# ---- block 1 ----
**Block 1: wire density map**

Bar = 20 µm. The die is cut into 24 by 24 equal tiles; dark blue is low, red is high, scaled to the fullest tile. Values are wire area over tile area, all layers added.
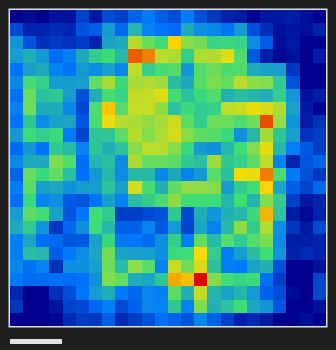

$ cat config.mk
export PLATFORM = sky130hd
export DESIGN_NAME = fetch_request_unit
export DESIGN_NICKNAME = d
export VERILOG_FILES = /design/src/rtl/fetch_request_unit.sv
export SDC_FILE = /design/constraint.sdc
export NUM_CORES = 1
export LEC_CHECK = 0
export CAP_MARGIN = 10
export CORE_MARGIN = 2
export CORE_UTILIZATION = 42
export DETAILED_ROUTE_END_ITERATION = 7
export HOLD_SLACK_MARGIN = 0.02
export PLACE_DENSITY_LB_ADDON = 0.25
export SETUP_SLACK_MARGIN = 0.2
export SYNTH_ARGS = -nofsm -noshare
export SYNTH_HDL_FRONTEND = slang
export SYNTH_SLANG_ARGS = --single-unit
$ cat constraint.sdc
create_clock -name CLK -period 3.39 [get_ports CLK]
set_input_delay 0.678 -clock CLK [delete_from_list [all_inputs] [get_ports CLK]]
set_output_delay 0.678 -clock CLK [all_outputs]
set_load 0.05 [all_outputs]
$ cat src/rtl/fetch_request_unit.sv
// ============================================================================
// fetch_request_unit : multi-cycle fetch/exec/mem sequencer with next-PC select
// Option macro FETCH_PERF_CNT_EN enables the retired-instruction counter.
// Revision: 1.0
// ============================================================================
`default_nettype none

module fetch_request_unit #(
   parameter logic [31:0] PC_INIT = 32'h0000_0000
) (
   input  logic        CLK,
   input  logic        RST,
   input  logic        ihit,
   input  logic [31:0] iload,
   input  logic        dhit,
   input  logic [1:0]  PCsrc,
   input  logic        branch_taken,
   input  logic [31:0] rs_data,
   input  logic        dREN_in,
   input  logic        dWEN_in,
   input  logic        halt_in,
   output logic [31:0] imemaddr,
   output logic        iREN,
   output logic [31:0] instr,
   output logic [31:0] pc_plus4,
   output logic        dREN,
   output logic        dWEN,
   output logic        halt,
   output logic [31:0] retired_cnt
);

   typedef enum logic [1:0] {
      FETCH  = 2'd0,
      EXEC   = 2'd1,
      MEM    = 2'd2,
      HALTED = 2'd3
   } state_t;

   state_t      state;
   state_t      state_next;
   logic [31:0] pc;
   logic [31:0] pc_next;
   logic [31:0] instr_q;
   logic [31:0] instr_next;
   logic        dren_q;
   logic        dren_next;
   logic        dwen_q;
   logic        dwen_next;
   logic [31:0] seq_pc;
   logic [31:0] branch_off;
   logic [31:0] target;

   assign seq_pc     = pc + 32'd4;
   assign branch_off = {{14{instr_q[15]}}, instr_q[15:0], 2'b00};

   always_comb begin
      target = seq_pc;
      case (PCsrc)
         2'b00:   target = seq_pc;
         2'b01:   target = {seq_pc[31:28], instr_q[25:0], 2'b00};
         2'b10:   target = branch_taken ? (seq_pc + branch_off) : seq_pc;
         default: target = rs_data;
      endcase
   end

   always_ff @(posedge CLK) begin
      if (RST) begin
         state <= FETCH;
      end else begin
         state <= state_next;
      end
   end

   always_comb begin
      state_next = state;
      pc_next    = pc;
      instr_next = instr_q;
      dren_next  = dren_q;
      dwen_next  = dwen_q;
      case (state)
         FETCH: begin
            if (ihit) begin
               instr_next = iload;
               state_next = EXEC;
            end
         end
         EXEC: begin
            if (halt_in) begin
               state_next = HALTED;
            end else if (dREN_in || dWEN_in) begin
               dren_next  = dREN_in;
               dwen_next  = dWEN_in;
               state_next = MEM;
            end else begin
               pc_next    = target;
               state_next = FETCH;
            end
         end
         MEM: begin
            // Decode inputs are only sampled on EXEC exit; MEM holds the latched copy.
            if (dhit) begin
               dren_next  = 1'b0;
               dwen_next  = 1'b0;
               pc_next    = target;
               state_next = FETCH;
            end
         end
         default: begin
            state_next = HALTED;
         end
      endcase
   end

   always_ff @(posedge CLK) begin
      if (RST) begin
         pc      <= PC_INIT;
         instr_q <= 32'h0;
         dren_q  <= 1'b0;
         dwen_q  <= 1'b0;
      end else begin
         pc      <= pc_next;
         instr_q <= instr_next;
         dren_q  <= dren_next;
         dwen_q  <= dwen_next;
      end
   end

   assign imemaddr = pc;
   assign instr    = instr_q;
   assign pc_plus4 = seq_pc;
   assign iREN     = (state == FETCH);
   assign halt     = (state == HALTED);
   assign dREN     = dren_q;
   assign dWEN     = dwen_q;

`ifdef FETCH_PERF_CNT_EN
   logic        retire;
   logic [31:0] retired_q;

   // HALTED never re-enters FETCH without reset, so this covers EXEC/MEM exits only.
   assign retire = (state != FETCH) && (state_next == FETCH);

   always_ff @(posedge CLK) begin
      if (RST) begin
         retired_q <= 32'h0;
      end else if (retire) begin
         retired_q <= retired_q + 32'd1;
      end
   end

   assign retired_cnt = retired_q;
`else
   assign retired_cnt = 32'h0;
`endif

endmodule

`default_nettype wire

# ---- block 2 ----
## src/rtl/alu_pkg.sv

```systemverilog
// rtl/alu_pkg.sv - shared widths, ALU op codes and the operand bundle type
package alu_pkg;

    localparam int DATA_W = 16;
    // Wide enough for any register file the issue stage is built with (up to 256 entries).
    localparam int RD_W   = 8;

    typedef enum logic [2:0] {
        OP_ADD  = 3'b000,
        OP_AND  = 3'b001,
        OP_OR   = 3'b010,
        OP_XOR  = 3'b011,
        OP_SUB  = 3'b100,
        OP_NAND = 3'b101,
        OP_NOR  = 3'b110,
        OP_XNOR = 3'b111
    } alu_op_e;

    typedef struct packed {
        logic [2:0]        op;
        logic [DATA_W-1:0] in0;
        logic [DATA_W-1:0] in1;
        logic [RD_W-1:0]   rd;
    } operand_bundle_t;

endpackage

```

## src/rtl/alu_regfile.sv

```systemverilog
// rtl/alu_regfile.sv - register file with two bypassed read ports, r0 hardwired to zero
module alu_regfile #(
    parameter int  DATA_W = 16,
    parameter int  NREGS  = 8,
    localparam int AW     = $clog2(NREGS)
) (
    input  logic              clk,
    input  logic              rst_n,
    input  logic [AW-1:0]     rd_addr0,
    output logic [DATA_W-1:0] rd_data0,
    input  logic [AW-1:0]     rd_addr1,
    output logic [DATA_W-1:0] rd_data1,
    input  logic              wr_en,
    input  logic [AW-1:0]     wr_addr,
    input  logic [DATA_W-1:0] wr_data
);

    logic [DATA_W-1:0] mem [NREGS];

    always_ff @(posedge clk) begin
        if (!rst_n) begin
            for (int i = 0; i < NREGS; i++) begin
                mem[i] <= '0;
            end
        end else if (wr_en && wr_addr != '0) begin
            mem[wr_addr] <= wr_data;
        end
    end

    // A write landing this cycle is visible to readers in the same cycle.
    always_comb begin
        rd_data0 = mem[rd_addr0];
        if (rd_addr0 == '0) begin
            rd_data0 = '0;
        end else if (wr_en && wr_addr == rd_addr0) begin
            rd_data0 = wr_data;
        end
    end

    always_comb begin
        rd_data1 = mem[rd_addr1];
        if (rd_addr1 == '0) begin
            rd_data1 = '0;
        end else if (wr_en && wr_addr == rd_addr1) begin
            rd_data1 = wr_data;
        end
    end

endmodule

```

## src/rtl/alu_operand_stage.sv

```systemverilog
// rtl/alu_operand_stage.sv - ALU issue stage: operand read, hazard scoreboard, output register
module alu_operand_stage
    import alu_pkg::*;
#(
    parameter int  DATA_W = alu_pkg::DATA_W,
    parameter int  NREGS  = 8,
    localparam int AW     = $clog2(NREGS)
) (
    input  logic              clk,
    input  logic              rst_n,
    input  logic              in_valid,
    output logic              in_ready,
    input  logic [2:0]        in_op,
    input  logic [AW-1:0]     in_rd,
    input  logic [AW-1:0]     in_rs1,
    input  logic [AW-1:0]     in_rs2,
    input  logic              in_use_imm,
    input  logic [DATA_W-1:0] in_imm,
    output logic              alu_valid,
    input  logic              alu_ready,
    output logic [2:0]        alu_op,
    output logic [DATA_W-1:0] alu_in0,
    output logic [DATA_W-1:0] alu_in1,
    output logic [AW-1:0]     alu_rd,
    input  logic              wb_en,
    input  logic [AW-1:0]     wb_addr,
    input  logic [DATA_W-1:0] wb_data,
    output logic              busy
);

    logic [DATA_W-1:0] rs1_data;
    logic [DATA_W-1:0] rs2_data;
    logic [NREGS-1:0]  pending_q;
    logic [NREGS-1:0]  pending_d;
    logic              valid_q;
    operand_bundle_t   bundle_q;
    operand_bundle_t   bundle_d;
    logic              src1_busy;
    logic              src2_busy;
    logic              rd_busy;
    logic              hazard;
    logic              accept;

    alu_regfile #(
        .DATA_W (DATA_W),
        .NREGS  (NREGS)
    ) u_regfile (
        .clk      (clk),
        .rst_n    (rst_n),
        .rd_addr0 (in_rs1),
        .rd_data0 (rs1_data),
        .rd_addr1 (in_rs2),
        .rd_data1 (rs2_data),
        .wr_en    (wb_en),
        .wr_addr  (wb_addr),
        .wr_data  (wb_data)
    );

    // A register whose result is being written back this cycle no longer blocks.
    always_comb begin
        src1_busy = (in_rs1 != '0) && pending_q[in_rs1] && !(wb_en && wb_addr == in_rs1);
        src2_busy = (in_rs2 != '0) && pending_q[in_rs2] && !(wb_en && wb_addr == in_rs2);
        rd_busy   = (in_rd  != '0) && pending_q[in_rd]  && !(wb_en && wb_addr == in_rd);
        hazard    = src1_busy || (!in_use_imm && src2_busy) || rd_busy;
    end

    assign in_ready = (!valid_q || alu_ready) && !hazard;
    assign accept   = in_valid && in_ready;

    always_comb begin
        bundle_d     = bundle_q;
        bundle_d.op  = in_op;
        bundle_d.in0 = rs1_data;
        bundle_d.in1 = in_use_imm ? in_imm : rs2_data;
        bundle_d.rd  = RD_W'(in_rd);
    end

    // Clear from writeback first so a same-cycle issue to that register keeps it pending.
    always_comb begin
        pending_d = pending_q;
        if (wb_en) begin
            pending_d[wb_addr] = 1'b0;
        end
        if (accept && in_rd != '0) begin
            pending_d[in_rd] = 1'b1;
        end
        pending_d[0] = 1'b0;
    end

    always_ff @(posedge clk) begin
        if (!rst_n) begin
            valid_q   <= 1'b0;
            bundle_q  <= '0;
            pending_q <= '0;
        end else begin
            pending_q <= pending_d;
            if (accept) begin
                valid_q  <= 1'b1;
                bundle_q <= bundle_d;
            end else if (alu_ready) begin
                valid_q <= 1'b0;
            end
        end
    end

    assign alu_valid = valid_q;
    assign alu_op    = bundle_q.op;
    assign alu_in0   = bundle_q.in0;
    assign alu_in1   = bundle_q.in1;
    assign alu_rd    = bundle_q.rd[AW-1:0];
    assign busy      = |pending_q;

    generate
        if (AW < RD_W) begin : g_rd_hi
            logic unused_rd_hi;
            assign unused_rd_hi = |bundle_q.rd[RD_W-1:AW];
        end
    endgenerate

endmodule

```

## config.mk

```make
export PLATFORM = sky130hd
export DESIGN_NAME = alu_operand_stage
export DESIGN_NICKNAME = d
export VERILOG_FILES = /design/src/rtl/alu_pkg.sv /design/src/rtl/alu_regfile.sv /design/src/rtl/alu_operand_stage.sv
export SDC_FILE = /design/constraint.sdc
export NUM_CORES = 1
export LEC_CHECK = 0
export ABC_CLOCK_PERIOD_IN_PS = 4300
export CAP_MARGIN = 0
export CORE_MARGIN = 4
export CORE_UTILIZATION = 61
export DETAILED_ROUTE_END_ITERATION = 8
export PLACE_DENSITY_LB_ADDON = 0.25
export SYNTH_ARGS = -nofsm -noshare
export SYNTH_HDL_FRONTEND = slang
export SYNTH_SLANG_ARGS = --single-unit
export TNS_END_PERCENT = 10
```

## constraint.sdc

```tcl
create_clock -name clk -period 4.3 [get_ports clk]
set_input_delay 0.86 -clock clk [delete_from_list [all_inputs] [get_ports clk]]
set_output_delay 0.86 -clock clk [all_outputs]
set_load 0.05 [all_outputs]
```

# ---- block 3 ----
**config.mk**
```make
export PLATFORM = sky130hd
export DESIGN_NAME = prefetch_queue
export DESIGN_NICKNAME = d
export VERILOG_FILES = /design/src/rtl/prefetch_queue_pkg.sv /design/src/rtl/prefetch_queue.sv
export SDC_FILE = /design/constraint.sdc
export NUM_CORES = 1
export LEC_CHECK = 0
export CORE_ASPECT_RATIO = 0.75
export CORE_MARGIN = 2
export CORE_UTILIZATION = 57
export CTS_BUF_LIST = sky130_fd_sc_hd__clkbuf_8
export CTS_CLUSTER_SIZE = 14
export DETAILED_ROUTE_END_ITERATION = 16
export GPL_TIMING_DRIVEN = 1
export PLACE_DENSITY = 0.88
export SLEW_MARGIN = 30
export SYNTH_ARGS = -nofsm -noshare
export SYNTH_HDL_FRONTEND = slang
export SYNTH_SLANG_ARGS = --single-unit
```
**constraint.sdc**
```tcl
create_clock -name clk -period 8.85 [get_ports clk]
set_input_delay 2.2125 -clock clk [delete_from_list [all_inputs] [get_ports clk]]
set_output_delay 2.2125 -clock clk [all_outputs]
set_load 0.01 [all_outputs]
```
**src/rtl/prefetch_queue_pkg.sv**
```systemverilog
// Shared types and constants for the V33 instruction prefetch queue.
package prefetch_queue_pkg;

  localparam int IPQ_DEPTH = 8;
  localparam logic [3:0] IPQ_DEPTH_L = 4'(IPQ_DEPTH);

  typedef enum logic [1:0] {
    IPQ_IDLE    = 2'd0,
    IPQ_REQ     = 2'd1,
    IPQ_DISCARD = 2'd2
  } ipq_state_e;

endpackage

```
**src/rtl/prefetch_queue.sv**
```systemverilog
// V33 instruction prefetch queue: an 8-byte circular window of code bytes
// ahead of the consumer PC, refilled by byte/word fetches to the bus unit.
//
// state       | meaning
// ------------+-----------------------------------------------------------
// IPQ_IDLE    | no fetch in flight; issue one when space exists and no fault
// IPQ_REQ     | fetch_req held high, waiting for fetch_ack
// IPQ_DISCARD | redirect orphaned a fetch; swallow its ack, then resume
module prefetch_queue
  import prefetch_queue_pkg::*;
(
  input  logic                       clk,
  input  logic                       n_reset,
  input  logic                       ce,
  input  logic                       pfp_set,
  input  logic [15:0]                pfp_new,
  input  logic [15:0]                ipq_head,
  output logic                       fetch_req,
  output logic [15:0]                fetch_addr,
  output logic                       fetch_wide,
  input  logic                       fetch_ack,
  input  logic [15:0]                fetch_data,
  output logic [IPQ_DEPTH-1:0][7:0]  ipq,
  output logic [3:0]                 ipq_len,
  output logic                       ipq_fault
);

  ipq_state_e state_q, state_d;
  logic [15:0] pfp_q, pfp_d;
  logic [IPQ_DEPTH-1:0][7:0] ipq_q, ipq_d;
  logic fault_q, fault_d;
  logic fetch_req_q, fetch_req_d;
  logic [15:0] fetch_addr_q, fetch_addr_d;
  logic fetch_wide_q, fetch_wide_d;

  logic [15:0] diff;
  logic        overrun;
  logic [3:0]  free;
  logic        can_fetch;
  logic        wide_ok;
  logic [2:0]  idx_lo;
  logic [2:0]  idx_hi;

  // An odd PS offset lives on the upper byte lane of the bus.
  function automatic logic [7:0] lane_byte(input logic [15:0] data, input logic odd);
    return odd ? data[15:8] : data[7:0];
  endfunction

  // Occupancy seen from the consumer PC; a head past pfp is an overrun.
  always_comb begin
    diff      = pfp_q - ipq_head;
    overrun   = (diff > 16'd8);
    ipq_len   = overrun ? 4'd0 : diff[3:0];
    free      = IPQ_DEPTH_L - ipq_len;
    ipq_fault = fault_q | overrun;
    can_fetch = (free != 4'd0) && !ipq_fault;
    wide_ok   = ~pfp_q[0] & (free >= 4'd2);
    idx_lo    = pfp_q[2:0];
    idx_hi    = pfp_q[2:0] + 3'd1;
  end

  // Next-state and datapath; a redirect overrides any ack storage.
  always_comb begin
    state_d      = state_q;
    pfp_d        = pfp_q;
    ipq_d        = ipq_q;
    fault_d      = fault_q | overrun;
    fetch_req_d  = fetch_req_q;
    fetch_addr_d = fetch_addr_q;
    fetch_wide_d = fetch_wide_q;

    if (pfp_set) begin
      pfp_d       = pfp_new;
      fault_d     = 1'b0;
      fetch_req_d = 1'b0;
      case (state_q)
        IPQ_REQ, IPQ_DISCARD: state_d = fetch_ack ? IPQ_IDLE : IPQ_DISCARD;
        default:              state_d = IPQ_IDLE;
      endcase
    end else begin
      case (state_q)
        IPQ_IDLE: begin
          if (can_fetch) begin
            fetch_req_d  = 1'b1;
            fetch_addr_d = pfp_q;
            fetch_wide_d = wide_ok;
            state_d      = IPQ_REQ;
          end
        end
        IPQ_REQ: begin
          if (fetch_ack) begin
            if (fetch_wide_q) begin
              ipq_d[idx_lo] = fetch_data[7:0];
              ipq_d[idx_hi] = fetch_data[15:8];
              pfp_d         = pfp_q + 16'd2;
            end else begin
              ipq_d[idx_lo] = lane_byte(fetch_data, pfp_q[0]);
              pfp_d         = pfp_q + 16'd1;
            end
            fetch_req_d = 1'b0;
            state_d     = IPQ_IDLE;
          end
        end
        IPQ_DISCARD: begin
          if (fetch_ack) state_d = IPQ_IDLE;
        end
        default: state_d = IPQ_IDLE;
      endcase
    end
  end

  // State register; reset wins over ce and abandons any transaction.
  always_ff @(posedge clk) begin
    if (!n_reset) begin
      state_q      <= IPQ_IDLE;
      pfp_q        <= 16'h0000;
      ipq_q        <= '0;
      fault_q      <= 1'b0;
      fetch_req_q  <= 1'b0;
      fetch_addr_q <= 16'h0000;
      fetch_wide_q <= 1'b0;
    end else if (ce) begin
      state_q      <= state_d;
      pfp_q        <= pfp_d;
      ipq_q        <= ipq_d;
      fault_q      <= fault_d;
      fetch_req_q  <= fetch_req_d;
      fetch_addr_q <= fetch_addr_d;
      fetch_wide_q <= fetch_wide_d;
    end
  end

  assign fetch_req  = fetch_req_q;
  assign fetch_addr = fetch_addr_q;
  assign fetch_wide = fetch_wide_q;
  assign ipq        = ipq_q;

endmodule
```
**Block 2: wire density map**

Bar = 50 µm. The die is cut into 25 by 25 equal tiles; dark blue is low, red is high, scaled to the fullest tile. Values are wire area over tile area, all layers added.
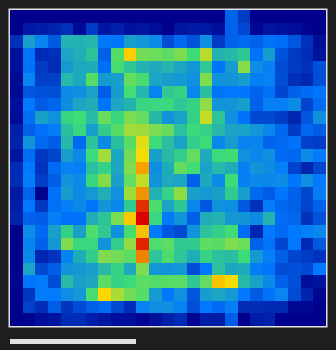
8.2% of the tiles are nearly empty. The mean over all tiles is 0.25. 13% of the tiles are over half the peak. The densest ninth of the die: middle. The fullest tile reaches 0.88.
drt wl/cell: 23.4 µm
GRT Overall Usage: 30.3%
final wirelength: 23.6 mm
vias: 6362

**Block 2: met3 routing**

Bar = 50 µm.
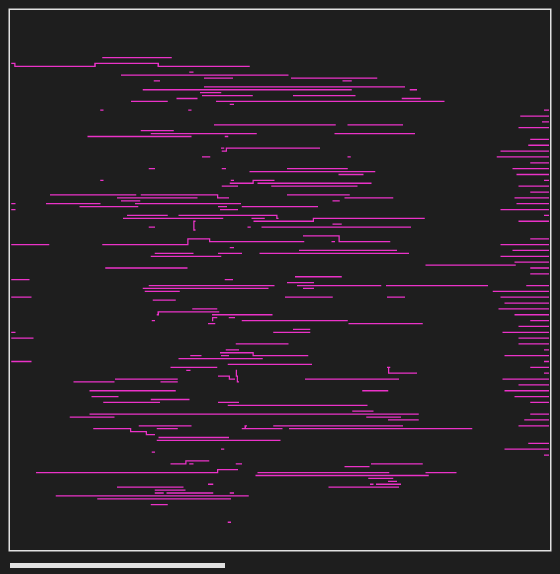
163 nets have wire on it. The wires run mostly horizontal. The layer holds 11% of the routed length.
met3 usage: 8.21%

==> metrics.yaml, block 2 <==
synth:
  synth-edff-count: 112
  synthTopCellsByCount: "114 x and2_1, 112 x edfxtp_1, 85 x nand2_1, 81 x mux2i_1, 46 x dfxtp_1"
  synthAoiAreaFrac_pct: 11.6
  topCombFamilyByArea: "multiplexers"
  xor_share_pct: 0.933
  synth.most_common_cell: "and2_1"
  top_cell_area_share_pct: 39.8
  yosys-top-cells-area: "edfxtp_1 40%, dfxtp_1 11%, mux2i_1 9.6%, and2_1 8.4%, mux4_2 5.1%"
  ys.flops: 158
cells_and_area:
  logic_gate_count: 520
  clock_buffers: 18
  n_all_inverters: 9
  syn_to_final_growth_pct: 18.8
  layout_top_cell: "and2_1"
  regMostFlops: "u_regfile.mem"
floorplanning:
  core-area_um2: 13400
  fp.dieW_um: 126
  io_pins: 94
  rows: 42
detailed_routing:
  vias_per_cell: 6.29
  wl_met1_mm: 9.94
  drtPass1Iterations: 5
critical_path:
  path_cells: "clkdlybuf4s50_1 -> mux2_2 -> a22o_1 -> a22oi_1 -> o211a_4 -> buf_12"
  path_buffers: 2
  crit_required_ns: 3.44
  endpoint_kind: "output pin"
  worst_ep_arrival_time_ns: 2.84
  worstSetupPathType: "input port to output pin"
worst_hold_path:
  hold_start: "alu_in1[14]"
  min_path_type: "flop to flop"
timing:
  fin_ws_ns: 0.602
  hold_viol: 0
  max_freq_mhz: 270
  min_period_ns: 3.70
clocking:
  clk-insertion-delay-late_ns: 0.42
  clock_sinks: 158
status:
  status: "finished clean"
global_routing:
  grt_pass1_vias: 6259
  top_usage_layer: "met2"
pwr:
  pg_seq_mw: 1.80
place:
  place_area_um2: 9490
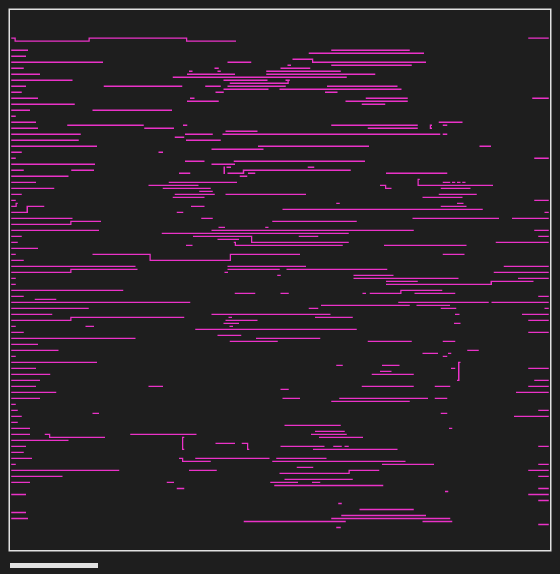
**Above:** block 1 (met3 routing).
Bar = 20 µm.
The wires run mostly horizontal. The longest straight run is 49.0 µm. The layer holds 11% of the routed length. The layer carries 2720 µm of wire.
met3 usage: 8.41%
final wirelength: 25.0 mm
vias: 7334

About 'wire density map' of block 1:
25% of the tiles are over half the peak. 5.9% of the tiles are nearly empty. The mean over all tiles is 0.28.
GRT Overall Usage: 32.8%
drt wl/cell: 19.6 µm

==> metrics.yaml, block 1 <==
timing:
  fin_ws_ns: -0.0982
  period_used_pct: 103
  min_period_ns: 3.49
  drv_slew: 0
  setup_viol: 2
critical_path:
  cp-startpoint: "imemaddr[7]"
  worstSetupStartpointType: "flop"
  cp_max_fo: 5
  path_cells: "and4_4 -> nand4_1 -> buf_6 -> nor2_2 -> xnor2_2 -> ha_1 -> a21oi_1 -> a21boi_0 -> a311o_1 -> a211o_1 -> a21bo_1 -> a311oi_2 -> mux2i_1 -> nor4_2"
  rr_worst_depth: 14
global_routing:
  grt_max_degree: 58
  antenna_found_initial: 0
  grt_overflow_total: 0
pwr:
  power_mw: 2.87
  internal_power_mw: 1.75
  comb_power_mw: 1.10
  seqPwrFrac_pct: 31.0
status:
  violations: "setup timing"
  status: "finished, violations left"
synth:
  simple_gate_area_share_pct: 21.7
  top_cell_area_share_pct: 23.1
  synthTopCellsByCount: "126 x nand2_1, 93 x a21oi_1, 68 x dfxtp_1, 51 x nor2_1, 38 x clkbuf_1"
  synth.distinct_cells: 74
  topCombFamilyByArea: "AND-OR/OR-AND gates"
  yosysChipArea_um2: 5880
  yosys_most_used_dff: "dfxtp_1"
detailed_routing:
  wl_met1_mm: 10.2
  vias_per_cell: 5.76
  wl_met2_mm: 11.3
cells_and_area:
  utilization_pct: 71.3
  sh_comb_area_pct: 49.7
  logic_gate_count: 666
floorplanning:
  initCoreUtil_pct: 42.7
  chip_area_um2: 15000
  n_tap_cell: 180
clocking:
  cts_buffers: 9
  clock_sinks: 68
  cts_hold_buf: 0
place:
  port_buffers: 173
  place_congestion: 0.978
**Block 3: clock routing**

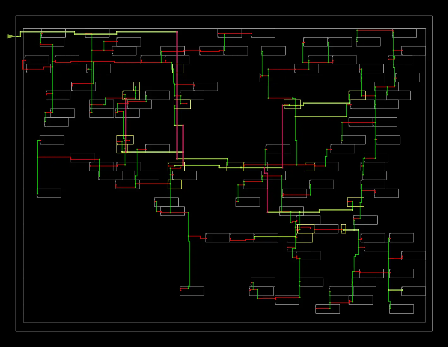
clock buffers: 10
Clock Skew: 0.0170 ns
P_clk: 0.286 mW
Clock Sink Count: 101

==> metrics.yaml, block 3 <==
status:
  status: "finished clean"
synth:
  synth_nets: 911
  synth.distinct_cells: 70
  simple_gate_area_share_pct: 19.7
critical_path:
  endpoint_kind: "output pin"
  worstSetupPathType: "input port to output pin"
  cp_max_fo: 5
pwr:
  power_leader: "sequential cells"
  p_comb_share_pct: 19.1
  internal_power_mw: 0.644
  comb_power_mw: 0.178
  p_leak_nw: 2.72
global_routing:
  grt_max_degree: 95
  top_usage_layer: "met1"
  grt_pass1_wl_mm: 31.2
clocking:
  postCtsSetupRepairBufs: 0
worst_hold_path:
  min_path_cells: 2
cells_and_area:
  n_all_buffers: 144
  flops: 101
  layout.nets: 983
  flop_area_um2: 2020
timing:
  min_period_ns: 7.92
  period_used_pct: 89.5
  drv_slew: 0
  setup_viol: 0
detailed_routing:
  wl_met2_mm: 8.18
  drtPass1Iterations: 6
  postRouteWirelength_mm: 20.1
place:
  place_congestion: 0.992
floorplanning:
  n_tap_cell: 140

# ---- block 4 ----
[src/rtl/bit_serial_adder_pkg.sv]
// Shared definitions for the bit-serial adder: FSM state encoding and the
// default operand width.
package bit_serial_adder_pkg;

   typedef enum logic [1:0] {
      IDLE = 2'd0,
      RUN  = 2'd1,
      DONE = 2'd2
   } state_t;

   localparam int DEFAULT_WIDTH = 8;

endpackage : bit_serial_adder_pkg

[src/rtl/bit_serial_adder_fa_cell.sv]
// One-bit full adder. Purely combinational; the serial adder feeds it one
// operand bit pair plus the stored carry each clock.
module fa_cell (
   input  logic a,
   input  logic b,
   input  logic cin,
   output logic s,
   output logic c
);

   // Sum and majority carry; the carry is built from cin, never from s or c.
   always_comb begin
      s = a ^ b ^ cin;
      c = (a & b) | (b & cin) | (cin & a);
   end

endmodule : fa_cell

[src/rtl/bit_serial_adder.sv]
// Bit-serial adder: adds two WIDTH-bit operands LSB first through a single
// full-adder cell, keeping the carry in a flip-flop between bits and
// collecting sum bits in a right-shifting register.
module bit_serial_adder
   import bit_serial_adder_pkg::*;
#(
   parameter int WIDTH = DEFAULT_WIDTH
) (
   input  logic             clk,
   input  logic             rst_n,
   input  logic             start,
   input  logic [WIDTH-1:0] a,
   input  logic [WIDTH-1:0] b,
   input  logic             cin,
   output logic             busy,
   output logic             done,
   output logic [WIDTH-1:0] sum,
   output logic             cout
);

   localparam int               CNT_W    = $clog2(WIDTH);
   localparam logic [CNT_W-1:0] LAST_BIT = CNT_W'(WIDTH - 1);

   state_t           state_q;
   state_t           state_d;
   logic [WIDTH-1:0] op_a_q;
   logic [WIDTH-1:0] op_b_q;
   logic [WIDTH-1:0] shift_q;
   logic [WIDTH-1:0] sum_q;
   logic [CNT_W-1:0] cnt_q;
   logic             carry_q;
   logic             cout_q;
   logic             fa_s;
   logic             fa_c;
   logic             last_bit;

   fa_cell u_fa_cell (
      .a   (op_a_q[0]),
      .b   (op_b_q[0]),
      .cin (carry_q),
      .s   (fa_s),
      .c   (fa_c)
   );

   assign last_bit = (cnt_q == LAST_BIT);

   // State register; reset abandons any add in flight.
   always_ff @(posedge clk or negedge rst_n) begin
      // NOTE: registers use non-blocking assignments so every flop samples
      // pre-edge values regardless of block ordering.
      if (!rst_n) begin
         state_q <= IDLE;
      end else begin
         state_q <= state_d;
      end
   end

   // Next-state logic: start only matters in IDLE, DONE lasts one cycle.
   always_comb begin
      // NOTE: default assigned first so no path leaves state_d unassigned
      // (which would infer a latch).
      state_d = state_q;
      case (state_q)
         IDLE:    if (start) state_d = RUN;
         RUN:     if (last_bit) state_d = DONE;
         DONE:    state_d = IDLE;
         default: state_d = IDLE;
      endcase
   end

   // Datapath: operand capture on accept, one bit per edge in RUN, and the
   // result registers updated only on the final bit.
   always_ff @(posedge clk or negedge rst_n) begin
      if (!rst_n) begin
         op_a_q  <= '0;
         op_b_q  <= '0;
         shift_q <= '0;
         sum_q   <= '0;
         cnt_q   <= '0;
         carry_q <= 1'b0;
         cout_q  <= 1'b0;
      end else begin
         case (state_q)
            IDLE: begin
               if (start) begin
                  op_a_q  <= a;
                  op_b_q  <= b;
                  carry_q <= cin;
                  cnt_q   <= '0;
               end
            end
            RUN: begin
               op_a_q  <= op_a_q >> 1;
               op_b_q  <= op_b_q >> 1;
               shift_q <= {fa_s, shift_q[WIDTH-1:1]};
               carry_q <= fa_c;
               if (last_bit) begin
                  sum_q  <= {fa_s, shift_q[WIDTH-1:1]};
                  cout_q <= fa_c;
               end else begin
                  cnt_q <= cnt_q + CNT_W'(1);
               end
            end
            default: ;
         endcase
      end
   end

   // Status decoded straight from the state register so reset clears it
   // without waiting for a clock.
   always_comb begin
      busy = (state_q == RUN);
      done = (state_q == DONE);
   end

   assign sum  = sum_q;
   assign cout = cout_q;

endmodule : bit_serial_adder
[config.mk]
export PLATFORM = sky130hd
export DESIGN_NAME = bit_serial_adder
export DESIGN_NICKNAME = d
export VERILOG_FILES = /design/src/rtl/bit_serial_adder_pkg.sv /design/src/rtl/bit_serial_adder_fa_cell.sv /design/src/rtl/bit_serial_adder.sv
export SDC_FILE = /design/constraint.sdc
export NUM_CORES = 1
export LEC_CHECK = 0
export CAP_MARGIN = 20
export CORE_ASPECT_RATIO = 1.2
export CORE_MARGIN = 2
export CORE_UTILIZATION = 38
export DETAILED_ROUTE_END_ITERATION = 8
export HOLD_SLACK_MARGIN = 0.02
export PLACE_DENSITY = 0.57
export SLEW_MARGIN = 5
export SYNTH_ARGS = -nofsm -noshare
export SYNTH_HDL_FRONTEND = slang
export SYNTH_HIERARCHICAL = 1
export SYNTH_SLANG_ARGS = --single-unit
export TNS_END_PERCENT = 30
[constraint.sdc]
create_clock -name clk -period 2.1 [get_ports clk]
set_clock_uncertainty 0.1 [all_clocks]
set_input_delay 0.21 -clock clk [delete_from_list [all_inputs] [get_ports clk]]
set_output_delay 0.21 -clock clk [all_outputs]
set_load 0.01 [all_outputs]
# ---- block 5 ----
<file path="src/rtl/fpga_temp_monitor_pkg.sv">
// Shared types and constants for the die-temperature monitor.
// Imported by the sequencer top and the overtemp flag sub-module.
package fpga_temp_mon_pkg;

    localparam int TEMP_W_DFLT = 12;

    typedef enum logic [1:0] {
        ST_IDLE,
        ST_WAIT,
        ST_SAMPLE,
        ST_UPDATE
    } state_e;

    localparam logic [TEMP_W_DFLT-1:0] TEMP_MIN_RST = '1;
    localparam logic [TEMP_W_DFLT-1:0] TEMP_MAX_RST = '0;

endpackage

</file>
<file path="src/rtl/fpga_temp_monitor_hyst.sv">
// Hysteretic over-temperature flag, re-evaluated only on the update strobe.
// A set condition takes priority, so lo_thresh > hi_thresh still sets.
module fpga_temp_hyst
    import fpga_temp_mon_pkg::*;
#(
    parameter int TEMP_W = TEMP_W_DFLT
) (
    input  logic              clk,
    input  logic              rst_n,
    input  logic              upd,
    input  logic [TEMP_W-1:0] avg,
    input  logic [TEMP_W-1:0] hi_thresh,
    input  logic [TEMP_W-1:0] lo_thresh,
    output logic              flag
);

    logic flag_q;
    logic flag_d;

    always_comb begin
        flag_d = flag_q;
        if (upd) begin
            if (avg >= hi_thresh) begin
                flag_d = 1'b1;
            end else if (avg < lo_thresh) begin
                flag_d = 1'b0;
            end
        end
    end

    always_ff @(posedge clk) begin
        if (!rst_n) begin
            flag_q <= 1'b0;
        end else begin
            flag_q <= flag_d;
        end
    end

    assign flag = flag_q;

endmodule

</file>
<file path="src/rtl/fpga_temp_monitor.sv">
// Die-temperature sequencer: interval sampling, box-car average,
// min/max tracking with a 4-phase clear handshake, overtemp flag.
module fpga_temp_monitor
    import fpga_temp_mon_pkg::*;
#(
    parameter int TEMP_W     = TEMP_W_DFLT,
    parameter int SAMPLE_DIV = 1000,
    parameter int LOG2_NAVG  = 4
) (
    input  logic              lclk,
    input  logic              lclk_rst_n,
    input  logic              enable,
    input  logic [TEMP_W-1:0] device_temp_in,
    input  logic [TEMP_W-1:0] hi_thresh,
    input  logic [TEMP_W-1:0] lo_thresh,
    input  logic              clr_req,
    output logic              clr_ack,
    output logic [TEMP_W-1:0] temp_avg,
    output logic              avg_valid,
    output logic [TEMP_W-1:0] temp_min,
    output logic [TEMP_W-1:0] temp_max,
    output logic              overtemp,
    output logic [15:0]       avg_count
);

    localparam int ACC_W = TEMP_W + LOG2_NAVG;
    localparam int DIV_W = (SAMPLE_DIV > 1) ? $clog2(SAMPLE_DIV) : 1;
    localparam int CNT_W = LOG2_NAVG + 1;

    localparam logic [DIV_W-1:0]  DIV_LAST = DIV_W'(SAMPLE_DIV - 1);
    localparam logic [CNT_W-1:0]  CNT_LAST = CNT_W'((1 << LOG2_NAVG) - 1);
    localparam logic [TEMP_W-1:0] MIN_RST  = {TEMP_W{TEMP_MIN_RST[0]}};
    localparam logic [TEMP_W-1:0] MAX_RST  = TEMP_W'(TEMP_MAX_RST);

    state_e            state_q, state_d;
    logic [DIV_W-1:0]  div_q, div_d;
    logic [CNT_W-1:0]  cnt_q, cnt_d;
    logic [ACC_W-1:0]  acc_q, acc_d;
    logic [TEMP_W-1:0] avg_q, avg_d;
    logic              valid_q, valid_d;
    logic [TEMP_W-1:0] min_q, min_d;
    logic [TEMP_W-1:0] max_q, max_d;
    logic              ack_q, ack_d;
    logic [15:0]       count_q, count_d;

    logic [TEMP_W-1:0] avg_new;
    logic              upd;
    logic              clr;

    always_comb begin
        avg_new = TEMP_W'(acc_q >> LOG2_NAVG);
        upd     = (state_q == ST_UPDATE);
        clr     = clr_req && !ack_q;

        state_d = state_q;
        div_d   = div_q;
        cnt_d   = cnt_q;
        acc_d   = acc_q;
        avg_d   = avg_q;
        valid_d = upd;
        count_d = count_q;

        unique case (state_q)
            ST_IDLE: begin
                if (enable) begin
                    state_d = ST_WAIT;
                    div_d   = '0;
                    cnt_d   = '0;
                    acc_d   = '0;
                end
            end
            ST_WAIT: begin
                if (!enable) begin
                    state_d = ST_IDLE;
                end else if (div_q == DIV_LAST) begin
                    state_d = ST_SAMPLE;
                    div_d   = '0;
                end else begin
                    div_d = div_q + DIV_W'(1);
                end
            end
            ST_SAMPLE: begin
                if (!enable) begin
                    state_d = ST_IDLE;
                end else begin
                    acc_d   = acc_q + ACC_W'(device_temp_in);
                    cnt_d   = cnt_q + CNT_W'(1);
                    state_d = (cnt_q == CNT_LAST) ? ST_UPDATE : ST_WAIT;
                end
            end
            ST_UPDATE: begin
                avg_d   = avg_new;
                count_d = count_q + 16'd1;
                acc_d   = '0;
                cnt_d   = '0;
                div_d   = '0;
                state_d = enable ? ST_WAIT : ST_IDLE;
            end
            default: begin
                state_d = ST_IDLE;
            end
        endcase

        // Clear lands before a coincident update so the new average reloads both.
        ack_d = ack_q;
        min_d = min_q;
        max_d = max_q;
        if (clr) begin
            ack_d = 1'b1;
            min_d = MIN_RST;
            max_d = MAX_RST;
        end else if (!clr_req) begin
            ack_d = 1'b0;
        end
        if (upd) begin
            if (avg_new < min_d) begin
                min_d = avg_new;
            end
            if (avg_new > max_d) begin
                max_d = avg_new;
            end
        end
    end

    always_ff @(posedge lclk) begin
        if (!lclk_rst_n) begin
            state_q <= ST_IDLE;
            div_q   <= '0;
            cnt_q   <= '0;
            acc_q   <= '0;
            avg_q   <= '0;
            valid_q <= 1'b0;
            min_q   <= MIN_RST;
            max_q   <= MAX_RST;
            ack_q   <= 1'b0;
            count_q <= '0;
        end else begin
            state_q <= state_d;
            div_q   <= div_d;
            cnt_q   <= cnt_d;
            acc_q   <= acc_d;
            avg_q   <= avg_d;
            valid_q <= valid_d;
            min_q   <= min_d;
            max_q   <= max_d;
            ack_q   <= ack_d;
            count_q <= count_d;
        end
    end

    fpga_temp_hyst #(
        .TEMP_W(TEMP_W)
    ) u_hyst (
        .clk       (lclk),
        .rst_n     (lclk_rst_n),
        .upd       (upd),
        .avg       (avg_new),
        .hi_thresh (hi_thresh),
        .lo_thresh (lo_thresh),
        .flag      (overtemp)
    );

    assign clr_ack   = ack_q;
    assign temp_avg  = avg_q;
    assign avg_valid = valid_q;
    assign temp_min  = min_q;
    assign temp_max  = max_q;
    assign avg_count = count_q;

endmodule

</file>
<file path="config.mk">
export PLATFORM = sky130hd
export DESIGN_NAME = fpga_temp_monitor
export DESIGN_NICKNAME = d
export VERILOG_FILES = /design/src/rtl/fpga_temp_monitor_pkg.sv /design/src/rtl/fpga_temp_monitor_hyst.sv /design/src/rtl/fpga_temp_monitor.sv
export SDC_FILE = /design/constraint.sdc
export NUM_CORES = 1
export LEC_CHECK = 0
export CORE_AREA = 3 3 105 107
export CTS_CLUSTER_SIZE = 12
export DETAILED_ROUTE_END_ITERATION = 6
export DIE_AREA = 0 0 108 110
export PLACE_DENSITY = 0.79
export SLEW_MARGIN = 20
export SYNTH_ARGS = -nofsm -noshare
export SYNTH_HDL_FRONTEND = slang
export SYNTH_SLANG_ARGS = --single-unit
</file>
<file path="constraint.sdc">
create_clock -name lclk -period 3.3 [get_ports lclk]
set_input_delay 0.66 -clock lclk [delete_from_list [all_inputs] [get_ports lclk]]
set_output_delay 0.66 -clock lclk [all_outputs]
set_load 0.02 [all_outputs]
</file>
# ---- block 6 ----
===== config.mk =====
export PLATFORM = sky130hd
export DESIGN_NAME = ram8
export DESIGN_NICKNAME = d
export VERILOG_FILES = /design/src/rtl/ram8.sv
export SDC_FILE = /design/constraint.sdc
export NUM_CORES = 1
export LEC_CHECK = 0
export ABC_AREA = 1
export CAP_MARGIN = 20
export CORE_MARGIN = 1
export CORE_UTILIZATION = 45
export DETAILED_ROUTE_END_ITERATION = 12
export DONT_BUFFER_PORTS = 1
export GPL_ROUTABILITY_DRIVEN = 0
export HOLD_SLACK_MARGIN = 0.05
export PLACE_DENSITY_LB_ADDON = 0.15
export SYNTH_ARGS = -nofsm -noshare
export SYNTH_HDL_FRONTEND = slang
export SYNTH_SLANG_ARGS = --single-unit
export TNS_END_PERCENT = 5

===== constraint.sdc =====
create_clock -name CLK -period 5.93 [get_ports CLK]
set_clock_uncertainty 0.05 [all_clocks]
set_input_delay 0.593 -clock CLK [delete_from_list [all_inputs] [get_ports CLK]]
set_output_delay 0.593 -clock CLK [all_outputs]
set_load 0.01 [all_outputs]

===== src/rtl/ram8.sv =====
`timescale 1ns/1ns
`default_nettype none
// ============================================================================
// ram8 : eight-word register file with per-word written-since-reset flags.
// Define RAM8_READ_REG_EN for a registered (read-first, 1-cycle) read port.
// Rev 1.0 - initial release
// ============================================================================
module ram8 #(
  parameter int WIDTH = 16
) (
  input  logic             CLK,
  input  logic             RST,
  input  logic [WIDTH-1:0] IN,
  input  logic             LOAD,
  input  logic [2:0]       ADDRESS,
  output logic [WIDTH-1:0] OUT,
  output logic             OUT_VALID
);

  localparam int c_WORDS = 8;

  logic [c_WORDS-1:0]            w_load_en;
  logic [c_WORDS-1:0][WIDTH-1:0] mem_q;
  logic [c_WORDS-1:0][WIDTH-1:0] mem_d;
  logic [c_WORDS-1:0]            valid_q;
  logic [c_WORDS-1:0]            valid_d;
  logic [WIDTH-1:0]              w_rd_data;
  logic                          w_rd_valid;

  // 1-to-8 load demultiplexer: at most one word enable is active.
  generate
    for (genvar i = 0; i < c_WORDS; i++) begin : g_demux
      assign w_load_en[i] = LOAD && (ADDRESS == 3'(i));
    end
  endgenerate

  always_comb begin
    mem_d   = mem_q;
    valid_d = valid_q;
    for (int i = 0; i < c_WORDS; i++) begin
      if (w_load_en[i]) begin
        mem_d[i]   = IN;
        valid_d[i] = 1'b1;
      end
    end
  end

  always_ff @(posedge CLK or posedge RST) begin
    if (RST) begin
      mem_q   <= '0;
      valid_q <= '0;
    end else begin
      mem_q   <= mem_d;
      valid_q <= valid_d;
    end
  end

  assign w_rd_data  = mem_q[ADDRESS];
  assign w_rd_valid = valid_q[ADDRESS];

`ifdef RAM8_READ_REG_EN
  logic [WIDTH-1:0] rd_data_q;
  logic             rd_valid_q;

  // Samples pre-write storage, so a same-address write reads first.
  always_ff @(posedge CLK or posedge RST) begin
    if (RST) begin
      rd_data_q  <= '0;
      rd_valid_q <= 1'b0;
    end else begin
      rd_data_q  <= w_rd_data;
      rd_valid_q <= w_rd_valid;
    end
  end

  assign OUT       = rd_data_q;
  assign OUT_VALID = rd_valid_q;
`else
  assign OUT       = w_rd_data;
  assign OUT_VALID = w_rd_valid;
`endif

endmodule
`default_nettype wire


**Block 6: cells coloured by class**

Fill, decap, tap and diode cells in grey.
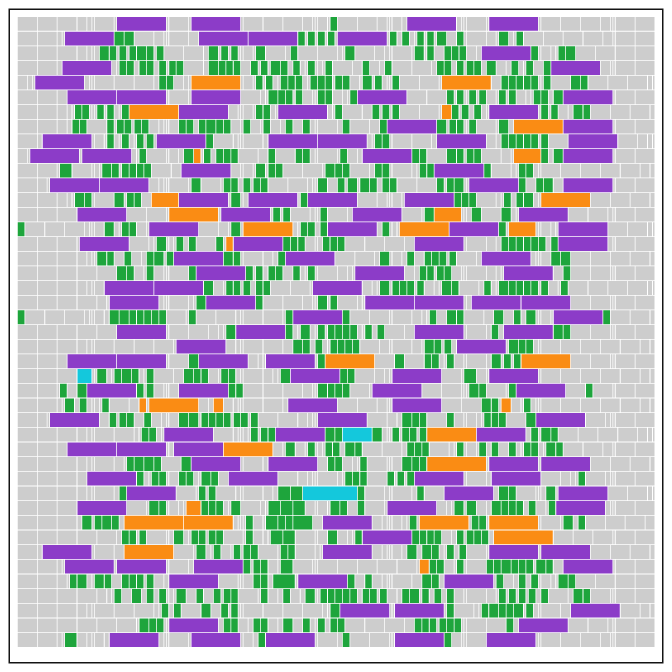
Key: clock drivers and dummy loads = orange [cells 32]; registers = purple [cells 136]; remaining logic cells = green [cells 664]; remaining buffers and delay cells = cyan [cells 3]
# rows: 43
flop share of the area: 48.7%

**Block 6: clock routing**

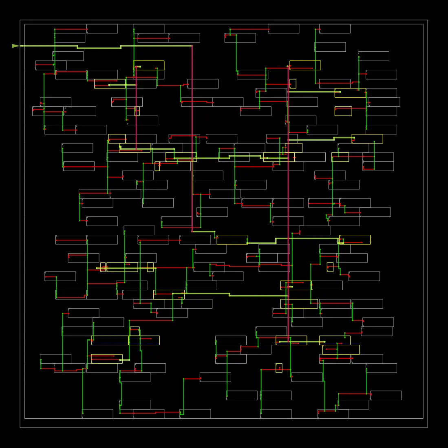
Clock Sink Count: 136
clock buffers: 24
flop count: 136

==> metrics.yaml, block 6 <==
cells_and_area:
  final_cell_mix: "479 x nand2_1, 136 x dfrtp_1, 102 x o21ai_0"
  largest_cell_class: "sequential cells"
  n_antenna_cell: 0
  fillers: 1294
  syn_to_final_growth_pct: 9.77
synth:
  synth.most_common_cell: "nand2_1"
  yosysChipArea_um2: 6360
  synth.distinct_cells: 21
pwr:
  p_per_area_nw_per_um2: 379
  clock_power_mw: 1.09
  internal_power_mw: 1.93
  power_leader: "sequential cells"
  seqPwrFrac_pct: 44.9
timing:
  rsz0062_at_grt: "no"
  setup_viol: 0
  min_period_ns: 2.39
  maxSlewHeadroom_pct: 39.8
  timing.hold.ws_ns: 0.152
status:
  status: "finished clean"
global_routing:
  met3_usage_pct: 5.31
critical_path:
  reg2reg_from: "valid_q[7]"
  worstSetupPathType: "input port to output pin"
  crit_path_frequent_cell: "nand2_1"
  worst_path_max_delay_cell: "inv_4"
  cp_max_fo: 73
floorplanning:
  die_h_um: 121
  n_tap_cell: 180
  core-area_um2: 13800
clocking:
  clockRootBuffer: "clkbuf_16"
detailed_routing:
  top_layer: "met4"
  vias_per_cell: 5.12
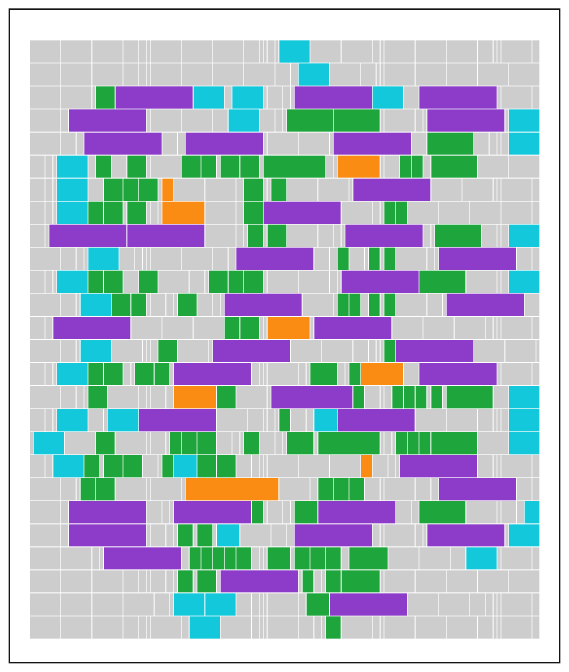
**Above:** block 4 (cells coloured by class).
Fill, decap, tap and diode cells in grey.
Key: remaining logic cells = green [cells 108]; remaining buffers and delay cells = cyan [cells 34]; registers = purple [cells 38]; clock drivers and dummy loads = orange [cells 8]
core area: 4260 µm²
flop share of the area: 44.3%
Post-Layout Inst Area: 2150 µm²
# rows: 26

**Block 4: wire density map**

Bar = 20 µm. The die is cut into 13 by 15 equal tiles; dark blue is low, red is high, scaled to the fullest tile. Values are wire area over tile area, all layers added.
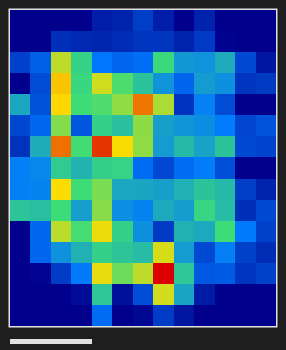
16% of the tiles are over half the peak. 20% of the tiles are nearly empty. The emptiest ninth of the die: top right. The fullest tile reaches 0.41. The mean over all tiles is 0.11.
vias: 1325
final wirelength: 3.54 mm
drt wl/cell: 14.5 µm
GRT Overall Usage: 16.0%

==> metrics.yaml, block 4 <==
pwr:
  seqPwrFrac_pct: 43.2
  p_per_area_nw_per_um2: 1410
  comb_power_mw: 1.12
  p_leak_nw: 0.937
  p_comb_share_pct: 37.0
  p_sw_share_pct: 34.4
critical_path:
  cp_max_fo: 12
  crit_family: "buffers and inverters"
  worstSetupPathType: "flop to output pin"
  worstReg2RegEnd: "sum[1]"
  max_stage_delay_ns: 0.54
  rr_worst_depth: 4
  worst_path_max_delay_cell: "clkdlybuf4s50_1"
synth:
  ys.flops: 38
  yosys-top-cells-area: "dfrtp_1 56%, o22ai_1 11%, mux2_4 8.0%, nand2_1 5.3%, a21oi_1 5.0%"
  yosysChipArea_um2: 1690
  synth_nets: 178
  ys_warn_count: 6
  synth.most_common_cell: "dfrtp_1"
  synth.distinct_cells: 23
  synth_cells: 155
  simple_gate_area_share_pct: 9.20
  yosys_most_used_dff: "dfrtp_1"
  synthTopCellsByCount: "38 x dfrtp_1, 30 x o22ai_1, 24 x nand2_1, 17 x a21oi_1, 10 x o21ai_0"
place:
  post-place-ws_ns: 0.385
  dp_cells: 235
  port_buffers: 30
clocking:
  cts_resized: 0
  clock_path_buffers: 2
  clock_sinks: 38
  clockRootBuffer: "clkbuf_8"
detailed_routing:
  wl_met2_mm: 1.80
  top_layer: "met4"
  drtPass1Iterations: 4
  wl_met1_mm: 1.55
cells_and_area:
  flop_area_um2: 952
  largest_cell_class: "sequential cells"
  n_all_buffers: 34
  utilization_pct: 50.4
  logic_gate_count: 104
timing:
  maxSlewHeadroom_pct: 43.7
  max_freq_mhz: 509
  drv_slew: 0
floorplanning:
  initCoreUtil_pct: 39.6
  chip_area_um2: 4990
status:
  status: "finished clean"
global_routing:
  grt_overflow_total: 0
**Block 5: cells coloured by class**

Fill, decap, tap and diode cells in grey.
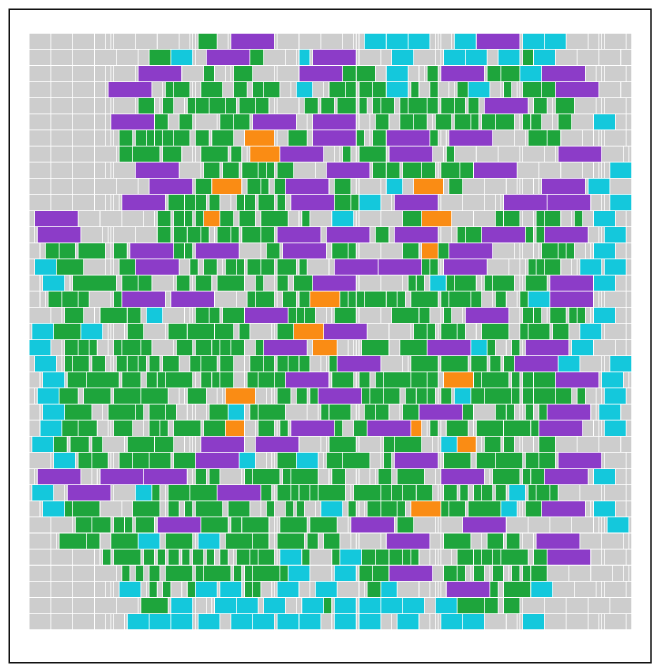
Key: remaining logic cells = green [cells 514]; clock drivers and dummy loads = orange [cells 16]; remaining buffers and delay cells = cyan [cells 107]; registers = purple [cells 88]
Post-Layout Inst Area: 6590 µm²
flop share of the area: 26.7%
# rows: 37

**Block 5: clock routing**

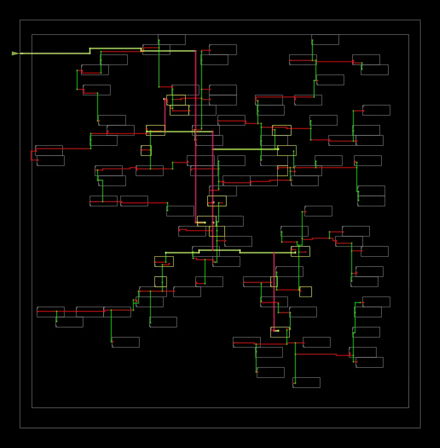
clock buffers: 10
P_clk: 0.710 mW
flop count: 88
clock latency (worst-skew pair): 0.36 ns

==> metrics.yaml, block 5 <==
status:
  status: "finished clean"
cells_and_area:
  n_antenna_cell: 0
  n_all_buffers: 107
  logic_gate_count: 486
  flop_area_um2: 1760
  multi_input_comb_area_um2: 3330
  largest_cell_class: "logic gates"
  sh_comb_area_pct: 50.6
place:
  post-place-ws_ns: 0.00499
clocking:
  clock_path_buffers: 2
  cts_buffers: 9
critical_path:
  cp_max_fo: 18
  rr_worst_depth: 11
pwr:
  power_mw: 1.93
  p_per_area_nw_per_um2: 293
synth:
  synthAoiAreaFrac_pct: 18.6
  ys_cells: 629
floorplanning:
  die_h_um: 110

==> gallery <==
Signal wires on met1.
panel A
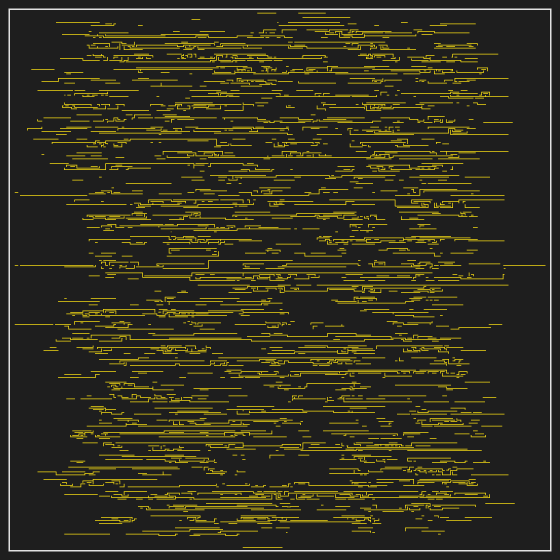
panel B
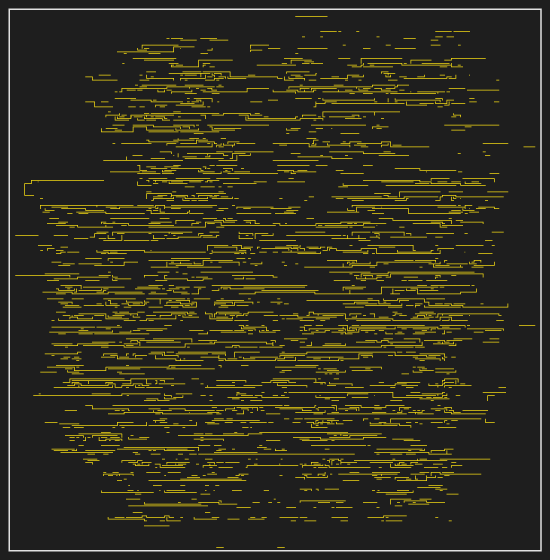
panel C
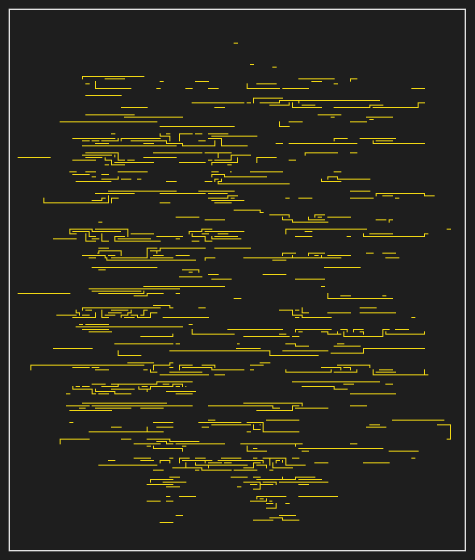
| picture | from |
|---|---|
| panel C | block 4 |
| panel B | block 5 |
| panel A | block 6 |


# ---- block 7 ----
**Block 7: cells coloured by class**

Fill, decap, tap and diode cells in grey.
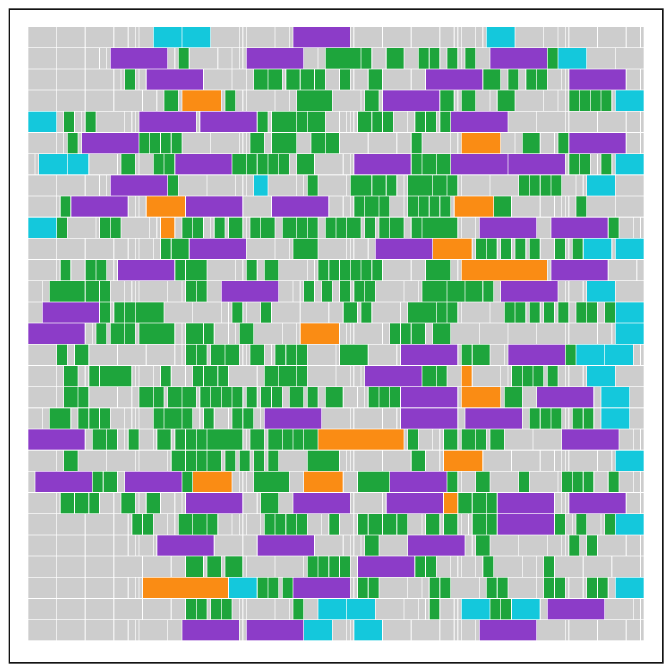

===== config.mk =====
export PLATFORM = sky130hd
export DESIGN_NAME = vga_capture
export DESIGN_NICKNAME = d
export VERILOG_FILES = /design/src/rtl/vga_capture_pkg.sv /design/src/rtl/vga_capture_sync_edge.sv /design/src/rtl/vga_capture.sv
export SDC_FILE = /design/constraint.sdc
export NUM_CORES = 1
export LEC_CHECK = 0
export ABC_AREA = 1
export CAP_MARGIN = 20
export CORE_MARGIN = 2
export CORE_UTILIZATION = 45
export CTS_BUF_LIST = sky130_fd_sc_hd__clkbuf_8
export DETAILED_ROUTE_END_ITERATION = 8
export GPL_ROUTABILITY_DRIVEN = 0
export PLACE_DENSITY_LB_ADDON = 0.1
export SLEW_MARGIN = 20
export SYNTH_ARGS = -nofsm -noshare
export SYNTH_HDL_FRONTEND = slang
export SYNTH_HIERARCHICAL = 1
export SYNTH_SLANG_ARGS = --single-unit

===== constraint.sdc =====
create_clock -name clk -period 4.64 [get_ports clk]
set_input_delay 0.928 -clock clk [delete_from_list [all_inputs] [get_ports clk]]
set_output_delay 0.928 -clock clk [all_outputs]
set_load 0.05 [all_outputs]

===== src/rtl/vga_capture_pkg.sv =====
// Shared VGA/Spectrum geometry and the Spectrum bitmap address scramble.
// Also used by the display generator so both ends agree on layout.
package vga_capture_pkg;

   localparam logic [9:0] HA = 10'd640;
   localparam logic [9:0] VA = 10'd480;
   localparam logic [9:0] HB = 10'd64;
   localparam logic [9:0] VB = 10'd48;

   typedef enum logic {
      WR_IDLE,
      WR_PEND
   } wr_state_t;

   function automatic logic [12:0] spec_addr(
      input logic [7:0] y,
      input logic [4:0] xb
   );
      return {y[7:6], y[2:0], y[5:3], xb};
   endfunction

endpackage


===== src/rtl/vga_capture_sync_edge.sv =====
// Registers one input bit and flags its rising/falling edges,
// aligned with the registered copy.
module sync_edge #(
   parameter logic INIT = 1'b0
) (
   input  logic clk,
   input  logic reset,
   input  logic d,
   output logic q,
   output logic rise,
   output logic fall
);

   logic q_d;

   always_ff @(posedge clk) begin
      if (!reset) begin
         q   <= INIT;
         q_d <= INIT;
      end else begin
         q   <= d;
         q_d <= q;
      end
   end

   assign rise = q & ~q_d;
   assign fall = ~q & q_d;

endmodule


===== src/rtl/vga_capture.sv =====
// Rebuilds the 256x192 Spectrum bitmap from the 640x480 VGA stream
// and writes it byte by byte through a valid/ready port.
module vga_capture (
   input  logic        clk,
   input  logic        reset,
   input  logic        vga_hs,
   input  logic        vga_vs,
   input  logic        vga_de,
   input  logic [3:0]  vga_g,
   output logic        wr_valid,
   input  logic        wr_ready,
   output logic [12:0] wr_addr,
   output logic [7:0]  wr_data,
   output logic        frame_done,
   output logic        overflow,
   output logic        frame_err
);

   import vga_capture_pkg::*;

   logic de, de_rise, de_fall;
   logic vs_fall, unused_vs_q, unused_vs_rise;
   logic pix, hs_q;

   sync_edge #(.INIT(1'b0)) u_de (
      .clk  (clk),
      .reset(reset),
      .d    (vga_de),
      .q    (de),
      .rise (de_rise),
      .fall (de_fall)
   );

   sync_edge #(.INIT(1'b1)) u_vs (
      .clk  (clk),
      .reset(reset),
      .d    (vga_vs),
      .q    (unused_vs_q),
      .rise (unused_vs_rise),
      .fall (vs_fall)
   );

   always_ff @(posedge clk) begin
      if (!reset) begin
         pix  <= 1'b0;
         hs_q <= 1'b1;
      end else begin
         pix  <= vga_g[3];
         hs_q <= vga_hs;
      end
   end

   logic [9:0] hc, vc, hpos, dx, dy;
   logic       armed, short_line;

   // hc holds the index of the next pixel; hpos is the current one
   assign hpos = de_rise ? 10'd0 : hc;
   assign dx   = hpos - HB;
   assign dy   = vc - VB;

   always_ff @(posedge clk) begin
      if (!reset) begin
         hc <= '0;
      end else if (de) begin
         hc <= (hpos == 10'h3FF) ? hpos : hpos + 10'd1;
      end
   end

   always_ff @(posedge clk) begin
      if (!reset) begin
         vc <= '0;
      end else if (vs_fall) begin
         vc <= '0;
      end else if (de_fall && vc != 10'h3FF) begin
         vc <= vc + 10'd1;
      end
   end

   logic       in_win, sample, done;
   logic [7:0] x, y, sh, byte_new;

   assign in_win = de && hpos >= HB && hpos < HA - HB
                   && vc >= VB && vc < VA - VB;
   assign x        = dx[8:1];
   assign y        = dy[8:1];
   assign sample   = in_win && !dx[0] && !dy[0];
   assign byte_new = {sh[6:0], pix};
   assign done     = sample && armed && x[2:0] == 3'd7;

   always_ff @(posedge clk) begin
      if (!reset) begin
         sh <= '0;
      end else if (sample) begin
         sh <= byte_new;
      end
   end

   // Nothing is written until a whole frame can start cleanly
   always_ff @(posedge clk) begin
      if (!reset) begin
         armed <= 1'b0;
      end else if (vs_fall) begin
         armed <= 1'b1;
      end
   end

   always_ff @(posedge clk) begin
      if (!reset) begin
         short_line <= 1'b0;
         frame_err  <= 1'b0;
         frame_done <= 1'b0;
      end else begin
         frame_done <= vs_fall;
         if (vs_fall) begin
            short_line <= 1'b0;
            frame_err  <= (vc < VA) | short_line;
         end else if (de_fall && hc < HA) begin
            short_line <= 1'b1;
         end
      end
   end

   wr_state_t state, state_nxt;
   logic      load, drop;

   always_ff @(posedge clk) begin
      if (!reset) begin
         state <= WR_IDLE;
      end else begin
         state <= state_nxt;
      end
   end

   always_comb begin
      state_nxt = state;
      load      = 1'b0;
      drop      = 1'b0;
      unique case (state)
         WR_IDLE: begin
            if (done) begin
               load      = 1'b1;
               state_nxt = WR_PEND;
            end
         end
         WR_PEND: begin
            if (wr_ready) begin
               if (done) begin
                  load = 1'b1;
               end else begin
                  state_nxt = WR_IDLE;
               end
            end else if (done) begin
               drop = 1'b1;
            end
         end
         default: state_nxt = WR_IDLE;
      endcase
   end

   always_ff @(posedge clk) begin
      if (!reset) begin
         wr_addr  <= '0;
         wr_data  <= '0;
         overflow <= 1'b0;
      end else begin
         if (load) begin
            wr_addr <= spec_addr(y, x[7:3]);
            wr_data <= byte_new;
         end
         if (drop) begin
            overflow <= 1'b1;
         end
      end
   end

   assign wr_valid = (state == WR_PEND);

   logic unused_bits;
   assign unused_bits = ^{hs_q, vga_g[2:0], dx[9], dy[9],
                          unused_vs_q, unused_vs_rise};

endmodule


# ---- block 8 ----
**src/rtl/state_force_arbiter_if.sv**
```systemverilog
// Force-request bus between override sources and the arbiter.
// master drives REQ/REQ_VAL/REL/LOAD_EN/DATA_IN; slave returns STATE/GNT/BUSY/TIMEOUT.
interface state_force_arbiter_if #(
  parameter int NREQ  = 4,
  parameter int WIDTH = 8
);
  logic [NREQ-1:0]       REQ;
  logic [NREQ*WIDTH-1:0] REQ_VAL;
  logic [NREQ-1:0]       REL;
  logic                  LOAD_EN;
  logic [WIDTH-1:0]      DATA_IN;
  logic [WIDTH-1:0]      STATE;
  logic [NREQ-1:0]       GNT;
  logic                  BUSY;
  logic                  TIMEOUT;

  modport master (
    output REQ, REQ_VAL, REL, LOAD_EN, DATA_IN,
    input  STATE, GNT, BUSY, TIMEOUT
  );

  modport slave (
    input  REQ, REQ_VAL, REL, LOAD_EN, DATA_IN,
    output STATE, GNT, BUSY, TIMEOUT
  );
endinterface

```
**src/rtl/state_force_arbiter.sv**
```systemverilog
// Round-robin force arbiter owning a shared state register.
// Ports: CLOCK, RST (async high), bus (slave): REQ/REQ_VAL/REL/LOAD_EN/DATA_IN in, STATE/GNT/BUSY/TIMEOUT out.
module state_force_arbiter #(
  parameter int NREQ     = 4,
  parameter int WIDTH    = 8,
  parameter int HOLD_MAX = 15
) (
  input logic CLOCK,
  input logic RST,
  state_force_arbiter_if.slave bus
);
  localparam int IW = (NREQ > 1) ? $clog2(NREQ) : 1;
  localparam int CW = $clog2(HOLD_MAX + 1);

  typedef enum logic [1:0] {
    IDLE,
    FORCE,
    RECOVER
  } st_t;

  st_t st_q, st_d;

  logic [IW-1:0]    ptr_q;
  logic [IW-1:0]    gidx_q;
  logic [IW-1:0]    pick;
  logic             any_req;
  logic [CW-1:0]    cnt_q;
  logic [WIDTH-1:0] state_q;
  logic             tmo_q;
  logic             rel_g;
  logic             drop_g;
  logic             expire;
  logic [WIDTH-1:0] pick_val;
  logic [WIDTH-1:0] gnt_val;
  logic [NREQ-1:0]  gnt;
  logic             busy;

  // Descending scan so the lowest offset from the pointer wins.
  always_comb begin : arb
    int idx;
    idx     = 0;
    any_req = 1'b0;
    pick    = '0;
    for (int k = NREQ - 1; k >= 0; k--) begin
      idx = int'(ptr_q) + k;
      if (idx >= NREQ) idx = idx - NREQ;
      if (bus.REQ[idx]) begin
        any_req = 1'b1;
        pick    = IW'(idx);
      end
    end
  end

  always_comb begin
    pick_val = bus.REQ_VAL[int'(pick)*WIDTH +: WIDTH];
    gnt_val  = bus.REQ_VAL[int'(gidx_q)*WIDTH +: WIDTH];
    rel_g    = bus.REL[gidx_q];
    drop_g   = !bus.REQ[gidx_q];
    // Counter holds completed FORCE cycles minus one.
    expire   = (int'(cnt_q) + 1) >= HOLD_MAX;
  end

  always_ff @(posedge CLOCK or posedge RST) begin
    if (RST) st_q <= IDLE;
    else     st_q <= st_d;
  end

  always_comb begin
    st_d = st_q;
    unique case (st_q)
      IDLE:    if (any_req) st_d = FORCE;
      FORCE:   if (rel_g || drop_g || expire) st_d = RECOVER;
      RECOVER: st_d = IDLE;
      default: st_d = IDLE;
    endcase
  end

  always_ff @(posedge CLOCK or posedge RST) begin
    if (RST) begin
      ptr_q   <= '0;
      gidx_q  <= '0;
      cnt_q   <= '0;
      state_q <= '0;
      tmo_q   <= 1'b0;
    end else begin
      tmo_q <= 1'b0;
      unique case (1'b1)
        (st_q == IDLE): begin
          if (any_req) begin
            gidx_q  <= pick;
            state_q <= pick_val;
            cnt_q   <= '0;
          end else if (bus.LOAD_EN) begin
            state_q <= bus.DATA_IN;
          end
        end
        (st_q == FORCE): begin
          state_q <= gnt_val;
          // Release or request drop outranks expiry.
          if (rel_g || drop_g) begin
            tmo_q <= 1'b0;
          end else if (expire) begin
            tmo_q <= 1'b1;
          end else begin
            cnt_q <= cnt_q + 1'b1;
          end
        end
        (st_q == RECOVER): begin
          cnt_q <= '0;
          ptr_q <= (gidx_q == IW'(NREQ - 1)) ? '0 : gidx_q + 1'b1;
        end
        default: ;
      endcase
    end
  end

  always_comb begin
    gnt  = '0;
    busy = 1'b0;
    if (st_q == FORCE) begin
      gnt[gidx_q] = 1'b1;
      busy        = 1'b1;
    end
  end

  assign bus.STATE   = state_q;
  assign bus.GNT     = gnt;
  assign bus.BUSY    = busy;
  assign bus.TIMEOUT = tmo_q;
endmodule

```
**src/flat_wrapper.sv**
```systemverilog
// flat-port wrapper written by rule: the top's interface ports become plain ports
module state_force_arbiter_flat 
#(
  parameter int NREQ     = 4,
  parameter int WIDTH    = 8,
  parameter int HOLD_MAX = 15
)
  (CLOCK, RST, bus_REQ, bus_REQ_VAL, bus_REL, bus_LOAD_EN, bus_DATA_IN, bus_STATE, bus_GNT, bus_BUSY, bus_TIMEOUT);
  state_force_arbiter_if #(.NREQ(NREQ), .WIDTH(WIDTH)) bus_i ();
  input logic CLOCK;
  input logic RST;
  input wire logic [$bits(bus_i.REQ)-1:0] bus_REQ;
  input wire logic [$bits(bus_i.REQ_VAL)-1:0] bus_REQ_VAL;
  input wire logic [$bits(bus_i.REL)-1:0] bus_REL;
  input wire logic [$bits(bus_i.LOAD_EN)-1:0] bus_LOAD_EN;
  input wire logic [$bits(bus_i.DATA_IN)-1:0] bus_DATA_IN;
  output wire logic [$bits(bus_i.STATE)-1:0] bus_STATE;
  output wire logic [$bits(bus_i.GNT)-1:0] bus_GNT;
  output wire logic [$bits(bus_i.BUSY)-1:0] bus_BUSY;
  output wire logic [$bits(bus_i.TIMEOUT)-1:0] bus_TIMEOUT;
  assign bus_i.REQ = bus_REQ;
  assign bus_i.REQ_VAL = bus_REQ_VAL;
  assign bus_i.REL = bus_REL;
  assign bus_i.LOAD_EN = bus_LOAD_EN;
  assign bus_i.DATA_IN = bus_DATA_IN;
  assign bus_STATE = bus_i.STATE;
  assign bus_GNT = bus_i.GNT;
  assign bus_BUSY = bus_i.BUSY;
  assign bus_TIMEOUT = bus_i.TIMEOUT;
  state_force_arbiter #(.NREQ(NREQ), .WIDTH(WIDTH), .HOLD_MAX(HOLD_MAX)) u_core (.CLOCK(CLOCK), .RST(RST), .bus(bus_i));
endmodule
```
**config.mk**
```make
export PLATFORM = sky130hd
export DESIGN_NAME = state_force_arbiter_flat
export DESIGN_NICKNAME = d
export VERILOG_FILES = /design/src/rtl/state_force_arbiter_if.sv /design/src/rtl/state_force_arbiter.sv /design/src/flat_wrapper.sv
export SDC_FILE = /design/constraint.sdc
export NUM_CORES = 1
export LEC_CHECK = 0
export CORE_MARGIN = 2
export CORE_UTILIZATION = 45
export DETAILED_ROUTE_END_ITERATION = 8
export DONT_BUFFER_PORTS = 1
export MAX_ROUTING_LAYER = met4
export PLACE_DENSITY = 0.58
export SETUP_SLACK_MARGIN = 0.2
export SYNTH_ARGS = -nofsm -noshare
export SYNTH_HDL_FRONTEND = slang
export SYNTH_SLANG_ARGS = --single-unit
```
**constraint.sdc**
```tcl
create_clock -name CLOCK -period 2.15 [get_ports CLOCK]
set_input_delay 0.3225 -clock CLOCK [delete_from_list [all_inputs] [get_ports CLOCK]]
set_output_delay 0.3225 -clock CLOCK [all_outputs]
set_load 0.1 [all_outputs]
```
**Block 7: clock routing**

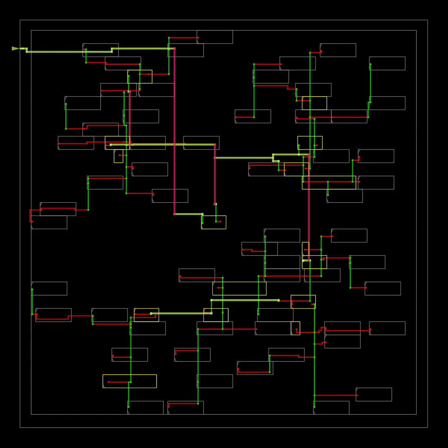
Clock Skew: 0.00712 ns
Clock Sink Count: 59
flop count: 59

About 'cells coloured by class' of block 7:
Key: registers = purple [cells 59]; clock drivers and dummy loads = orange [cells 16]; remaining buffers and delay cells = cyan [cells 32]; remaining logic cells = green [cells 354]
# rows: 29
flop share of the area: 34.3%

==> metrics.yaml, block 7 <==
job:
  maxCapViolCount: 0
critical_path:
  endpoint_kind: "flop"
  worst_ep_arrival_time_ns: 3.52
  cp-startpoint: "u_de/q"
  path_buffers: 2
  cp_max_fo: 39
  crit_path_frequent_cell: "nor2_1"
  worst_path_max_delay_cell: "nand3_2"
  rr_worst_depth: 12
  critical_path.endpoint: "wr_addr[12]"
  path_cells: "inv_1 -> nor2_2 -> inv_2 -> nand2_4 -> ha_1 -> nand3_1 -> nor2_1 -> nor2_4 -> nor2_4 -> nand3_2 -> nor2_1 -> nor2_1"
  r2r_slack_ns: 1.33
  max_stage_delay_ns: 0.72
  reg2reg_from: "u_de/q"
timing:
  worst_pin_slew_ns: 0.861
  finalSetupTns_ns: 0
  maxSlewHeadroom_pct: 42.5
  timing.hold.ws_ns: 0.429
  hold_viol: 0
  fin_ws_ns: 1.33
  drv_slew: 0
  min_period_ns: 3.31
status:
  status: "finished clean"
worst_hold_path:
  min_path_type: "flop to flop"
  min_path_cells: 2
  hold_start: "u_vs/q"
cells_and_area:
  largest_reg_flops: 13
  clock_buffers: 10
  logic_gate_count: 283
  n_all_inverters: 71
  fillers: 600
  fin_cells: 538
  layout.nets: 473
  reg.largest.list: "wr_addr x13, hc x10, vc x10"
  n_all_buffers: 32
  n_antenna_cell: 0
  drive_gt1_share_pct: 7.59
clocking:
  cts_tree: "yes"
  clockRootBuffer: "clkbuf_8"
  clk-insertion-delay-late_ns: 0.33
  cts_buffers: 9
detailed_routing:
  drc_errors: 0
  antenna_left: 0
  initialDrtViolationCount: 124
  wl_per_cell_um: 10.4
  vias_per_cell: 4.64
floorplanning:
  die_h_um: 83.7
  io_pins: 35
  chip_area_um2: 7010
  fp.dieW_um: 83.7
  core-area_um2: 6240
pwr:
  p_per_area_nw_per_um2: 327
  peakVddDrop_mv: 0.197
  clock_power_mw: 0.565
synth:
  syn-cell-area_um2: 2860
  synth_cells: 424
place:
  dp_cells: 521
  post-place-ws_ns: 1.39
global_routing:
  use_met2_pct: 26.3
  globalRouteMet1Util_pct: 23.6
  grt_max_degree: 40
**Block 8: clock routing**

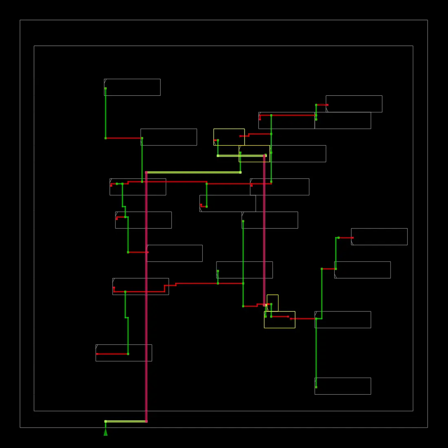
clock latency (worst-skew pair): 0.26 ns
Clock Sink Count: 19
CTS Buf Count: 3
P_clk: 0.257 mW
flop count: 19

==> metrics.yaml, block 8 <==
cells_and_area:
  largest_cell_class: "logic gates"
  layout_top_cell: "dfrtp_1"
  n_antenna_cell: 0
  fin_cells: 271
  sh_comb_area_pct: 60.8
  logic_gate_count: 173
  drive_gt1_share_pct: 18.8
  clock_buffers: 3
  utilization_pct: 53.6
  largest_reg_flops: 8
  n_all_inverters: 8
timing:
  min_period_ns: 1.86
  worst_pin_slew_ns: 0.754
  setup_viol: 0
  max_freq_mhz: 537
  finClkSkew_ns: 0.00124
detailed_routing:
  top_layer: "met4"
  vias: 1650
  wl_per_cell_um: 17.9
  postRouteWirelength_mm: 4.85
  wl_met2_mm: 2.56
  antenna_left: 0
  vias_per_cell: 6.09
floorplanning:
  rows: 22
  chip_area_um2: 4460
  core-area_um2: 3720
  io_pins: 65
  n_tap_cell: 48
  fp.dieW_um: 66.8
synth:
  synth_nets: 268
  yosys-top-cells-area: "dfrtp_1 27%, mux2i_1 9.6%, a21boi_1 6.8%, and3_1 4.9%, nand2b_1 4.6%"
  yosys_most_used_dff: "dfrtp_1"
  synthAoiAreaFrac_pct: 31.7
  syn_area_per_cell_um2: 8.41
  ys_cells: 211
  adder_share_pct: 4.23
  synth.most_common_cell: "dfrtp_1"
  ys_warn_count: 0
  ys.flops: 19
  synthTopCellsByCount: "19 x dfrtp_1, 17 x mux2i_1, 16 x a21boi_1, 16 x o21ai_0"
status:
  status: "finished clean"
job:
  warnings: 30
clocking:
  cts_resized: 0
  clockRootBuffer: "clkbuf_8"
  cts_tree: "yes"
critical_path:
  worst_path_max_delay_cell: "dfrtp_2"
  endpoint_kind: "flop"
  worstSetupPathType: "flop to flop"
  path_buffers: 1
  crit_required_ns: 2.30
  critical_path.endpoint: "u_core.cnt_q[1]"
  crit_cells: 7
  reg2reg_from: "u_core.cnt_q[0]"
  cp-startpoint: "u_core.cnt_q[0]"
worst_hold_path:
  min_path_type: "input port to asynchronous set/reset pin"
global_routing:
  grt_pass1_wl_mm: 7.91
  use_met2_pct: 43.4
  top_usage_layer: "met2"
pwr:
  p_comb_share_pct: 71.9
  clkPwrFrac_pct: 8.0
  power_mw: 3.20

# ---- block 9 ----
**Block 9: signal wires on met1**

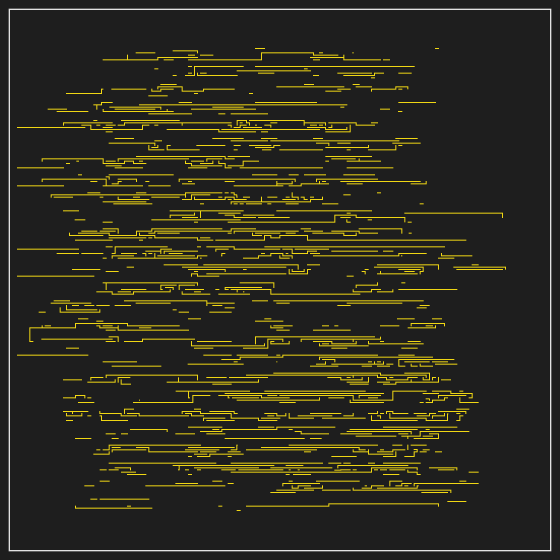

`src/rtl/div_slew_sequencer.sv`:
```
//==============================================================================
// Module      : div_slew_sequencer
// Description : Moves a clock divisor toward a requested target, changing it
//               only at slow-clock period boundaries. Optional slew limiting
//               via macro DIV_SLEW_SEQUENCER_SLEW_EN (MAX_STEP per update).
// Revision    : 1.0 - initial release
//==============================================================================
`default_nettype none

module div_slew_sequencer #(
    parameter int DIV_W    = 4,
    parameter int MIN_DIV  = 2,
    parameter int MAX_STEP = 1
) (
    input  logic             clk,
    input  logic             reset,
    input  logic             i_req_valid,
    input  logic [DIV_W-1:0] i_req_div,
    input  logic             i_period_end,
    output logic [DIV_W-1:0] o_cur_div,
    output logic             o_upd_valid,
    output logic             o_busy,
    output logic [15:0]      o_upd_count
);

`ifdef DIV_SLEW_SEQUENCER_SLEW_EN
    localparam bit c_slew_en = 1'b1;
`else
    localparam bit c_slew_en = 1'b0;
`endif

    // Without slew limiting the limit is the largest possible distance, so
    // every update lands directly on the target.
    localparam logic [DIV_W:0]   c_step_lim = c_slew_en ? (DIV_W+1)'(MAX_STEP)
                                                        : {1'b0, {DIV_W{1'b1}}};
    localparam logic [DIV_W-1:0] c_min_div  = DIV_W'(MIN_DIV);

    typedef enum logic [0:0] {
        ST_IDLE = 1'b0,
        ST_WAIT = 1'b1
    } state_t;

    state_t           r_state;
    state_t           w_state_nxt;
    logic [DIV_W-1:0] r_tgt;
    logic [DIV_W-1:0] r_cur;
    logic             r_upd;
    logic             r_busy;
    logic [15:0]      r_upd_count;

    logic [DIV_W-1:0] w_tgt_nxt;
    logic [DIV_W-1:0] w_cur_nxt;
    logic             w_upd;
    logic             w_up;
    logic [DIV_W:0]   w_diff;
    logic [DIV_W:0]   w_step;
    logic [DIV_W:0]   w_cur_ext;

    // Extended-width step; the carry bit flags a wrap, which can never be taken.
    always_comb begin
        w_up      = (r_tgt > r_cur);
        w_diff    = w_up ? ({1'b0, r_tgt} - {1'b0, r_cur})
                         : ({1'b0, r_cur} - {1'b0, r_tgt});
        w_step    = (w_diff > c_step_lim) ? c_step_lim : w_diff;
        w_cur_ext = w_up ? ({1'b0, r_cur} + w_step)
                         : ({1'b0, r_cur} - w_step);
    end

    always_comb begin
        w_tgt_nxt = r_tgt;
        if (i_req_valid) begin
            w_tgt_nxt = (i_req_div < c_min_div) ? {DIV_W{1'b1}} : i_req_div;
        end
    end

    always_comb begin
        w_state_nxt = r_state;
        w_cur_nxt   = r_cur;
        w_upd       = 1'b0;
        case (r_state)
            ST_IDLE: begin
                if (r_tgt != r_cur) begin
                    w_state_nxt = ST_WAIT;
                end
            end
            ST_WAIT: begin
                if (r_tgt == r_cur) begin
                    w_state_nxt = ST_IDLE;
                end else if (i_period_end && !w_cur_ext[DIV_W]) begin
                    w_cur_nxt = w_cur_ext[DIV_W-1:0];
                    w_upd     = 1'b1;
                end
            end
            default: begin
                w_state_nxt = ST_IDLE;
            end
        endcase
    end

    always_ff @(posedge clk) begin
        if (reset) begin
            r_state     <= ST_IDLE;
            r_tgt       <= {DIV_W{1'b1}};
            r_cur       <= {DIV_W{1'b1}};
            r_upd       <= 1'b0;
            r_busy      <= 1'b0;
            r_upd_count <= 16'h0000;
        end else begin
            r_state <= w_state_nxt;
            r_tgt   <= w_tgt_nxt;
            r_cur   <= w_cur_nxt;
            r_upd   <= w_upd;
            r_busy  <= (w_state_nxt == ST_WAIT);
            if (w_upd && (r_upd_count != 16'hFFFF)) begin
                r_upd_count <= r_upd_count + 16'h0001;
            end
        end
    end

    assign o_cur_div   = r_cur;
    assign o_upd_valid = r_upd;
    assign o_busy      = r_busy;
    assign o_upd_count = r_upd_count;

endmodule

`default_nettype wire

```
`config.mk`:
```
export PLATFORM = sky130hd
export DESIGN_NAME = div_slew_sequencer
export DESIGN_NICKNAME = d
export VERILOG_FILES = /design/src/rtl/div_slew_sequencer.sv
export SDC_FILE = /design/constraint.sdc
export NUM_CORES = 1
export LEC_CHECK = 0
export ABC_CLOCK_PERIOD_IN_PS = 4600
export CORE_MARGIN = 3
export CORE_UTILIZATION = 40
export CTS_BUF_LIST = sky130_fd_sc_hd__clkbuf_4
export DETAILED_ROUTE_END_ITERATION = 12
export HOLD_SLACK_MARGIN = 0.03
export PLACE_DENSITY = 0.61
export SYNTH_ARGS = -nofsm -noshare
export SYNTH_HDL_FRONTEND = slang
export SYNTH_SLANG_ARGS = --single-unit
```
`constraint.sdc`:
```
create_clock -name clk -period 4.6 [get_ports clk]
set_input_delay 0.46 -clock clk [delete_from_list [all_inputs] [get_ports clk]]
set_output_delay 0.46 -clock clk [all_outputs]
set_load 0.02 [all_outputs]
```
# ---- block 10 ----
<file path="src/rtl/post_pkg.sv">
// Shared types and seven-segment helpers for the post-period controller.
// Segment bytes are active-low, with bit 7 as the decimal point.
package post_pkg;

  typedef enum logic [1:0] {
    S_IDLE,
    S_RUN,
    S_DONE
  } state_e;

  localparam logic [7:0] SEG_BLANK = 8'hFF;
  localparam logic [7:0] SEG_DASH  = 8'hBF;

  function automatic logic [7:0] digit_to_seg(input logic [3:0] digit);
    logic [7:0] seg;
    case (digit)
      4'd0:    seg = 8'hC0;
      4'd1:    seg = 8'hF9;
      4'd2:    seg = 8'hA4;
      4'd3:    seg = 8'hB0;
      4'd4:    seg = 8'h99;
      4'd5:    seg = 8'h92;
      4'd6:    seg = 8'h82;
      4'd7:    seg = 8'hF8;
      4'd8:    seg = 8'h80;
      4'd9:    seg = 8'h90;
      default: seg = SEG_BLANK;
    endcase
    return seg;
  endfunction

endpackage

</file>
<file path="src/rtl/bin2bcd_seq.sv">
// Iterative double-dabble converter: one load cycle plus COUNT_W shift cycles.
// Results are valid with the one-cycle done_o pulse. ovf_o flags a value that does not fit in NUM_DIGITS digits.
module bin2bcd_seq
  import post_pkg::*;
#(
  parameter int COUNT_W    = 8,
  parameter int NUM_DIGITS = 4
) (
  input  logic                    clk_i,
  input  logic                    rst_n_i,
  input  logic                    clr_i,
  input  logic                    start_i,
  input  logic [COUNT_W-1:0]      bin_i,
  output logic                    done_o,
  output logic [4*NUM_DIGITS-1:0] bcd_o,
  output logic                    ovf_o
);

  localparam int BCD_W = 4 * NUM_DIGITS;
  localparam int CNT_W = $clog2(COUNT_W + 1);
  localparam logic [CNT_W-1:0] CNT_LAST = CNT_W'(COUNT_W - 1);

  logic               busy_q, busy_d;
  logic               done_q, done_d;
  logic               ovf_q, ovf_d;
  logic [CNT_W-1:0]   cnt_q, cnt_d;
  logic [COUNT_W-1:0] bin_q, bin_d;
  logic [BCD_W-1:0]   bcd_q, bcd_d;
  logic [BCD_W-1:0]   adj;

  // NOTE: every variable driven here gets a default before any branch, so no path can leave it unassigned and infer a latch.
  always_comb begin
    adj = bcd_q;
    for (int i = 0; i < NUM_DIGITS; i++) begin
      if (bcd_q[4*i +: 4] >= 4'd5) adj[4*i +: 4] = bcd_q[4*i +: 4] + 4'd3;
    end
  end

  always_comb begin
    busy_d = busy_q;
    done_d = 1'b0;
    ovf_d  = ovf_q;
    cnt_d  = cnt_q;
    bin_d  = bin_q;
    bcd_d  = bcd_q;
    if (clr_i) begin
      busy_d = 1'b0;
    end else if (!busy_q && start_i) begin
      busy_d = 1'b1;
      ovf_d  = 1'b0;
      cnt_d  = '0;
      bin_d  = bin_i;
      bcd_d  = '0;
    end else if (busy_q) begin
      // The bit shifted out of the top digit is a carry into a digit the display lacks.
      ovf_d = ovf_q | adj[BCD_W-1];
      bcd_d = {adj[BCD_W-2:0], bin_q[COUNT_W-1]};
      bin_d = bin_q << 1;
      cnt_d = cnt_q + CNT_W'(1);
      if (cnt_q == CNT_LAST) begin
        busy_d = 1'b0;
        done_d = 1'b1;
      end
    end
  end

  // NOTE: sequential state uses non-blocking assignments so all flops update together at the edge.
  always_ff @(posedge clk_i) begin
    if (!rst_n_i) begin
      // NOTE: the datapath registers are reset as well, so the result registers never start out unknown.
      busy_q <= 1'b0;
      done_q <= 1'b0;
      ovf_q  <= 1'b0;
      cnt_q  <= '0;
      bin_q  <= '0;
      bcd_q  <= '0;
    end else begin
      busy_q <= busy_d;
      done_q <= done_d;
      ovf_q  <= ovf_d;
      cnt_q  <= cnt_d;
      bin_q  <= bin_d;
      bcd_q  <= bcd_d;
    end
  end

  assign done_o = done_q;
  assign bcd_o  = bcd_q;
  assign ovf_o  = ovf_q;

endmodule

</file>
<file path="src/rtl/post_period_ctrl.sv">
// Post-period timer: counts PERIOD_SEC seconds down and pulses levelComplete at the end.
// Meanwhile it shows magicSymbolCount on active-low seven-segment digits.
module post_period_ctrl
  import post_pkg::*;
#(
  parameter int PERIOD_SEC = 5,
  parameter int TICK_DIV   = 100_000_000,
  parameter int NUM_DIGITS = 4,
  parameter int COUNT_W    = 8
) (
  input  logic                    Clk100M,
  input  logic                    RstN,
  input  logic                    postSig,
  input  logic                    abortSig,
  input  logic [COUNT_W-1:0]      magicSymbolCount,
  output logic                    levelComplete,
  output logic                    busy,
  output logic [7:0]              secondsLeft,
  output logic [8*NUM_DIGITS-1:0] postSeg
);

  localparam int PRESC_W = $clog2(TICK_DIV);
  localparam logic [PRESC_W-1:0]      PRESC_LAST = PRESC_W'(TICK_DIV - 1);
  localparam logic [8*NUM_DIGITS-1:0] SEG_ALL_BLANK = {NUM_DIGITS{SEG_BLANK}};

  state_e                  state_q, state_d;
  logic [PRESC_W-1:0]      presc_q, presc_d;
  logic [7:0]              secs_q, secs_d;
  logic [8*NUM_DIGITS-1:0] seg_q, seg_d;
  logic                    busy_q, busy_d;
  logic                    lc_q, lc_d;

  logic                    tick;
  logic                    conv_start, conv_clr, conv_done, conv_ovf;
  logic [4*NUM_DIGITS-1:0] conv_bcd;
  logic [8*NUM_DIGITS-1:0] fmt_seg;
  logic                    seen_nonzero;

  // The converter free-runs outside IDLE and is held cleared in IDLE, so stale results never reach the display.
  assign conv_start = (state_q != S_IDLE);
  assign conv_clr   = (state_q == S_IDLE);

  bin2bcd_seq #(
    .COUNT_W    (COUNT_W),
    .NUM_DIGITS (NUM_DIGITS)
  ) u_bin2bcd (
    .clk_i   (Clk100M),
    .rst_n_i (RstN),
    .clr_i   (conv_clr),
    .start_i (conv_start),
    .bin_i   (magicSymbolCount),
    .done_o  (conv_done),
    .bcd_o   (conv_bcd),
    .ovf_o   (conv_ovf)
  );

  // Leading-zero blanking runs from the top digit downward. Digit 0 is always lit.
  always_comb begin
    fmt_seg      = SEG_ALL_BLANK;
    seen_nonzero = 1'b0;
    for (int i = NUM_DIGITS - 1; i >= 0; i--) begin
      if (conv_bcd[4*i +: 4] != 4'd0 || i == 0) seen_nonzero = 1'b1;
      fmt_seg[8*i +: 8] = seen_nonzero ? digit_to_seg(conv_bcd[4*i +: 4]) : SEG_BLANK;
    end
    if (conv_ovf) fmt_seg = {NUM_DIGITS{SEG_DASH}};
  end

  assign tick = (state_q == S_RUN) && (presc_q == PRESC_LAST);

  always_comb begin
    state_d = state_q;
    presc_d = '0;
    secs_d  = secs_q;
    seg_d   = seg_q;
    case (state_q)
      S_IDLE: begin
        if (postSig) begin
          state_d = S_RUN;
          secs_d  = 8'(PERIOD_SEC);
          seg_d   = SEG_ALL_BLANK;
        end
      end
      S_RUN: begin
        if (abortSig) begin
          state_d = S_IDLE;
          secs_d  = 8'd0;
          seg_d   = SEG_ALL_BLANK;
        end else begin
          presc_d = tick ? '0 : presc_q + PRESC_W'(1);
          if (conv_done) seg_d = fmt_seg;
          if (tick) begin
            secs_d = secs_q - 8'd1;
            if (secs_q == 8'd1) state_d = S_DONE;
          end
        end
      end
      S_DONE: begin
        state_d = S_IDLE;
        if (conv_done) seg_d = fmt_seg;
      end
      default: state_d = S_IDLE;
    endcase
    busy_d = (state_d == S_RUN);
    lc_d   = (state_d == S_DONE);
  end

  always_ff @(posedge Clk100M) begin
    if (!RstN) begin
      state_q <= S_IDLE;
      presc_q <= '0;
      secs_q  <= 8'd0;
      seg_q   <= SEG_ALL_BLANK;
      busy_q  <= 1'b0;
      lc_q    <= 1'b0;
    end else begin
      state_q <= state_d;
      presc_q <= presc_d;
      secs_q  <= secs_d;
      seg_q   <= seg_d;
      busy_q  <= busy_d;
      lc_q    <= lc_d;
    end
  end

  assign levelComplete = lc_q;
  assign busy          = busy_q;
  assign secondsLeft   = secs_q;
  assign postSeg       = seg_q;

endmodule
</file>
<file path="config.mk">
export PLATFORM = sky130hd
export DESIGN_NAME = post_period_ctrl
export DESIGN_NICKNAME = d
export VERILOG_FILES = /design/src/rtl/post_pkg.sv /design/src/rtl/bin2bcd_seq.sv /design/src/rtl/post_period_ctrl.sv
export SDC_FILE = /design/constraint.sdc
export NUM_CORES = 1
export LEC_CHECK = 0
export ABC_AREA = 1
export CELL_PAD_IN_SITES_DETAIL_PLACEMENT = 1
export CELL_PAD_IN_SITES_GLOBAL_PLACEMENT = 2
export CORE_MARGIN = 10
export CORE_UTILIZATION = 36
export DETAILED_ROUTE_END_ITERATION = 8
export HOLD_SLACK_MARGIN = 0.1
export PLACE_DENSITY_LB_ADDON = 0.1
export SLEW_MARGIN = 25
export SYNTH_ARGS = -nofsm -noshare
export SYNTH_HDL_FRONTEND = slang
export SYNTH_SLANG_ARGS = --single-unit
</file>
<file path="constraint.sdc">
create_clock -name Clk100M -period 3.6 [get_ports Clk100M]
set_input_delay 0.72 -clock Clk100M [delete_from_list [all_inputs] [get_ports Clk100M]]
set_output_delay 0.72 -clock Clk100M [all_outputs]
set_load 0.1 [all_outputs]
</file>
# ---- block 11 ----
<file path="config.mk">
export PLATFORM = sky130hd
export DESIGN_NAME = lsu_mem_master
export DESIGN_NICKNAME = d
export VERILOG_FILES = /design/src/rtl/lsu_pkg.sv /design/src/rtl/lsu_mem_master_load_align.sv /design/src/rtl/lsu_mem_master.sv
export SDC_FILE = /design/constraint.sdc
export NUM_CORES = 1
export LEC_CHECK = 0
export ABC_AREA = 0
export CAP_MARGIN = 20
export CORE_MARGIN = 5
export CORE_UTILIZATION = 44
export DETAILED_ROUTE_END_ITERATION = 10
export GPL_TIMING_DRIVEN = 0
export HOLD_SLACK_MARGIN = 0.02
export PLACE_DENSITY = 0.86
export SLEW_MARGIN = 20
export SYNTH_ARGS = -nofsm -noshare
export SYNTH_HDL_FRONTEND = slang
export SYNTH_SLANG_ARGS = --single-unit
</file>
<file path="constraint.sdc">
create_clock -name clk -period 2.4 [get_ports clk]
set_input_delay 0.48 -clock clk [delete_from_list [all_inputs] [get_ports clk]]
set_output_delay 0.48 -clock clk [all_outputs]
set_load 0.03 [all_outputs]
</file>
<file path="src/rtl/lsu_pkg.sv">
// rtl/lsu_pkg.sv - shared op/state types and helpers for the load/store master
// Misalignment helper is only consulted when LSU_MISALIGN_TRAP_EN is defined.
package lsu_pkg;

  typedef enum logic [2:0] {
    LW  = 3'd0,
    LH  = 3'd1,
    LHU = 3'd2,
    LB  = 3'd3,
    LBU = 3'd4,
    SW  = 3'd5,
    SH  = 3'd6,
    SB  = 3'd7
  } lsu_op_t;

  localparam logic [1:0] MW_NONE = 2'd0;
  localparam logic [1:0] MW_WORD = 2'd1;
  localparam logic [1:0] MW_BYTE = 2'd2;
  localparam logic [1:0] MW_HALF = 2'd3;

  typedef enum logic [1:0] {
    ST_IDLE   = 2'd0,
    ST_ACCESS = 2'd1,
    ST_RESP   = 2'd2
  } lsu_state_t;

  function automatic logic is_store(input lsu_op_t op);
    return (op == SW) || (op == SH) || (op == SB);
  endfunction

  function automatic logic is_misaligned(input lsu_op_t op, input logic [1:0] lo);
    case (op)
      LW, SW:      return lo != 2'b00;
      LH, LHU, SH: return lo[0];
      default:     return 1'b0;
    endcase
  endfunction

  function automatic logic [1:0] mw_code(input lsu_op_t op);
    case (op)
      SW:      return MW_WORD;
      SH:      return MW_HALF;
      SB:      return MW_BYTE;
      default: return MW_NONE;
    endcase
  endfunction

endpackage

</file>
<file path="src/rtl/lsu_mem_master_load_align.sv">
// rtl/lsu_mem_master_load_align.sv - big-endian lane select and sign/zero extend
// Purely combinational; word index already chosen by the memory from dataadr.
module load_align
  import lsu_pkg::*;
#(
  parameter int N = 32
) (
  input  logic [2:0]   op,
  input  logic [1:0]   addr_lo,
  input  logic [N-1:0] readdata,
  output logic [N-1:0] rdata
);

  lsu_op_t    op_e;
  logic [7:0]  byte_sel;
  logic [15:0] half_sel;

  assign op_e = lsu_op_t'(op);

  always_comb begin
    // Lane 00 is the most significant byte of the word.
    case (addr_lo)
      2'b00:   byte_sel = readdata[31:24];
      2'b01:   byte_sel = readdata[23:16];
      2'b10:   byte_sel = readdata[15:8];
      default: byte_sel = readdata[7:0];
    endcase
    half_sel = addr_lo[1] ? readdata[15:0] : readdata[31:16];

    case (op_e)
      LW:      rdata = readdata;
      LH:      rdata = {{(N-16){half_sel[15]}}, half_sel};
      LHU:     rdata = {{(N-16){1'b0}}, half_sel};
      LB:      rdata = {{(N-8){byte_sel[7]}}, byte_sel};
      LBU:     rdata = {{(N-8){1'b0}}, byte_sel};
      default: rdata = '0;
    endcase
  end

endmodule

</file>
<file path="src/rtl/lsu_mem_master.sv">
// rtl/lsu_mem_master.sv - single-outstanding load/store initiator (IDLE->ACCESS->RESP)
// Optional LSU_MISALIGN_TRAP_EN: misaligned ops skip the write and respond with resp_err.
module lsu_mem_master
  import lsu_pkg::*;
#(
  parameter int N = 32
) (
  input  logic         clk,
  input  logic         reset,
  input  logic         req_valid,
  output logic         req_ready,
  input  logic [2:0]   req_op,
  input  logic [N-1:0] req_addr,
  input  logic [N-1:0] req_wdata,
  output logic         resp_valid,
  input  logic         resp_ready,
  output logic [N-1:0] resp_rdata,
  output logic         resp_err,
  output logic [N-1:0] dataadr,
  output logic [N-1:0] writedata,
  output logic [1:0]   memwrite,
  input  logic [N-1:0] readdata
);

  lsu_state_t   state;
  lsu_op_t      op_q;
  logic [N-1:0] addr_q;
  logic [N-1:0] wdata_q;
  logic [N-1:0] rdata_q;
  logic         err_q;
  logic [N-1:0] align_rdata;
  logic         trap;

  load_align #(.N(N)) u_load_align (
    .op       (op_q),
    .addr_lo  (addr_q[1:0]),
    .readdata (readdata),
    .rdata    (align_rdata)
  );

`ifdef LSU_MISALIGN_TRAP_EN
  assign trap = is_misaligned(op_q, addr_q[1:0]);
`else
  assign trap = 1'b0;
`endif

  always_ff @(posedge clk) begin
    if (reset) begin
      state   <= ST_IDLE;
      op_q    <= LW;
      addr_q  <= '0;
      wdata_q <= '0;
      rdata_q <= '0;
      err_q   <= 1'b0;
    end else begin
      case (state)
        ST_IDLE: begin
          if (req_valid) begin
            op_q    <= lsu_op_t'(req_op);
            addr_q  <= req_addr;
            wdata_q <= req_wdata;
            state   <= ST_ACCESS;
          end
        end
        ST_ACCESS: begin
          rdata_q <= (is_store(op_q) || trap) ? '0 : align_rdata;
          err_q   <= trap;
          state   <= ST_RESP;
        end
        ST_RESP: begin
          if (resp_ready) state <= ST_IDLE;
        end
        default: state <= ST_IDLE;
      endcase
    end
  end

  assign req_ready  = (state == ST_IDLE);
  assign resp_valid = (state == ST_RESP);
  assign resp_rdata = rdata_q;
  assign resp_err   = err_q;
  assign dataadr    = addr_q;
  assign writedata  = wdata_q;

  // Gating with reset lets a reset raised mid-ACCESS suppress the write edge.
  assign memwrite = (state == ST_ACCESS && !trap && !reset) ? mw_code(op_q) : MW_NONE;

endmodule
</file>
# ---- block 12 ----
[src/rtl/uart_pkg.sv]
// Shared types and constants for the UART receive path.
package uart_pkg;

  localparam int UART_DATA_BITS = 8;

  typedef enum logic [2:0] {
    IDLE  = 3'd0,
    START = 3'd1,
    DATA  = 3'd2,
    STOP  = 3'd3,
    BREAK = 3'd4
  } uart_rx_state_t;

endpackage

[src/rtl/uart_rx_sipo_if.sv]
// Received-byte holding register handshake plus status flags of the UART receiver.
interface uart_rx_sipo_if;
  import uart_pkg::*;

  logic [UART_DATA_BITS-1:0] data;
  logic                      valid;
  logic                      ready;
  logic                      frame_err;
  logic                      overrun;
  logic                      busy;

  modport master (output data, valid, frame_err, overrun, busy, input ready);
  modport slave  (input data, valid, frame_err, overrun, busy, output ready);
endinterface

[src/rtl/uart_rx_sipo_sync2.sv]
// Two-flop synchronizer with a configurable reset value (idle level of the line).
module sync2 #(
  parameter logic RST_VAL = 1'b1
) (
  input  logic clk,
  input  logic clr,
  input  logic d,
  output logic q
);

  logic [1:0] sync_reg;

  always_ff @(posedge clk or posedge clr) begin
    if (clr) begin
      sync_reg <= {2{RST_VAL}};
    end else begin
      sync_reg <= {sync_reg[0], d};
    end
  end

  assign q = sync_reg[1];

endmodule

[src/rtl/uart_rx_sipo.sv]
// 8N1 UART receiver: mid-bit oversampled deserializer feeding a valid/ready
// holding register, with framing and overrun pulses.
module uart_rx_sipo
  import uart_pkg::*;
#(
  parameter int CLKS_PER_BIT = 16,
  parameter bit MSB_FIRST    = 1'b1
) (
  input  logic          clk,
  input  logic          clr,
  input  logic          rxd,
  uart_rx_sipo_if.master rx
);

  localparam int CW = $clog2(CLKS_PER_BIT);
  localparam int BW = $clog2(UART_DATA_BITS);
  localparam logic [CW-1:0] CNT_HALF = CW'(CLKS_PER_BIT / 2 - 1);
  localparam logic [CW-1:0] CNT_FULL = CW'(CLKS_PER_BIT - 1);
  localparam logic [BW-1:0] LAST_BIT = BW'(UART_DATA_BITS - 1);

  logic                      rxs;
  uart_rx_state_t            state_reg, state_next;
  logic [CW-1:0]             cnt_reg, cnt_next;
  logic [BW-1:0]             bit_idx_reg, bit_idx_next;
  logic [UART_DATA_BITS-1:0] shift_reg, shift_next, shift_in;
  logic [UART_DATA_BITS-1:0] data_reg;
  logic                      valid_reg, frame_err_reg, overrun_reg;
  logic                      stop_sample, load, drop, ferr;

  sync2 #(.RST_VAL(1'b1)) u_sync (.clk(clk), .clr(clr), .d(rxd), .q(rxs));

  // Shift direction picks which neighbour feeds each bit; the end bit takes rxs.
  for (genvar gi = 0; gi < UART_DATA_BITS; gi++) begin : g_shift
    localparam int SRC = MSB_FIRST ? gi - 1 : gi + 1;
    if (SRC < 0 || SRC >= UART_DATA_BITS) begin : g_edge
      assign shift_in[gi] = rxs;
    end else begin : g_mid
      assign shift_in[gi] = shift_reg[SRC];
    end
  end

  assign stop_sample = (state_reg == STOP) && (cnt_reg == CNT_FULL);
  assign load        = stop_sample && rxs && (!valid_reg || rx.ready);
  assign drop        = stop_sample && rxs && valid_reg && !rx.ready;
  assign ferr        = stop_sample && !rxs;

  always_comb begin
    state_next   = state_reg;
    cnt_next     = cnt_reg + 1'b1;
    bit_idx_next = bit_idx_reg;
    shift_next   = shift_reg;
    case (state_reg)
      IDLE: begin
        cnt_next = '0;
        if (!rxs) state_next = START;
      end
      START: begin
        if (cnt_reg == CNT_HALF) begin
          cnt_next     = '0;
          bit_idx_next = '0;
          state_next   = rxs ? IDLE : DATA;
        end
      end
      DATA: begin
        if (cnt_reg == CNT_FULL) begin
          cnt_next     = '0;
          shift_next   = shift_in;
          bit_idx_next = bit_idx_reg + 1'b1;
          if (bit_idx_reg == LAST_BIT) state_next = STOP;
        end
      end
      STOP: begin
        if (cnt_reg == CNT_FULL) begin
          cnt_next   = '0;
          state_next = rxs ? IDLE : BREAK;
        end
      end
      BREAK: begin
        // A line stuck low must go high before another start bit is armed.
        cnt_next = '0;
        if (rxs) state_next = IDLE;
      end
      default: begin
        cnt_next   = '0;
        state_next = IDLE;
      end
    endcase
  end

  always_ff @(posedge clk or posedge clr) begin
    if (clr) begin
      state_reg     <= IDLE;
      cnt_reg       <= '0;
      bit_idx_reg   <= '0;
      shift_reg     <= '0;
      data_reg      <= '0;
      valid_reg     <= 1'b0;
      frame_err_reg <= 1'b0;
      overrun_reg   <= 1'b0;
    end else begin
      state_reg     <= state_next;
      cnt_reg       <= cnt_next;
      bit_idx_reg   <= bit_idx_next;
      shift_reg     <= shift_next;
      frame_err_reg <= ferr;
      overrun_reg   <= drop;
      if (load) begin
        data_reg  <= shift_reg;
        valid_reg <= 1'b1;
      end else if (valid_reg && rx.ready) begin
        valid_reg <= 1'b0;
      end
    end
  end

  assign rx.data      = data_reg;
  assign rx.valid     = valid_reg;
  assign rx.frame_err = frame_err_reg;
  assign rx.overrun   = overrun_reg;
  assign rx.busy      = (state_reg != IDLE);

endmodule

[src/flat_wrapper.sv]
// flat-port wrapper written by rule: the top's interface ports become plain ports
module uart_rx_sipo_flat import uart_pkg::*;
#(
  parameter int CLKS_PER_BIT = 16,
  parameter bit MSB_FIRST    = 1'b1
)
  (clk, clr, rxd, rx_data, rx_valid, rx_frame_err, rx_overrun, rx_busy, rx_ready);
  uart_rx_sipo_if rx_i ();
  input  logic clk;
  input  logic clr;
  input  logic rxd;
  output wire logic [$bits(rx_i.data)-1:0] rx_data;
  output wire logic [$bits(rx_i.valid)-1:0] rx_valid;
  output wire logic [$bits(rx_i.frame_err)-1:0] rx_frame_err;
  output wire logic [$bits(rx_i.overrun)-1:0] rx_overrun;
  output wire logic [$bits(rx_i.busy)-1:0] rx_busy;
  input wire logic [$bits(rx_i.ready)-1:0] rx_ready;
  assign rx_data = rx_i.data;
  assign rx_valid = rx_i.valid;
  assign rx_frame_err = rx_i.frame_err;
  assign rx_overrun = rx_i.overrun;
  assign rx_busy = rx_i.busy;
  assign rx_i.ready = rx_ready;
  uart_rx_sipo #(.CLKS_PER_BIT(CLKS_PER_BIT), .MSB_FIRST(MSB_FIRST)) u_core (.clk(clk), .clr(clr), .rxd(rxd), .rx(rx_i));
endmodule
[config.mk]
export PLATFORM = sky130hd
export DESIGN_NAME = uart_rx_sipo_flat
export DESIGN_NICKNAME = d
export VERILOG_FILES = /design/src/rtl/uart_pkg.sv /design/src/rtl/uart_rx_sipo_if.sv /design/src/rtl/uart_rx_sipo_sync2.sv /design/src/rtl/uart_rx_sipo.sv /design/src/flat_wrapper.sv
export SDC_FILE = /design/constraint.sdc
export NUM_CORES = 1
export LEC_CHECK = 0
export CORE_MARGIN = 2
export CORE_UTILIZATION = 54
export CTS_CLUSTER_SIZE = 24
export DETAILED_ROUTE_END_ITERATION = 10
export GPL_ROUTABILITY_DRIVEN = 0
export HOLD_SLACK_MARGIN = 0.12
export PLACE_DENSITY = 0.82
export SETUP_SLACK_MARGIN = 0.2
export SLEW_MARGIN = 20
export SYNTH_ARGS = -nofsm -noshare
export SYNTH_HDL_FRONTEND = slang
export SYNTH_SLANG_ARGS = --single-unit
[constraint.sdc]
create_clock -name clk -period 1.9 [get_ports clk]
set_clock_uncertainty 0.05 [all_clocks]
set_input_delay 0.38 -clock clk [delete_from_list [all_inputs] [get_ports clk]]
set_output_delay 0.38 -clock clk [all_outputs]
set_load 0.01 [all_outputs]
**Block 10: cells coloured by class**

Fill, decap, tap and diode cells in grey.
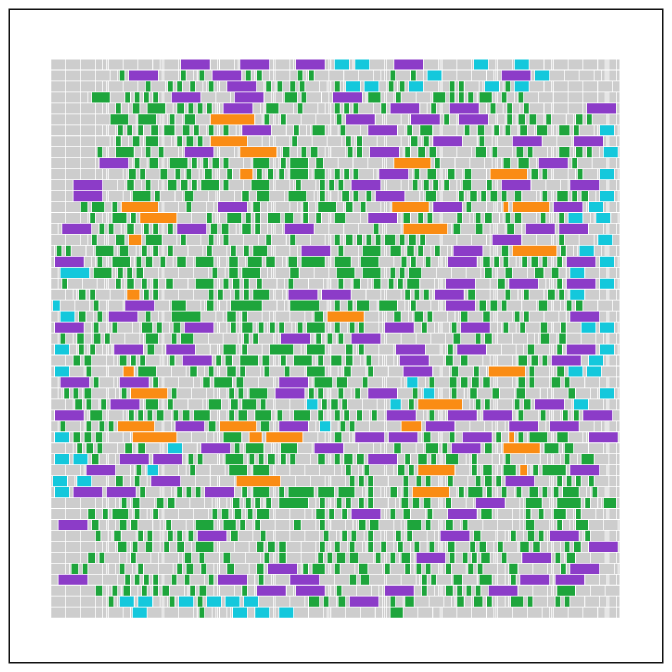
Key: clock drivers and dummy loads = orange [cells 32]; remaining buffers and delay cells = cyan [cells 60]; remaining logic cells = green [cells 857]; registers = purple [cells 130]
# rows: 51
core area: 19600 µm²

==> metrics.yaml, block 10 <==
pwr:
  power_leader: "the clock network"
  p_leak_nw: 3.86
  p_comb_share_pct: 14.2
  clock_power_mw: 2.01
detailed_routing:
  antenna_left: 0
  met3_length_um: 695
  top_layer: "met4"
  postRouteWirelength_mm: 20.5
  vias: 6547
clocking:
  cts_hold_buf: 0
  clk-insertion-delay-late_ns: 0.43
timing:
  finClkSkew_ns: 0.00996
  min_period_ns: 2.76
  finalSetupTns_ns: 0
  fin_ws_ns: 0.839
synth:
  ys.flops: 130
  synth.distinct_cells: 53
  top_cell_area_share_pct: 36.0
  ys_cells: 1018
  synthAoiAreaFrac_pct: 10.0
  ys_warn_count: 0
  syn_area_per_cell_um2: 7.11
worst_hold_path:
  min_path_cells: 2
cells_and_area:
  layout.nets: 1117
  fillers: 2500
  largest_cell_class: "logic gates"
  fin_cells: 1344
  logic_gate_count: 747
  final-clk-cell-share_pct: 7.79
  fin_area_um2: 8660
  syn_to_final_growth_pct: 19.7
global_routing:
  antenna_found_initial: 0
  grt_overflow_total: 0
  top_usage_layer: "met2"
floorplanning:
  io_pins: 54
critical_path:
  max_stage_delay_ns: 1.18
  rr_worst_depth: 11
  path_buffers: 1
status:
  status: "finished clean"
job:
  maxCapViolCount: 0
  warnings: 53
place:
  post-place-ws_ns: 0.825
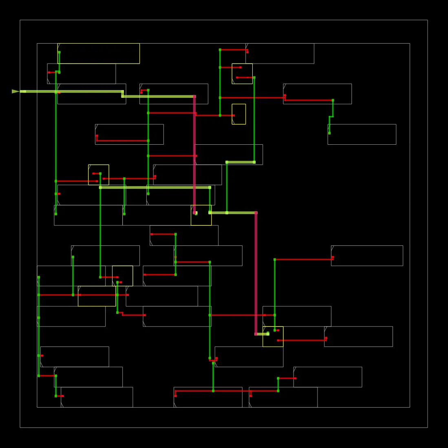
**Above:** block 12 (clock routing).
CTS Buf Count: 5
P_clk: 0.540 mW
clock latency (worst-skew pair): 0.33 ns
Clock Sink Count: 31

**Block 12: signal wires on met1**

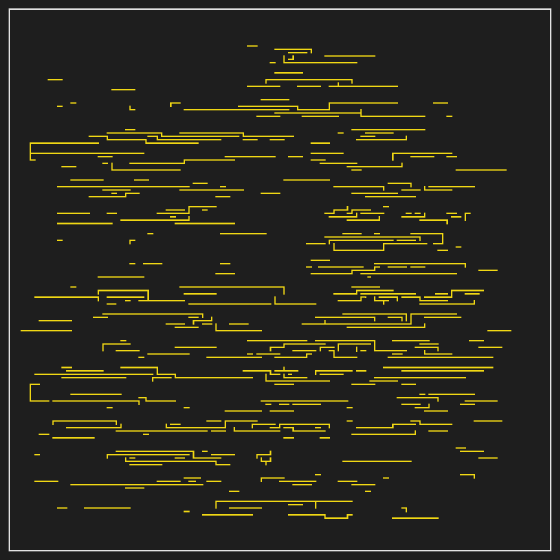
The longest straight run is 13.8 µm. 129 nets have wire on it.
met1 usage: 24.7%
vias: 939

==> metrics.yaml, block 12 <==
synth:
  adder_share_pct: 2.69
  yosys-top-cells-area: "dfrtp_1 52%, mux2_2 13%, dfstp_2 3.8%, ha_1 2.7%, mux2i_1 2.2%"
  syn-cell-area_um2: 1400
  simple_gate_area_share_pct: 13.2
  yosys_most_used_dff: "dfrtp_1"
  xor_share_pct: 0.628
  largest_area_cell: "dfrtp_1"
  yosysChipArea_um2: 1400
global_routing:
  grt_max_degree: 21
  antenna_found_initial: 0
place:
  place_area_um2: 1600
  dp_cells: 155
  port_buffers: 15
  dp_hpwl_mm: 1.81
  post-place-ws_ns: 0.0937
detailed_routing:
  met3_length_um: 85
  postRouteWirelength_mm: 2.59
pwr:
  clkPwrFrac_pct: 28.2
  p_leak_nw: 0.885
  p_sw_share_pct: 30.7
  pg_seq_mw: 0.839
job:
  maxCapViolCount: 0
timing:
  timing.hold.ws_ns: 0.289
  maxSlewHeadroom_pct: 79.5
  drv_slew: 0
  rsz0062_at_grt: "yes"
  max_freq_mhz: 579
  hold_viol: 0
status:
  status: "finished clean"
cells_and_area:
  final_cell_mix: "28 x dfrtp_1, 16 x mux2_2, 10 x clkdlybuf4s50_1, 10 x buf_4"
  logic_gate_count: 68
  layout.nets: 142
  largest_cell_class: "sequential cells"
  multi_input_comb_area_um2: 608
  fin_area_um2: 1760
  drive_gt1_share_pct: 35.3
floorplanning:
  chip_area_um2: 3010
  io_pins: 16
critical_path:
  worst_path_max_delay_cell: "dfrtp_1"
  crit_required_ns: 2.08
  worstReg2RegEnd: "u_core.bit_idx_reg[1]"
clocking:
  postCtsSetupRepairBufs: 3
**Block 9: cells coloured by class**

Fill, decap, tap and diode cells in grey.
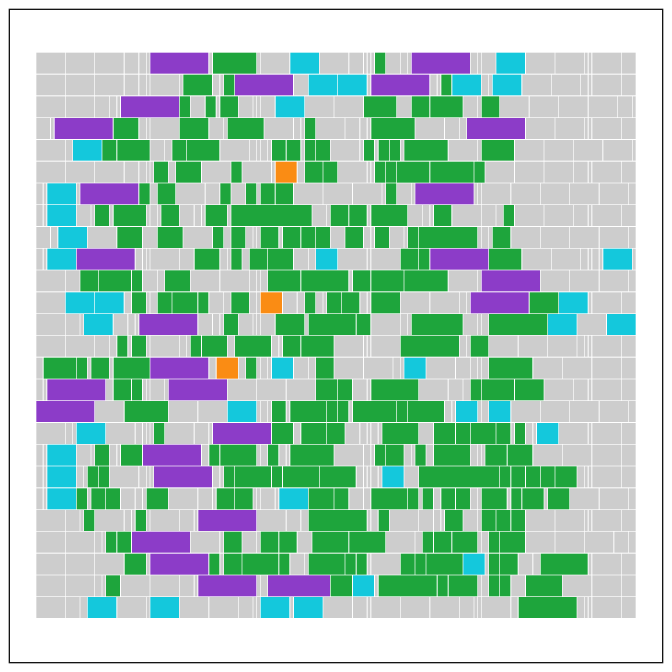
Key: registers = purple [cells 26]; clock-net drivers = orange [cells 3]; remaining logic cells = green [cells 229]; remaining buffers and delay cells = cyan [cells 38]
core area: 5300 µm²
flop share of the area: 19.1%
Core Util, Final: 51.6%
Post-Layout Inst Area: 2740 µm²
# rows: 26

**Block 9: met3 routing**

Bar = 20 µm.
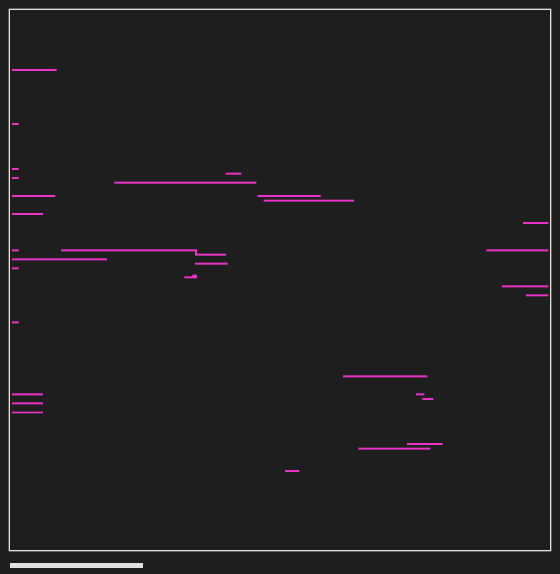
The layer holds 3.3% of the routed length. 27 nets have wire on it. The layer carries 181 µm of wire. The longest straight run is 21.2 µm.
met3 usage: 2.85%
final wirelength: 5.51 mm

## Picture notes: 'signal wires on met1' of block 9
The layer carries 3020 µm of wire. The layer holds 55% of the routed length. The longest straight run is 31.3 µm. The wires run mostly horizontal.
met1 usage: 27.6%
vias: 2032

==> metrics.yaml, block 9 <==
status:
  status: "finished clean"
place:
  dp_hpwl_mm: 4.28
critical_path:
  worstSetupPathType: "flop to flop"
  max_stage_delay_ns: 0.43
  endpoint_kind: "flop"
synth:
  synth.distinct_cells: 65
  synth_seq_share_pct: 22.9
  synthAoiAreaFrac_pct: 23.7
clocking:
  clock_sinks: 26
  postCtsSetupRepairBufs: 0
  clk-insertion-delay-late_ns: 0.33
  clockRootBuffer: "clkbuf_4"
  cts.clk_slew.worst_paths_ns: 0.14
detailed_routing:
  initialDrtViolationCount: 105
  wl_met2_mm: 2.26
  wl_met1_mm: 3.02
  drtPass1Iterations: 4
  met3_length_um: 180
timing:
  timing.hold.ws_ns: 0.526
  hold_viol: 0
cells_and_area:
  n_antenna_cell: 0
  final_cell_mix: "33 x nor2_1, 29 x clkdlybuf4s50_1, 25 x dfxtp_1"
  clock_buffers: 3
global_routing:
  antenna_found_initial: 0
pwr:
  p_leak_nw: 1.04
floorplanning:
  die_h_um: 81.5
**Block 11: signal wires on met1**

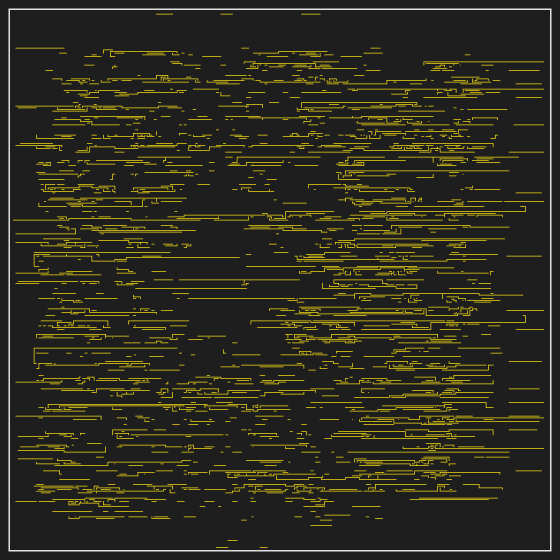
The layer holds 39% of the routed length. The longest straight run is 32.7 µm. The layer carries 5640 µm of wire. The wires run mostly horizontal.
final wirelength: 14.6 mm
met1 usage: 28.2%

**Block 11: met3 routing**

Bar = 20 µm.
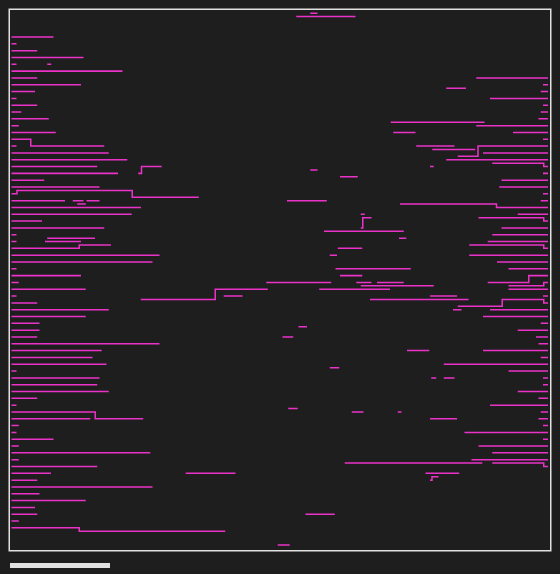
The longest straight run is 29.2 µm. 166 nets have wire on it. The wires run mostly horizontal. The layer carries 1660 µm of wire. The layer holds 11% of the routed length.
met3 usage: 10.1%
vias: 4359

==> metrics.yaml, block 11 <==
cells_and_area:
  layout.nets: 798
  final_cell_mix: "199 x clkdlybuf4s50_1, 168 x nand2_1, 101 x dfxtp_1"
  flops: 101
  bufAreaShareNonClock_pct: 34.0
  layout_top_cell: "clkdlybuf4s50_1"
  fillers: 728
critical_path:
  worstReg2RegEnd: "resp_rdata[14]"
  crit_cells: 4
  rr_worst_depth: 5
  crit_family: "buffers and inverters"
  reg2reg_from: "dataadr[1]"
clocking:
  cts_tree: "yes"
  htreeDepth: 3
timing:
  min_period_ns: 2.15
  maxSlewHeadroom_pct: 59.5
  hold_viol: 0
synth:
  adder_share_pct: 0
  ys_cells: 483
  synth.most_common_cell: "nand2_1"
place:
  post-place-ws_ns: -0.0149
floorplanning:
  chip_area_um2: 11600
  fp.dieW_um: 108
detailed_routing:
  met3_length_mm: 1.66
status:
  status: "finished clean"
job:
  warnings: 26
global_routing:
  grt_pass1_wl_mm: 22.9
  antenna_found_initial: 0
pwr:
  power_mw: 3.89
  p_sw_share_pct: 31.9
  internal_power_mw: 2.65

# ---- block 13 ----
**Block 13: clock routing**

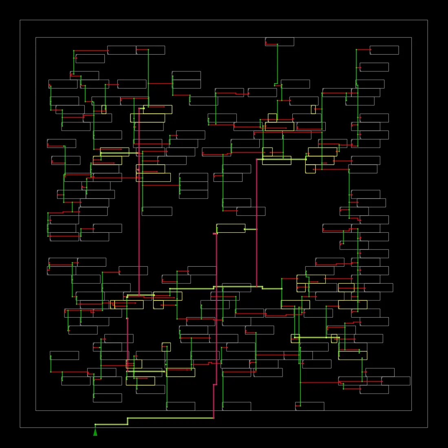

--- src/rtl/mem_stage_pkg.sv ---
// Shared types for the memory stage: FSM states, write-back select codes and
// the EX/MEM and MEM/WB control bundles.
package mem_stage_pkg;

    typedef enum logic {
        IDLE   = 1'b0,
        ACCESS = 1'b1
    } state_t;

    localparam logic [1:0] WB_ALU  = 2'b00;
    localparam logic [1:0] WB_LOAD = 2'b01;

    typedef struct packed {
        logic       reg_write;
        logic       mem_write;
        logic       mem_pwrite;
        logic       io_flag;
        logic [1:0] mem_to_reg;
        logic [3:0] rd;
    } ex_ctrl_t;

    typedef struct packed {
        logic       valid;
        logic       reg_write;
        logic [1:0] mem_to_reg;
        logic [3:0] rd;
    } wb_ctrl_t;

    localparam wb_ctrl_t WB_BUBBLE = '{valid: 1'b0, reg_write: 1'b0,
                                       mem_to_reg: WB_ALU, rd: 4'd0};

    // Pixel writes take priority, so a bundle with MemPWrite never handshakes.
    function automatic logic is_mem_op(input ex_ctrl_t c);
        return (c.mem_write || (c.mem_to_reg == WB_LOAD)) && !c.mem_pwrite;
    endfunction

endpackage

--- src/rtl/mem_access_fsm.sv ---
// Request/ack sequencer for the memory stage: owns state, stall, req/we and,
// when MEM_STAGE_TIMEOUT_EN is defined, the watchdog counter and mem_err.
module mem_access_fsm
    import mem_stage_pkg::*;
#(
    parameter int unsigned TIMEOUT_W = 8
)
(
    input  logic clk,
    input  logic rst,
    input  logic i_start,
    input  logic i_start_io,
    input  logic i_start_we,
    input  logic i_dmem_ack,
    input  logic i_io_ack,
    output logic o_stall,
    output logic o_abort,
    output logic o_dmem_req,
    output logic o_dmem_we,
    output logic o_io_req,
    output logic o_io_we,
    output logic o_mem_err
);

    state_t r_state;
    logic   r_dmem_req;
    logic   r_dmem_we;
    logic   r_io_req;
    logic   r_io_we;
    logic   w_ack;
    logic   w_abort;
    logic   w_accept;

    // Only the ack of the bus actually being driven counts; stale acks are dropped.
    assign w_ack    = (r_dmem_req & i_dmem_ack) | (r_io_req & i_io_ack);
    assign w_accept = (r_state == IDLE) | w_ack | w_abort;

    assign o_stall    = ~w_accept;
    assign o_abort    = w_abort;
    assign o_dmem_req = r_dmem_req;
    assign o_dmem_we  = r_dmem_we;
    assign o_io_req   = r_io_req;
    assign o_io_we    = r_io_we;

`ifdef MEM_STAGE_TIMEOUT_EN
    logic [TIMEOUT_W-1:0] r_cnt;
    logic                 r_mem_err;

    assign w_abort   = (r_state == ACCESS) & ~w_ack & (r_cnt == '1);
    assign o_mem_err = r_mem_err;
`else
    assign w_abort   = 1'b0;
    assign o_mem_err = 1'b0 && (TIMEOUT_W > 0);
`endif

    always_ff @(posedge clk or posedge rst) begin
        if (rst) begin
            r_state    <= IDLE;
            r_dmem_req <= 1'b0;
            r_dmem_we  <= 1'b0;
            r_io_req   <= 1'b0;
            r_io_we    <= 1'b0;
`ifdef MEM_STAGE_TIMEOUT_EN
            r_cnt      <= '0;
            r_mem_err  <= 1'b0;
`endif
        end else begin
            if (w_accept) begin
                r_state    <= i_start ? ACCESS : IDLE;
                r_dmem_req <= i_start & ~i_start_io;
                r_dmem_we  <= i_start & ~i_start_io & i_start_we;
                r_io_req   <= i_start & i_start_io;
                r_io_we    <= i_start & i_start_io & i_start_we;
            end
`ifdef MEM_STAGE_TIMEOUT_EN
            if (w_accept) begin
                r_cnt <= '0;
            end else begin
                r_cnt <= r_cnt + 1'b1;
            end
            if (w_abort) begin
                r_mem_err <= 1'b1;
            end
`endif
        end
    end

endmodule

--- src/rtl/memory_stage.sv ---
// Memory stage: EX/MEM latch, dmem/IO handshake via mem_access_fsm, pixel
// write strobe and MEM/WB latch. Optional watchdog: MEM_STAGE_TIMEOUT_EN.
module memory_stage
    import mem_stage_pkg::*;
#(
    parameter int unsigned N         = 32,
    parameter int unsigned TIMEOUT_W = 8
)
(
    input  logic         clk,
    input  logic         rst,
    input  logic         RegWrite,
    input  logic         MemWrite,
    input  logic         MemPWrite,
    input  logic         IOFlag,
    input  logic [1:0]   MemToReg,
    input  logic [N-1:0] ALUResult,
    input  logic [N-1:0] WriteData,
    input  logic [3:0]   Rd,
    input  logic         ex_valid,
    output logic         stall,
    output logic         dmem_req,
    output logic         dmem_we,
    output logic         io_req,
    output logic         io_we,
    output logic [N-1:0] mem_addr,
    output logic [N-1:0] mem_wdata,
    input  logic [N-1:0] dmem_rdata,
    input  logic [N-1:0] io_rdata,
    input  logic         dmem_ack,
    input  logic         io_ack,
    output logic         pix_we,
    output logic         wb_valid,
    output logic         wb_reg_write,
    output logic [1:0]   wb_mem_to_reg,
    output logic [N-1:0] wb_alu_result,
    output logic [N-1:0] wb_read_data,
    output logic [3:0]   wb_rd,
    output logic         mem_err
);

    ex_ctrl_t     w_ex_ctrl;
    ex_ctrl_t     r_m_ctrl;
    logic         r_m_valid;
    logic [N-1:0] r_m_alu;
    logic [N-1:0] r_m_wdata;
    wb_ctrl_t     r_w_ctrl;
    logic [N-1:0] r_w_alu;
    logic [N-1:0] r_w_rdata;
    logic         w_stall;
    logic         w_abort;
    logic         w_start;
    logic         w_m_load;
    logic [N-1:0] w_rdata;

    assign w_ex_ctrl = '{reg_write: RegWrite, mem_write: MemWrite,
                         mem_pwrite: MemPWrite, io_flag: IOFlag,
                         mem_to_reg: MemToReg, rd: Rd};

    assign w_start  = ex_valid & is_mem_op(w_ex_ctrl);
    assign w_m_load = r_m_valid & ~r_m_ctrl.mem_write & ~r_m_ctrl.mem_pwrite
                    & (r_m_ctrl.mem_to_reg == WB_LOAD);
    assign w_rdata  = r_m_ctrl.io_flag ? io_rdata : dmem_rdata;

    mem_access_fsm #(
        .TIMEOUT_W (TIMEOUT_W)
    ) u_fsm (
        .clk        (clk),
        .rst        (rst),
        .i_start    (w_start),
        .i_start_io (IOFlag),
        .i_start_we (MemWrite),
        .i_dmem_ack (dmem_ack),
        .i_io_ack   (io_ack),
        .o_stall    (w_stall),
        .o_abort    (w_abort),
        .o_dmem_req (dmem_req),
        .o_dmem_we  (dmem_we),
        .o_io_req   (io_req),
        .o_io_we    (io_we),
        .o_mem_err  (mem_err)
    );

    always_ff @(posedge clk or posedge rst) begin
        if (rst) begin
            r_m_valid <= 1'b0;
            r_m_ctrl  <= '0;
            r_m_alu   <= '0;
            r_m_wdata <= '0;
        end else if (!w_stall) begin
            r_m_valid <= ex_valid;
            r_m_ctrl  <= w_ex_ctrl;
            r_m_alu   <= ALUResult;
            r_m_wdata <= WriteData;
        end
    end

    // An aborted access retires as a bubble, same as a stalled cycle.
    always_ff @(posedge clk or posedge rst) begin
        if (rst) begin
            r_w_ctrl  <= WB_BUBBLE;
            r_w_alu   <= '0;
            r_w_rdata <= '0;
        end else if (w_stall || w_abort || !r_m_valid) begin
            r_w_ctrl  <= WB_BUBBLE;
            r_w_alu   <= '0;
            r_w_rdata <= '0;
        end else begin
            r_w_ctrl  <= '{valid: 1'b1, reg_write: r_m_ctrl.reg_write,
                           mem_to_reg: r_m_ctrl.mem_to_reg, rd: r_m_ctrl.rd};
            r_w_alu   <= r_m_alu;
            r_w_rdata <= w_m_load ? w_rdata : '0;
        end
    end

    assign stall         = w_stall;
    assign mem_addr      = r_m_alu;
    assign mem_wdata     = r_m_wdata;
    assign pix_we        = r_m_valid & r_m_ctrl.mem_pwrite;
    assign wb_valid      = r_w_ctrl.valid;
    assign wb_reg_write  = r_w_ctrl.reg_write;
    assign wb_mem_to_reg = r_w_ctrl.mem_to_reg;
    assign wb_rd         = r_w_ctrl.rd;
    assign wb_alu_result = r_w_alu;
    assign wb_read_data  = r_w_rdata;

endmodule

--- config.mk ---
export PLATFORM = sky130hd
export DESIGN_NAME = memory_stage
export DESIGN_NICKNAME = d
export VERILOG_FILES = /design/src/rtl/mem_stage_pkg.sv /design/src/rtl/mem_access_fsm.sv /design/src/rtl/memory_stage.sv
export SDC_FILE = /design/constraint.sdc
export NUM_CORES = 1
export LEC_CHECK = 0
export CORE_MARGIN = 5
export CORE_UTILIZATION = 41
export DETAILED_ROUTE_END_ITERATION = 7
export PLACE_DENSITY = 0.86
export SKIP_LAST_GASP = 1
export SLEW_MARGIN = 20
export SYNTH_ARGS = -nofsm -noshare
export SYNTH_HDL_FRONTEND = slang
export SYNTH_SLANG_ARGS = --single-unit
--- constraint.sdc ---
create_clock -name clk -period 6.08 [get_ports clk]
set_clock_uncertainty 0.05 [all_clocks]
set_input_delay 0.608 -clock clk [delete_from_list [all_inputs] [get_ports clk]]
set_output_delay 0.608 -clock clk [all_outputs]
set_load 0.005 [all_outputs]
# ---- block 14 ----
[src/rtl/sysid_regs_pkg.sv]
// Shared register-map constants and helpers for the system-ID slave.
package sysid_regs_pkg;

  localparam logic [31:0] OFF_ID        = 32'd0;
  localparam logic [31:0] OFF_TIMESTAMP = 32'd1;
  localparam logic [31:0] OFF_SCRATCH   = 32'd2;
  localparam logic [31:0] OFF_UPTIME_LO = 32'd3;
  localparam logic [31:0] OFF_UPTIME_HI = 32'd4;
  localparam logic [31:0] OFF_CAPS      = 32'd5;
  localparam logic [31:0] OFF_USER0     = 32'd6;

  localparam logic [15:0] CAPS_VERSION  = 16'h0002;
  localparam int          MAX_USER      = 16;

  // Words are packed little-end first: word i lives at bits [32i+31:32i].
  function automatic logic [31:0] user_word(input logic [MAX_USER*32-1:0] words,
                                            input int idx);
    return words[idx*32 +: 32];
  endfunction

endpackage

[src/rtl/sysid_read_pipe.sv]
// Fixed-latency valid/data delay line for read responses.
module sysid_read_pipe #(
  parameter int LATENCY = 1,
  parameter int W       = 32
) (
  input  logic         clock,
  input  logic         reset_n,
  input  logic         in_valid,
  input  logic [W-1:0] in_data,
  output logic         out_valid,
  output logic [W-1:0] out_data
);

  logic [LATENCY-1:0] vld_q, vld_d;
  logic [W-1:0]       dat_q [LATENCY];
  logic [W-1:0]       dat_d [LATENCY];

  // Data is zeroed on entry when not valid, so the output is 0 whenever out_valid is low.
  always_comb begin
    vld_d    = '0;
    vld_d[0] = in_valid;
    dat_d[0] = in_valid ? in_data : '0;
    for (int s = 1; s < LATENCY; s++) begin
      vld_d[s] = vld_q[s-1];
      dat_d[s] = dat_q[s-1];
    end
  end

  always_ff @(posedge clock) begin
    if (!reset_n) begin
      vld_q <= '0;
      for (int s = 0; s < LATENCY; s++) dat_q[s] <= '0;
    end else begin
      vld_q <= vld_d;
      for (int s = 0; s < LATENCY; s++) dat_q[s] <= dat_d[s];
    end
  end

  assign out_valid = vld_q[LATENCY-1];
  assign out_data  = dat_q[LATENCY-1];

endmodule

[src/rtl/sysid_regs.sv]
// System-ID Avalon-MM slave: build ID, timestamp, scratch, 64-bit uptime
// with coherent hi/lo readout, capability word and user constants.
module sysid_regs
  import sysid_regs_pkg::*;
#(
  parameter logic [31:0] ID_VALUE     = 32'h0000_0000,
  parameter logic [31:0] TIMESTAMP    = 32'h0000_0000,
  parameter int          NUM_USER     = 4,
  parameter logic [((NUM_USER > 0) ? NUM_USER : 1)*32-1:0] USER_WORDS = '0,
  parameter int          READ_LATENCY = 1,
  parameter int          ADDR_W       = 4
) (
  input  logic              clock,
  input  logic              reset_n,
  input  logic [ADDR_W-1:0] address,
  input  logic              read,
  input  logic              write,
  input  logic [31:0]       writedata,
  input  logic [3:0]        byteenable,
  output logic [31:0]       readdata,
  output logic              readdatavalid
);

  localparam logic [MAX_USER*32-1:0] USER_PAD  = (MAX_USER*32)'(USER_WORDS);
  localparam logic [31:0]            NUM_USER_W = 32'(NUM_USER);
  localparam logic [31:0]            CAPS_WORD  =
    {CAPS_VERSION, 8'(READ_LATENCY), 8'(NUM_USER)};

  logic [31:0] scratch_q, scratch_d;
  logic [63:0] cnt_q, cnt_d;
  logic [31:0] hi_shadow_q, hi_shadow_d;
  logic [31:0] addr_ext;
  logic [31:0] rd_data;
  logic        wr_scratch, clr_cnt, rd_lo;

  assign addr_ext   = 32'(address);
  assign wr_scratch = write && (addr_ext == OFF_SCRATCH);
  assign clr_cnt    = write && (addr_ext == OFF_UPTIME_LO) && (|byteenable);
  assign rd_lo      = read  && (addr_ext == OFF_UPTIME_LO);

  // Read mux samples current state, so a same-cycle write is seen only by later reads.
  always_comb begin
    rd_data = '0;
    case (addr_ext)
      OFF_ID:        rd_data = ID_VALUE;
      OFF_TIMESTAMP: rd_data = TIMESTAMP;
      OFF_SCRATCH:   rd_data = scratch_q;
      OFF_UPTIME_LO: rd_data = cnt_q[31:0];
      OFF_UPTIME_HI: rd_data = hi_shadow_q;
      OFF_CAPS:      rd_data = CAPS_WORD;
      default: begin
        if (addr_ext >= OFF_USER0 && addr_ext < OFF_USER0 + NUM_USER_W)
          rd_data = user_word(USER_PAD, int'(addr_ext - OFF_USER0));
      end
    endcase
  end

  always_comb begin
    scratch_d = scratch_q;
    for (int k = 0; k < 4; k++) begin
      if (wr_scratch && byteenable[k])
        scratch_d[8*k +: 8] = writedata[8*k +: 8];
    end
    cnt_d       = clr_cnt ? 64'd0 : cnt_q + 64'd1;
    hi_shadow_d = rd_lo ? cnt_q[63:32] : hi_shadow_q;
  end

  always_ff @(posedge clock) begin
    if (!reset_n) begin
      scratch_q   <= '0;
      cnt_q       <= '0;
      hi_shadow_q <= '0;
    end else begin
      scratch_q   <= scratch_d;
      cnt_q       <= cnt_d;
      hi_shadow_q <= hi_shadow_d;
    end
  end

  sysid_read_pipe #(
    .LATENCY (READ_LATENCY),
    .W       (32)
  ) u_read_pipe (
    .clock     (clock),
    .reset_n   (reset_n),
    .in_valid  (read),
    .in_data   (rd_data),
    .out_valid (readdatavalid),
    .out_data  (readdata)
  );

endmodule

[config.mk]
export PLATFORM = sky130hd
export DESIGN_NAME = sysid_regs
export DESIGN_NICKNAME = d
export VERILOG_FILES = /design/src/rtl/sysid_regs_pkg.sv /design/src/rtl/sysid_read_pipe.sv /design/src/rtl/sysid_regs.sv
export SDC_FILE = /design/constraint.sdc
export NUM_CORES = 1
export LEC_CHECK = 0
export CAP_MARGIN = 5
export CORE_MARGIN = 1.5
export CORE_UTILIZATION = 49
export DETAILED_ROUTE_END_ITERATION = 6
export PLACE_DENSITY = 0.71
export SLEW_MARGIN = 20
export SYNTH_ARGS = -nofsm -noshare
export SYNTH_HDL_FRONTEND = slang
export SYNTH_SLANG_ARGS = --single-unit
[constraint.sdc]
create_clock -name clock -period 2.3 [get_ports clock]
set_input_delay 0.23 -clock clock [delete_from_list [all_inputs] [get_ports clock]]
set_output_delay 0.23 -clock clock [all_outputs]
set_load 0.01 [all_outputs]
# ---- block 15 ----
[src/rtl/hazard_flag_gen_if.sv]
// Issue bus between the instruction source (master) and hazard_flag_gen (slave).
interface hazard_flag_gen_if #(
  parameter int REG_W = 3
) ();
  logic             in_valid;
  logic             in_ready;
  logic [REG_W-1:0] in_rd;
  logic [REG_W-1:0] in_rs1;
  logic [REG_W-1:0] in_rs2;
  logic             in_load;
  logic             in_store;
  logic             in_branch;
  logic             in_pred;
  logic             in_taken;

  modport master (
    output in_valid, in_rd, in_rs1, in_rs2, in_load, in_store, in_branch, in_pred, in_taken,
    input  in_ready
  );

  modport slave (
    input  in_valid, in_rd, in_rs1, in_rs2, in_load, in_store, in_branch, in_pred, in_taken,
    output in_ready
  );
endinterface

[src/rtl/hazard_flag_gen.sv]
// Issue-side partner of the hazard resolver: models ID/EX/MEM slots, decodes
// hazard flags from the slot registers, applies freeze/flush and counts
// stall and flush cycles.
module hazard_flag_gen #(
  parameter int REG_W = 3,
  parameter int CNT_W = 8
) (
  input  logic             clk,
  input  logic             rst_n,
  hazard_flag_gen_if.slave iss,
  input  logic             pc_freeze_i,
  input  logic             do_flush_i,
  output logic             haz_data_o,
  output logic             haz_str_o,
  output logic             haz_ctrl_o,
  output logic             haz_branch_o,
  output logic             haz_fwrd_o,
  output logic             haz_crct_o,
  output logic             retire_valid_o,
  output logic [REG_W-1:0] retire_rd_o,
  output logic [CNT_W-1:0] stall_cnt_o,
  output logic [CNT_W-1:0] flush_cnt_o
);

  typedef struct packed {
    logic             v;
    logic [REG_W-1:0] rd;
    logic [REG_W-1:0] rs1;
    logic [REG_W-1:0] rs2;
    logic             ld;
    logic             st;
    logic             br;
    logic             pred;
    logic             tk;
  } id_slot_t;

  // EX no longer needs source indices; MEM only needs validity and rd.
  typedef struct packed {
    logic             v;
    logic [REG_W-1:0] rd;
    logic             ld;
    logic             st;
    logic             br;
    logic             pred;
    logic             tk;
  } ex_slot_t;

  id_slot_t         id_q, id_d, issued;
  ex_slot_t         ex_q, ex_d, ex_from_id;
  logic             mem_v_q, mem_v_d;
  logic [REG_W-1:0] mem_rd_q, mem_rd_d;
  logic [CNT_W-1:0] stall_cnt_q, stall_cnt_d;
  logic [CNT_W-1:0] flush_cnt_q, flush_cnt_d;

  logic m_ex, m_mem, load_use, ilk, accept;

  assign m_ex  = ex_q.v & id_q.v & (ex_q.rd != '0) &
                 ((id_q.rs1 == ex_q.rd) | (id_q.rs2 == ex_q.rd));
  assign m_mem = mem_v_q & id_q.v & (mem_rd_q != '0) &
                 ((id_q.rs1 == mem_rd_q) | (id_q.rs2 == mem_rd_q));

  assign load_use = m_ex & ex_q.ld;

  assign haz_data_o   = m_ex | m_mem;
  assign haz_fwrd_o   = haz_data_o & ~load_use;
  assign haz_str_o    = id_q.v & ex_q.v & (id_q.ld | id_q.st) & (ex_q.ld | ex_q.st);
  assign haz_ctrl_o   = (id_q.v & id_q.br) | (ex_q.v & ex_q.br);
  assign haz_branch_o = ex_q.v & ex_q.br;
  assign haz_crct_o   = haz_branch_o & (ex_q.pred == ex_q.tk);

  assign retire_valid_o = mem_v_q;
  assign retire_rd_o    = mem_v_q ? mem_rd_q : '0;
  assign stall_cnt_o    = stall_cnt_q;
  assign flush_cnt_o    = flush_cnt_q;

  // A stalled load-use or memory-port conflict holds ID for one cycle.
  assign ilk = load_use | haz_str_o;

  assign iss.in_ready = rst_n & ~pc_freeze_i & ~do_flush_i & ~ilk;
  assign accept       = iss.in_valid & iss.in_ready;

  assign issued = '{v: 1'b1, rd: iss.in_rd, rs1: iss.in_rs1, rs2: iss.in_rs2,
                    ld: iss.in_load, st: iss.in_store, br: iss.in_branch,
                    pred: iss.in_pred, tk: iss.in_taken};

  assign ex_from_id = '{v: id_q.v, rd: id_q.rd, ld: id_q.ld, st: id_q.st,
                        br: id_q.br, pred: id_q.pred, tk: id_q.tk};

  // Next slot contents: flush beats interlock beats normal advance.
  always_comb begin
    mem_v_d  = ex_q.v;
    mem_rd_d = ex_q.rd;
    ex_d     = ex_from_id;
    id_d     = accept ? issued : '0;
    if (do_flush_i) begin
      id_d = '0;
      ex_d = '0;
    end else if (ilk) begin
      id_d = id_q;
      ex_d = '0;
    end
  end

  // Saturating event counters; they never wrap.
  always_comb begin
    stall_cnt_d = stall_cnt_q;
    flush_cnt_d = flush_cnt_q;
    if (iss.in_valid & ~iss.in_ready & (stall_cnt_q != '1))
      stall_cnt_d = stall_cnt_q + CNT_W'(1);
    if (do_flush_i & (flush_cnt_q != '1))
      flush_cnt_d = flush_cnt_q + CNT_W'(1);
  end

  // Slot and counter registers; reset drops in-flight work without a retire.
  always_ff @(posedge clk) begin
    if (!rst_n) begin
      id_q        <= '0;
      ex_q        <= '0;
      mem_v_q     <= 1'b0;
      mem_rd_q    <= '0;
      stall_cnt_q <= '0;
      flush_cnt_q <= '0;
    end else begin
      id_q        <= id_d;
      ex_q        <= ex_d;
      mem_v_q     <= mem_v_d;
      mem_rd_q    <= mem_rd_d;
      stall_cnt_q <= stall_cnt_d;
      flush_cnt_q <= flush_cnt_d;
    end
  end

endmodule
[src/flat_wrapper.sv]
// flat-port wrapper written by rule: the top's interface ports become plain ports
module hazard_flag_gen_flat 
#(
  parameter int REG_W = 3,
  parameter int CNT_W = 8
)
  (clk, rst_n, pc_freeze_i, do_flush_i, haz_data_o, haz_str_o, haz_ctrl_o, haz_branch_o, haz_fwrd_o, haz_crct_o, retire_valid_o, retire_rd_o, stall_cnt_o, flush_cnt_o, iss_in_valid, iss_in_rd, iss_in_rs1, iss_in_rs2, iss_in_load, iss_in_store, iss_in_branch, iss_in_pred, iss_in_taken, iss_in_ready);
  hazard_flag_gen_if #(.REG_W(REG_W)) iss_i ();
  input  logic clk;
  input  logic rst_n;
  input  logic pc_freeze_i;
  input  logic do_flush_i;
  output logic haz_data_o;
  output logic haz_str_o;
  output logic haz_ctrl_o;
  output logic haz_branch_o;
  output logic haz_fwrd_o;
  output logic haz_crct_o;
  output logic retire_valid_o;
  output logic [REG_W-1:0] retire_rd_o;
  output logic [CNT_W-1:0] stall_cnt_o;
  output logic [CNT_W-1:0] flush_cnt_o;
  input wire logic [$bits(iss_i.in_valid)-1:0] iss_in_valid;
  input wire logic [$bits(iss_i.in_rd)-1:0] iss_in_rd;
  input wire logic [$bits(iss_i.in_rs1)-1:0] iss_in_rs1;
  input wire logic [$bits(iss_i.in_rs2)-1:0] iss_in_rs2;
  input wire logic [$bits(iss_i.in_load)-1:0] iss_in_load;
  input wire logic [$bits(iss_i.in_store)-1:0] iss_in_store;
  input wire logic [$bits(iss_i.in_branch)-1:0] iss_in_branch;
  input wire logic [$bits(iss_i.in_pred)-1:0] iss_in_pred;
  input wire logic [$bits(iss_i.in_taken)-1:0] iss_in_taken;
  output wire logic [$bits(iss_i.in_ready)-1:0] iss_in_ready;
  assign iss_i.in_valid = iss_in_valid;
  assign iss_i.in_rd = iss_in_rd;
  assign iss_i.in_rs1 = iss_in_rs1;
  assign iss_i.in_rs2 = iss_in_rs2;
  assign iss_i.in_load = iss_in_load;
  assign iss_i.in_store = iss_in_store;
  assign iss_i.in_branch = iss_in_branch;
  assign iss_i.in_pred = iss_in_pred;
  assign iss_i.in_taken = iss_in_taken;
  assign iss_in_ready = iss_i.in_ready;
  hazard_flag_gen #(.REG_W(REG_W), .CNT_W(CNT_W)) u_core (.clk(clk), .rst_n(rst_n), .iss(iss_i), .pc_freeze_i(pc_freeze_i), .do_flush_i(do_flush_i), .haz_data_o(haz_data_o), .haz_str_o(haz_str_o), .haz_ctrl_o(haz_ctrl_o), .haz_branch_o(haz_branch_o), .haz_fwrd_o(haz_fwrd_o), .haz_crct_o(haz_crct_o), .retire_valid_o(retire_valid_o), .retire_rd_o(retire_rd_o), .stall_cnt_o(stall_cnt_o), .flush_cnt_o(flush_cnt_o));
endmodule
[config.mk]
export PLATFORM = sky130hd
export DESIGN_NAME = hazard_flag_gen_flat
export DESIGN_NICKNAME = d
export VERILOG_FILES = /design/src/rtl/hazard_flag_gen_if.sv /design/src/rtl/hazard_flag_gen.sv /design/src/flat_wrapper.sv
export SDC_FILE = /design/constraint.sdc
export NUM_CORES = 1
export LEC_CHECK = 0
export CAP_MARGIN = 0
export CORE_MARGIN = 4
export CORE_UTILIZATION = 53
export DETAILED_ROUTE_END_ITERATION = 8
export PLACE_DENSITY_LB_ADDON = 0.05
export SLEW_MARGIN = 30
export SYNTH_ARGS = -nofsm -noshare
export SYNTH_HDL_FRONTEND = slang
export SYNTH_SLANG_ARGS = --single-unit
[constraint.sdc]
create_clock -name clk -period 3.7 [get_ports clk]
set_input_delay 1.11 -clock clk [delete_from_list [all_inputs] [get_ports clk]]
set_output_delay 1.11 -clock clk [all_outputs]
set_load 0.02 [all_outputs]

## Gallery

Met3 routing.
(a)
Bar = 20 µm.
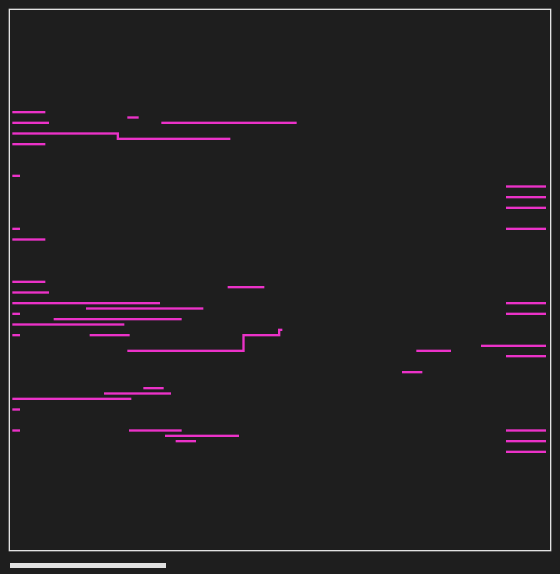
(b)
Bar = 20 µm.
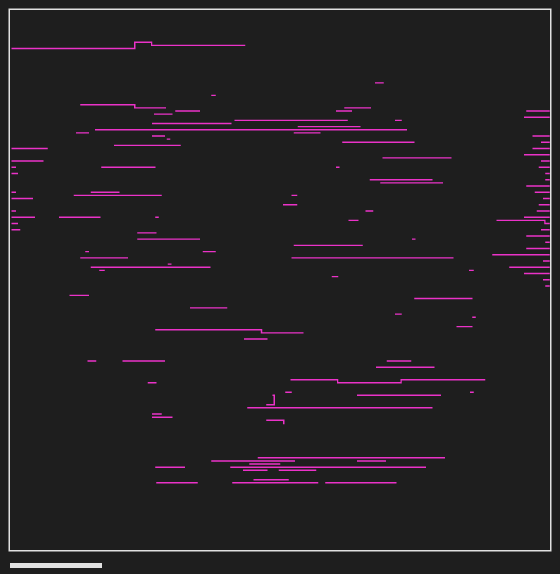
(c)
Bar = 50 µm.
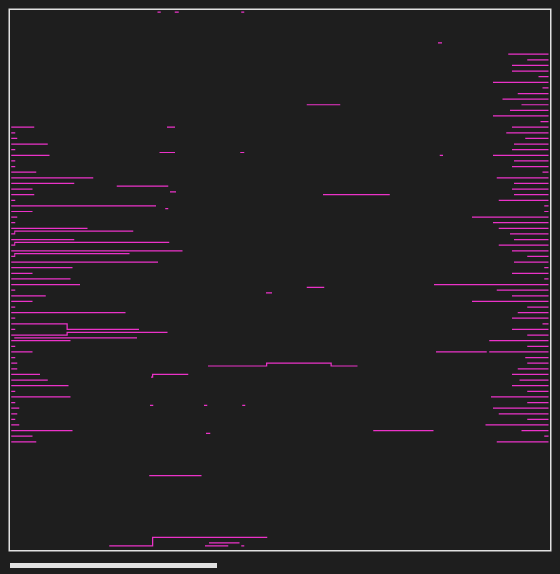
- largest die: (c)
- smallest die: (a)
- (a) = block 15
- (c) = block 13
- (b) = block 14

**Block 15: wire density map**

Bar = 20 µm. The die is cut into 14 by 14 equal tiles; dark blue is low, red is high, scaled to the fullest tile. Values are wire area over tile area, all layers added.
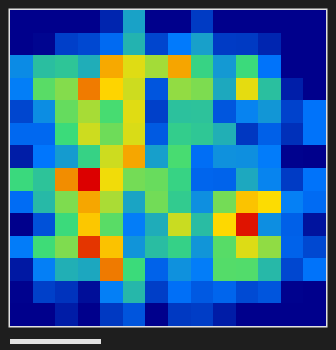
The mean over all tiles is 0.15. 25% of the tiles are over half the peak. The emptiest ninth of the die: top right. 16% of the tiles are nearly empty.
vias: 1822
final wirelength: 4.44 mm
drt wl/cell: 13.4 µm
GRT Overall Usage: 19.0%

==> metrics.yaml, block 15 <==
synth:
  synthAoiAreaFrac_pct: 10.4
  ys_cells: 236
  synthArstFlopShare_pct: 0
  xor_share_pct: 7.50
cells_and_area:
  logic_gate_count: 177
  syn_to_final_growth_pct: 31.8
  flop_area_um2: 881
  flops: 44
  fin_area_um2: 2620
  clock_buffers: 5
  n_antenna_cell: 0
  final_cell_mix: "44 x clkdlybuf4s50_1, 44 x dfxtp_1, 33 x nand2_1"
clocking:
  postCtsSetupRepairBufs: 0
  cts_buffers: 5
pwr:
  p_sw_share_pct: 22.6
  clkPwrFrac_pct: 39.9
  comb_power_mw: 0.0735
  internal_power_mw: 0.725
floorplanning:
  die_h_um: 69.2
job:
  warnings: 26
place:
  dp_hpwl_mm: 3.19
  place_congestion: 0.782
  dp_cells: 324
critical_path:
  cp-startpoint: "do_flush_i"
  crit_cells: 5
  worstSetupPathType: "input port to output pin"
  max_stage_delay_ns: 0.44
  path_buffers: 3
  crit_family: "buffers and inverters"
  crit_required_ns: 2.59
  worst_ep_arrival_time_ns: 2.51
  reg2reg_from: "u_core.id_q[9]"
timing:
  max_freq_mhz: 276
  finalSetupTns_ns: 0
  rsz0062_at_grt: "no"
  drv_slew: 0
status:
  status: "finished clean"
detailed_routing:
  antenna_left: 0
  drc_errors: 0
global_routing:
  use_met2_pct: 30.0
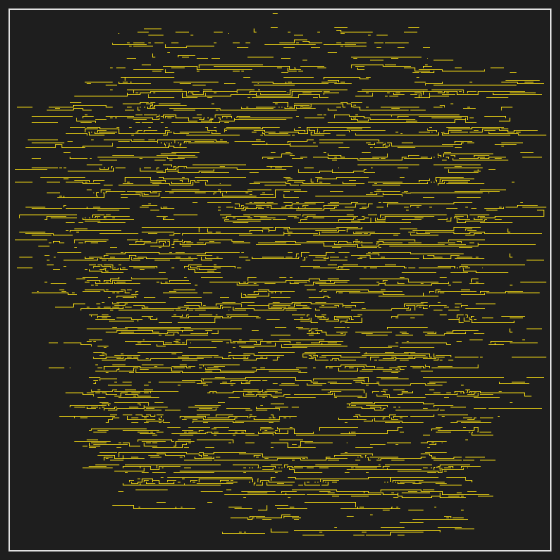
**Above:** block 14 (signal wires on met1).
802 nets have wire on it. The layer carries 7440 µm of wire. The wires run mostly horizontal.
final wirelength: 16.8 mm
met1 usage: 31.9%
vias: 5671

==> metrics.yaml, block 14 <==
critical_path:
  critical_path.endpoint: "cnt_q[34]"
  worstReg2RegEnd: "cnt_q[34]"
  reg2reg_from: "cnt_q[1]"
  worst_ep_arrival_time_ns: 2.50
  path_buffers: 1
status:
  violations: "DRC"
  status: "finished, violations left"
cells_and_area:
  clock_buffers: 21
  fillers: 1120
  logic_gate_count: 505
  n_all_buffers: 114
  layout.nets: 855
  final_cell_mix: "161 x dfxtp_1, 104 x nor2_1, 83 x nand2_1"
  utilization_pct: 64.0
  n_all_inverters: 11
  bufAreaShareNonClock_pct: 13.5
clocking:
  cts_tree: "yes"
place:
  place_congestion: 0.839
  port_buffers: 76
  dp_hpwl_mm: 11.7
synth:
  yosys_most_used_dff: "dfxtp_1"
  synthArstFlopShare_pct: 0
  synth.distinct_cells: 41
  mux_share_pct: 4.99
global_routing:
  antenna_found_initial: 0
  use_met2_pct: 40.3
  grt_pass1_wl_mm: 27.5
detailed_routing:
  top_layer: "met4"
  wl_per_cell_um: 16.9
  drc_errors: 10
timing:
  worst_pin_slew_ns: 0.418
  min_period_ns: 2.14
  fin_ws_ns: 0.159
floorplanning:
  io_pins: 77
  initCoreUtil_pct: 50.5
pwr:
  peakVddDrop_mv: 0.487
  p_comb_share_pct: 3.8
**Block 13: signal wires on met1**

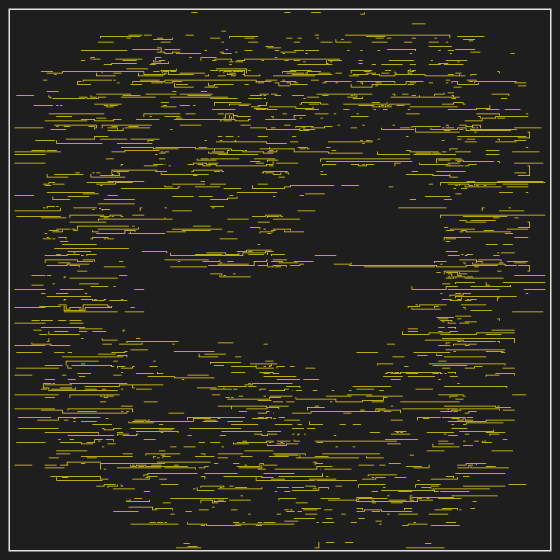
The longest straight run is 25.3 µm. The wires run mostly horizontal. The layer carries 5710 µm of wire.
final wirelength: 15.8 mm
met1 usage: 20.5%
vias: 4058

Notes on 'clock routing' of block 13 above:
CTS Buf Count: 17
clock latency (worst-skew pair): 0.41 ns
P_clk: 1.03 mW
flop count: 152
Clock Sink Count: 152

==> metrics.yaml, block 13 <==
status:
  status: "finished clean"
detailed_routing:
  drtPass1Iterations: 4
  vias_per_cell: 4.71
  initialDrtViolationCount: 117
  antenna_left: 0
  wl_met1_mm: 5.71
  wl_per_cell_um: 18.3
cells_and_area:
  final-clk-cell-share_pct: 6.19
  n_all_buffers: 288
  bufAreaShareNonClock_pct: 30.4
  fillers: 1023
  clock_buffers: 22
  sh_comb_area_pct: 20.5
  logic_gate_count: 200
  multi_input_comb_area_um2: 1940
pwr:
  p_sw_mw: 1.28
  p_leak_nw: 4.39
  pg_seq_mw: 1.63
  p_comb_share_pct: 41.5
  p_sw_share_pct: 28.1
synth:
  syn-cell-area_um2: 5970
  synthAoiAreaFrac_pct: 0.859
  ys.flops: 152
place:
  port_buffers: 284
  post-place-ws_ns: 2.74
  place_area_um2: 8880
clocking:
  cts_resized: 0
  postCtsSetupRepairBufs: 0
critical_path:
  path_cells: "clkdlybuf4s50_1 -> nand2_2 -> nand3_4 -> inv_4 -> clkdlybuf4s50_1"
  worst_path_max_delay_cell: "nand3_4"
  worstReg2RegEnd: "mem_addr[8]"
  crit_cells: 5
  crit_required_ns: 5.42
  max_stage_delay_ns: 0.59
  critical_path.endpoint: "stall"
  crit_path_frequent_cell: "clkdlybuf4s50_1"
  worstSetupStartpointType: "input port"
  worst_ep_arrival_time_ns: 2.54
timing:
  worst_pin_slew_ns: 0.950
  period_used_pct: 52.7
  maxSlewHeadroom_pct: 36.6
  min_period_ns: 3.20
global_routing:
  grt_pass1_vias: 4468
  antenna_found_initial: 0
  use_met2_pct: 32.0
job:
  maxCapViolCount: 0
floorplanning:
  initCoreUtil_pct: 41.4

# ---- block 16 ----
**Block 16: met3 routing**

Bar = 50 µm.
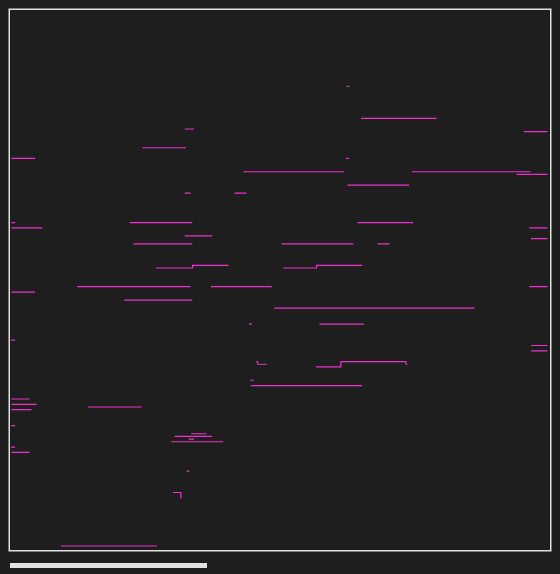

`config.mk`:
```
export PLATFORM = sky130hd
export DESIGN_NAME = mac_operand_sequencer_flat
export DESIGN_NICKNAME = d
export VERILOG_FILES = /design/src/rtl/mac_seq_if.sv /design/src/rtl/mac_operand_sequencer.sv /design/src/flat_wrapper.sv
export SDC_FILE = /design/constraint.sdc
export NUM_CORES = 1
export LEC_CHECK = 0
export CAP_MARGIN = 20
export CORE_UTILIZATION = 40
export DETAILED_ROUTE_END_ITERATION = 8
export GPL_TIMING_DRIVEN = 0
export SLEW_MARGIN = 20
export SYNTH_ARGS = -nofsm -noshare
export SYNTH_HDL_FRONTEND = slang
export SYNTH_SLANG_ARGS = --single-unit
```
`constraint.sdc`:
```
create_clock -name clk -period 4.7 [get_ports clk]
set_input_delay 0.94 -clock clk [delete_from_list [all_inputs] [get_ports clk]]
set_output_delay 0.94 -clock clk [all_outputs]
set_load 0.01 [all_outputs]
```
`src/rtl/mac_seq_if.sv`:
```
// Operand-sequencer bus: FIFO write side, run control and the MAC-facing outputs.
interface mac_seq_if;
  logic       wr_en;
  logic [7:0] wr_a;
  logic [7:0] wr_b;
  logic       start;
  logic [7:0] op_bus;
  logic       ld_a;
  logic       ld_b;
  logic       mac_go;
  logic       busy;
  logic       done;
  logic       full;
  logic       empty;
  logic       overflow;
  logic [7:0] pairs_done;

  modport master (
    output wr_en, wr_a, wr_b, start,
    input  op_bus, ld_a, ld_b, mac_go, busy, done, full, empty, overflow, pairs_done
  );

  modport slave (
    input  wr_en, wr_a, wr_b, start,
    output op_bus, ld_a, ld_b, mac_go, busy, done, full, empty, overflow, pairs_done
  );
endinterface

```
`src/rtl/mac_operand_sequencer.sv`:
```
// Buffers (A,B) operand pairs and replays them onto a MAC operand bus with
// the load-A / load-B / settle / long-go / gap pulse sequence.
module mac_operand_sequencer #(
  parameter int DEPTH      = 8,
  parameter int GO_CYCLES  = 20,
  parameter int GAP_CYCLES = 5
) (
  input  logic       clk,
  input  logic       btnC,
  mac_seq_if.slave   bus
);

  localparam int AW   = $clog2(DEPTH);
  localparam int CMAX = (GO_CYCLES > GAP_CYCLES) ? GO_CYCLES : GAP_CYCLES;
  localparam int CW   = $clog2(CMAX + 1);

  typedef enum logic [2:0] {
    S_IDLE, S_LOAD_A, S_LOAD_B, S_SETTLE, S_GO, S_GAP, S_DONE
  } state_t;

  state_t          state, nxt;
  logic [CW-1:0]   cnt;
  logic            cnt_last;

  logic [7:0]      mem_a [DEPTH];
  logic [7:0]      mem_b [DEPTH];
  logic [AW-1:0]   rd_ptr, wr_ptr;
  logic [AW:0]     count, count_n;
  logic            fifo_full, fifo_empty;
  logic            pop, push;

  logic [7:0]      cur_a, cur_b, cur_a_n, cur_b_n;

  assign fifo_full  = (count == (AW+1)'(DEPTH));
  assign fifo_empty = (count == '0);
  // A pop frees a slot in the same cycle, so a write to a full FIFO is still taken.
  assign push       = bus.wr_en && (!fifo_full || pop);

  assign bus.full   = fifo_full;
  assign bus.empty  = fifo_empty;

  // GO and GAP share one dwell counter; it restarts on every state change.
  assign cnt_last = (state == S_GO) ? (cnt == CW'(GO_CYCLES - 1))
                                    : (cnt == CW'(GAP_CYCLES - 1));

  // Next-state and pop decision; a pop always coincides with entry into LOAD_A.
  always_comb begin
    nxt = state;
    pop = 1'b0;
    case (state)
      S_IDLE: begin
        if (bus.start) begin
          if (fifo_empty) nxt = S_DONE;
          else begin
            nxt = S_LOAD_A;
            pop = 1'b1;
          end
        end
      end
      S_LOAD_A: nxt = S_LOAD_B;
      S_LOAD_B: nxt = S_SETTLE;
      S_SETTLE: nxt = S_GO;
      S_GO:     if (cnt_last) nxt = S_GAP;
      S_GAP: begin
        if (cnt_last) begin
          if (fifo_empty) nxt = S_DONE;
          else begin
            nxt = S_LOAD_A;
            pop = 1'b1;
          end
        end
      end
      S_DONE:   nxt = S_IDLE;
      default:  nxt = S_IDLE;
    endcase
  end

  // Occupancy update; simultaneous push and pop leaves it unchanged.
  always_comb begin
    count_n = count;
    case ({push, pop})
      2'b10:   count_n = count + (AW+1)'(1);
      2'b01:   count_n = count - (AW+1)'(1);
      default: count_n = count;
    endcase
  end

  // Operand latch value as it will be after this edge, so outputs stay aligned with state.
  always_comb begin
    cur_a_n = cur_a;
    cur_b_n = cur_b;
    if (pop) begin
      cur_a_n = mem_a[rd_ptr];
      cur_b_n = mem_b[rd_ptr];
    end
  end

  // State register and dwell counter.
  always_ff @(posedge clk) begin
    if (btnC) begin
      state <= S_IDLE;
      cnt   <= '0;
    end else begin
      state <= nxt;
      cnt   <= (nxt != state) ? '0 : cnt + CW'(1);
    end
  end

  // FIFO storage; contents need no reset since pointers and count define validity.
  always_ff @(posedge clk) begin
    if (!btnC && push) begin
      mem_a[wr_ptr] <= bus.wr_a;
      mem_b[wr_ptr] <= bus.wr_b;
    end
  end

  // FIFO pointers, count, sticky overflow and the current operand latch.
  always_ff @(posedge clk) begin
    if (btnC) begin
      rd_ptr       <= '0;
      wr_ptr       <= '0;
      count        <= '0;
      bus.overflow <= 1'b0;
      cur_a        <= '0;
      cur_b        <= '0;
    end else begin
      if (push) wr_ptr <= wr_ptr + AW'(1);
      if (pop)  rd_ptr <= rd_ptr + AW'(1);
      count <= count_n;
      if (bus.wr_en && !push) bus.overflow <= 1'b1;
      cur_a <= cur_a_n;
      cur_b <= cur_b_n;
    end
  end

  // Registered outputs decoded from the state being entered, so each strobe
  // is high exactly while the FSM sits in its state.
  always_ff @(posedge clk) begin
    if (btnC) begin
      bus.op_bus <= '0;
      bus.ld_a   <= 1'b0;
      bus.ld_b   <= 1'b0;
      bus.mac_go <= 1'b0;
      bus.done   <= 1'b0;
      bus.busy   <= 1'b0;
    end else begin
      bus.ld_a   <= (nxt == S_LOAD_A);
      bus.ld_b   <= (nxt == S_LOAD_B);
      bus.mac_go <= (nxt == S_GO);
      bus.done   <= (nxt == S_DONE);
      bus.busy   <= (nxt != S_IDLE);
      case (nxt)
        S_LOAD_A:          bus.op_bus <= cur_a_n;
        S_LOAD_B, S_SETTLE: bus.op_bus <= cur_b_n;
        default:           bus.op_bus <= '0;
      endcase
    end
  end

  // Pair counter: cleared by an accepted start, bumped as each GO phase ends.
  always_ff @(posedge clk) begin
    if (btnC)                          bus.pairs_done <= '0;
    else if (state == S_IDLE && bus.start) bus.pairs_done <= '0;
    else if (state == S_GO && cnt_last)    bus.pairs_done <= bus.pairs_done + 8'd1;
  end

endmodule

```
`src/flat_wrapper.sv`:
```
// flat-port wrapper written by rule: the top's interface ports become plain ports
module mac_operand_sequencer_flat 
#(
  parameter int DEPTH      = 8,
  parameter int GO_CYCLES  = 20,
  parameter int GAP_CYCLES = 5
)
  (clk, btnC, bus_wr_en, bus_wr_a, bus_wr_b, bus_start, bus_op_bus, bus_ld_a, bus_ld_b, bus_mac_go, bus_busy, bus_done, bus_full, bus_empty, bus_overflow, bus_pairs_done);
  mac_seq_if bus_i ();
  input  logic clk;
  input  logic btnC;
  input wire logic [$bits(bus_i.wr_en)-1:0] bus_wr_en;
  input wire logic [$bits(bus_i.wr_a)-1:0] bus_wr_a;
  input wire logic [$bits(bus_i.wr_b)-1:0] bus_wr_b;
  input wire logic [$bits(bus_i.start)-1:0] bus_start;
  output wire logic [$bits(bus_i.op_bus)-1:0] bus_op_bus;
  output wire logic [$bits(bus_i.ld_a)-1:0] bus_ld_a;
  output wire logic [$bits(bus_i.ld_b)-1:0] bus_ld_b;
  output wire logic [$bits(bus_i.mac_go)-1:0] bus_mac_go;
  output wire logic [$bits(bus_i.busy)-1:0] bus_busy;
  output wire logic [$bits(bus_i.done)-1:0] bus_done;
  output wire logic [$bits(bus_i.full)-1:0] bus_full;
  output wire logic [$bits(bus_i.empty)-1:0] bus_empty;
  output wire logic [$bits(bus_i.overflow)-1:0] bus_overflow;
  output wire logic [$bits(bus_i.pairs_done)-1:0] bus_pairs_done;
  assign bus_i.wr_en = bus_wr_en;
  assign bus_i.wr_a = bus_wr_a;
  assign bus_i.wr_b = bus_wr_b;
  assign bus_i.start = bus_start;
  assign bus_op_bus = bus_i.op_bus;
  assign bus_ld_a = bus_i.ld_a;
  assign bus_ld_b = bus_i.ld_b;
  assign bus_mac_go = bus_i.mac_go;
  assign bus_busy = bus_i.busy;
  assign bus_done = bus_i.done;
  assign bus_full = bus_i.full;
  assign bus_empty = bus_i.empty;
  assign bus_overflow = bus_i.overflow;
  assign bus_pairs_done = bus_i.pairs_done;
  mac_operand_sequencer #(.DEPTH(DEPTH), .GO_CYCLES(GO_CYCLES), .GAP_CYCLES(GAP_CYCLES)) u_core (.clk(clk), .btnC(btnC), .bus(bus_i));
endmodule
```
# ---- block 17 ----
<file path="config.mk">
export PLATFORM = sky130hd
export DESIGN_NAME = reg_bank_32x32
export DESIGN_NICKNAME = d
export VERILOG_FILES = /design/src/rtl/reg_bank_32x32_pkg.sv /design/src/rtl/reg_bank_32x32_reg_en_w.sv /design/src/rtl/reg_bank_32x32.sv
export SDC_FILE = /design/constraint.sdc
export NUM_CORES = 1
export LEC_CHECK = 0
export CORE_AREA = 2 2 410 412
export CTS_BUF_LIST = sky130_fd_sc_hd__clkbuf_8
export DETAILED_ROUTE_END_ITERATION = 8
export DIE_AREA = 0 0 412 414
export GPL_ROUTABILITY_DRIVEN = 0
export GPL_TIMING_DRIVEN = 0
export PLACE_DENSITY = 0.5
export REMOVE_ABC_BUFFERS = 1
export SLEW_MARGIN = 20
export SYNTH_ARGS = -nofsm -noshare
export SYNTH_HDL_FRONTEND = slang
export SYNTH_SLANG_ARGS = --single-unit
</file>
<file path="constraint.sdc">
create_clock -name clk -period 0.9 [get_ports clk]
set_input_delay 0.225 -clock clk [delete_from_list [all_inputs] [get_ports clk]]
set_output_delay 0.225 -clock clk [all_outputs]
set_load 0.01 [all_outputs]
</file>
<file path="src/rtl/reg_bank_32x32_pkg.sv">
// Shared register-file definitions: sizes, the $zero address and the write-address decoder.
package reg_bank_32x32_pkg;

  localparam int REG_COUNT  = 32;
  localparam int REG_ADDR_W = 5;
  localparam int DATA_W     = 32;

  localparam logic [REG_ADDR_W-1:0] ZERO_ADDR = 5'd0;

  // Turns a write address into a one-hot vector with exactly one bit set.
  function automatic logic [REG_COUNT-1:0] onehot_decode(input logic [REG_ADDR_W-1:0] addr);
    logic [REG_COUNT-1:0] dec;
    dec       = '0;
    dec[addr] = 1'b1;
    return dec;
  endfunction

endpackage

</file>
<file path="src/rtl/reg_bank_32x32_reg_en_w.sv">
// One storage word: loads d when en is high, jumps to RESET_VAL as soon as rst_n drops.
module reg_en_w #(
  parameter int               WIDTH     = 32,
  parameter logic [WIDTH-1:0] RESET_VAL = '0
) (
  input  logic             clk,
  input  logic             rst_n,
  input  logic             en,
  input  logic [WIDTH-1:0] d,
  output logic [WIDTH-1:0] q
);

  // Enabled load; reset takes priority and does not wait for a clock edge.
  always_ff @(posedge clk or negedge rst_n) begin
    if (!rst_n) begin
      q <= RESET_VAL;
    end else if (en) begin
      q <= d;
    end
  end

endmodule

</file>
<file path="src/rtl/reg_bank_32x32.sv">
// 32 x WIDTH register storage bank feeding the downstream 32:1 read mux.
// It has one synchronous write port. Register 0 can optionally be hardwired to zero.
module reg_bank_32x32
  import reg_bank_32x32_pkg::*;
#(
  parameter int               WIDTH     = DATA_W,
  parameter bit               ZERO_REG  = 1'b1,
  parameter logic [WIDTH-1:0] RESET_VAL = '0
) (
  input  logic                  clk,
  input  logic                  rst_n,
  input  logic                  we,
  input  logic [REG_ADDR_W-1:0] wa,
  input  logic [WIDTH-1:0]      wd,
  output logic [WIDTH-1:0]      q0,  q1,  q2,  q3,  q4,  q5,  q6,  q7,
  output logic [WIDTH-1:0]      q8,  q9,  q10, q11, q12, q13, q14, q15,
  output logic [WIDTH-1:0]      q16, q17, q18, q19, q20, q21, q22, q23,
  output logic [WIDTH-1:0]      q24, q25, q26, q27, q28, q29, q30, q31,
  output logic                  wr_ack
);

  logic [REG_COUNT-1:0] wr_en;
  logic [WIDTH-1:0]     regs [REG_COUNT];

  // Per-register write enables. At most one bit is high, and none while we is low.
  always_comb begin
    wr_en = '0;
    if (we) begin
      wr_en = onehot_decode(wa);
    end
  end

  // The acknowledge echoes the write enable one cycle later. A write to $zero is still acknowledged.
  always_ff @(posedge clk or negedge rst_n) begin
    if (!rst_n) begin
      wr_ack <= 1'b0;
    end else begin
      wr_ack <= we;
    end
  end

  // Build one storage word per address. The $zero slot becomes a constant when enabled.
  for (genvar i = 0; i < REG_COUNT; i++) begin : g_reg
    if (ZERO_REG && (i == int'(ZERO_ADDR))) begin : g_zero
      logic unused_en;
      assign unused_en = wr_en[i];
      assign regs[i]   = '0;
    end else begin : g_store
      reg_en_w #(
        .WIDTH     (WIDTH),
        .RESET_VAL (RESET_VAL)
      ) u_reg (
        .clk   (clk),
        .rst_n (rst_n),
        .en    (wr_en[i]),
        .d     (wd),
        .q     (regs[i])
      );
    end
  end

  assign q0  = regs[0];   assign q1  = regs[1];   assign q2  = regs[2];   assign q3  = regs[3];
  assign q4  = regs[4];   assign q5  = regs[5];   assign q6  = regs[6];   assign q7  = regs[7];
  assign q8  = regs[8];   assign q9  = regs[9];   assign q10 = regs[10];  assign q11 = regs[11];
  assign q12 = regs[12];  assign q13 = regs[13];  assign q14 = regs[14];  assign q15 = regs[15];
  assign q16 = regs[16];  assign q17 = regs[17];  assign q18 = regs[18];  assign q19 = regs[19];
  assign q20 = regs[20];  assign q21 = regs[21];  assign q22 = regs[22];  assign q23 = regs[23];
  assign q24 = regs[24];  assign q25 = regs[25];  assign q26 = regs[26];  assign q27 = regs[27];
  assign q28 = regs[28];  assign q29 = regs[29];  assign q30 = regs[30];  assign q31 = regs[31];

endmodule

</file>
# ---- block 18 ----
<file path="config.mk">
export PLATFORM = sky130hd
export DESIGN_NAME = pes_fmul_arb
export DESIGN_NICKNAME = d
export VERILOG_FILES = /design/src/rtl/pes_fmul_arb.sv
export SDC_FILE = /design/constraint.sdc
export NUM_CORES = 1
export LEC_CHECK = 0
export CELL_PAD_IN_SITES_DETAIL_PLACEMENT = 0
export CELL_PAD_IN_SITES_GLOBAL_PLACEMENT = 1
export CORE_MARGIN = 3
export CORE_UTILIZATION = 32
export DETAILED_ROUTE_END_ITERATION = 7
export MAX_ROUTING_LAYER = met4
export PLACE_DENSITY_LB_ADDON = 0.1
export SLEW_MARGIN = 30
export SYNTH_ARGS = -nofsm -noshare
export SYNTH_HDL_FRONTEND = slang
export SYNTH_SLANG_ARGS = --single-unit
</file>
<file path="constraint.sdc">
create_clock -name clk -period 5.7 [get_ports clk]
set_clock_uncertainty 0.15 [all_clocks]
set_input_delay 0.855 -clock clk [delete_from_list [all_inputs] [get_ports clk]]
set_output_delay 0.855 -clock clk [all_outputs]
set_load 0.02 [all_outputs]
</file>
<file path="src/rtl/pes_fmul_arb.sv">
// pes_fmul_arb: round-robin issue arbiter sharing one pipelined signed multiplier among N requesters.
// Optional issue counter output enabled by defining PES_FMUL_ARB_STATS_EN.
module pes_fmul_arb #(
    parameter int N   = 4,
    parameter int W   = 8,
    parameter int LAT = 2,
    localparam int IW = (N > 1) ? $clog2(N) : 1
) (
    input  logic             clk,
    input  logic             reset,
    input  logic             en,
    input  logic [N-1:0]     req_valid,
    input  logic [N*W-1:0]   req_x,
    input  logic [N*W-1:0]   req_y,
    output logic [N-1:0]     req_ready,
    output logic [W-1:0]     mul_x,
    output logic [W-1:0]     mul_y,
    output logic             mul_valid,
    input  logic [2*W-1:0]   mul_product,
    output logic             rsp_valid,
    output logic [IW-1:0]    rsp_id,
    output logic [2*W-1:0]   rsp_product,
`ifdef PES_FMUL_ARB_STATS_EN
    output logic [15:0]      issue_cnt,
`endif
    output logic             busy
);
    typedef enum logic [1:0] {IDLE, ISSUE, DRAIN} state_t;
    state_t state, state_nx;
    logic [IW-1:0] ptr, win, mul_id;
    logic [IW-1:0] tid [LAT+1];
    logic [LAT:0]  tv;
    logic          hs, pend;
    // Descending scan so the requester closest to the pointer is the final assignment.
    always_comb begin
        win = ptr;
        for (int k = N - 1; k >= 0; k--)
            if (req_valid[(int'(ptr) + k) % N]) win = IW'((int'(ptr) + k) % N);
        req_ready = '0;
        if (state == ISSUE && |req_valid) req_ready[win] = 1'b1;
        hs = |(req_valid & req_ready);
        pend = mul_valid | |tv;
        busy = (state != IDLE) | pend;
        state_nx = state;
        if (state == IDLE && en) state_nx = ISSUE;
        if (state == ISSUE && !en) state_nx = (hs || pend) ? DRAIN : IDLE;
        if (state == DRAIN && !pend) state_nx = IDLE;
    end
    always_ff @(posedge clk or negedge reset) begin
        if (!reset) begin
            state       <= IDLE;
            ptr         <= '0;
            mul_x       <= '0;
            mul_y       <= '0;
            mul_valid   <= 1'b0;
            mul_id      <= '0;
            tv          <= '0;
            rsp_valid   <= 1'b0;
            rsp_id      <= '0;
            rsp_product <= '0;
        end else begin
            state     <= state_nx;
            mul_valid <= hs;
            if (hs) begin
                mul_x  <= req_x[int'(win)*W +: W];
                mul_y  <= req_y[int'(win)*W +: W];
                mul_id <= win;
                ptr    <= (int'(win) == N - 1) ? '0 : win + 1'b1;
            end
            tv        <= {tv[LAT-1:0], mul_valid};
            rsp_valid <= tv[LAT];
            if (tv[LAT]) begin
                rsp_id      <= tid[LAT];
                rsp_product <= mul_product;
            end
        end
    end
    // Tag ids are qualified by tv, so they need no reset.
    always_ff @(posedge clk) begin
        tid[0] <= mul_id;
        for (int k = 1; k <= LAT; k++) tid[k] <= tid[k-1];
    end
`ifdef PES_FMUL_ARB_STATS_EN
    always_ff @(posedge clk or negedge reset) begin
        if (!reset) issue_cnt <= '0;
        else if (hs && issue_cnt != 16'hFFFF) issue_cnt <= issue_cnt + 1'b1;
    end
`endif
endmodule

</file>
**Block 17: wire density map**

Bar = 100 µm. The die is cut into 21 by 21 equal tiles; dark blue is low, red is high, scaled to the fullest tile. Values are wire area over tile area, all layers added.
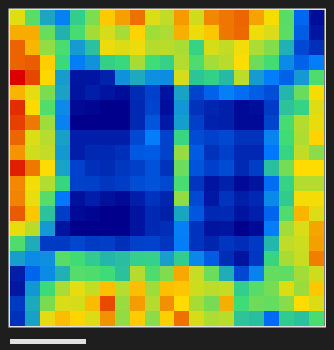
The emptiest ninth of the die: middle. 44% of the tiles are over half the peak. The mean over all tiles is 0.14. The fullest tile reaches 0.34. 3.4% of the tiles are nearly empty.
vias: 24.0k
drt wl/cell: 25.4 µm

==> metrics.yaml, block 17 <==
global_routing:
  grtUsageTotal_pct: 16.8
  antenna_found_initial: 12
  met3_usage_pct: 6.03
  grt_pass1_wl_mm: 202
  globalRouteMet1Util_pct: 19.3
  use_met2_pct: 28.9
  grt_pass1_vias: 24505
  grt_overflow_total: 0
critical_path:
  reg2reg_from: "g_reg[12].g_store.u_reg.q[10]"
  crit_family: "flip-flops"
  path_buffers: 1
  endpoint_kind: "output pin"
  cp-startpoint: "g_reg[20].g_store.u_reg.q[18]"
  cp_max_fo: 2
  worstSetupPathType: "flop to output pin"
floorplanning:
  io_pins: 1065
  core-area_um2: 166000
  initCoreUtil_pct: 22.5
synth:
  ys_warn_count: 0
  ys_cells: 2267
  synthArstFlopShare_pct: 100
  mux_share_pct: 29.8
  yosysChipArea_um2: 37500
  topCombFamilyByArea: "multiplexers"
  top_cell_area_share_pct: 66.3
  synthAoiAreaFrac_pct: 0
  largest_area_cell: "dfrtp_1"
  syn_area_per_cell_um2: 16.5
timing:
  min_period_ns: 1.69
  fin_ws_ns: -0.787
  hold_viol: 611
  timing.hold.ws_ns: -0.790
  max_freq_mhz: 593
  setup_viol: 1555
clocking:
  clock_sinks: 993
  cts_buffers: 182
  clock_path_buffers: 3
  postCtsSetupRepairBufs: 16
pwr:
  seqPwrFrac_pct: 43.5
  power_leader: "sequential cells"
place:
  dp_cells: 5385
  post-place-ws_ns: -2.36
cells_and_area:
  final_cell_mix: "993 x dfrtp_1, 961 x mux2_2, 667 x buf_2"
  bufAreaShareNonClock_pct: 18.9
  largest_reg_flops: 992
  regMostFlops: "g.g_store.u_reg.q"
  sh_seq_area_pct: 46.7
detailed_routing:
  met3_length_mm: 11.6
status:
  violations: "hold timing, setup timing"
  status: "finished, violations left"
**Block 16: clock routing**

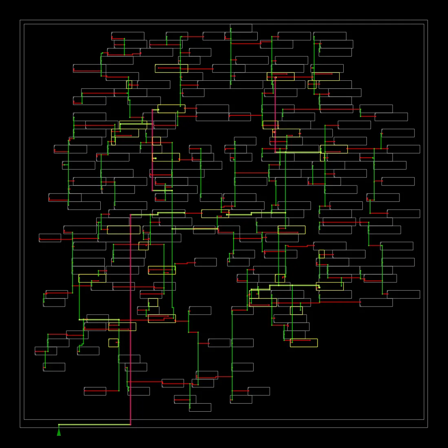
P_clk: 1.42 mW
Clock Sink Count: 187
Clock Skew: 0.00649 ns

**Block 16: wire density map**

Bar = 50 µm. The die is cut into 27 by 27 equal tiles; dark blue is low, red is high, scaled to the fullest tile. Values are wire area over tile area, all layers added.
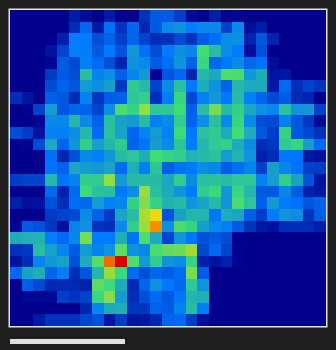
The emptiest ninth of the die: bottom right. 24% of the tiles are nearly empty. The fullest tile reaches 0.57. The densest ninth of the die: middle.
GRT Overall Usage: 16.9%
vias: 4060

## Picture notes: 'met3 routing' of block 16
The layer holds 3.7% of the routed length. The longest straight run is 50.6 µm.
met3 usage: 3.13%
final wirelength: 14.7 mm

==> metrics.yaml, block 16 <==
pwr:
  seqPwrFrac_pct: 43.5
  p_per_area_nw_per_um2: 510
  p_sw_share_pct: 28.1
  p_comb_share_pct: 25.0
synth:
  yosys-top-cells-area: "edfxtp_1 52%, dfxtp_1 16%, mux4_2 9.8%, mux2i_1 2.9%, mux2_2 2.6%"
  synthAoiAreaFrac_pct: 3.81
  ys_warn_count: 0
  synth.most_common_cell: "edfxtp_1"
  synth_seq_share_pct: 68.5
  top_cell_area_share_pct: 52.4
  adder_share_pct: 1.30
  simple_gate_area_share_pct: 7.44
  ys_cells: 452
timing:
  fin_ws_ns: 1.07
  hold_viol: 0
cells_and_area:
  drive_gt1_share_pct: 23.1
  flop_area_um2: 5020
  fin_area_um2: 8830
  largest_cell_class: "sequential cells"
  n_all_inverters: 11
  reg.largest.list: "u_core.mem_a x64, u_core.mem_b x64"
critical_path:
  crit_required_ns: 4.82
  worst_ep_arrival_time_ns: 3.76
clocking:
  cts_buffers: 17
  htreeDepth: 4
detailed_routing:
  drtPass1Iterations: 4
  initialDrtViolationCount: 302
  met3_length_um: 540
  top_layer: "met4"
job:
  warnings: 26
worst_hold_path:
  min_path_cells: 2
  worst_hold_path.endpoint: "u_core.cur_a[7]"
place:
  dp_cells: 742
  place_area_um2: 8240
  dp_hpwl_mm: 10.3
floorplanning:
  die_h_um: 137
  core-area_um2: 18000
status:
  status: "finished clean"
**Block 18: clock routing**

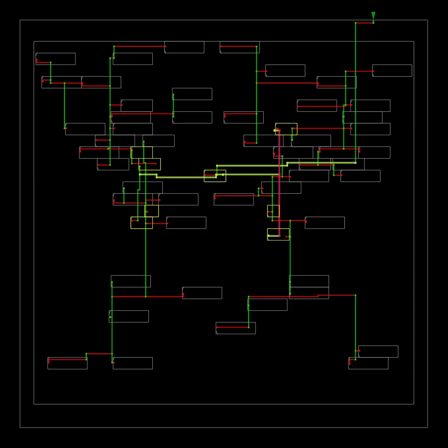
clock latency (worst-skew pair): 0.30 ns
clock buffers: 6
P_clk: 0.226 mW
flop count: 51
Clock Sink Count: 51

**Block 18: signal wires on met1**

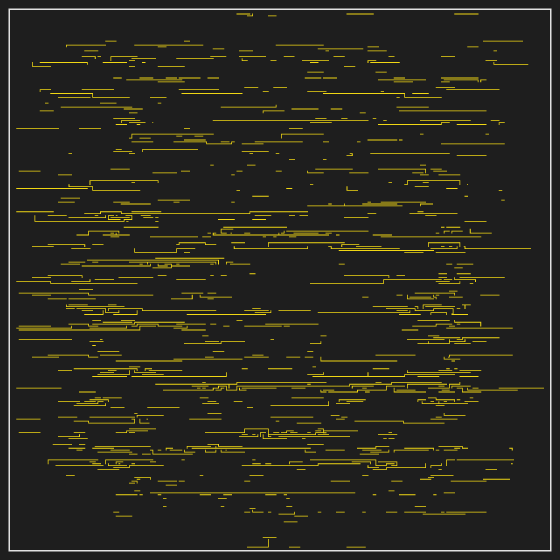
The wires run mostly horizontal. The longest straight run is 35.9 µm. 374 nets have wire on it.
met1 usage: 19.6%
vias: 2125
final wirelength: 6.74 mm

==> metrics.yaml, block 18 <==
critical_path:
  crit_path_frequent_cell: "clkdlybuf4s50_1"
  path_buffers: 4
  rr_worst_depth: 9
  worst_path_max_delay_cell: "clkdlybuf4s50_1"
  worst_ep_arrival_time_ns: 3.59
  worstReg2RegEnd: "ptr[1]"
  cp-startpoint: "req_valid[3]"
  max_stage_delay_ns: 0.59
worst_hold_path:
  worst_hold_path.endpoint: "tid[2][1]"
global_routing:
  top_usage_layer: "met2"
  grt_pass1_wl_mm: 11.0
  grtUsageTotal_pct: 16.1
synth:
  ys_cells: 222
  syn_area_per_cell_um2: 11.3
  syn-cell-area_um2: 2520
  yosys-top-cells-area: "dfrtp_1 45%, mux2_2 8.9%, mux2i_1 6.4%, o21a_1 5.7%, o221ai_1 5.6%"
  synthArstFlopShare_pct: 88.2
  synthTopCellsByCount: "45 x dfrtp_1, 20 x mux2_2, 19 x o21a_1, 18 x o21ai_0, 17 x inv_1"
  mux_share_pct: 15.3
  topCombFamilyByArea: "AND-OR/OR-AND gates"
  yosysChipArea_um2: 2520
cells_and_area:
  largest_cell_class: "non-clock buffers"
  largest_reg_flops: 16
  sh_comb_area_pct: 28.3
  n_all_inverters: 18
  bufAreaShareNonClock_pct: 32.6
  n_all_buffers: 129
floorplanning:
  n_tap_cell: 99
  io_pins: 128
timing:
  period_used_pct: 80.6
  rsz0062_at_grt: "no"
  fin_ws_ns: 1.11
detailed_routing:
  wl_met1_mm: 2.87
  drc_errors: 0
clocking:
  clock_path_buffers: 2
pwr:
  power_mw: 1.89
  p_sw_mw: 0.723
  internal_power_mw: 1.16
  p_sw_share_pct: 38.4
  p_leak_nw: 1.59
  pg_seq_mw: 0.651
status:
  status: "finished clean"

# ---- block 19 ----
**Block 19: wire density map**

Bar = 200 µm. The die is cut into 35 by 35 equal tiles; dark blue is low, red is high, scaled to the fullest tile. Values are wire area over tile area, all layers added.
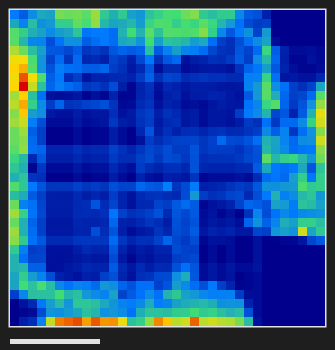

$ cat src/rtl/tile_renderer.sv
// tile_renderer: three-stage VGA pixel pipeline. Looks up the tile code for
// the scan position in the level tile map, overlays the Mario and Goomba
// sprites and emits a 12-bit colour three cycles after the pixel enters.
// Optional coin blink animation is enabled by defining TILE_RENDERER_BLINK_EN;
// without it frame_start is ignored and coins always render in 0xFD0.
module tile_renderer (
  input  logic                     i_vga_clock,
  input  logic                     i_reset,
  input  logic [11:0][16:0][7:0]   i_background,
  input  logic [9:0]               i_pixel_x,
  input  logic [9:0]               i_pixel_y,
  input  logic                     i_pixel_valid,
  input  logic                     i_frame_start,
  input  logic signed [31:0]       i_mario_x,
  input  logic signed [31:0]       i_mario_y,
  input  logic signed [31:0]       i_goomba_x,
  input  logic signed [31:0]       i_goomba_y,
  output logic [11:0]              o_rgb,
  output logic                     o_rgb_valid
);

  localparam logic [7:0] BDR = 8'd0;
  localparam logic [7:0] SKY = 8'd1;
  localparam logic [7:0] BLK = 8'd2;
  localparam logic [7:0] GND = 8'd3;
  localparam logic [7:0] TKN = 8'd4;
  localparam logic [7:0] CK1 = 8'd5;
  localparam logic [7:0] CK2 = 8'd6;

  localparam int unsigned CHARACTER_WIDTH = 42;
  localparam int unsigned SCREEN_WIDTH    = 640;
  localparam int unsigned SCREEN_HEIGHT   = 480;
  localparam int unsigned BLOCK_WIDTH     = 40;
  localparam int unsigned ROWS            = 12;
  localparam int unsigned COLS            = 16;

  localparam logic [11:0] RGB_BLACK  = 12'h000;
  localparam logic [11:0] RGB_SKY    = 12'h6AF;
  localparam logic [11:0] RGB_BRICK  = 12'hA52;
  localparam logic [11:0] RGB_GROUND = 12'h840;
  localparam logic [11:0] RGB_COIN   = 12'hFD0;
  localparam logic [11:0] RGB_WHITE  = 12'hFFF;
  localparam logic [11:0] RGB_BAD    = 12'hF0F;
  localparam logic [11:0] RGB_MARIO  = 12'hF00;
  localparam logic [11:0] RGB_GOOMBA = 12'h830;

  // Pixel p lies inside the sprite span starting at s (33-bit signed difference
  // so negative and very large sprite coordinates clip without overflow).
  function automatic logic f_hit(input logic [9:0] p, input logic signed [31:0] s);
    logic signed [32:0] d;
    d = $signed({23'd0, p}) - 33'(s);
    return !d[32] && (d[31:0] < 32'(CHARACTER_WIDTH));
  endfunction

  // Tile code to colour; coins fall back to sky colour while hidden.
  function automatic logic [11:0] f_palette(input logic [7:0] code, input logic hide);
    logic [11:0] c;
    case (code)
      BDR:     c = RGB_BLACK;
      SKY:     c = RGB_SKY;
      BLK:     c = RGB_BRICK;
      GND:     c = RGB_GROUND;
      TKN:     c = hide ? RGB_SKY : RGB_COIN;
      CK1:     c = RGB_WHITE;
      CK2:     c = RGB_BLACK;
      default: c = RGB_BAD;
    endcase
    return c;
  endfunction

  logic                 w_hide;

  logic [3:0]           w_row;
  logic [3:0]           w_col;
  logic                 w_off;
  logic [15:0][7:0]     w_row_bytes;
  logic [11:0][7:0]     w_col0_unused;

  logic                 r1_valid;
  logic                 r1_off;
  logic [9:0]           r1_x;
  logic [9:0]           r1_y;
  logic [3:0]           r1_col;
  logic [15:0][7:0]     r1_row_bytes;
  logic signed [31:0]   r1_mario_x;
  logic signed [31:0]   r1_mario_y;
  logic signed [31:0]   r1_goomba_x;
  logic signed [31:0]   r1_goomba_y;

  logic                 w_mario_hit;
  logic                 w_goomba_hit;
  logic [7:0]           w_code;

  logic                 r2_valid;
  logic                 r2_off;
  logic                 r2_mario;
  logic                 r2_goomba;
  logic [7:0]           r2_code;

  logic [11:0]          w_color;

  // Row/column by constant-compare chain; each threshold passed adds one.
  always_comb begin
    w_row = '0;
    w_col = '0;
    for (int unsigned k = 1; k < ROWS; k++) begin
      if (i_pixel_y >= 10'(k * BLOCK_WIDTH)) w_row = w_row + 4'd1;
    end
    for (int unsigned k = 1; k < COLS; k++) begin
      if (i_pixel_x >= 10'(k * BLOCK_WIDTH)) w_col = w_col + 4'd1;
    end
    w_off = (i_pixel_x >= 10'(SCREEN_WIDTH)) || (i_pixel_y >= 10'(SCREEN_HEIGHT));
  end

  // Capture the addressed map row now so later map writes do not affect this pixel.
  // Element x=0 of every row is never on screen and is not captured.
  always_comb begin
    for (int j = 0; j < 16; j++) begin
      w_row_bytes[j] = i_background[4'd11 - w_row][j + 1];
    end
    for (int r = 0; r < 12; r++) begin
      w_col0_unused[r] = i_background[r][0];
    end
  end

  // Stage 1: pixel, sprite coordinates, column, map row and off-screen flag.
  always_ff @(posedge i_vga_clock or posedge i_reset) begin
    if (i_reset) begin
      r1_valid     <= 1'b0;
      r1_off       <= 1'b0;
      r1_x         <= '0;
      r1_y         <= '0;
      r1_col       <= '0;
      r1_row_bytes <= '0;
      r1_mario_x   <= '0;
      r1_mario_y   <= '0;
      r1_goomba_x  <= '0;
      r1_goomba_y  <= '0;
    end else begin
      r1_valid     <= i_pixel_valid;
      r1_off       <= w_off;
      r1_x         <= i_pixel_x;
      r1_y         <= i_pixel_y;
      r1_col       <= w_col;
      r1_row_bytes <= w_row_bytes;
      r1_mario_x   <= i_mario_x;
      r1_mario_y   <= i_mario_y;
      r1_goomba_x  <= i_goomba_x;
      r1_goomba_y  <= i_goomba_y;
    end
  end

  // Tile select within the captured row and sprite hit tests.
  always_comb begin
    w_code       = r1_row_bytes[4'd15 - r1_col];
    w_mario_hit  = f_hit(r1_x, r1_mario_x) && f_hit(r1_y, r1_mario_y);
    w_goomba_hit = f_hit(r1_x, r1_goomba_x) && f_hit(r1_y, r1_goomba_y);
  end

  // Stage 2: tile code and sprite-hit flags.
  always_ff @(posedge i_vga_clock or posedge i_reset) begin
    if (i_reset) begin
      r2_valid  <= 1'b0;
      r2_off    <= 1'b0;
      r2_mario  <= 1'b0;
      r2_goomba <= 1'b0;
      r2_code   <= '0;
    end else begin
      r2_valid  <= r1_valid;
      r2_off    <= r1_off;
      r2_mario  <= w_mario_hit;
      r2_goomba <= w_goomba_hit;
      r2_code   <= w_code;
    end
  end

  // Final colour: blanking and off-screen black, then Mario > Goomba > tile.
  always_comb begin
    w_color = RGB_BLACK;
    if (r2_valid && !r2_off) begin
      if (r2_mario)       w_color = RGB_MARIO;
      else if (r2_goomba) w_color = RGB_GOOMBA;
      else                w_color = f_palette(r2_code, w_hide);
    end
  end

  // Stage 3: registered colour output.
  always_ff @(posedge i_vga_clock or posedge i_reset) begin
    if (i_reset) begin
      o_rgb       <= RGB_BLACK;
      o_rgb_valid <= 1'b0;
    end else begin
      o_rgb       <= w_color;
      o_rgb_valid <= r2_valid;
    end
  end

`ifdef TILE_RENDERER_BLINK_EN
  localparam int unsigned BLINK_FRAMES = 30;

  typedef enum logic {SHOW = 1'b0, HIDE = 1'b1} blink_state_t;

  blink_state_t r_state;
  blink_state_t w_state_next;
  logic [5:0]   r_frame_cnt;
  logic [5:0]   w_frame_cnt_next;

  // Blink state and frame counter registers.
  always_ff @(posedge i_vga_clock or posedge i_reset) begin
    if (i_reset) begin
      r_state     <= SHOW;
      r_frame_cnt <= '0;
    end else begin
      r_state     <= w_state_next;
      r_frame_cnt <= w_frame_cnt_next;
    end
  end

  // Count frames; toggle visibility every BLINK_FRAMES frame starts.
  always_comb begin
    w_state_next     = r_state;
    w_frame_cnt_next = r_frame_cnt;
    if (i_frame_start) begin
      if (r_frame_cnt == 6'(BLINK_FRAMES - 1)) begin
        w_frame_cnt_next = '0;
        w_state_next     = (r_state == SHOW) ? HIDE : SHOW;
      end else begin
        w_frame_cnt_next = r_frame_cnt + 6'd1;
      end
    end
  end

  assign w_hide = (r_state == HIDE);
`else
  logic w_frame_start_unused;

  assign w_frame_start_unused = i_frame_start;
  assign w_hide               = 1'b0;
`endif

endmodule

$ cat config.mk
export PLATFORM = sky130hd
export DESIGN_NAME = tile_renderer
export DESIGN_NICKNAME = d
export VERILOG_FILES = /design/src/rtl/tile_renderer.sv
export SDC_FILE = /design/constraint.sdc
export NUM_CORES = 2
export LEC_CHECK = 0
export ABC_AREA = 0
export CAP_MARGIN = 20
export CORE_AREA = 2 2 697 699
export CTS_CLUSTER_SIZE = 8
export DETAILED_ROUTE_END_ITERATION = 10
export DIE_AREA = 0 0 699 701
export PLACE_DENSITY = 0.3
export SYNTH_ARGS = -nofsm -noshare
export SYNTH_HDL_FRONTEND = slang
export SYNTH_SLANG_ARGS = --single-unit
$ cat constraint.sdc
create_clock -name i_vga_clock -period 10.9 [get_ports i_vga_clock]
set_clock_uncertainty 0.15 [all_clocks]
set_input_delay 2.18 -clock i_vga_clock [delete_from_list [all_inputs] [get_ports i_vga_clock]]
set_output_delay 2.18 -clock i_vga_clock [all_outputs]
set_load 0.01 [all_outputs]
# ---- block 20 ----
===== src/rtl/cpu_types_pkg.sv =====
// Core-wide types shared by every pipeline stage: machine word and primary opcodes.
package cpu_types_pkg;

    typedef logic [31:0] word_t;

    typedef enum logic [5:0] {
        RTYPE = 6'h00,
        J     = 6'h02,
        JAL   = 6'h03,
        BEQ   = 6'h04,
        BNE   = 6'h05,
        ADDI  = 6'h08,
        LW    = 6'h23,
        SW    = 6'h2B,
        HALT  = 6'h3F
    } opcode_t;

endpackage


===== src/rtl/diaosi_types_pkg.sv =====
// Pipeline control types: next-PC select and fetch-stage state encoding.
package diaosi_types_pkg;

    typedef enum logic [1:0] {
        PC_NEXT   = 2'd0,
        PC_BRANCH = 2'd1,
        PC_JUMP   = 2'd2,
        PC_JR     = 2'd3
    } PCSrc_t;

    typedef enum logic [1:0] {
        FETCH  = 2'd0,
        SQUASH = 2'd1,
        HALTED = 2'd2
    } fetch_state_t;

endpackage


===== src/rtl/fetch_btb.sv =====
// Direct-mapped branch-target buffer with full tags; present only when FETCH_BTB_EN is defined.
`ifdef FETCH_BTB_EN
module fetch_btb
    import cpu_types_pkg::*;
#(
    parameter int ENTRIES = 4
) (
    input  logic  i_clk,
    input  logic  i_rst,
    input  word_t i_lookup_pc,
    input  logic  i_wen,
    input  word_t i_wpc,
    input  word_t i_wtarget,
    output logic  o_hit,
    output word_t o_target
);

    localparam int IDX_W = (ENTRIES > 1) ? $clog2(ENTRIES) : 1;

    logic [ENTRIES-1:0] r_valid;
    word_t              r_tag    [ENTRIES];
    word_t              r_target [ENTRIES];
    logic [IDX_W-1:0]   w_rd_idx;
    logic [IDX_W-1:0]   w_wr_idx;

    assign w_rd_idx = i_lookup_pc[IDX_W+1:2];
    assign w_wr_idx = i_wpc[IDX_W+1:2];
    assign o_hit    = r_valid[w_rd_idx] & (r_tag[w_rd_idx] == i_lookup_pc);
    assign o_target = r_target[w_rd_idx];

    // Valid bits: cleared on reset, set on update
    always_ff @(posedge i_clk) begin
        if (i_rst) begin
            r_valid <= '0;
        end else if (i_wen) begin
            r_valid[w_wr_idx] <= 1'b1;
        end
    end

    // Tag and target storage need no reset; a clear valid bit masks them
    always_ff @(posedge i_clk) begin
        if (i_wen) begin
            r_tag[w_wr_idx]    <= i_wpc;
            r_target[w_wr_idx] <= i_wtarget;
        end
    end

endmodule
`endif


===== src/rtl/fetch_stage.sv =====
// Instruction-fetch stage: PC register, I-memory request and IF/ID latch.
// Define FETCH_BTB_EN to add the branch-target buffer (fetch_btb) for PC_NEXT prediction.
module fetch_stage
    import cpu_types_pkg::*;
    import diaosi_types_pkg::*;
#(
    parameter word_t PC_INIT     = 32'h0000_0000,
    parameter int    BTB_ENTRIES = 4
) (
    input  logic   CLK,
    input  logic   RST,
    input  logic   pc_en,
    input  logic   pipe1_en,
    input  logic   flushed1,
    input  PCSrc_t pc_src,
    input  word_t  branch_addr,
    input  word_t  jump_addr,
    input  word_t  jr_addr,
    input  logic   ihit,
    input  word_t  imemload,
    output logic   imemREN,
    output word_t  imemaddr,
    output word_t  ifid_instr,
    output word_t  ifid_npc,
    output logic   ifid_valid,
    output logic   ifid_pred_taken,
    input  logic   btb_wen,
    input  word_t  btb_pc,
    input  word_t  btb_target
);

    fetch_state_t r_state;
    fetch_state_t w_state_next;
    word_t        r_pc;
    word_t        w_pc_plus4;
    word_t        w_pc_next;
    word_t        w_btb_target;
    logic         w_btb_hit;
    logic         w_fetch_valid;
    logic         w_redirect;
    logic         w_halt_load;
    logic         w_pc_load;

`ifdef FETCH_BTB_EN
    fetch_btb #(
        .ENTRIES     (BTB_ENTRIES)
    ) u_btb (
        .i_clk       (CLK),
        .i_rst       (RST),
        .i_lookup_pc (r_pc),
        .i_wen       (btb_wen),
        .i_wpc       (btb_pc),
        .i_wtarget   (btb_target),
        .o_hit       (w_btb_hit),
        .o_target    (w_btb_target)
    );
`else
    logic w_unused_btb;
    assign w_unused_btb = ^{btb_wen, btb_pc, btb_target, BTB_ENTRIES[0]};
    assign w_btb_hit    = 1'b0;
    assign w_btb_target = w_pc_plus4;
`endif

    assign imemaddr      = r_pc;
    assign w_pc_plus4    = r_pc + 32'd4;
    assign w_fetch_valid = ihit & (r_state == FETCH);
    assign w_redirect    = pc_en & (pc_src != PC_NEXT);
    assign w_halt_load   = pipe1_en & ~flushed1 & w_fetch_valid & (imemload[31:26] == HALT);
    // A halted PC only moves again when the halt itself is flushed as wrong-path
    assign w_pc_load     = pc_en & ((r_state != HALTED) | flushed1);

    // Next-PC selection
    always_comb begin
        w_pc_next = w_pc_plus4;
        case (pc_src)
            PC_NEXT: begin
                if (w_btb_hit) begin
                    w_pc_next = w_btb_target;
                end else begin
                    w_pc_next = w_pc_plus4;
                end
            end
            PC_BRANCH: w_pc_next = branch_addr;
            PC_JUMP:   w_pc_next = jump_addr;
            PC_JR:     w_pc_next = jr_addr;
            default:   w_pc_next = w_pc_plus4;
        endcase
    end

    // Fetch FSM next state and request enable
    always_comb begin
        w_state_next = r_state;
        imemREN      = 1'b1;
        case (r_state)
            FETCH: begin
                if (w_halt_load) begin
                    w_state_next = HALTED;
                end else if (w_redirect & ~ihit) begin
                    w_state_next = SQUASH;
                end else begin
                    w_state_next = FETCH;
                end
            end
            SQUASH: begin
                if (ihit) begin
                    w_state_next = FETCH;
                end else begin
                    w_state_next = SQUASH;
                end
            end
            HALTED: begin
                imemREN = 1'b0;
                if (flushed1) begin
                    w_state_next = FETCH;
                end else begin
                    w_state_next = HALTED;
                end
            end
            default: begin
                w_state_next = FETCH;
            end
        endcase
    end

    // State, PC and IF/ID latch registers
    always_ff @(posedge CLK) begin
        if (RST) begin
            r_state         <= FETCH;
            r_pc            <= PC_INIT;
            ifid_instr      <= 32'h0000_0000;
            ifid_npc        <= 32'h0000_0000;
            ifid_valid      <= 1'b0;
            ifid_pred_taken <= 1'b0;
        end else begin
            r_state <= w_state_next;
            if (w_pc_load) begin
                r_pc <= w_pc_next;
            end
            if (flushed1) begin
                ifid_instr      <= 32'h0000_0000;
                ifid_npc        <= 32'h0000_0000;
                ifid_valid      <= 1'b0;
                ifid_pred_taken <= 1'b0;
            end else if (pipe1_en) begin
                ifid_instr      <= w_fetch_valid ? imemload : 32'h0000_0000;
                ifid_npc        <= w_pc_plus4;
                ifid_valid      <= w_fetch_valid;
                ifid_pred_taken <= w_fetch_valid & w_btb_hit;
            end
        end
    end

endmodule


===== config.mk =====
export PLATFORM = sky130hd
export DESIGN_NAME = fetch_stage
export DESIGN_NICKNAME = d
export VERILOG_FILES = /design/src/rtl/cpu_types_pkg.sv /design/src/rtl/diaosi_types_pkg.sv /design/src/rtl/fetch_btb.sv /design/src/rtl/fetch_stage.sv
export SDC_FILE = /design/constraint.sdc
export NUM_CORES = 1
export LEC_CHECK = 0
export CAP_MARGIN = 20
export CORE_MARGIN = 3
export CORE_UTILIZATION = 39
export DETAILED_ROUTE_END_ITERATION = 12
export PLACE_DENSITY = 0.82
export SLEW_MARGIN = 0
export SYNTH_ARGS = -nofsm -noshare
export SYNTH_HDL_FRONTEND = slang
export SYNTH_SLANG_ARGS = --single-unit

===== constraint.sdc =====
create_clock -name CLK -period 2.1 [get_ports CLK]
set_input_delay 0.315 -clock CLK [delete_from_list [all_inputs] [get_ports CLK]]
set_output_delay 0.315 -clock CLK [all_outputs]
set_load 0.02 [all_outputs]


==> gallery <==
Cells coloured by class.
Fill, decap, tap and diode cells in grey.
Plate I
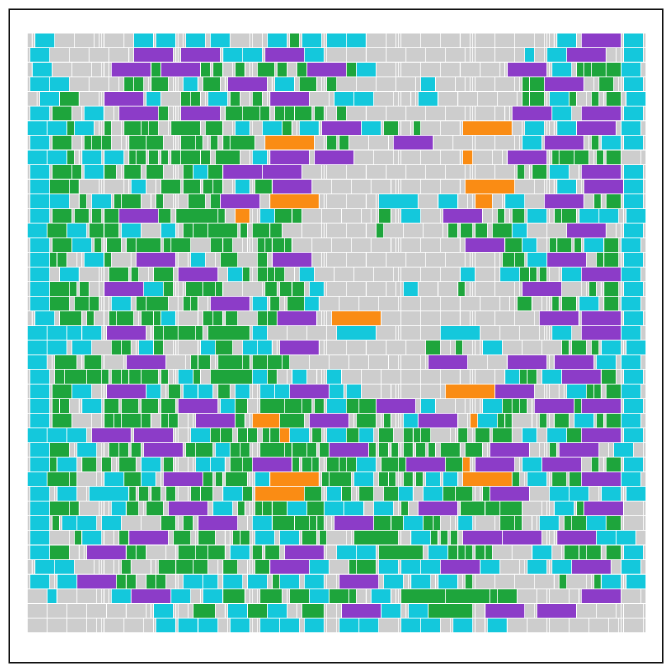
Plate II
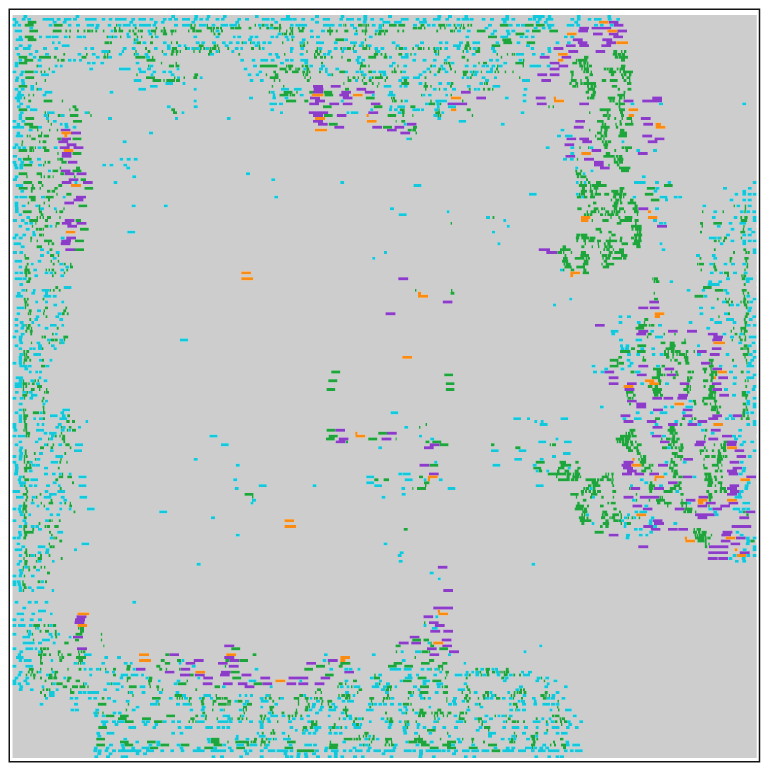
block 20: Plate I
block 19: Plate II

Key to Plate II:
Key: clock drivers and dummy loads = orange [cells 82]; registers = purple [cells 305]; remaining buffers and delay cells = cyan [cells 2075]; remaining logic cells = green [cells 2819]

**Block 19: met3 routing**

Bar = 200 µm.
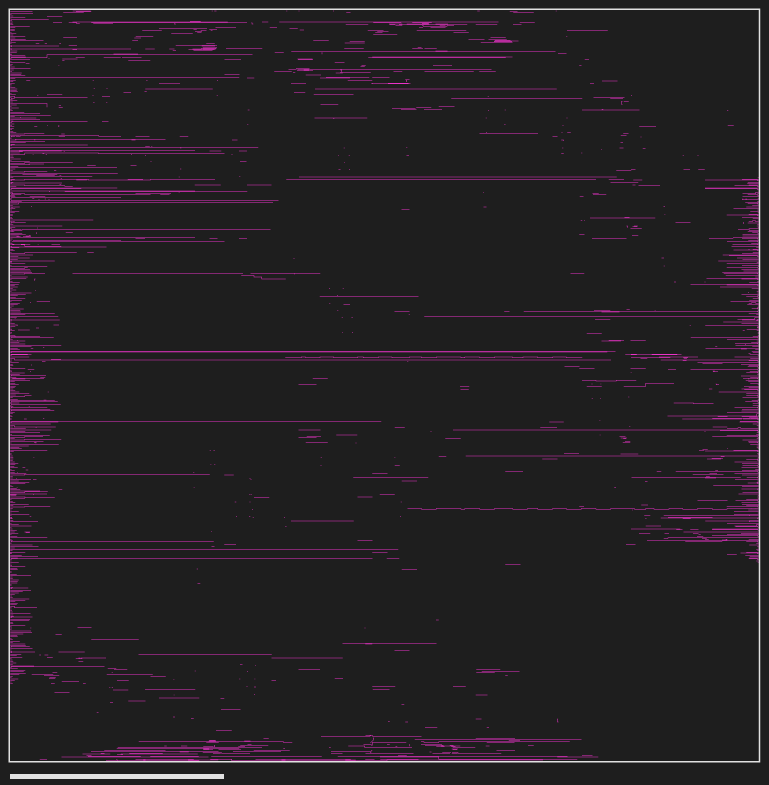
The longest straight run is 565 µm. The layer carries 29.4 mm of wire. 1125 nets have wire on it.
vias: 36.3k
final wirelength: 334 mm
met3 usage: 4.68%

Notes on 'wire density map' of block 19 above:
The emptiest ninth of the die: bottom right. The densest ninth of the die: top left. 8.1% of the tiles are over half the peak. The fullest tile reaches 0.58. The mean over all tiles is 0.11. 12% of the tiles are nearly empty.
GRT Overall Usage: 13.1%
drt wl/cell: 28.3 µm

==> metrics.yaml, block 19 <==
global_routing:
  grt_pass1_wl_mm: 416
  grt_max_degree: 103
cells_and_area:
  regMostFlops: "r1_row_bytes"
  utilization_pct: 11.9
  clock_buffers: 68
  multi_input_comb_area_um2: 18700
  layout_top_cell: "clkdlybuf4s50_1"
  final_cell_mix: "1699 x clkdlybuf4s50_1, 873 x nand2_1, 589 x a21oi_1"
  flop_area_um2: 7640
  drive_gt1_share_pct: 13.0
  syn_to_final_growth_pct: 106
  n_all_inverters: 76
worst_hold_path:
  min_path_type: "flop to flop"
clocking:
  clock_path_buffers: 3
  clock_sinks: 305
  cts_tree: "yes"
detailed_routing:
  drc_errors: 0
  met3_length_mm: 29.4
  vias_per_cell: 3.08
  top_layer: "met5"
  initialDrtViolationCount: 2664
  drtPass1Iterations: 6
floorplanning:
  die_h_um: 701
  io_pins: 1797
  fp.dieW_um: 699
  n_tap_cell: 6425
timing:
  hold_viol: 0
  period_used_pct: 90.1
synth:
  synthArstFlopShare_pct: 100
  mux_share_pct: 19.1
  xor_share_pct: 3.75
  synth-edff-count: 0
  synth_seq_share_pct: 27.5
critical_path:
  rr_worst_depth: 15
  cp-startpoint: "i_pixel_y[9]"
  path_buffers: 5
  worstSetupPathType: "input port to flop"
place:
  dp_hpwl_mm: 301
  place_area_um2: 55300
status:
  status: "finished clean"
job:
  warnings: 130
pwr:
  comb_power_mw: 13.8
  clkPwrFrac_pct: 9.7
**Block 20: signal wires on met1**

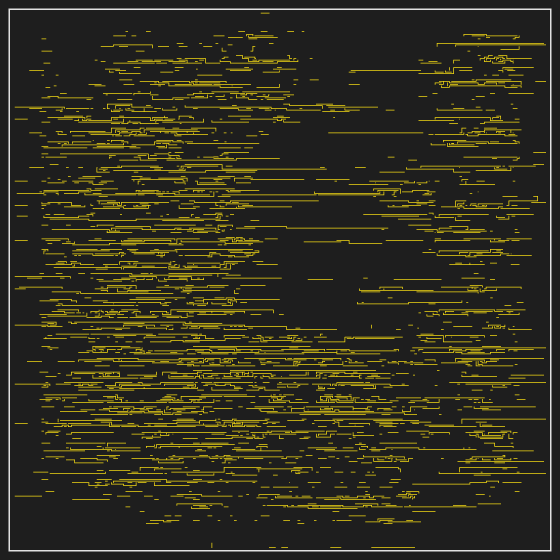
The layer carries 7140 µm of wire. The longest straight run is 32.7 µm. The layer holds 40% of the routed length.
met1 usage: 28.2%
final wirelength: 17.8 mm
vias: 5631

**Block 20: met3 routing**

Bar = 20 µm.
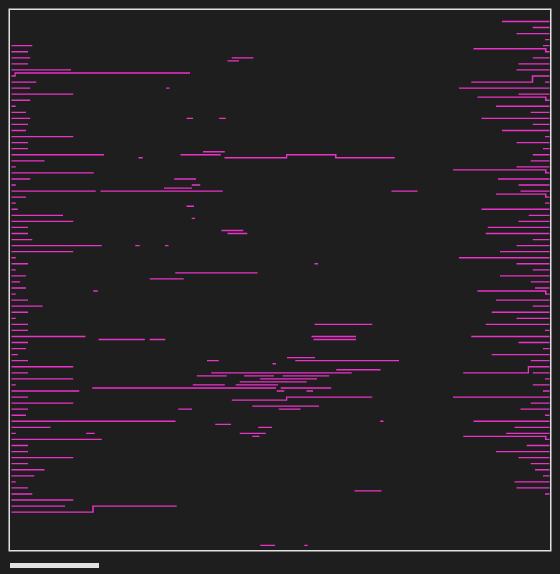
196 nets have wire on it. The layer carries 1680 µm of wire. The longest straight run is 40.9 µm. The wires run mostly horizontal.
met3 usage: 7.18%

==> metrics.yaml, block 20 <==
status:
  status: "finished clean"
timing:
  period_used_pct: 92.5
  fin_ws_ns: 0.158
  hold_viol: 0
global_routing:
  grt_pass1_vias: 5366
  grt_pass1_wl_mm: 27.8
critical_path:
  endpoint_kind: "flop"
  worstReg2RegEnd: "imemaddr[31]"
  r2r_slack_ns: 0.16
  path_cells: "and4_2 -> nand4_4 -> or4_4 -> mux2i_1 -> a211oi_1"
  path_buffers: 0
cells_and_area:
  n_antenna_cell: 0
  flop_area_um2: 1980
  n_all_inverters: 9
  final-clk-cell-share_pct: 3.30
worst_hold_path:
  hold_start: "pipe1_en"
pwr:
  p_comb_share_pct: 24.0
  peakVddDrop_mv: 0.329
  p_leak_nw: 3.00
  comb_power_mw: 1.12
synth:
  yosysChipArea_um2: 5180
  topCombFamilyByArea: "AND-OR/OR-AND gates"
  synth.most_common_cell: "dfxtp_1"
  xor_share_pct: 4.74
  synth.distinct_cells: 60
floorplanning:
  initCoreUtil_pct: 40.4
  chip_area_um2: 14700
clocking:
  postCtsSetupRepairBufs: 0
  cts_tree: "yes"
  cts_resized: 0
detailed_routing:
  vias_per_cell: 5.41
place:
  place_congestion: 0.861

# ---- block 21 ----
**Block 21: cells coloured by class**

Fill, decap, tap and diode cells in grey.
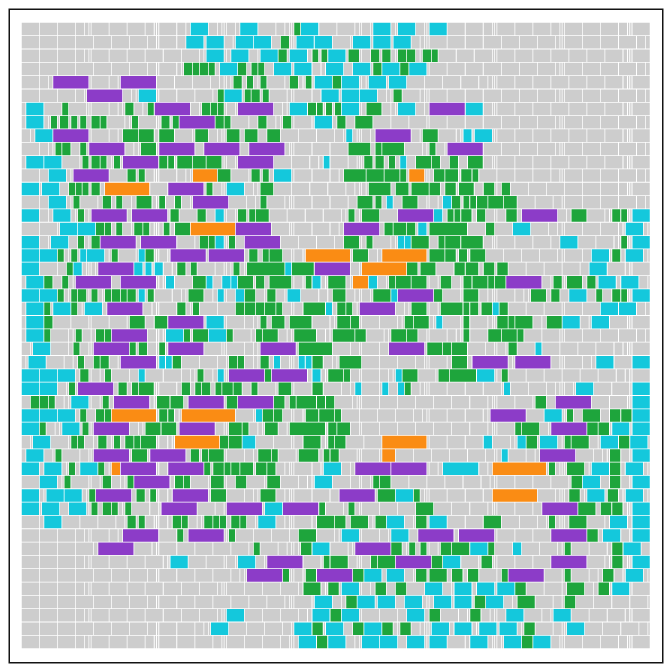

[config.mk]
export PLATFORM = sky130hd
export DESIGN_NAME = stack_port_sequencer
export DESIGN_NICKNAME = d
export VERILOG_FILES = /design/src/rtl/stack_port_sequencer.sv
export SDC_FILE = /design/constraint.sdc
export NUM_CORES = 1
export LEC_CHECK = 0
export CAP_MARGIN = 20
export CORE_MARGIN = 2
export CORE_UTILIZATION = 30
export CTS_CLUSTER_SIZE = 20
export DETAILED_ROUTE_END_ITERATION = 16
export GPL_TIMING_DRIVEN = 0
export MAX_ROUTING_LAYER = met4
export PLACE_DENSITY = 0.69
export SLEW_MARGIN = 10
export SYNTH_ARGS = -nofsm -noshare
export SYNTH_HDL_FRONTEND = slang
export SYNTH_SLANG_ARGS = --single-unit
export TNS_END_PERCENT = 100
[constraint.sdc]
create_clock -name clk -period 4.75 [get_ports clk]
set_input_delay 1.1875 -clock clk [delete_from_list [all_inputs] [get_ports clk]]
set_output_delay 1.1875 -clock clk [all_outputs]
set_load 0.005 [all_outputs]
[src/rtl/stack_port_sequencer.sv]
// stack_port_sequencer
// ---------------------------------------------------------------------------
// Owns the stack pointer and sequences multi-word stack operations (PUSH,
// POP, CALL, RET, INT, RTI) over the single data-memory port at the MEM
// stage. It also arbitrates that port against ordinary MEM-stage loads and
// stores, and stalls the pipeline while a multi-word operation is in flight.
//
// Ports
//   clk, rst_n          : clock, synchronous active-low reset
//   op_valid, op_code   : stack-operation request (1 PUSH .. 6 RTI, 0/7 none)
//   push_data           : PUSH operand
//   pc_in, flags_in     : return PC (CALL/INT) and flags (INT)
//   mem_req, mem_we_in,
//   mem_addr_in,
//   mem_wdata_in        : ordinary load/store request from the MEM stage
//   mem_grant           : ordinary request is on the memory port this cycle
//   mem_re, mem_we,
//   mem_addr, mem_wdata : data-memory port
//   mem_rdata           : asynchronous read data (same cycle as mem_re)
//   stall               : freeze IF..MEM
//   pop_data, pop_load  : POP result and strobe
//   pc_out, pc_load     : popped PC and strobe (RET/RTI)
//   flags_out,
//   flags_load          : popped flags and strobe (RTI)
//   sp_out              : current stack pointer
//   busy                : an access sequence is in progress
// ---------------------------------------------------------------------------
module stack_port_sequencer #(
  parameter int                DATA_W  = 16,
  parameter int                ADDR_W  = 11,
  parameter int                PC_W    = 32,
  parameter int                FLAG_W  = 3,
  parameter logic [ADDR_W-1:0] SP_INIT = {ADDR_W{1'b1}}
) (
  input  logic              clk,
  input  logic              rst_n,
  input  logic              op_valid,
  input  logic [2:0]        op_code,
  input  logic [DATA_W-1:0] push_data,
  input  logic [PC_W-1:0]   pc_in,
  input  logic [FLAG_W-1:0] flags_in,
  input  logic              mem_req,
  input  logic              mem_we_in,
  input  logic [ADDR_W-1:0] mem_addr_in,
  input  logic [DATA_W-1:0] mem_wdata_in,
  output logic              mem_grant,
  output logic              mem_re,
  output logic              mem_we,
  output logic [ADDR_W-1:0] mem_addr,
  output logic [DATA_W-1:0] mem_wdata,
  input  logic [DATA_W-1:0] mem_rdata,
  output logic              stall,
  output logic [DATA_W-1:0] pop_data,
  output logic              pop_load,
  output logic [PC_W-1:0]   pc_out,
  output logic              pc_load,
  output logic [FLAG_W-1:0] flags_out,
  output logic              flags_load,
  output logic [ADDR_W-1:0] sp_out,
  output logic              busy
);

  localparam logic [2:0] OP_NONE = 3'd0;
  localparam logic [2:0] OP_PUSH = 3'd1;
  localparam logic [2:0] OP_POP  = 3'd2;
  localparam logic [2:0] OP_CALL = 3'd3;
  localparam logic [2:0] OP_RET  = 3'd4;
  localparam logic [2:0] OP_INT  = 3'd5;
  localparam logic [2:0] OP_RTI  = 3'd6;
  localparam logic [2:0] OP_RSVD = 3'd7;

  localparam logic [ADDR_W-1:0] SP_ONE = {{(ADDR_W-1){1'b0}}, 1'b1};

  // W0..W2 are the first, second and third memory word of an operation.
  typedef enum logic [1:0] {
    S_IDLE = 2'd0,
    S_W0   = 2'd1,
    S_W1   = 2'd2,
    S_W2   = 2'd3
  } state_t;

  state_t              state_q, state_d;
  logic [ADDR_W-1:0]   sp_q, sp_d;
  logic [2:0]          op_q, op_d;
  logic [DATA_W-1:0]   push_q, push_d;
  logic [PC_W-1:0]     pc_q, pc_d;
  logic [FLAG_W-1:0]   flags_q, flags_d;
  logic [DATA_W-1:0]   lo_q, lo_d;          // PC low word read by RET/RTI
  logic [FLAG_W-1:0]   flags_rd_q, flags_rd_d; // flags word read by RTI

  logic [1:0]          step;
  logic                last_step;
  logic [ADDR_W-1:0]   sp_inc;

  // Index of the final word: one less than the word count of the operation.
  function automatic logic [1:0] last_idx(input logic [2:0] op);
    logic [1:0] idx;
    case (op)
      OP_PUSH, OP_POP: idx = 2'd0;
      OP_CALL, OP_RET: idx = 2'd1;
      OP_INT,  OP_RTI: idx = 2'd2;
      default:         idx = 2'd0;
    endcase
    return idx;
  endfunction

  function automatic logic is_push_op(input logic [2:0] op);
    return (op == OP_PUSH) || (op == OP_CALL) || (op == OP_INT);
  endfunction

  // Word written at a given step: pushes go high PC word first so that the
  // pop side reads them back low word first.
  function automatic logic [DATA_W-1:0] push_word(
    input logic [2:0]        op,
    input logic [1:0]        stp,
    input logic [DATA_W-1:0] pdata,
    input logic [PC_W-1:0]   pc,
    input logic [FLAG_W-1:0] flg
  );
    logic [DATA_W-1:0] w;
    case (op)
      OP_PUSH: w = pdata;
      OP_CALL, OP_INT: begin
        case (stp)
          2'd0:    w = pc[PC_W-1:DATA_W];
          2'd1:    w = pc[DATA_W-1:0];
          default: w = {{(DATA_W-FLAG_W){1'b0}}, flg};
        endcase
      end
      default: w = {DATA_W{1'b0}};
    endcase
    return w;
  endfunction

  // State register and operand/holding registers.
  always_ff @(posedge clk) begin
    if (!rst_n) begin
      state_q    <= S_IDLE;
      sp_q       <= SP_INIT;
      op_q       <= OP_NONE;
      push_q     <= {DATA_W{1'b0}};
      pc_q       <= {PC_W{1'b0}};
      flags_q    <= {FLAG_W{1'b0}};
      lo_q       <= {DATA_W{1'b0}};
      flags_rd_q <= {FLAG_W{1'b0}};
    end else begin
      state_q    <= state_d;
      sp_q       <= sp_d;
      op_q       <= op_d;
      push_q     <= push_d;
      pc_q       <= pc_d;
      flags_q    <= flags_d;
      lo_q       <= lo_d;
      flags_rd_q <= flags_rd_d;
    end
  end

  // Next-state, SP arithmetic, memory-port mux and completion strobes.
  always_comb begin
    state_d    = state_q;
    sp_d       = sp_q;
    op_d       = op_q;
    push_d     = push_q;
    pc_d       = pc_q;
    flags_d    = flags_q;
    lo_d       = lo_q;
    flags_rd_d = flags_rd_q;

    mem_grant  = 1'b0;
    mem_re     = 1'b0;
    mem_we     = 1'b0;
    mem_addr   = {ADDR_W{1'b0}};
    mem_wdata  = {DATA_W{1'b0}};
    stall      = 1'b0;
    pop_data   = {DATA_W{1'b0}};
    pop_load   = 1'b0;
    pc_out     = {PC_W{1'b0}};
    pc_load    = 1'b0;
    flags_out  = {FLAG_W{1'b0}};
    flags_load = 1'b0;

    step       = 2'd0;
    last_step  = 1'b0;
    sp_inc     = sp_q + SP_ONE;

    case (state_q)
      S_IDLE: begin
        if (op_valid && (op_code != OP_NONE) && (op_code != OP_RSVD)) begin
          // Accept cycle: latch operands, hold the pipeline, leave the port idle.
          stall   = 1'b1;
          state_d = S_W0;
          op_d    = op_code;
          push_d  = push_data;
          pc_d    = pc_in;
          flags_d = flags_in;
        end else begin
          mem_grant = mem_req;
          mem_re    = mem_req & ~mem_we_in;
          mem_we    = mem_req & mem_we_in;
          mem_addr  = mem_addr_in;
          mem_wdata = mem_wdata_in;
        end
      end
      S_W0, S_W1, S_W2: begin
        step      = state_q - 2'd1;
        last_step = (step >= last_idx(op_q));
        stall     = ~last_step;
        if (last_step) begin
          state_d = S_IDLE;
        end else begin
          state_d = state_t'(state_q + 2'd1);
        end

        if (is_push_op(op_q)) begin
          mem_we    = 1'b1;
          mem_addr  = sp_q;
          mem_wdata = push_word(op_q, step, push_q, pc_q, flags_q);
          sp_d      = sp_q - SP_ONE;
        end else begin
          // Pre-increment: the read address is the SP value taken at the edge.
          mem_re   = 1'b1;
          mem_addr = sp_inc;
          sp_d     = sp_inc;
          case (op_q)
            OP_POP: begin
              pop_data = mem_rdata;
              pop_load = 1'b1;
            end
            OP_RET: begin
              if (step == 2'd0) begin
                lo_d = mem_rdata;
              end else begin
                pc_out  = {mem_rdata, lo_q};
                pc_load = 1'b1;
              end
            end
            OP_RTI: begin
              case (step)
                2'd0: flags_rd_d = mem_rdata[FLAG_W-1:0];
                2'd1: lo_d       = mem_rdata;
                default: begin
                  pc_out     = {mem_rdata, lo_q};
                  pc_load    = 1'b1;
                  flags_out  = flags_rd_q;
                  flags_load = 1'b1;
                end
              endcase
            end
            default: begin
              pop_load = 1'b0;
            end
          endcase
        end
      end
      default: begin
        state_d = S_IDLE;
      end
    endcase
  end

  assign sp_out = sp_q;
  assign busy   = (state_q != S_IDLE);

endmodule
# ---- block 22 ----
### src/rtl/elevator_pkg.sv
// Shared elevator definitions: floor count, floor-number width, call FSM states
// and the floor-number to one-hot decoder used by the passenger panel.
package elevator_pkg;

  localparam int NUM_FLOORS = 5;
  localparam int FLOOR_W    = 3;

  typedef enum logic [1:0] {
    IDLE    = 2'd0,
    SEND    = 2'd1,
    PENDING = 2'd2
  } call_state_t;

  // Floors are 1-based; 0 and anything above NUM_FLOORS decode to all zeros.
  function automatic logic [NUM_FLOORS-1:0] floor_onehot(input logic [FLOOR_W-1:0] floor);
    logic [NUM_FLOORS-1:0] oh;
    oh = '0;
    for (int f = 0; f < NUM_FLOORS; f++) begin
      if (floor == FLOOR_W'(f + 1)) oh[f] = 1'b1;
    end
    return oh;
  endfunction

endpackage

### src/rtl/button_debounce.sv
// One push-button channel: 2-flop synchroniser, saturating press counter and a
// release flag so a held button qualifies exactly once per press.
module button_debounce #(
  parameter int DEBOUNCE_CYC = 4
) (
  input  logic clk,
  input  logic rst_n,
  input  logic raw_i,
  output logic press_o
);

  localparam int            CW      = $clog2(DEBOUNCE_CYC + 1);
  localparam logic [CW-1:0] CNT_MAX = CW'(DEBOUNCE_CYC);

  logic          sync1_q, sync2_q;
  logic [CW-1:0] hi_cnt_q, hi_cnt_d;
  logic [CW-1:0] lo_cnt_q, lo_cnt_d;
  logic          rel_q, rel_d;

  always_ff @(posedge clk or negedge rst_n) begin
    if (!rst_n) begin
      sync1_q  <= 1'b0;
      sync2_q  <= 1'b0;
      hi_cnt_q <= '0;
      lo_cnt_q <= '0;
      rel_q    <= 1'b1;
    end else begin
      sync1_q  <= raw_i;
      sync2_q  <= sync1_q;
      hi_cnt_q <= hi_cnt_d;
      lo_cnt_q <= lo_cnt_d;
      rel_q    <= rel_d;
    end
  end

  // press_o is a strobe for the edge on which hi_cnt reaches CNT_MAX.
  always_comb begin
    hi_cnt_d = hi_cnt_q;
    lo_cnt_d = lo_cnt_q;
    rel_d    = rel_q;
    press_o  = 1'b0;
    if (sync2_q) begin
      lo_cnt_d = '0;
      if (hi_cnt_q != CNT_MAX) hi_cnt_d = hi_cnt_q + 1'b1;
      if ((hi_cnt_q == CNT_MAX - 1'b1) && rel_q) begin
        press_o = 1'b1;
        rel_d   = 1'b0;
      end
    end else begin
      hi_cnt_d = '0;
      if (lo_cnt_q != CNT_MAX) lo_cnt_d = lo_cnt_q + 1'b1;
      if (lo_cnt_q == CNT_MAX - 1'b1) rel_d = 1'b1;
    end
  end

endmodule

### src/rtl/call_panel.sv
// Passenger call panel: debounced presses become one-cycle request pulses and
// latched call lamps cleared by car dwell. Optional re-pulse: CALL_PANEL_RESEND_EN.
module call_panel
  import elevator_pkg::*;
#(
  parameter int DEBOUNCE_CYC = 4,
  parameter int DWELL_CYC    = 2
`ifdef CALL_PANEL_RESEND_EN
  , parameter int RESEND_PERIOD = 16
`endif
) (
  input  logic                  clk,
  input  logic                  reset,
  input  logic [NUM_FLOORS-1:0] raw_buttons,
  input  logic [FLOOR_W-1:0]    current_floor,
  input  logic                  busy,
  output logic [NUM_FLOORS-1:0] buttons,
  output logic [NUM_FLOORS-1:0] lamps,
  output logic                  pending_any,
  output logic                  chime
);

  localparam int            DW        = $clog2(DWELL_CYC + 1);
  localparam logic [DW-1:0] DWELL_MAX = DW'(DWELL_CYC);
  localparam logic [DW-1:0] DWELL_MIN = DW'(DWELL_CYC - 1);

  logic [NUM_FLOORS-1:0] press;
  logic [NUM_FLOORS-1:0] served;
  logic [NUM_FLOORS-1:0] send_v, lamp_v, lamp_next, clear_v;
  logic [FLOOR_W-1:0]    prev_floor_q;
  logic [DW-1:0]         dwell_cnt_q, dwell_cnt_d;
  logic                  stopped;
  logic                  pending_any_q, chime_q;

  call_state_t [NUM_FLOORS-1:0] state_q, state_d;

  for (genvar f = 0; f < NUM_FLOORS; f++) begin : g_btn
    button_debounce #(
      .DEBOUNCE_CYC(DEBOUNCE_CYC)
    ) u_debounce (
      .clk    (clk),
      .rst_n  (reset),
      .raw_i  (raw_buttons[f]),
      .press_o(press[f])
    );
  end

  always_ff @(posedge clk or negedge reset) begin
    if (!reset) begin
      prev_floor_q <= '0;
      dwell_cnt_q  <= '0;
    end else begin
      prev_floor_q <= current_floor;
      dwell_cnt_q  <= dwell_cnt_d;
    end
  end

  // dwell_cnt_d already counts the current cycle, so a single-cycle pass-through reads 0.
  always_comb begin
    if (current_floor != prev_floor_q)  dwell_cnt_d = '0;
    else if (dwell_cnt_q == DWELL_MAX)  dwell_cnt_d = dwell_cnt_q;
    else                                dwell_cnt_d = dwell_cnt_q + 1'b1;
  end

  assign stopped = (dwell_cnt_d >= DWELL_MIN) || !busy;
  assign served  = floor_onehot(current_floor) & {NUM_FLOORS{stopped}};

  always_ff @(posedge clk or negedge reset) begin
    if (!reset) begin
      for (int f = 0; f < NUM_FLOORS; f++) state_q[f] <= IDLE;
    end else begin
      state_q <= state_d;
    end
  end

  // A press served on arrival still pulses so the controller reopens the door.
  always_comb begin
    state_d = state_q;
    for (int f = 0; f < NUM_FLOORS; f++) begin
      case (state_q[f])
        IDLE:    if (press[f]) state_d[f] = SEND;
        SEND:    state_d[f] = served[f] ? IDLE : PENDING;
        PENDING: if (served[f]) state_d[f] = IDLE;
        default: state_d[f] = IDLE;
      endcase
    end
  end

  always_comb begin
    send_v    = '0;
    lamp_v    = '0;
    lamp_next = '0;
    for (int f = 0; f < NUM_FLOORS; f++) begin
      send_v[f]    = (state_q[f] == SEND);
      lamp_v[f]    = (state_q[f] == PENDING);
      lamp_next[f] = (state_d[f] == PENDING);
    end
    clear_v = lamp_v & served;
  end

  always_ff @(posedge clk or negedge reset) begin
    if (!reset) begin
      pending_any_q <= 1'b0;
      chime_q       <= 1'b0;
    end else begin
      pending_any_q <= |lamp_next;
      chime_q       <= |clear_v;
    end
  end

`ifdef CALL_PANEL_RESEND_EN
  localparam int RW = (RESEND_PERIOD > 1) ? $clog2(RESEND_PERIOD) : 1;

  logic [RW-1:0] resend_cnt_q;
  logic          resend_wrap;

  assign resend_wrap = (resend_cnt_q == RW'(RESEND_PERIOD - 1));

  always_ff @(posedge clk or negedge reset) begin
    if (!reset)           resend_cnt_q <= '0;
    else if (resend_wrap) resend_cnt_q <= '0;
    else                  resend_cnt_q <= resend_cnt_q + 1'b1;
  end

  assign buttons = send_v | (lamp_v & {NUM_FLOORS{resend_wrap}});
`else
  assign buttons = send_v;
`endif

  assign lamps       = lamp_v;
  assign pending_any = pending_any_q;
  assign chime       = chime_q;

endmodule

### config.mk
export PLATFORM = sky130hd
export DESIGN_NAME = call_panel
export DESIGN_NICKNAME = d
export VERILOG_FILES = /design/src/rtl/elevator_pkg.sv /design/src/rtl/button_debounce.sv /design/src/rtl/call_panel.sv
export SDC_FILE = /design/constraint.sdc
export NUM_CORES = 1
export LEC_CHECK = 0
export CORE_UTILIZATION = 50
export CTS_CLUSTER_DIAMETER = 50
export DETAILED_ROUTE_END_ITERATION = 12
export PLACE_DENSITY_LB_ADDON = 0.3
export SETUP_SLACK_MARGIN = 0.2
export SYNTH_ARGS = -nofsm -noshare
export SYNTH_HDL_FRONTEND = slang
export SYNTH_SLANG_ARGS = --single-unit
### constraint.sdc
create_clock -name clk -period 1.81 [get_ports clk]
set_input_delay 0.2715 -clock clk [delete_from_list [all_inputs] [get_ports clk]]
set_output_delay 0.2715 -clock clk [all_outputs]
set_load 0.01 [all_outputs]
# ---- block 23 ----
### config.mk
export PLATFORM = sky130hd
export DESIGN_NAME = accelerator_fnn_load_sequencer_flat
export DESIGN_NICKNAME = d
export VERILOG_FILES = /design/src/rtl/accelerator_fnn_load_sequencer_pkg.sv /design/src/rtl/accelerator_fnn_load_sequencer_if.sv /design/src/rtl/accelerator_fnn_load_sequencer_index_counter.sv /design/src/rtl/accelerator_fnn_load_sequencer.sv /design/src/flat_wrapper.sv
export SDC_FILE = /design/constraint.sdc
export NUM_CORES = 2
export LEC_CHECK = 0
export ABC_CLOCK_PERIOD_IN_PS = 47000
export CAP_MARGIN = 30
export CORE_ASPECT_RATIO = 1.75
export CORE_MARGIN = 4
export CORE_UTILIZATION = 25
export DETAILED_ROUTE_END_ITERATION = 7
export GPL_TIMING_DRIVEN = 0
export HOLD_SLACK_MARGIN = 0.02
export PLACE_DENSITY_LB_ADDON = 0.15
export REMOVE_ABC_BUFFERS = 1
export SYNTH_ARGS = -nofsm -noshare
export SYNTH_HDL_FRONTEND = slang
export SYNTH_SLANG_ARGS = --single-unit
export TNS_END_PERCENT = 30
### constraint.sdc
create_clock -name clk_i -period 47 [get_ports clk_i]
set_input_delay 7.05 -clock clk_i [delete_from_list [all_inputs] [get_ports clk_i]]
set_output_delay 7.05 -clock clk_i [all_outputs]
set_load 0.05 [all_outputs]
### src/rtl/accelerator_fnn_load_sequencer_pkg.sv
// Shared definitions for the FNN load sequencer.
//   - FSM state encodings (IDLE .. DONE)
//   - default data/size width and an all-zero constant used for size tests
package accelerator_fnn_sequencer_pkg;

  localparam int unsigned DATA_SIZE_DEF = 64;

  localparam logic [DATA_SIZE_DEF-1:0] ZERO = '0;

  localparam logic [2:0] IDLE   = 3'd0;
  localparam logic [2:0] LOAD_X = 3'd1;
  localparam logic [2:0] LOAD_W = 3'd2;
  localparam logic [2:0] LOAD_B = 3'd3;
  localparam logic [2:0] RUN    = 3'd4;
  localparam logic [2:0] DONE   = 3'd5;

endpackage

### src/rtl/accelerator_fnn_load_sequencer_if.sv
// Bus bundle between the stream fabric / FNN controller and the sequencer.
// Suffixes are from the sequencer's point of view.
//   slave  : sequencer side (drives *_o, samples *_i)
//   master : environment side (drives *_i, samples *_o)
// Signals: start/ready command handshake, latched sizes, operand stream
// (data_in/valid/ready), forwarded h stream (data_out/valid) and the
// FNN controller strobes (x/w/b load, start, h out, ready).
interface accelerator_fnn_load_sequencer_if #(
  parameter int unsigned DATA_SIZE = 64
);
  logic                 start_i;
  logic                 ready_o;
  logic [DATA_SIZE-1:0] size_x_i;
  logic [DATA_SIZE-1:0] size_l_i;
  logic [DATA_SIZE-1:0] data_in_i;
  logic                 data_in_valid_i;
  logic                 data_in_ready_o;
  logic [DATA_SIZE-1:0] data_out_o;
  logic                 data_out_valid_o;
  logic                 fnn_start_o;
  logic                 fnn_ready_i;
  logic                 fnn_x_in_enable_o;
  logic [DATA_SIZE-1:0] fnn_x_in_o;
  logic                 fnn_w_in_l_enable_o;
  logic                 fnn_w_in_x_enable_o;
  logic [DATA_SIZE-1:0] fnn_w_in_o;
  logic                 fnn_b_in_enable_o;
  logic [DATA_SIZE-1:0] fnn_b_in_o;
  logic                 fnn_h_out_enable_i;
  logic [DATA_SIZE-1:0] fnn_h_out_i;

  modport slave (
    input  start_i, size_x_i, size_l_i, data_in_i, data_in_valid_i,
           fnn_ready_i, fnn_h_out_enable_i, fnn_h_out_i,
    output ready_o, data_in_ready_o, data_out_o, data_out_valid_o,
           fnn_start_o, fnn_x_in_enable_o, fnn_x_in_o, fnn_w_in_l_enable_o,
           fnn_w_in_x_enable_o, fnn_w_in_o, fnn_b_in_enable_o, fnn_b_in_o
  );

  modport master (
    output start_i, size_x_i, size_l_i, data_in_i, data_in_valid_i,
           fnn_ready_i, fnn_h_out_enable_i, fnn_h_out_i,
    input  ready_o, data_in_ready_o, data_out_o, data_out_valid_o,
           fnn_start_o, fnn_x_in_enable_o, fnn_x_in_o, fnn_w_in_l_enable_o,
           fnn_w_in_x_enable_o, fnn_w_in_o, fnn_b_in_enable_o, fnn_b_in_o
  );
endinterface

### src/rtl/accelerator_fnn_load_sequencer_index_counter.sv
// 2-D (i,j) index counter. j runs 0..lim_j-1; on wrap it clears and i
// advances 0..lim_i-1, wrapping to 0 after the last element.
// With lim_i = 1 it behaves as a plain 1-D counter.
// Ports:
//   clk_i, rst_i      clock, async active-high reset
//   clr_i             synchronous clear of both indices (priority)
//   step_i            advance by one element
//   lim_j_i, lim_i_i  extents (must be non-zero while stepping)
//   j_o               current column index
//   last_j_o/last_i_o current element is the last column / last row
module accelerator_fnn_index_counter #(
  parameter int unsigned W = 64
) (
  input  logic         clk_i,
  input  logic         rst_i,
  input  logic         clr_i,
  input  logic         step_i,
  input  logic [W-1:0] lim_j_i,
  input  logic [W-1:0] lim_i_i,
  output logic [W-1:0] j_o,
  output logic         last_j_o,
  output logic         last_i_o
);
  logic [W-1:0] j_q, j_d, i_q, i_d;

  assign j_o      = j_q;
  assign last_j_o = (j_q == lim_j_i - W'(1));
  assign last_i_o = (i_q == lim_i_i - W'(1));

  always_comb begin
    j_d = j_q;
    i_d = i_q;
    if (clr_i) begin
      j_d = '0;
      i_d = '0;
    end else if (step_i) begin
      if (last_j_o) begin
        j_d = '0;
        i_d = last_i_o ? '0 : i_q + W'(1);
      end else begin
        j_d = j_q + W'(1);
      end
    end
  end

  always_ff @(posedge clk_i or posedge rst_i) begin
    if (rst_i) begin
      j_q <= '0;
      i_q <= '0;
    end else begin
      j_q <= j_d;
      i_q <= i_d;
    end
  end
endmodule

### src/rtl/accelerator_fnn_load_sequencer.sv
// Sequences one FNN pass: streams x, W (row-major), b from a single operand
// stream into the controller, pulses fnn_start, forwards up to SIZE_L h words
// and finishes with a one-cycle ready pulse.
// Ports:
//   clk_i, rst_i  clock, async active-high reset
//   bus           slave modport of accelerator_fnn_load_sequencer_if
//                 (command, operand stream, result stream, controller strobes)
module accelerator_fnn_load_sequencer
  import accelerator_fnn_sequencer_pkg::*;
#(
  parameter int unsigned DATA_SIZE = DATA_SIZE_DEF
) (
  input  logic                                  clk_i,
  input  logic                                  rst_i,
  accelerator_fnn_load_sequencer_if.slave       bus
);
  logic [2:0]           state_q, state_d;
  logic [DATA_SIZE-1:0] size_x_q, size_l_q, h_cnt_q;
  logic [DATA_SIZE-1:0] lim_j, lim_i, j_idx;
  logic                 in_load, beat, last_j, last_i, phase_end, h_take, size_zero;

  logic                 x_en_q, wl_en_q, wx_en_q, b_en_q, b_last_q;
  logic                 fnn_start_q, dout_vld_q, ready_q;
  logic [DATA_SIZE-1:0] x_q, w_q, b_q, dout_q;

  assign in_load   = (state_q == LOAD_X) || (state_q == LOAD_W) || (state_q == LOAD_B);
  assign beat      = bus.data_in_valid_i & in_load;
  assign phase_end = beat & last_j & last_i;
  assign h_take    = (state_q == RUN) & bus.fnn_h_out_enable_i & (h_cnt_q < size_l_q);
  assign size_zero = (bus.size_x_i == DATA_SIZE'(ZERO)) || (bus.size_l_i == DATA_SIZE'(ZERO));

  // x and b are 1-D walks (single row); W walks SIZE_L rows of SIZE_X.
  always_comb begin
    lim_j = (state_q == LOAD_B) ? size_l_q : size_x_q;
    lim_i = (state_q == LOAD_W) ? size_l_q : DATA_SIZE'(1);
  end

  accelerator_fnn_index_counter #(.W(DATA_SIZE)) u_idx (
    .clk_i    (clk_i),
    .rst_i    (rst_i),
    .clr_i    (!in_load),
    .step_i   (beat),
    .lim_j_i  (lim_j),
    .lim_i_i  (lim_i),
    .j_o      (j_idx),
    .last_j_o (last_j),
    .last_i_o (last_i)
  );

  always_comb begin
    state_d = state_q;
    case (state_q)
      IDLE:   if (bus.start_i) state_d = size_zero ? DONE : LOAD_X;
      LOAD_X: if (phase_end) state_d = LOAD_W;
      LOAD_W: if (phase_end) state_d = LOAD_B;
      LOAD_B: if (phase_end) state_d = RUN;
      RUN:    if (bus.fnn_ready_i) state_d = DONE;
      DONE:   state_d = IDLE;
      default: state_d = IDLE;
    endcase
  end

  always_ff @(posedge clk_i or posedge rst_i) begin
    if (rst_i) begin
      state_q     <= IDLE;
      size_x_q    <= '0;
      size_l_q    <= '0;
      h_cnt_q     <= '0;
      x_en_q      <= 1'b0;
      wl_en_q     <= 1'b0;
      wx_en_q     <= 1'b0;
      b_en_q      <= 1'b0;
      b_last_q    <= 1'b0;
      fnn_start_q <= 1'b0;
      dout_vld_q  <= 1'b0;
      ready_q     <= 1'b0;
      x_q         <= '0;
      w_q         <= '0;
      b_q         <= '0;
      dout_q      <= '0;
    end else begin
      state_q <= state_d;
      if (state_q == IDLE && bus.start_i) begin
        size_x_q <= bus.size_x_i;
        size_l_q <= bus.size_l_i;
      end

      x_en_q  <= beat && (state_q == LOAD_X);
      wx_en_q <= beat && (state_q == LOAD_W);
      wl_en_q <= beat && (state_q == LOAD_W) && (j_idx == '0);
      b_en_q  <= beat && (state_q == LOAD_B);
      if (beat && state_q == LOAD_X) x_q <= bus.data_in_i;
      if (beat && state_q == LOAD_W) w_q <= bus.data_in_i;
      if (beat && state_q == LOAD_B) b_q <= bus.data_in_i;

      // b_last_q lines up with the last b enable, so start lands one later.
      b_last_q    <= phase_end && (state_q == LOAD_B);
      fnn_start_q <= b_last_q;

      dout_vld_q <= h_take;
      if (h_take) dout_q <= bus.fnn_h_out_i;
      if (state_q == IDLE)  h_cnt_q <= '0;
      else if (h_take)      h_cnt_q <= h_cnt_q + DATA_SIZE'(1);

      ready_q <= (state_q == DONE);
    end
  end

  assign bus.data_in_ready_o     = in_load;
  assign bus.ready_o             = ready_q;
  assign bus.data_out_o          = dout_q;
  assign bus.data_out_valid_o    = dout_vld_q;
  assign bus.fnn_start_o         = fnn_start_q;
  assign bus.fnn_x_in_enable_o   = x_en_q;
  assign bus.fnn_x_in_o          = x_q;
  assign bus.fnn_w_in_l_enable_o = wl_en_q;
  assign bus.fnn_w_in_x_enable_o = wx_en_q;
  assign bus.fnn_w_in_o          = w_q;
  assign bus.fnn_b_in_enable_o   = b_en_q;
  assign bus.fnn_b_in_o          = b_q;
endmodule

### src/flat_wrapper.sv
// flat-port wrapper written by rule: the top's interface ports become plain ports
module accelerator_fnn_load_sequencer_flat import accelerator_fnn_sequencer_pkg::*;
#(
  parameter int unsigned DATA_SIZE = DATA_SIZE_DEF
)
  (clk_i, rst_i, bus_start_i, bus_size_x_i, bus_size_l_i, bus_data_in_i, bus_data_in_valid_i, bus_fnn_ready_i, bus_fnn_h_out_enable_i, bus_fnn_h_out_i, bus_ready_o, bus_data_in_ready_o, bus_data_out_o, bus_data_out_valid_o, bus_fnn_start_o, bus_fnn_x_in_enable_o, bus_fnn_x_in_o, bus_fnn_w_in_l_enable_o, bus_fnn_w_in_x_enable_o, bus_fnn_w_in_o, bus_fnn_b_in_enable_o, bus_fnn_b_in_o);
  accelerator_fnn_load_sequencer_if #(.DATA_SIZE(DATA_SIZE)) bus_i ();
  input  logic clk_i;
  input  logic rst_i;
  input wire logic [$bits(bus_i.start_i)-1:0] bus_start_i;
  input wire logic [$bits(bus_i.size_x_i)-1:0] bus_size_x_i;
  input wire logic [$bits(bus_i.size_l_i)-1:0] bus_size_l_i;
  input wire logic [$bits(bus_i.data_in_i)-1:0] bus_data_in_i;
  input wire logic [$bits(bus_i.data_in_valid_i)-1:0] bus_data_in_valid_i;
  input wire logic [$bits(bus_i.fnn_ready_i)-1:0] bus_fnn_ready_i;
  input wire logic [$bits(bus_i.fnn_h_out_enable_i)-1:0] bus_fnn_h_out_enable_i;
  input wire logic [$bits(bus_i.fnn_h_out_i)-1:0] bus_fnn_h_out_i;
  output wire logic [$bits(bus_i.ready_o)-1:0] bus_ready_o;
  output wire logic [$bits(bus_i.data_in_ready_o)-1:0] bus_data_in_ready_o;
  output wire logic [$bits(bus_i.data_out_o)-1:0] bus_data_out_o;
  output wire logic [$bits(bus_i.data_out_valid_o)-1:0] bus_data_out_valid_o;
  output wire logic [$bits(bus_i.fnn_start_o)-1:0] bus_fnn_start_o;
  output wire logic [$bits(bus_i.fnn_x_in_enable_o)-1:0] bus_fnn_x_in_enable_o;
  output wire logic [$bits(bus_i.fnn_x_in_o)-1:0] bus_fnn_x_in_o;
  output wire logic [$bits(bus_i.fnn_w_in_l_enable_o)-1:0] bus_fnn_w_in_l_enable_o;
  output wire logic [$bits(bus_i.fnn_w_in_x_enable_o)-1:0] bus_fnn_w_in_x_enable_o;
  output wire logic [$bits(bus_i.fnn_w_in_o)-1:0] bus_fnn_w_in_o;
  output wire logic [$bits(bus_i.fnn_b_in_enable_o)-1:0] bus_fnn_b_in_enable_o;
  output wire logic [$bits(bus_i.fnn_b_in_o)-1:0] bus_fnn_b_in_o;
  assign bus_i.start_i = bus_start_i;
  assign bus_i.size_x_i = bus_size_x_i;
  assign bus_i.size_l_i = bus_size_l_i;
  assign bus_i.data_in_i = bus_data_in_i;
  assign bus_i.data_in_valid_i = bus_data_in_valid_i;
  assign bus_i.fnn_ready_i = bus_fnn_ready_i;
  assign bus_i.fnn_h_out_enable_i = bus_fnn_h_out_enable_i;
  assign bus_i.fnn_h_out_i = bus_fnn_h_out_i;
  assign bus_ready_o = bus_i.ready_o;
  assign bus_data_in_ready_o = bus_i.data_in_ready_o;
  assign bus_data_out_o = bus_i.data_out_o;
  assign bus_data_out_valid_o = bus_i.data_out_valid_o;
  assign bus_fnn_start_o = bus_i.fnn_start_o;
  assign bus_fnn_x_in_enable_o = bus_i.fnn_x_in_enable_o;
  assign bus_fnn_x_in_o = bus_i.fnn_x_in_o;
  assign bus_fnn_w_in_l_enable_o = bus_i.fnn_w_in_l_enable_o;
  assign bus_fnn_w_in_x_enable_o = bus_i.fnn_w_in_x_enable_o;
  assign bus_fnn_w_in_o = bus_i.fnn_w_in_o;
  assign bus_fnn_b_in_enable_o = bus_i.fnn_b_in_enable_o;
  assign bus_fnn_b_in_o = bus_i.fnn_b_in_o;
  accelerator_fnn_load_sequencer #(.DATA_SIZE(DATA_SIZE)) u_core (.clk_i(clk_i), .rst_i(rst_i), .bus(bus_i));
endmodule
**Block 21: wire density map**

Bar = 50 µm. The die is cut into 27 by 27 equal tiles; dark blue is low, red is high, scaled to the fullest tile. Values are wire area over tile area, all layers added.
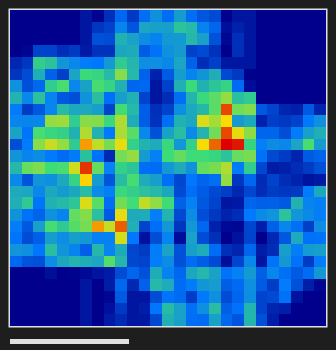
The emptiest ninth of the die: top right. The fullest tile reaches 0.62. The mean over all tiles is 0.15. 17% of the tiles are nearly empty. 10% of the tiles are over half the peak.
drt wl/cell: 15.6 µm
vias: 5330
final wirelength: 16.9 mm

**Block 21: signal wires on met1**

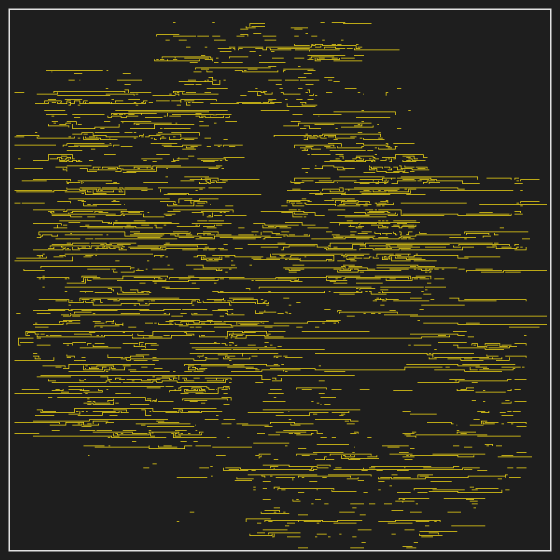
The wires run mostly horizontal. The longest straight run is 54.5 µm.
met1 usage: 24.9%

## Picture notes: 'cells coloured by class' of block 21
Key: clock drivers and dummy loads = orange [cells 16]; remaining logic cells = green [cells 512]; remaining buffers and delay cells = cyan [cells 251]; registers = purple [cells 86]
Core Util, Final: 46.3%
core area: 16400 µm²
flop share of the area: 22.7%
# rows: 47
Post-Layout Inst Area: 7600 µm²

==> metrics.yaml, block 21 <==
pwr:
  p_comb_share_pct: 34.6
  comb_power_mw: 0.865
  seqPwrFrac_pct: 33.9
  power_leader: "combinational cells"
place:
  place_congestion: 0.842
  dp_hpwl_mm: 13.1
  post-place-ws_ns: -0.0596
synth:
  synthTopCellsByCount: "137 x nand2_1, 86 x dfxtp_1, 58 x a21oi_1, 51 x and2_1, 33 x clkbuf_1"
  topCombFamilyByArea: "simple AND/OR/NAND/NOR gates"
  synth_nets: 765
  ys.flops: 86
  synth.most_common_cell: "nand2_1"
  synthArstFlopShare_pct: 0
  adder_share_pct: 2.75
worst_hold_path:
  hold_start: "flags_q[0]"
cells_and_area:
  reg.largest.list: "pc_q x32, lo_q x16, push_q x16"
  n_antenna_cell: 0
  final-clk-cell-share_pct: 4.33
  final_cell_mix: "197 x clkdlybuf4s50_1, 137 x nand2_1, 86 x dfxtp_1"
  multi_input_comb_area_um2: 3010
critical_path:
  critical_path.endpoint: "mem_wdata[5]"
  crit_family: "buffers and inverters"
  path_buffers: 3
  crit_required_ns: 3.56
  worstReg2RegEnd: "sp_out[4]"
  worst_path_max_delay_cell: "clkdlybuf4s50_1"
status:
  status: "finished clean"
detailed_routing:
  wl_met2_mm: 8.02
  drtPass1Iterations: 5
  wl_met1_mm: 7.58
clocking:
  cts.clk_slew.worst_paths_ns: 0.06
  cts_buffers: 9
  clk-insertion-delay-late_ns: 0.35
global_routing:
  grt_pass1_wl_mm: 26.6
  grtUsageTotal_pct: 19.5
  use_met2_pct: 31.6
timing:
  max_freq_mhz: 219
  drv_slew: 0
  maxSlewHeadroom_pct: 35.5
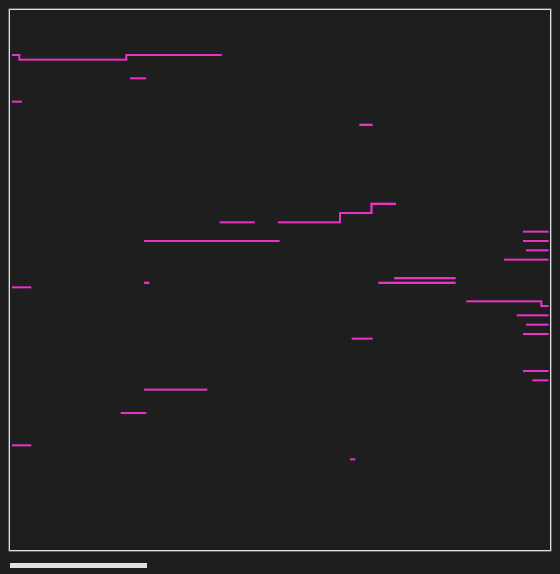
**Above:** block 22 (met3 routing).
Bar = 20 µm.
The layer carries 166 µm of wire. The layer holds 3.5% of the routed length. The wires run mostly horizontal. 17 nets have wire on it.
met3 usage: 4.02%
vias: 1938
final wirelength: 4.73 mm

**Block 22: cells coloured by class**

Fill, decap, tap and diode cells in grey.
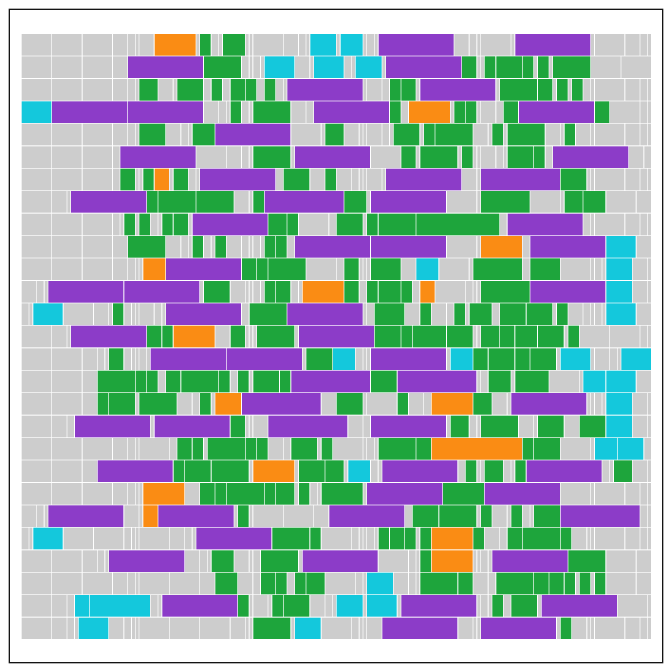
Key: clock drivers and dummy loads = orange [cells 16]; remaining buffers and delay cells = cyan [cells 31]; remaining logic cells = green [cells 207]; registers = purple [cells 62]
Core Util, Final: 63.5%
flop share of the area: 43.8%
Post-Layout Inst Area: 3560 µm²
core area: 5610 µm²

==> metrics.yaml, block 22 <==
timing:
  min_period_ns: 1.55
  worst_pin_slew_ns: 0.373
  maxSlewHeadroom_pct: 75.1
  finalSetupTns_ns: 0
  timing.hold.ws_ns: 0.348
  max_freq_mhz: 647
pwr:
  peakVddDrop_mv: 0.602
  comb_power_mw: 1.63
  p_comb_share_pct: 32.3
  internal_power_mw: 3.34
  clock_power_mw: 1.21
  p_sw_share_pct: 33.6
  pg_seq_mw: 2.20
clocking:
  cts_buffers: 9
  clock_sinks: 62
  postCtsSetupRepairBufs: 4
  cts_hold_buf: 1
  htreeDepth: 3
cells_and_area:
  multi_input_comb_area_um2: 1270
  sh_comb_area_pct: 35.7
  syn_to_final_growth_pct: 20.0
  n_all_buffers: 31
  n_all_inverters: 41
  flop_area_um2: 1560
global_routing:
  grt_overflow_total: 0
  antenna_found_initial: 0
  grtUsageTotal_pct: 18.4
  grt_pass1_wl_mm: 8.69
  grt_max_degree: 63
  globalRouteMet1Util_pct: 23.0
synth:
  synth_cells: 271
  synthAoiAreaFrac_pct: 8.98
  synth.most_common_cell: "dfrtp_1"
  yosys_most_used_dff: "dfrtp_1"
  mux_share_pct: 0.675
  largest_area_cell: "dfrtp_1"
  synth.distinct_cells: 36
  topCombFamilyByArea: "adder cells"
  ys.flops: 62
  simple_gate_area_share_pct: 13.0
  top_cell_area_share_pct: 48.1
  syn-cell-area_um2: 2970
floorplanning:
  n_tap_cell: 72
  die_h_um: 79.0
place:
  dp_cells: 367
  dp_hpwl_mm: 3.24
  port_buffers: 22
critical_path:
  cp_max_fo: 3
  worstSetupStartpointType: "flop"
  critical_path.endpoint: "lamps[4]"
  max_stage_delay_ns: 0.39
  crit_cells: 3
  cp-startpoint: "state_q[8]"
  r2r_slack_ns: 0.27
  worst_ep_arrival_time_ns: 1.27
  worst_path_max_delay_cell: "dfrtp_1"
  rr_worst_depth: 6
detailed_routing:
  vias_per_cell: 4.99
  drc_errors: 0
  top_layer: "met4"
  wl_met2_mm: 2.19
  wl_per_cell_um: 12.2
worst_hold_path:
  hold_start: "g_btn[3].u_debounce.sync1_q"
  min_path_type: "flop to flop"
  min_path_cells: 0
status:
  status: "finished clean"
job:
  warnings: 36
  maxCapViolCount: 0
**Block 23: cells coloured by class**

Fill, decap, tap and diode cells in grey.
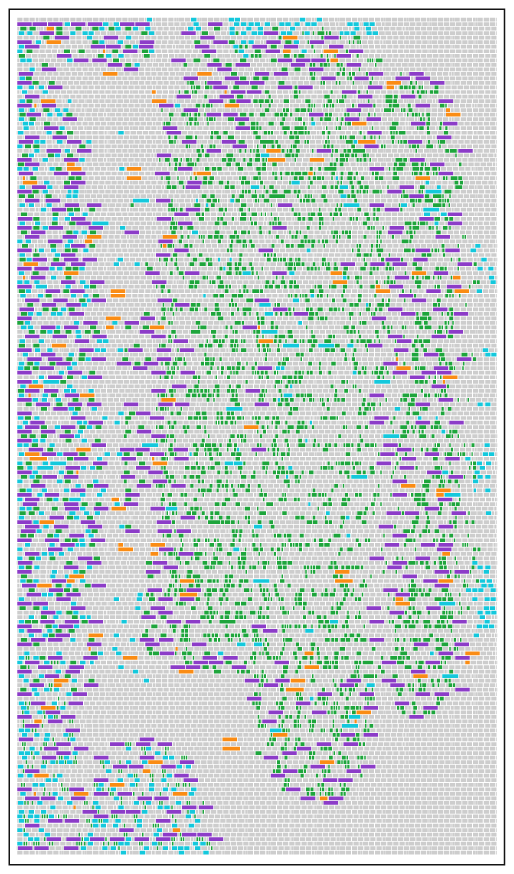
Key: remaining buffers and delay cells = cyan [cells 628]; registers = purple [cells 587]; clock drivers and dummy loads = orange [cells 124]; remaining logic cells = green [cells 3190]
Post-Layout Inst Area: 47000 µm²
core area: 145000 µm²

==> metrics.yaml, block 23 <==
status:
  status: "finished clean"
global_routing:
  use_met2_pct: 42.8
  top_usage_layer: "met2"
  grt_pass1_wl_mm: 266
  grtUsageTotal_pct: 24.3
place:
  post-place-ws_ns: 35.43
  port_buffers: 525
  place_congestion: 1.01
synth:
  xor_share_pct: 4.83
  topCombFamilyByArea: "simple AND/OR/NAND/NOR gates"
  synthArstFlopShare_pct: 100
  synth_cells: 4050
  syn_area_per_cell_um2: 9.00
critical_path:
  rr_worst_depth: 22
  endpoint_kind: "flop"
  cp_max_fo: 53
  crit_required_ns: 47.55
cells_and_area:
  flop_area_um2: 14700
  utilization_pct: 32.4
  sh_seq_area_pct: 31.3
  final_cell_mix: "587 x dfrtp_1, 525 x clkdlybuf4s50_1, 501 x nand2_1"
  fillers: 15083
  n_antenna_cell: 10
  final-clk-cell-share_pct: 5.19
  layout_top_cell: "dfrtp_1"
  n_all_inverters: 103
detailed_routing:
  drtPass1Iterations: 6
  drc_errors: 0
  wl_per_cell_um: 29.6
timing:
  timing.hold.ws_ns: 0.362
pwr:
  p_leak_nw: 19.3
  clkPwrFrac_pct: 33.6
  p_sw_mw: 0.694
  p_comb_share_pct: 26.9
  internal_power_mw: 1.07
  power_mw: 1.77
clocking:
  cts_tree: "yes"
  cts.clk_slew.worst_paths_ns: 0.06
  clock_sinks: 587
floorplanning:
  chip_area_um2: 152000
  initCoreUtil_pct: 25.1
worst_hold_path:
  worst_hold_path.endpoint: "u_core.bus.fnn_start_o"
  hold_start: "u_core.b_last_q"

==> notes/layouts.md <==
Pictures saved along the way, in no particular order.

Clock routing.
shot_01.png
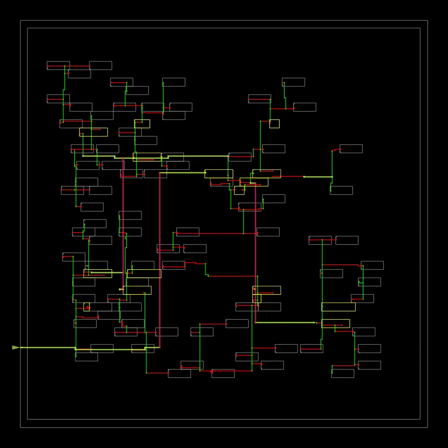
shot_02.png
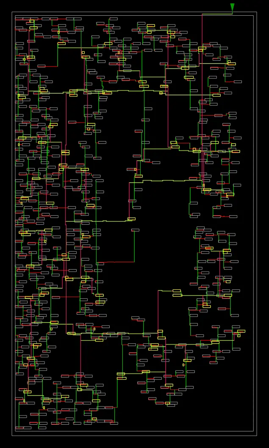
shot_03.png
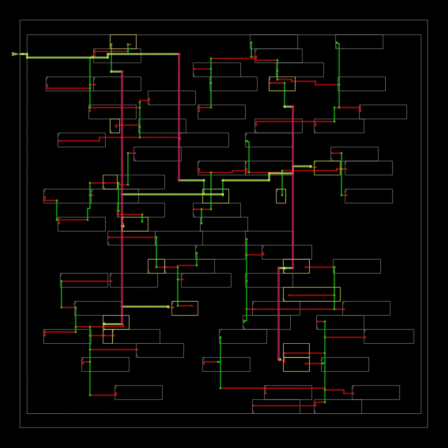
shot_01.png: block 21
shot_03.png: block 22
shot_02.png: block 23
Of these, most sequential cells: shot_02.png
Of these, most clock buffers: shot_02.png



==> gallery <==
Signal wires on met1.
picture 1
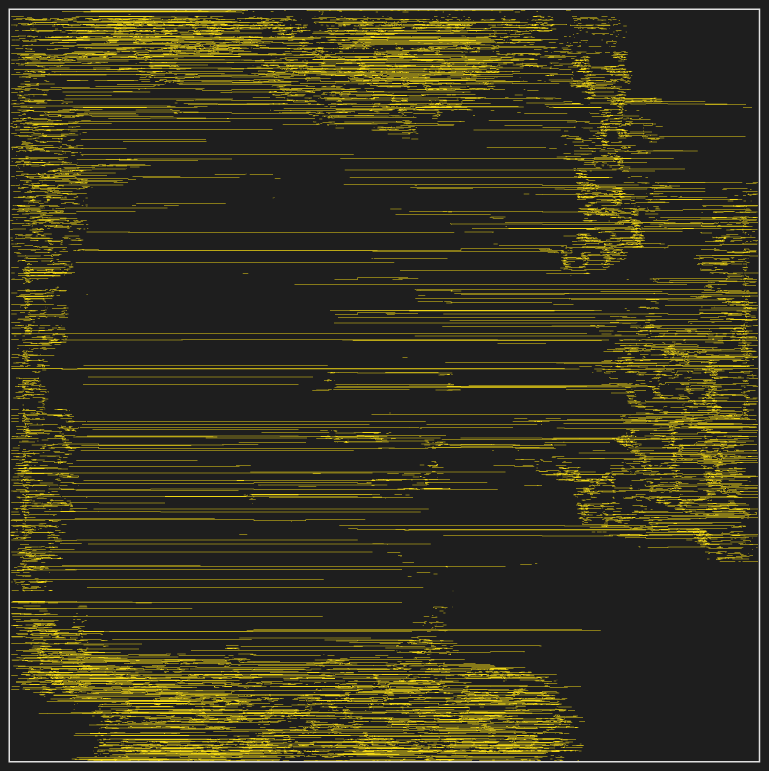
picture 2
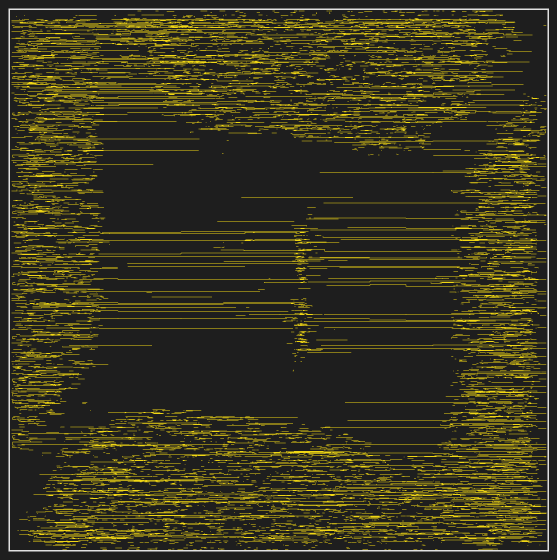
picture 3
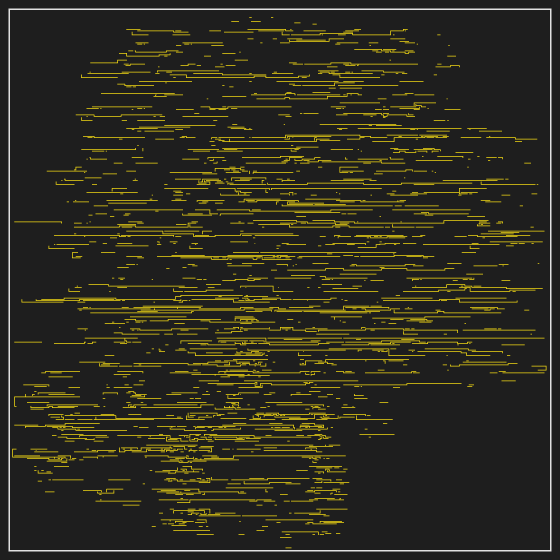
picture 4
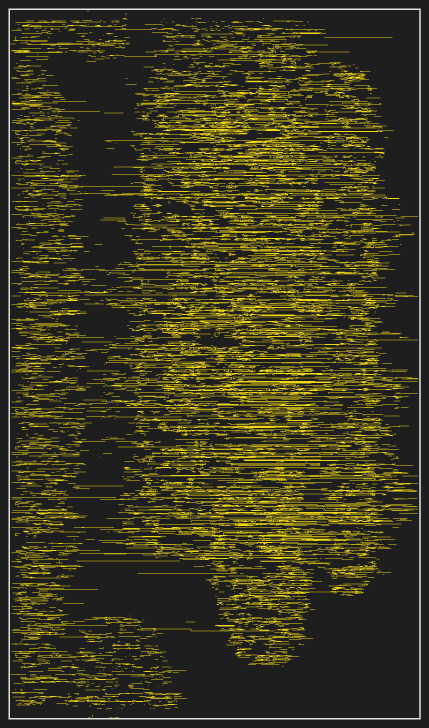
picture 5
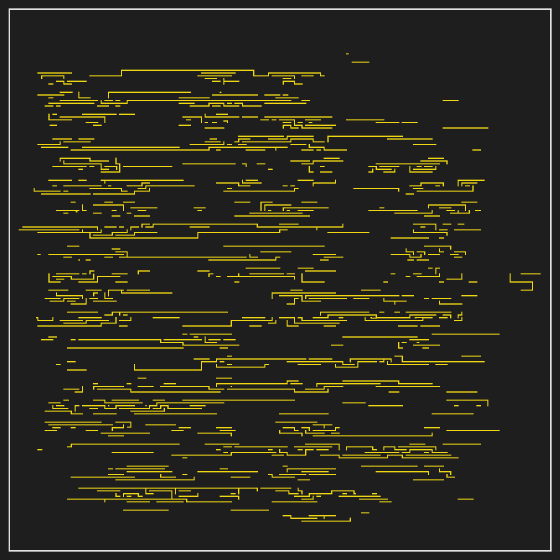
picture 6
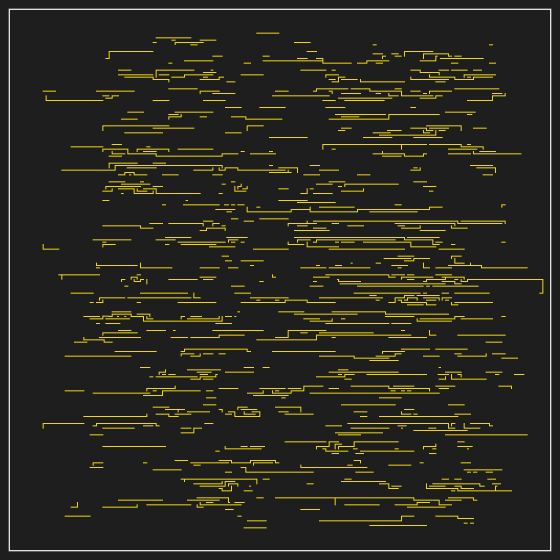
Block 16 is picture 3.
Block 22 is picture 6.
Block 19 is picture 1.
Block 8 is picture 5.
Block 23 is picture 4.
Block 17 is picture 2.


==> screenshots <==
Wire density map.
image #1
Bar = 20 µm. The die is cut into 16 by 16 equal tiles; dark blue is low, red is high, scaled to the fullest tile. Values are wire area over tile area, all layers added.
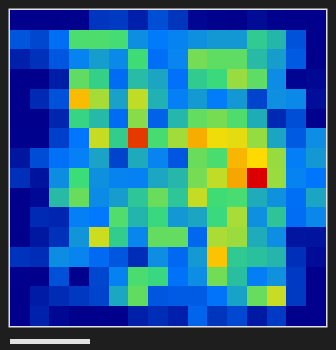
image #2
Bar = 100 µm. The die is cut into 15 by 26 equal tiles; dark blue is low, red is high, scaled to the fullest tile. Values are wire area over tile area, all layers added.
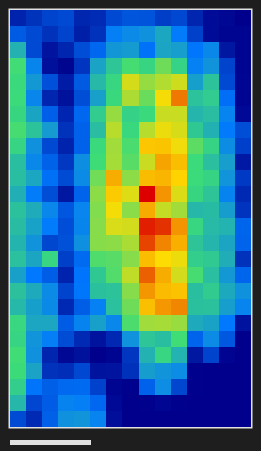
image #3
Bar = 20 µm. The die is cut into 22 by 22 equal tiles; dark blue is low, red is high, scaled to the fullest tile. Values are wire area over tile area, all layers added.
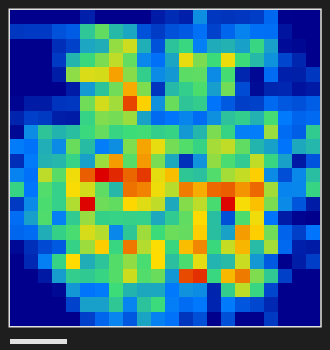
image #4
Bar = 20 µm. The die is cut into 16 by 16 equal tiles; dark blue is low, red is high, scaled to the fullest tile. Values are wire area over tile area, all layers added.
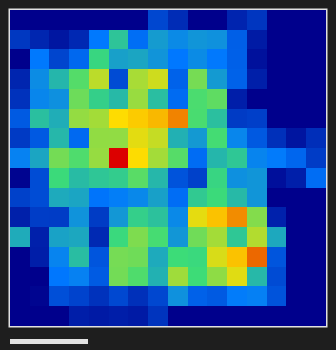
image #5
Bar = 20 µm. The die is cut into 24 by 24 equal tiles; dark blue is low, red is high, scaled to the fullest tile. Values are wire area over tile area, all layers added.
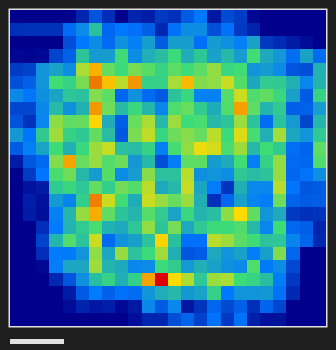
image #6
Bar = 20 µm. The die is cut into 17 by 17 equal tiles; dark blue is low, red is high, scaled to the fullest tile. Values are wire area over tile area, all layers added.
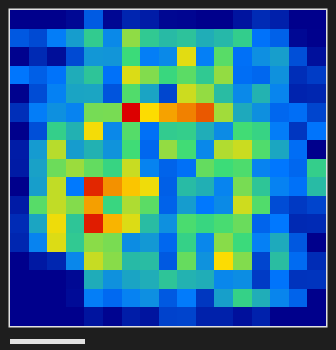
Of these, largest die: image #2
Image #1 comes from block 22.
Image #4 comes from block 9.
Image #6 comes from block 7.
Image #5 comes from block 14.
Image #3 comes from block 5.
Image #2 comes from block 23.

Power figures rest on the tool's default switching activity, not on a simulated workload.
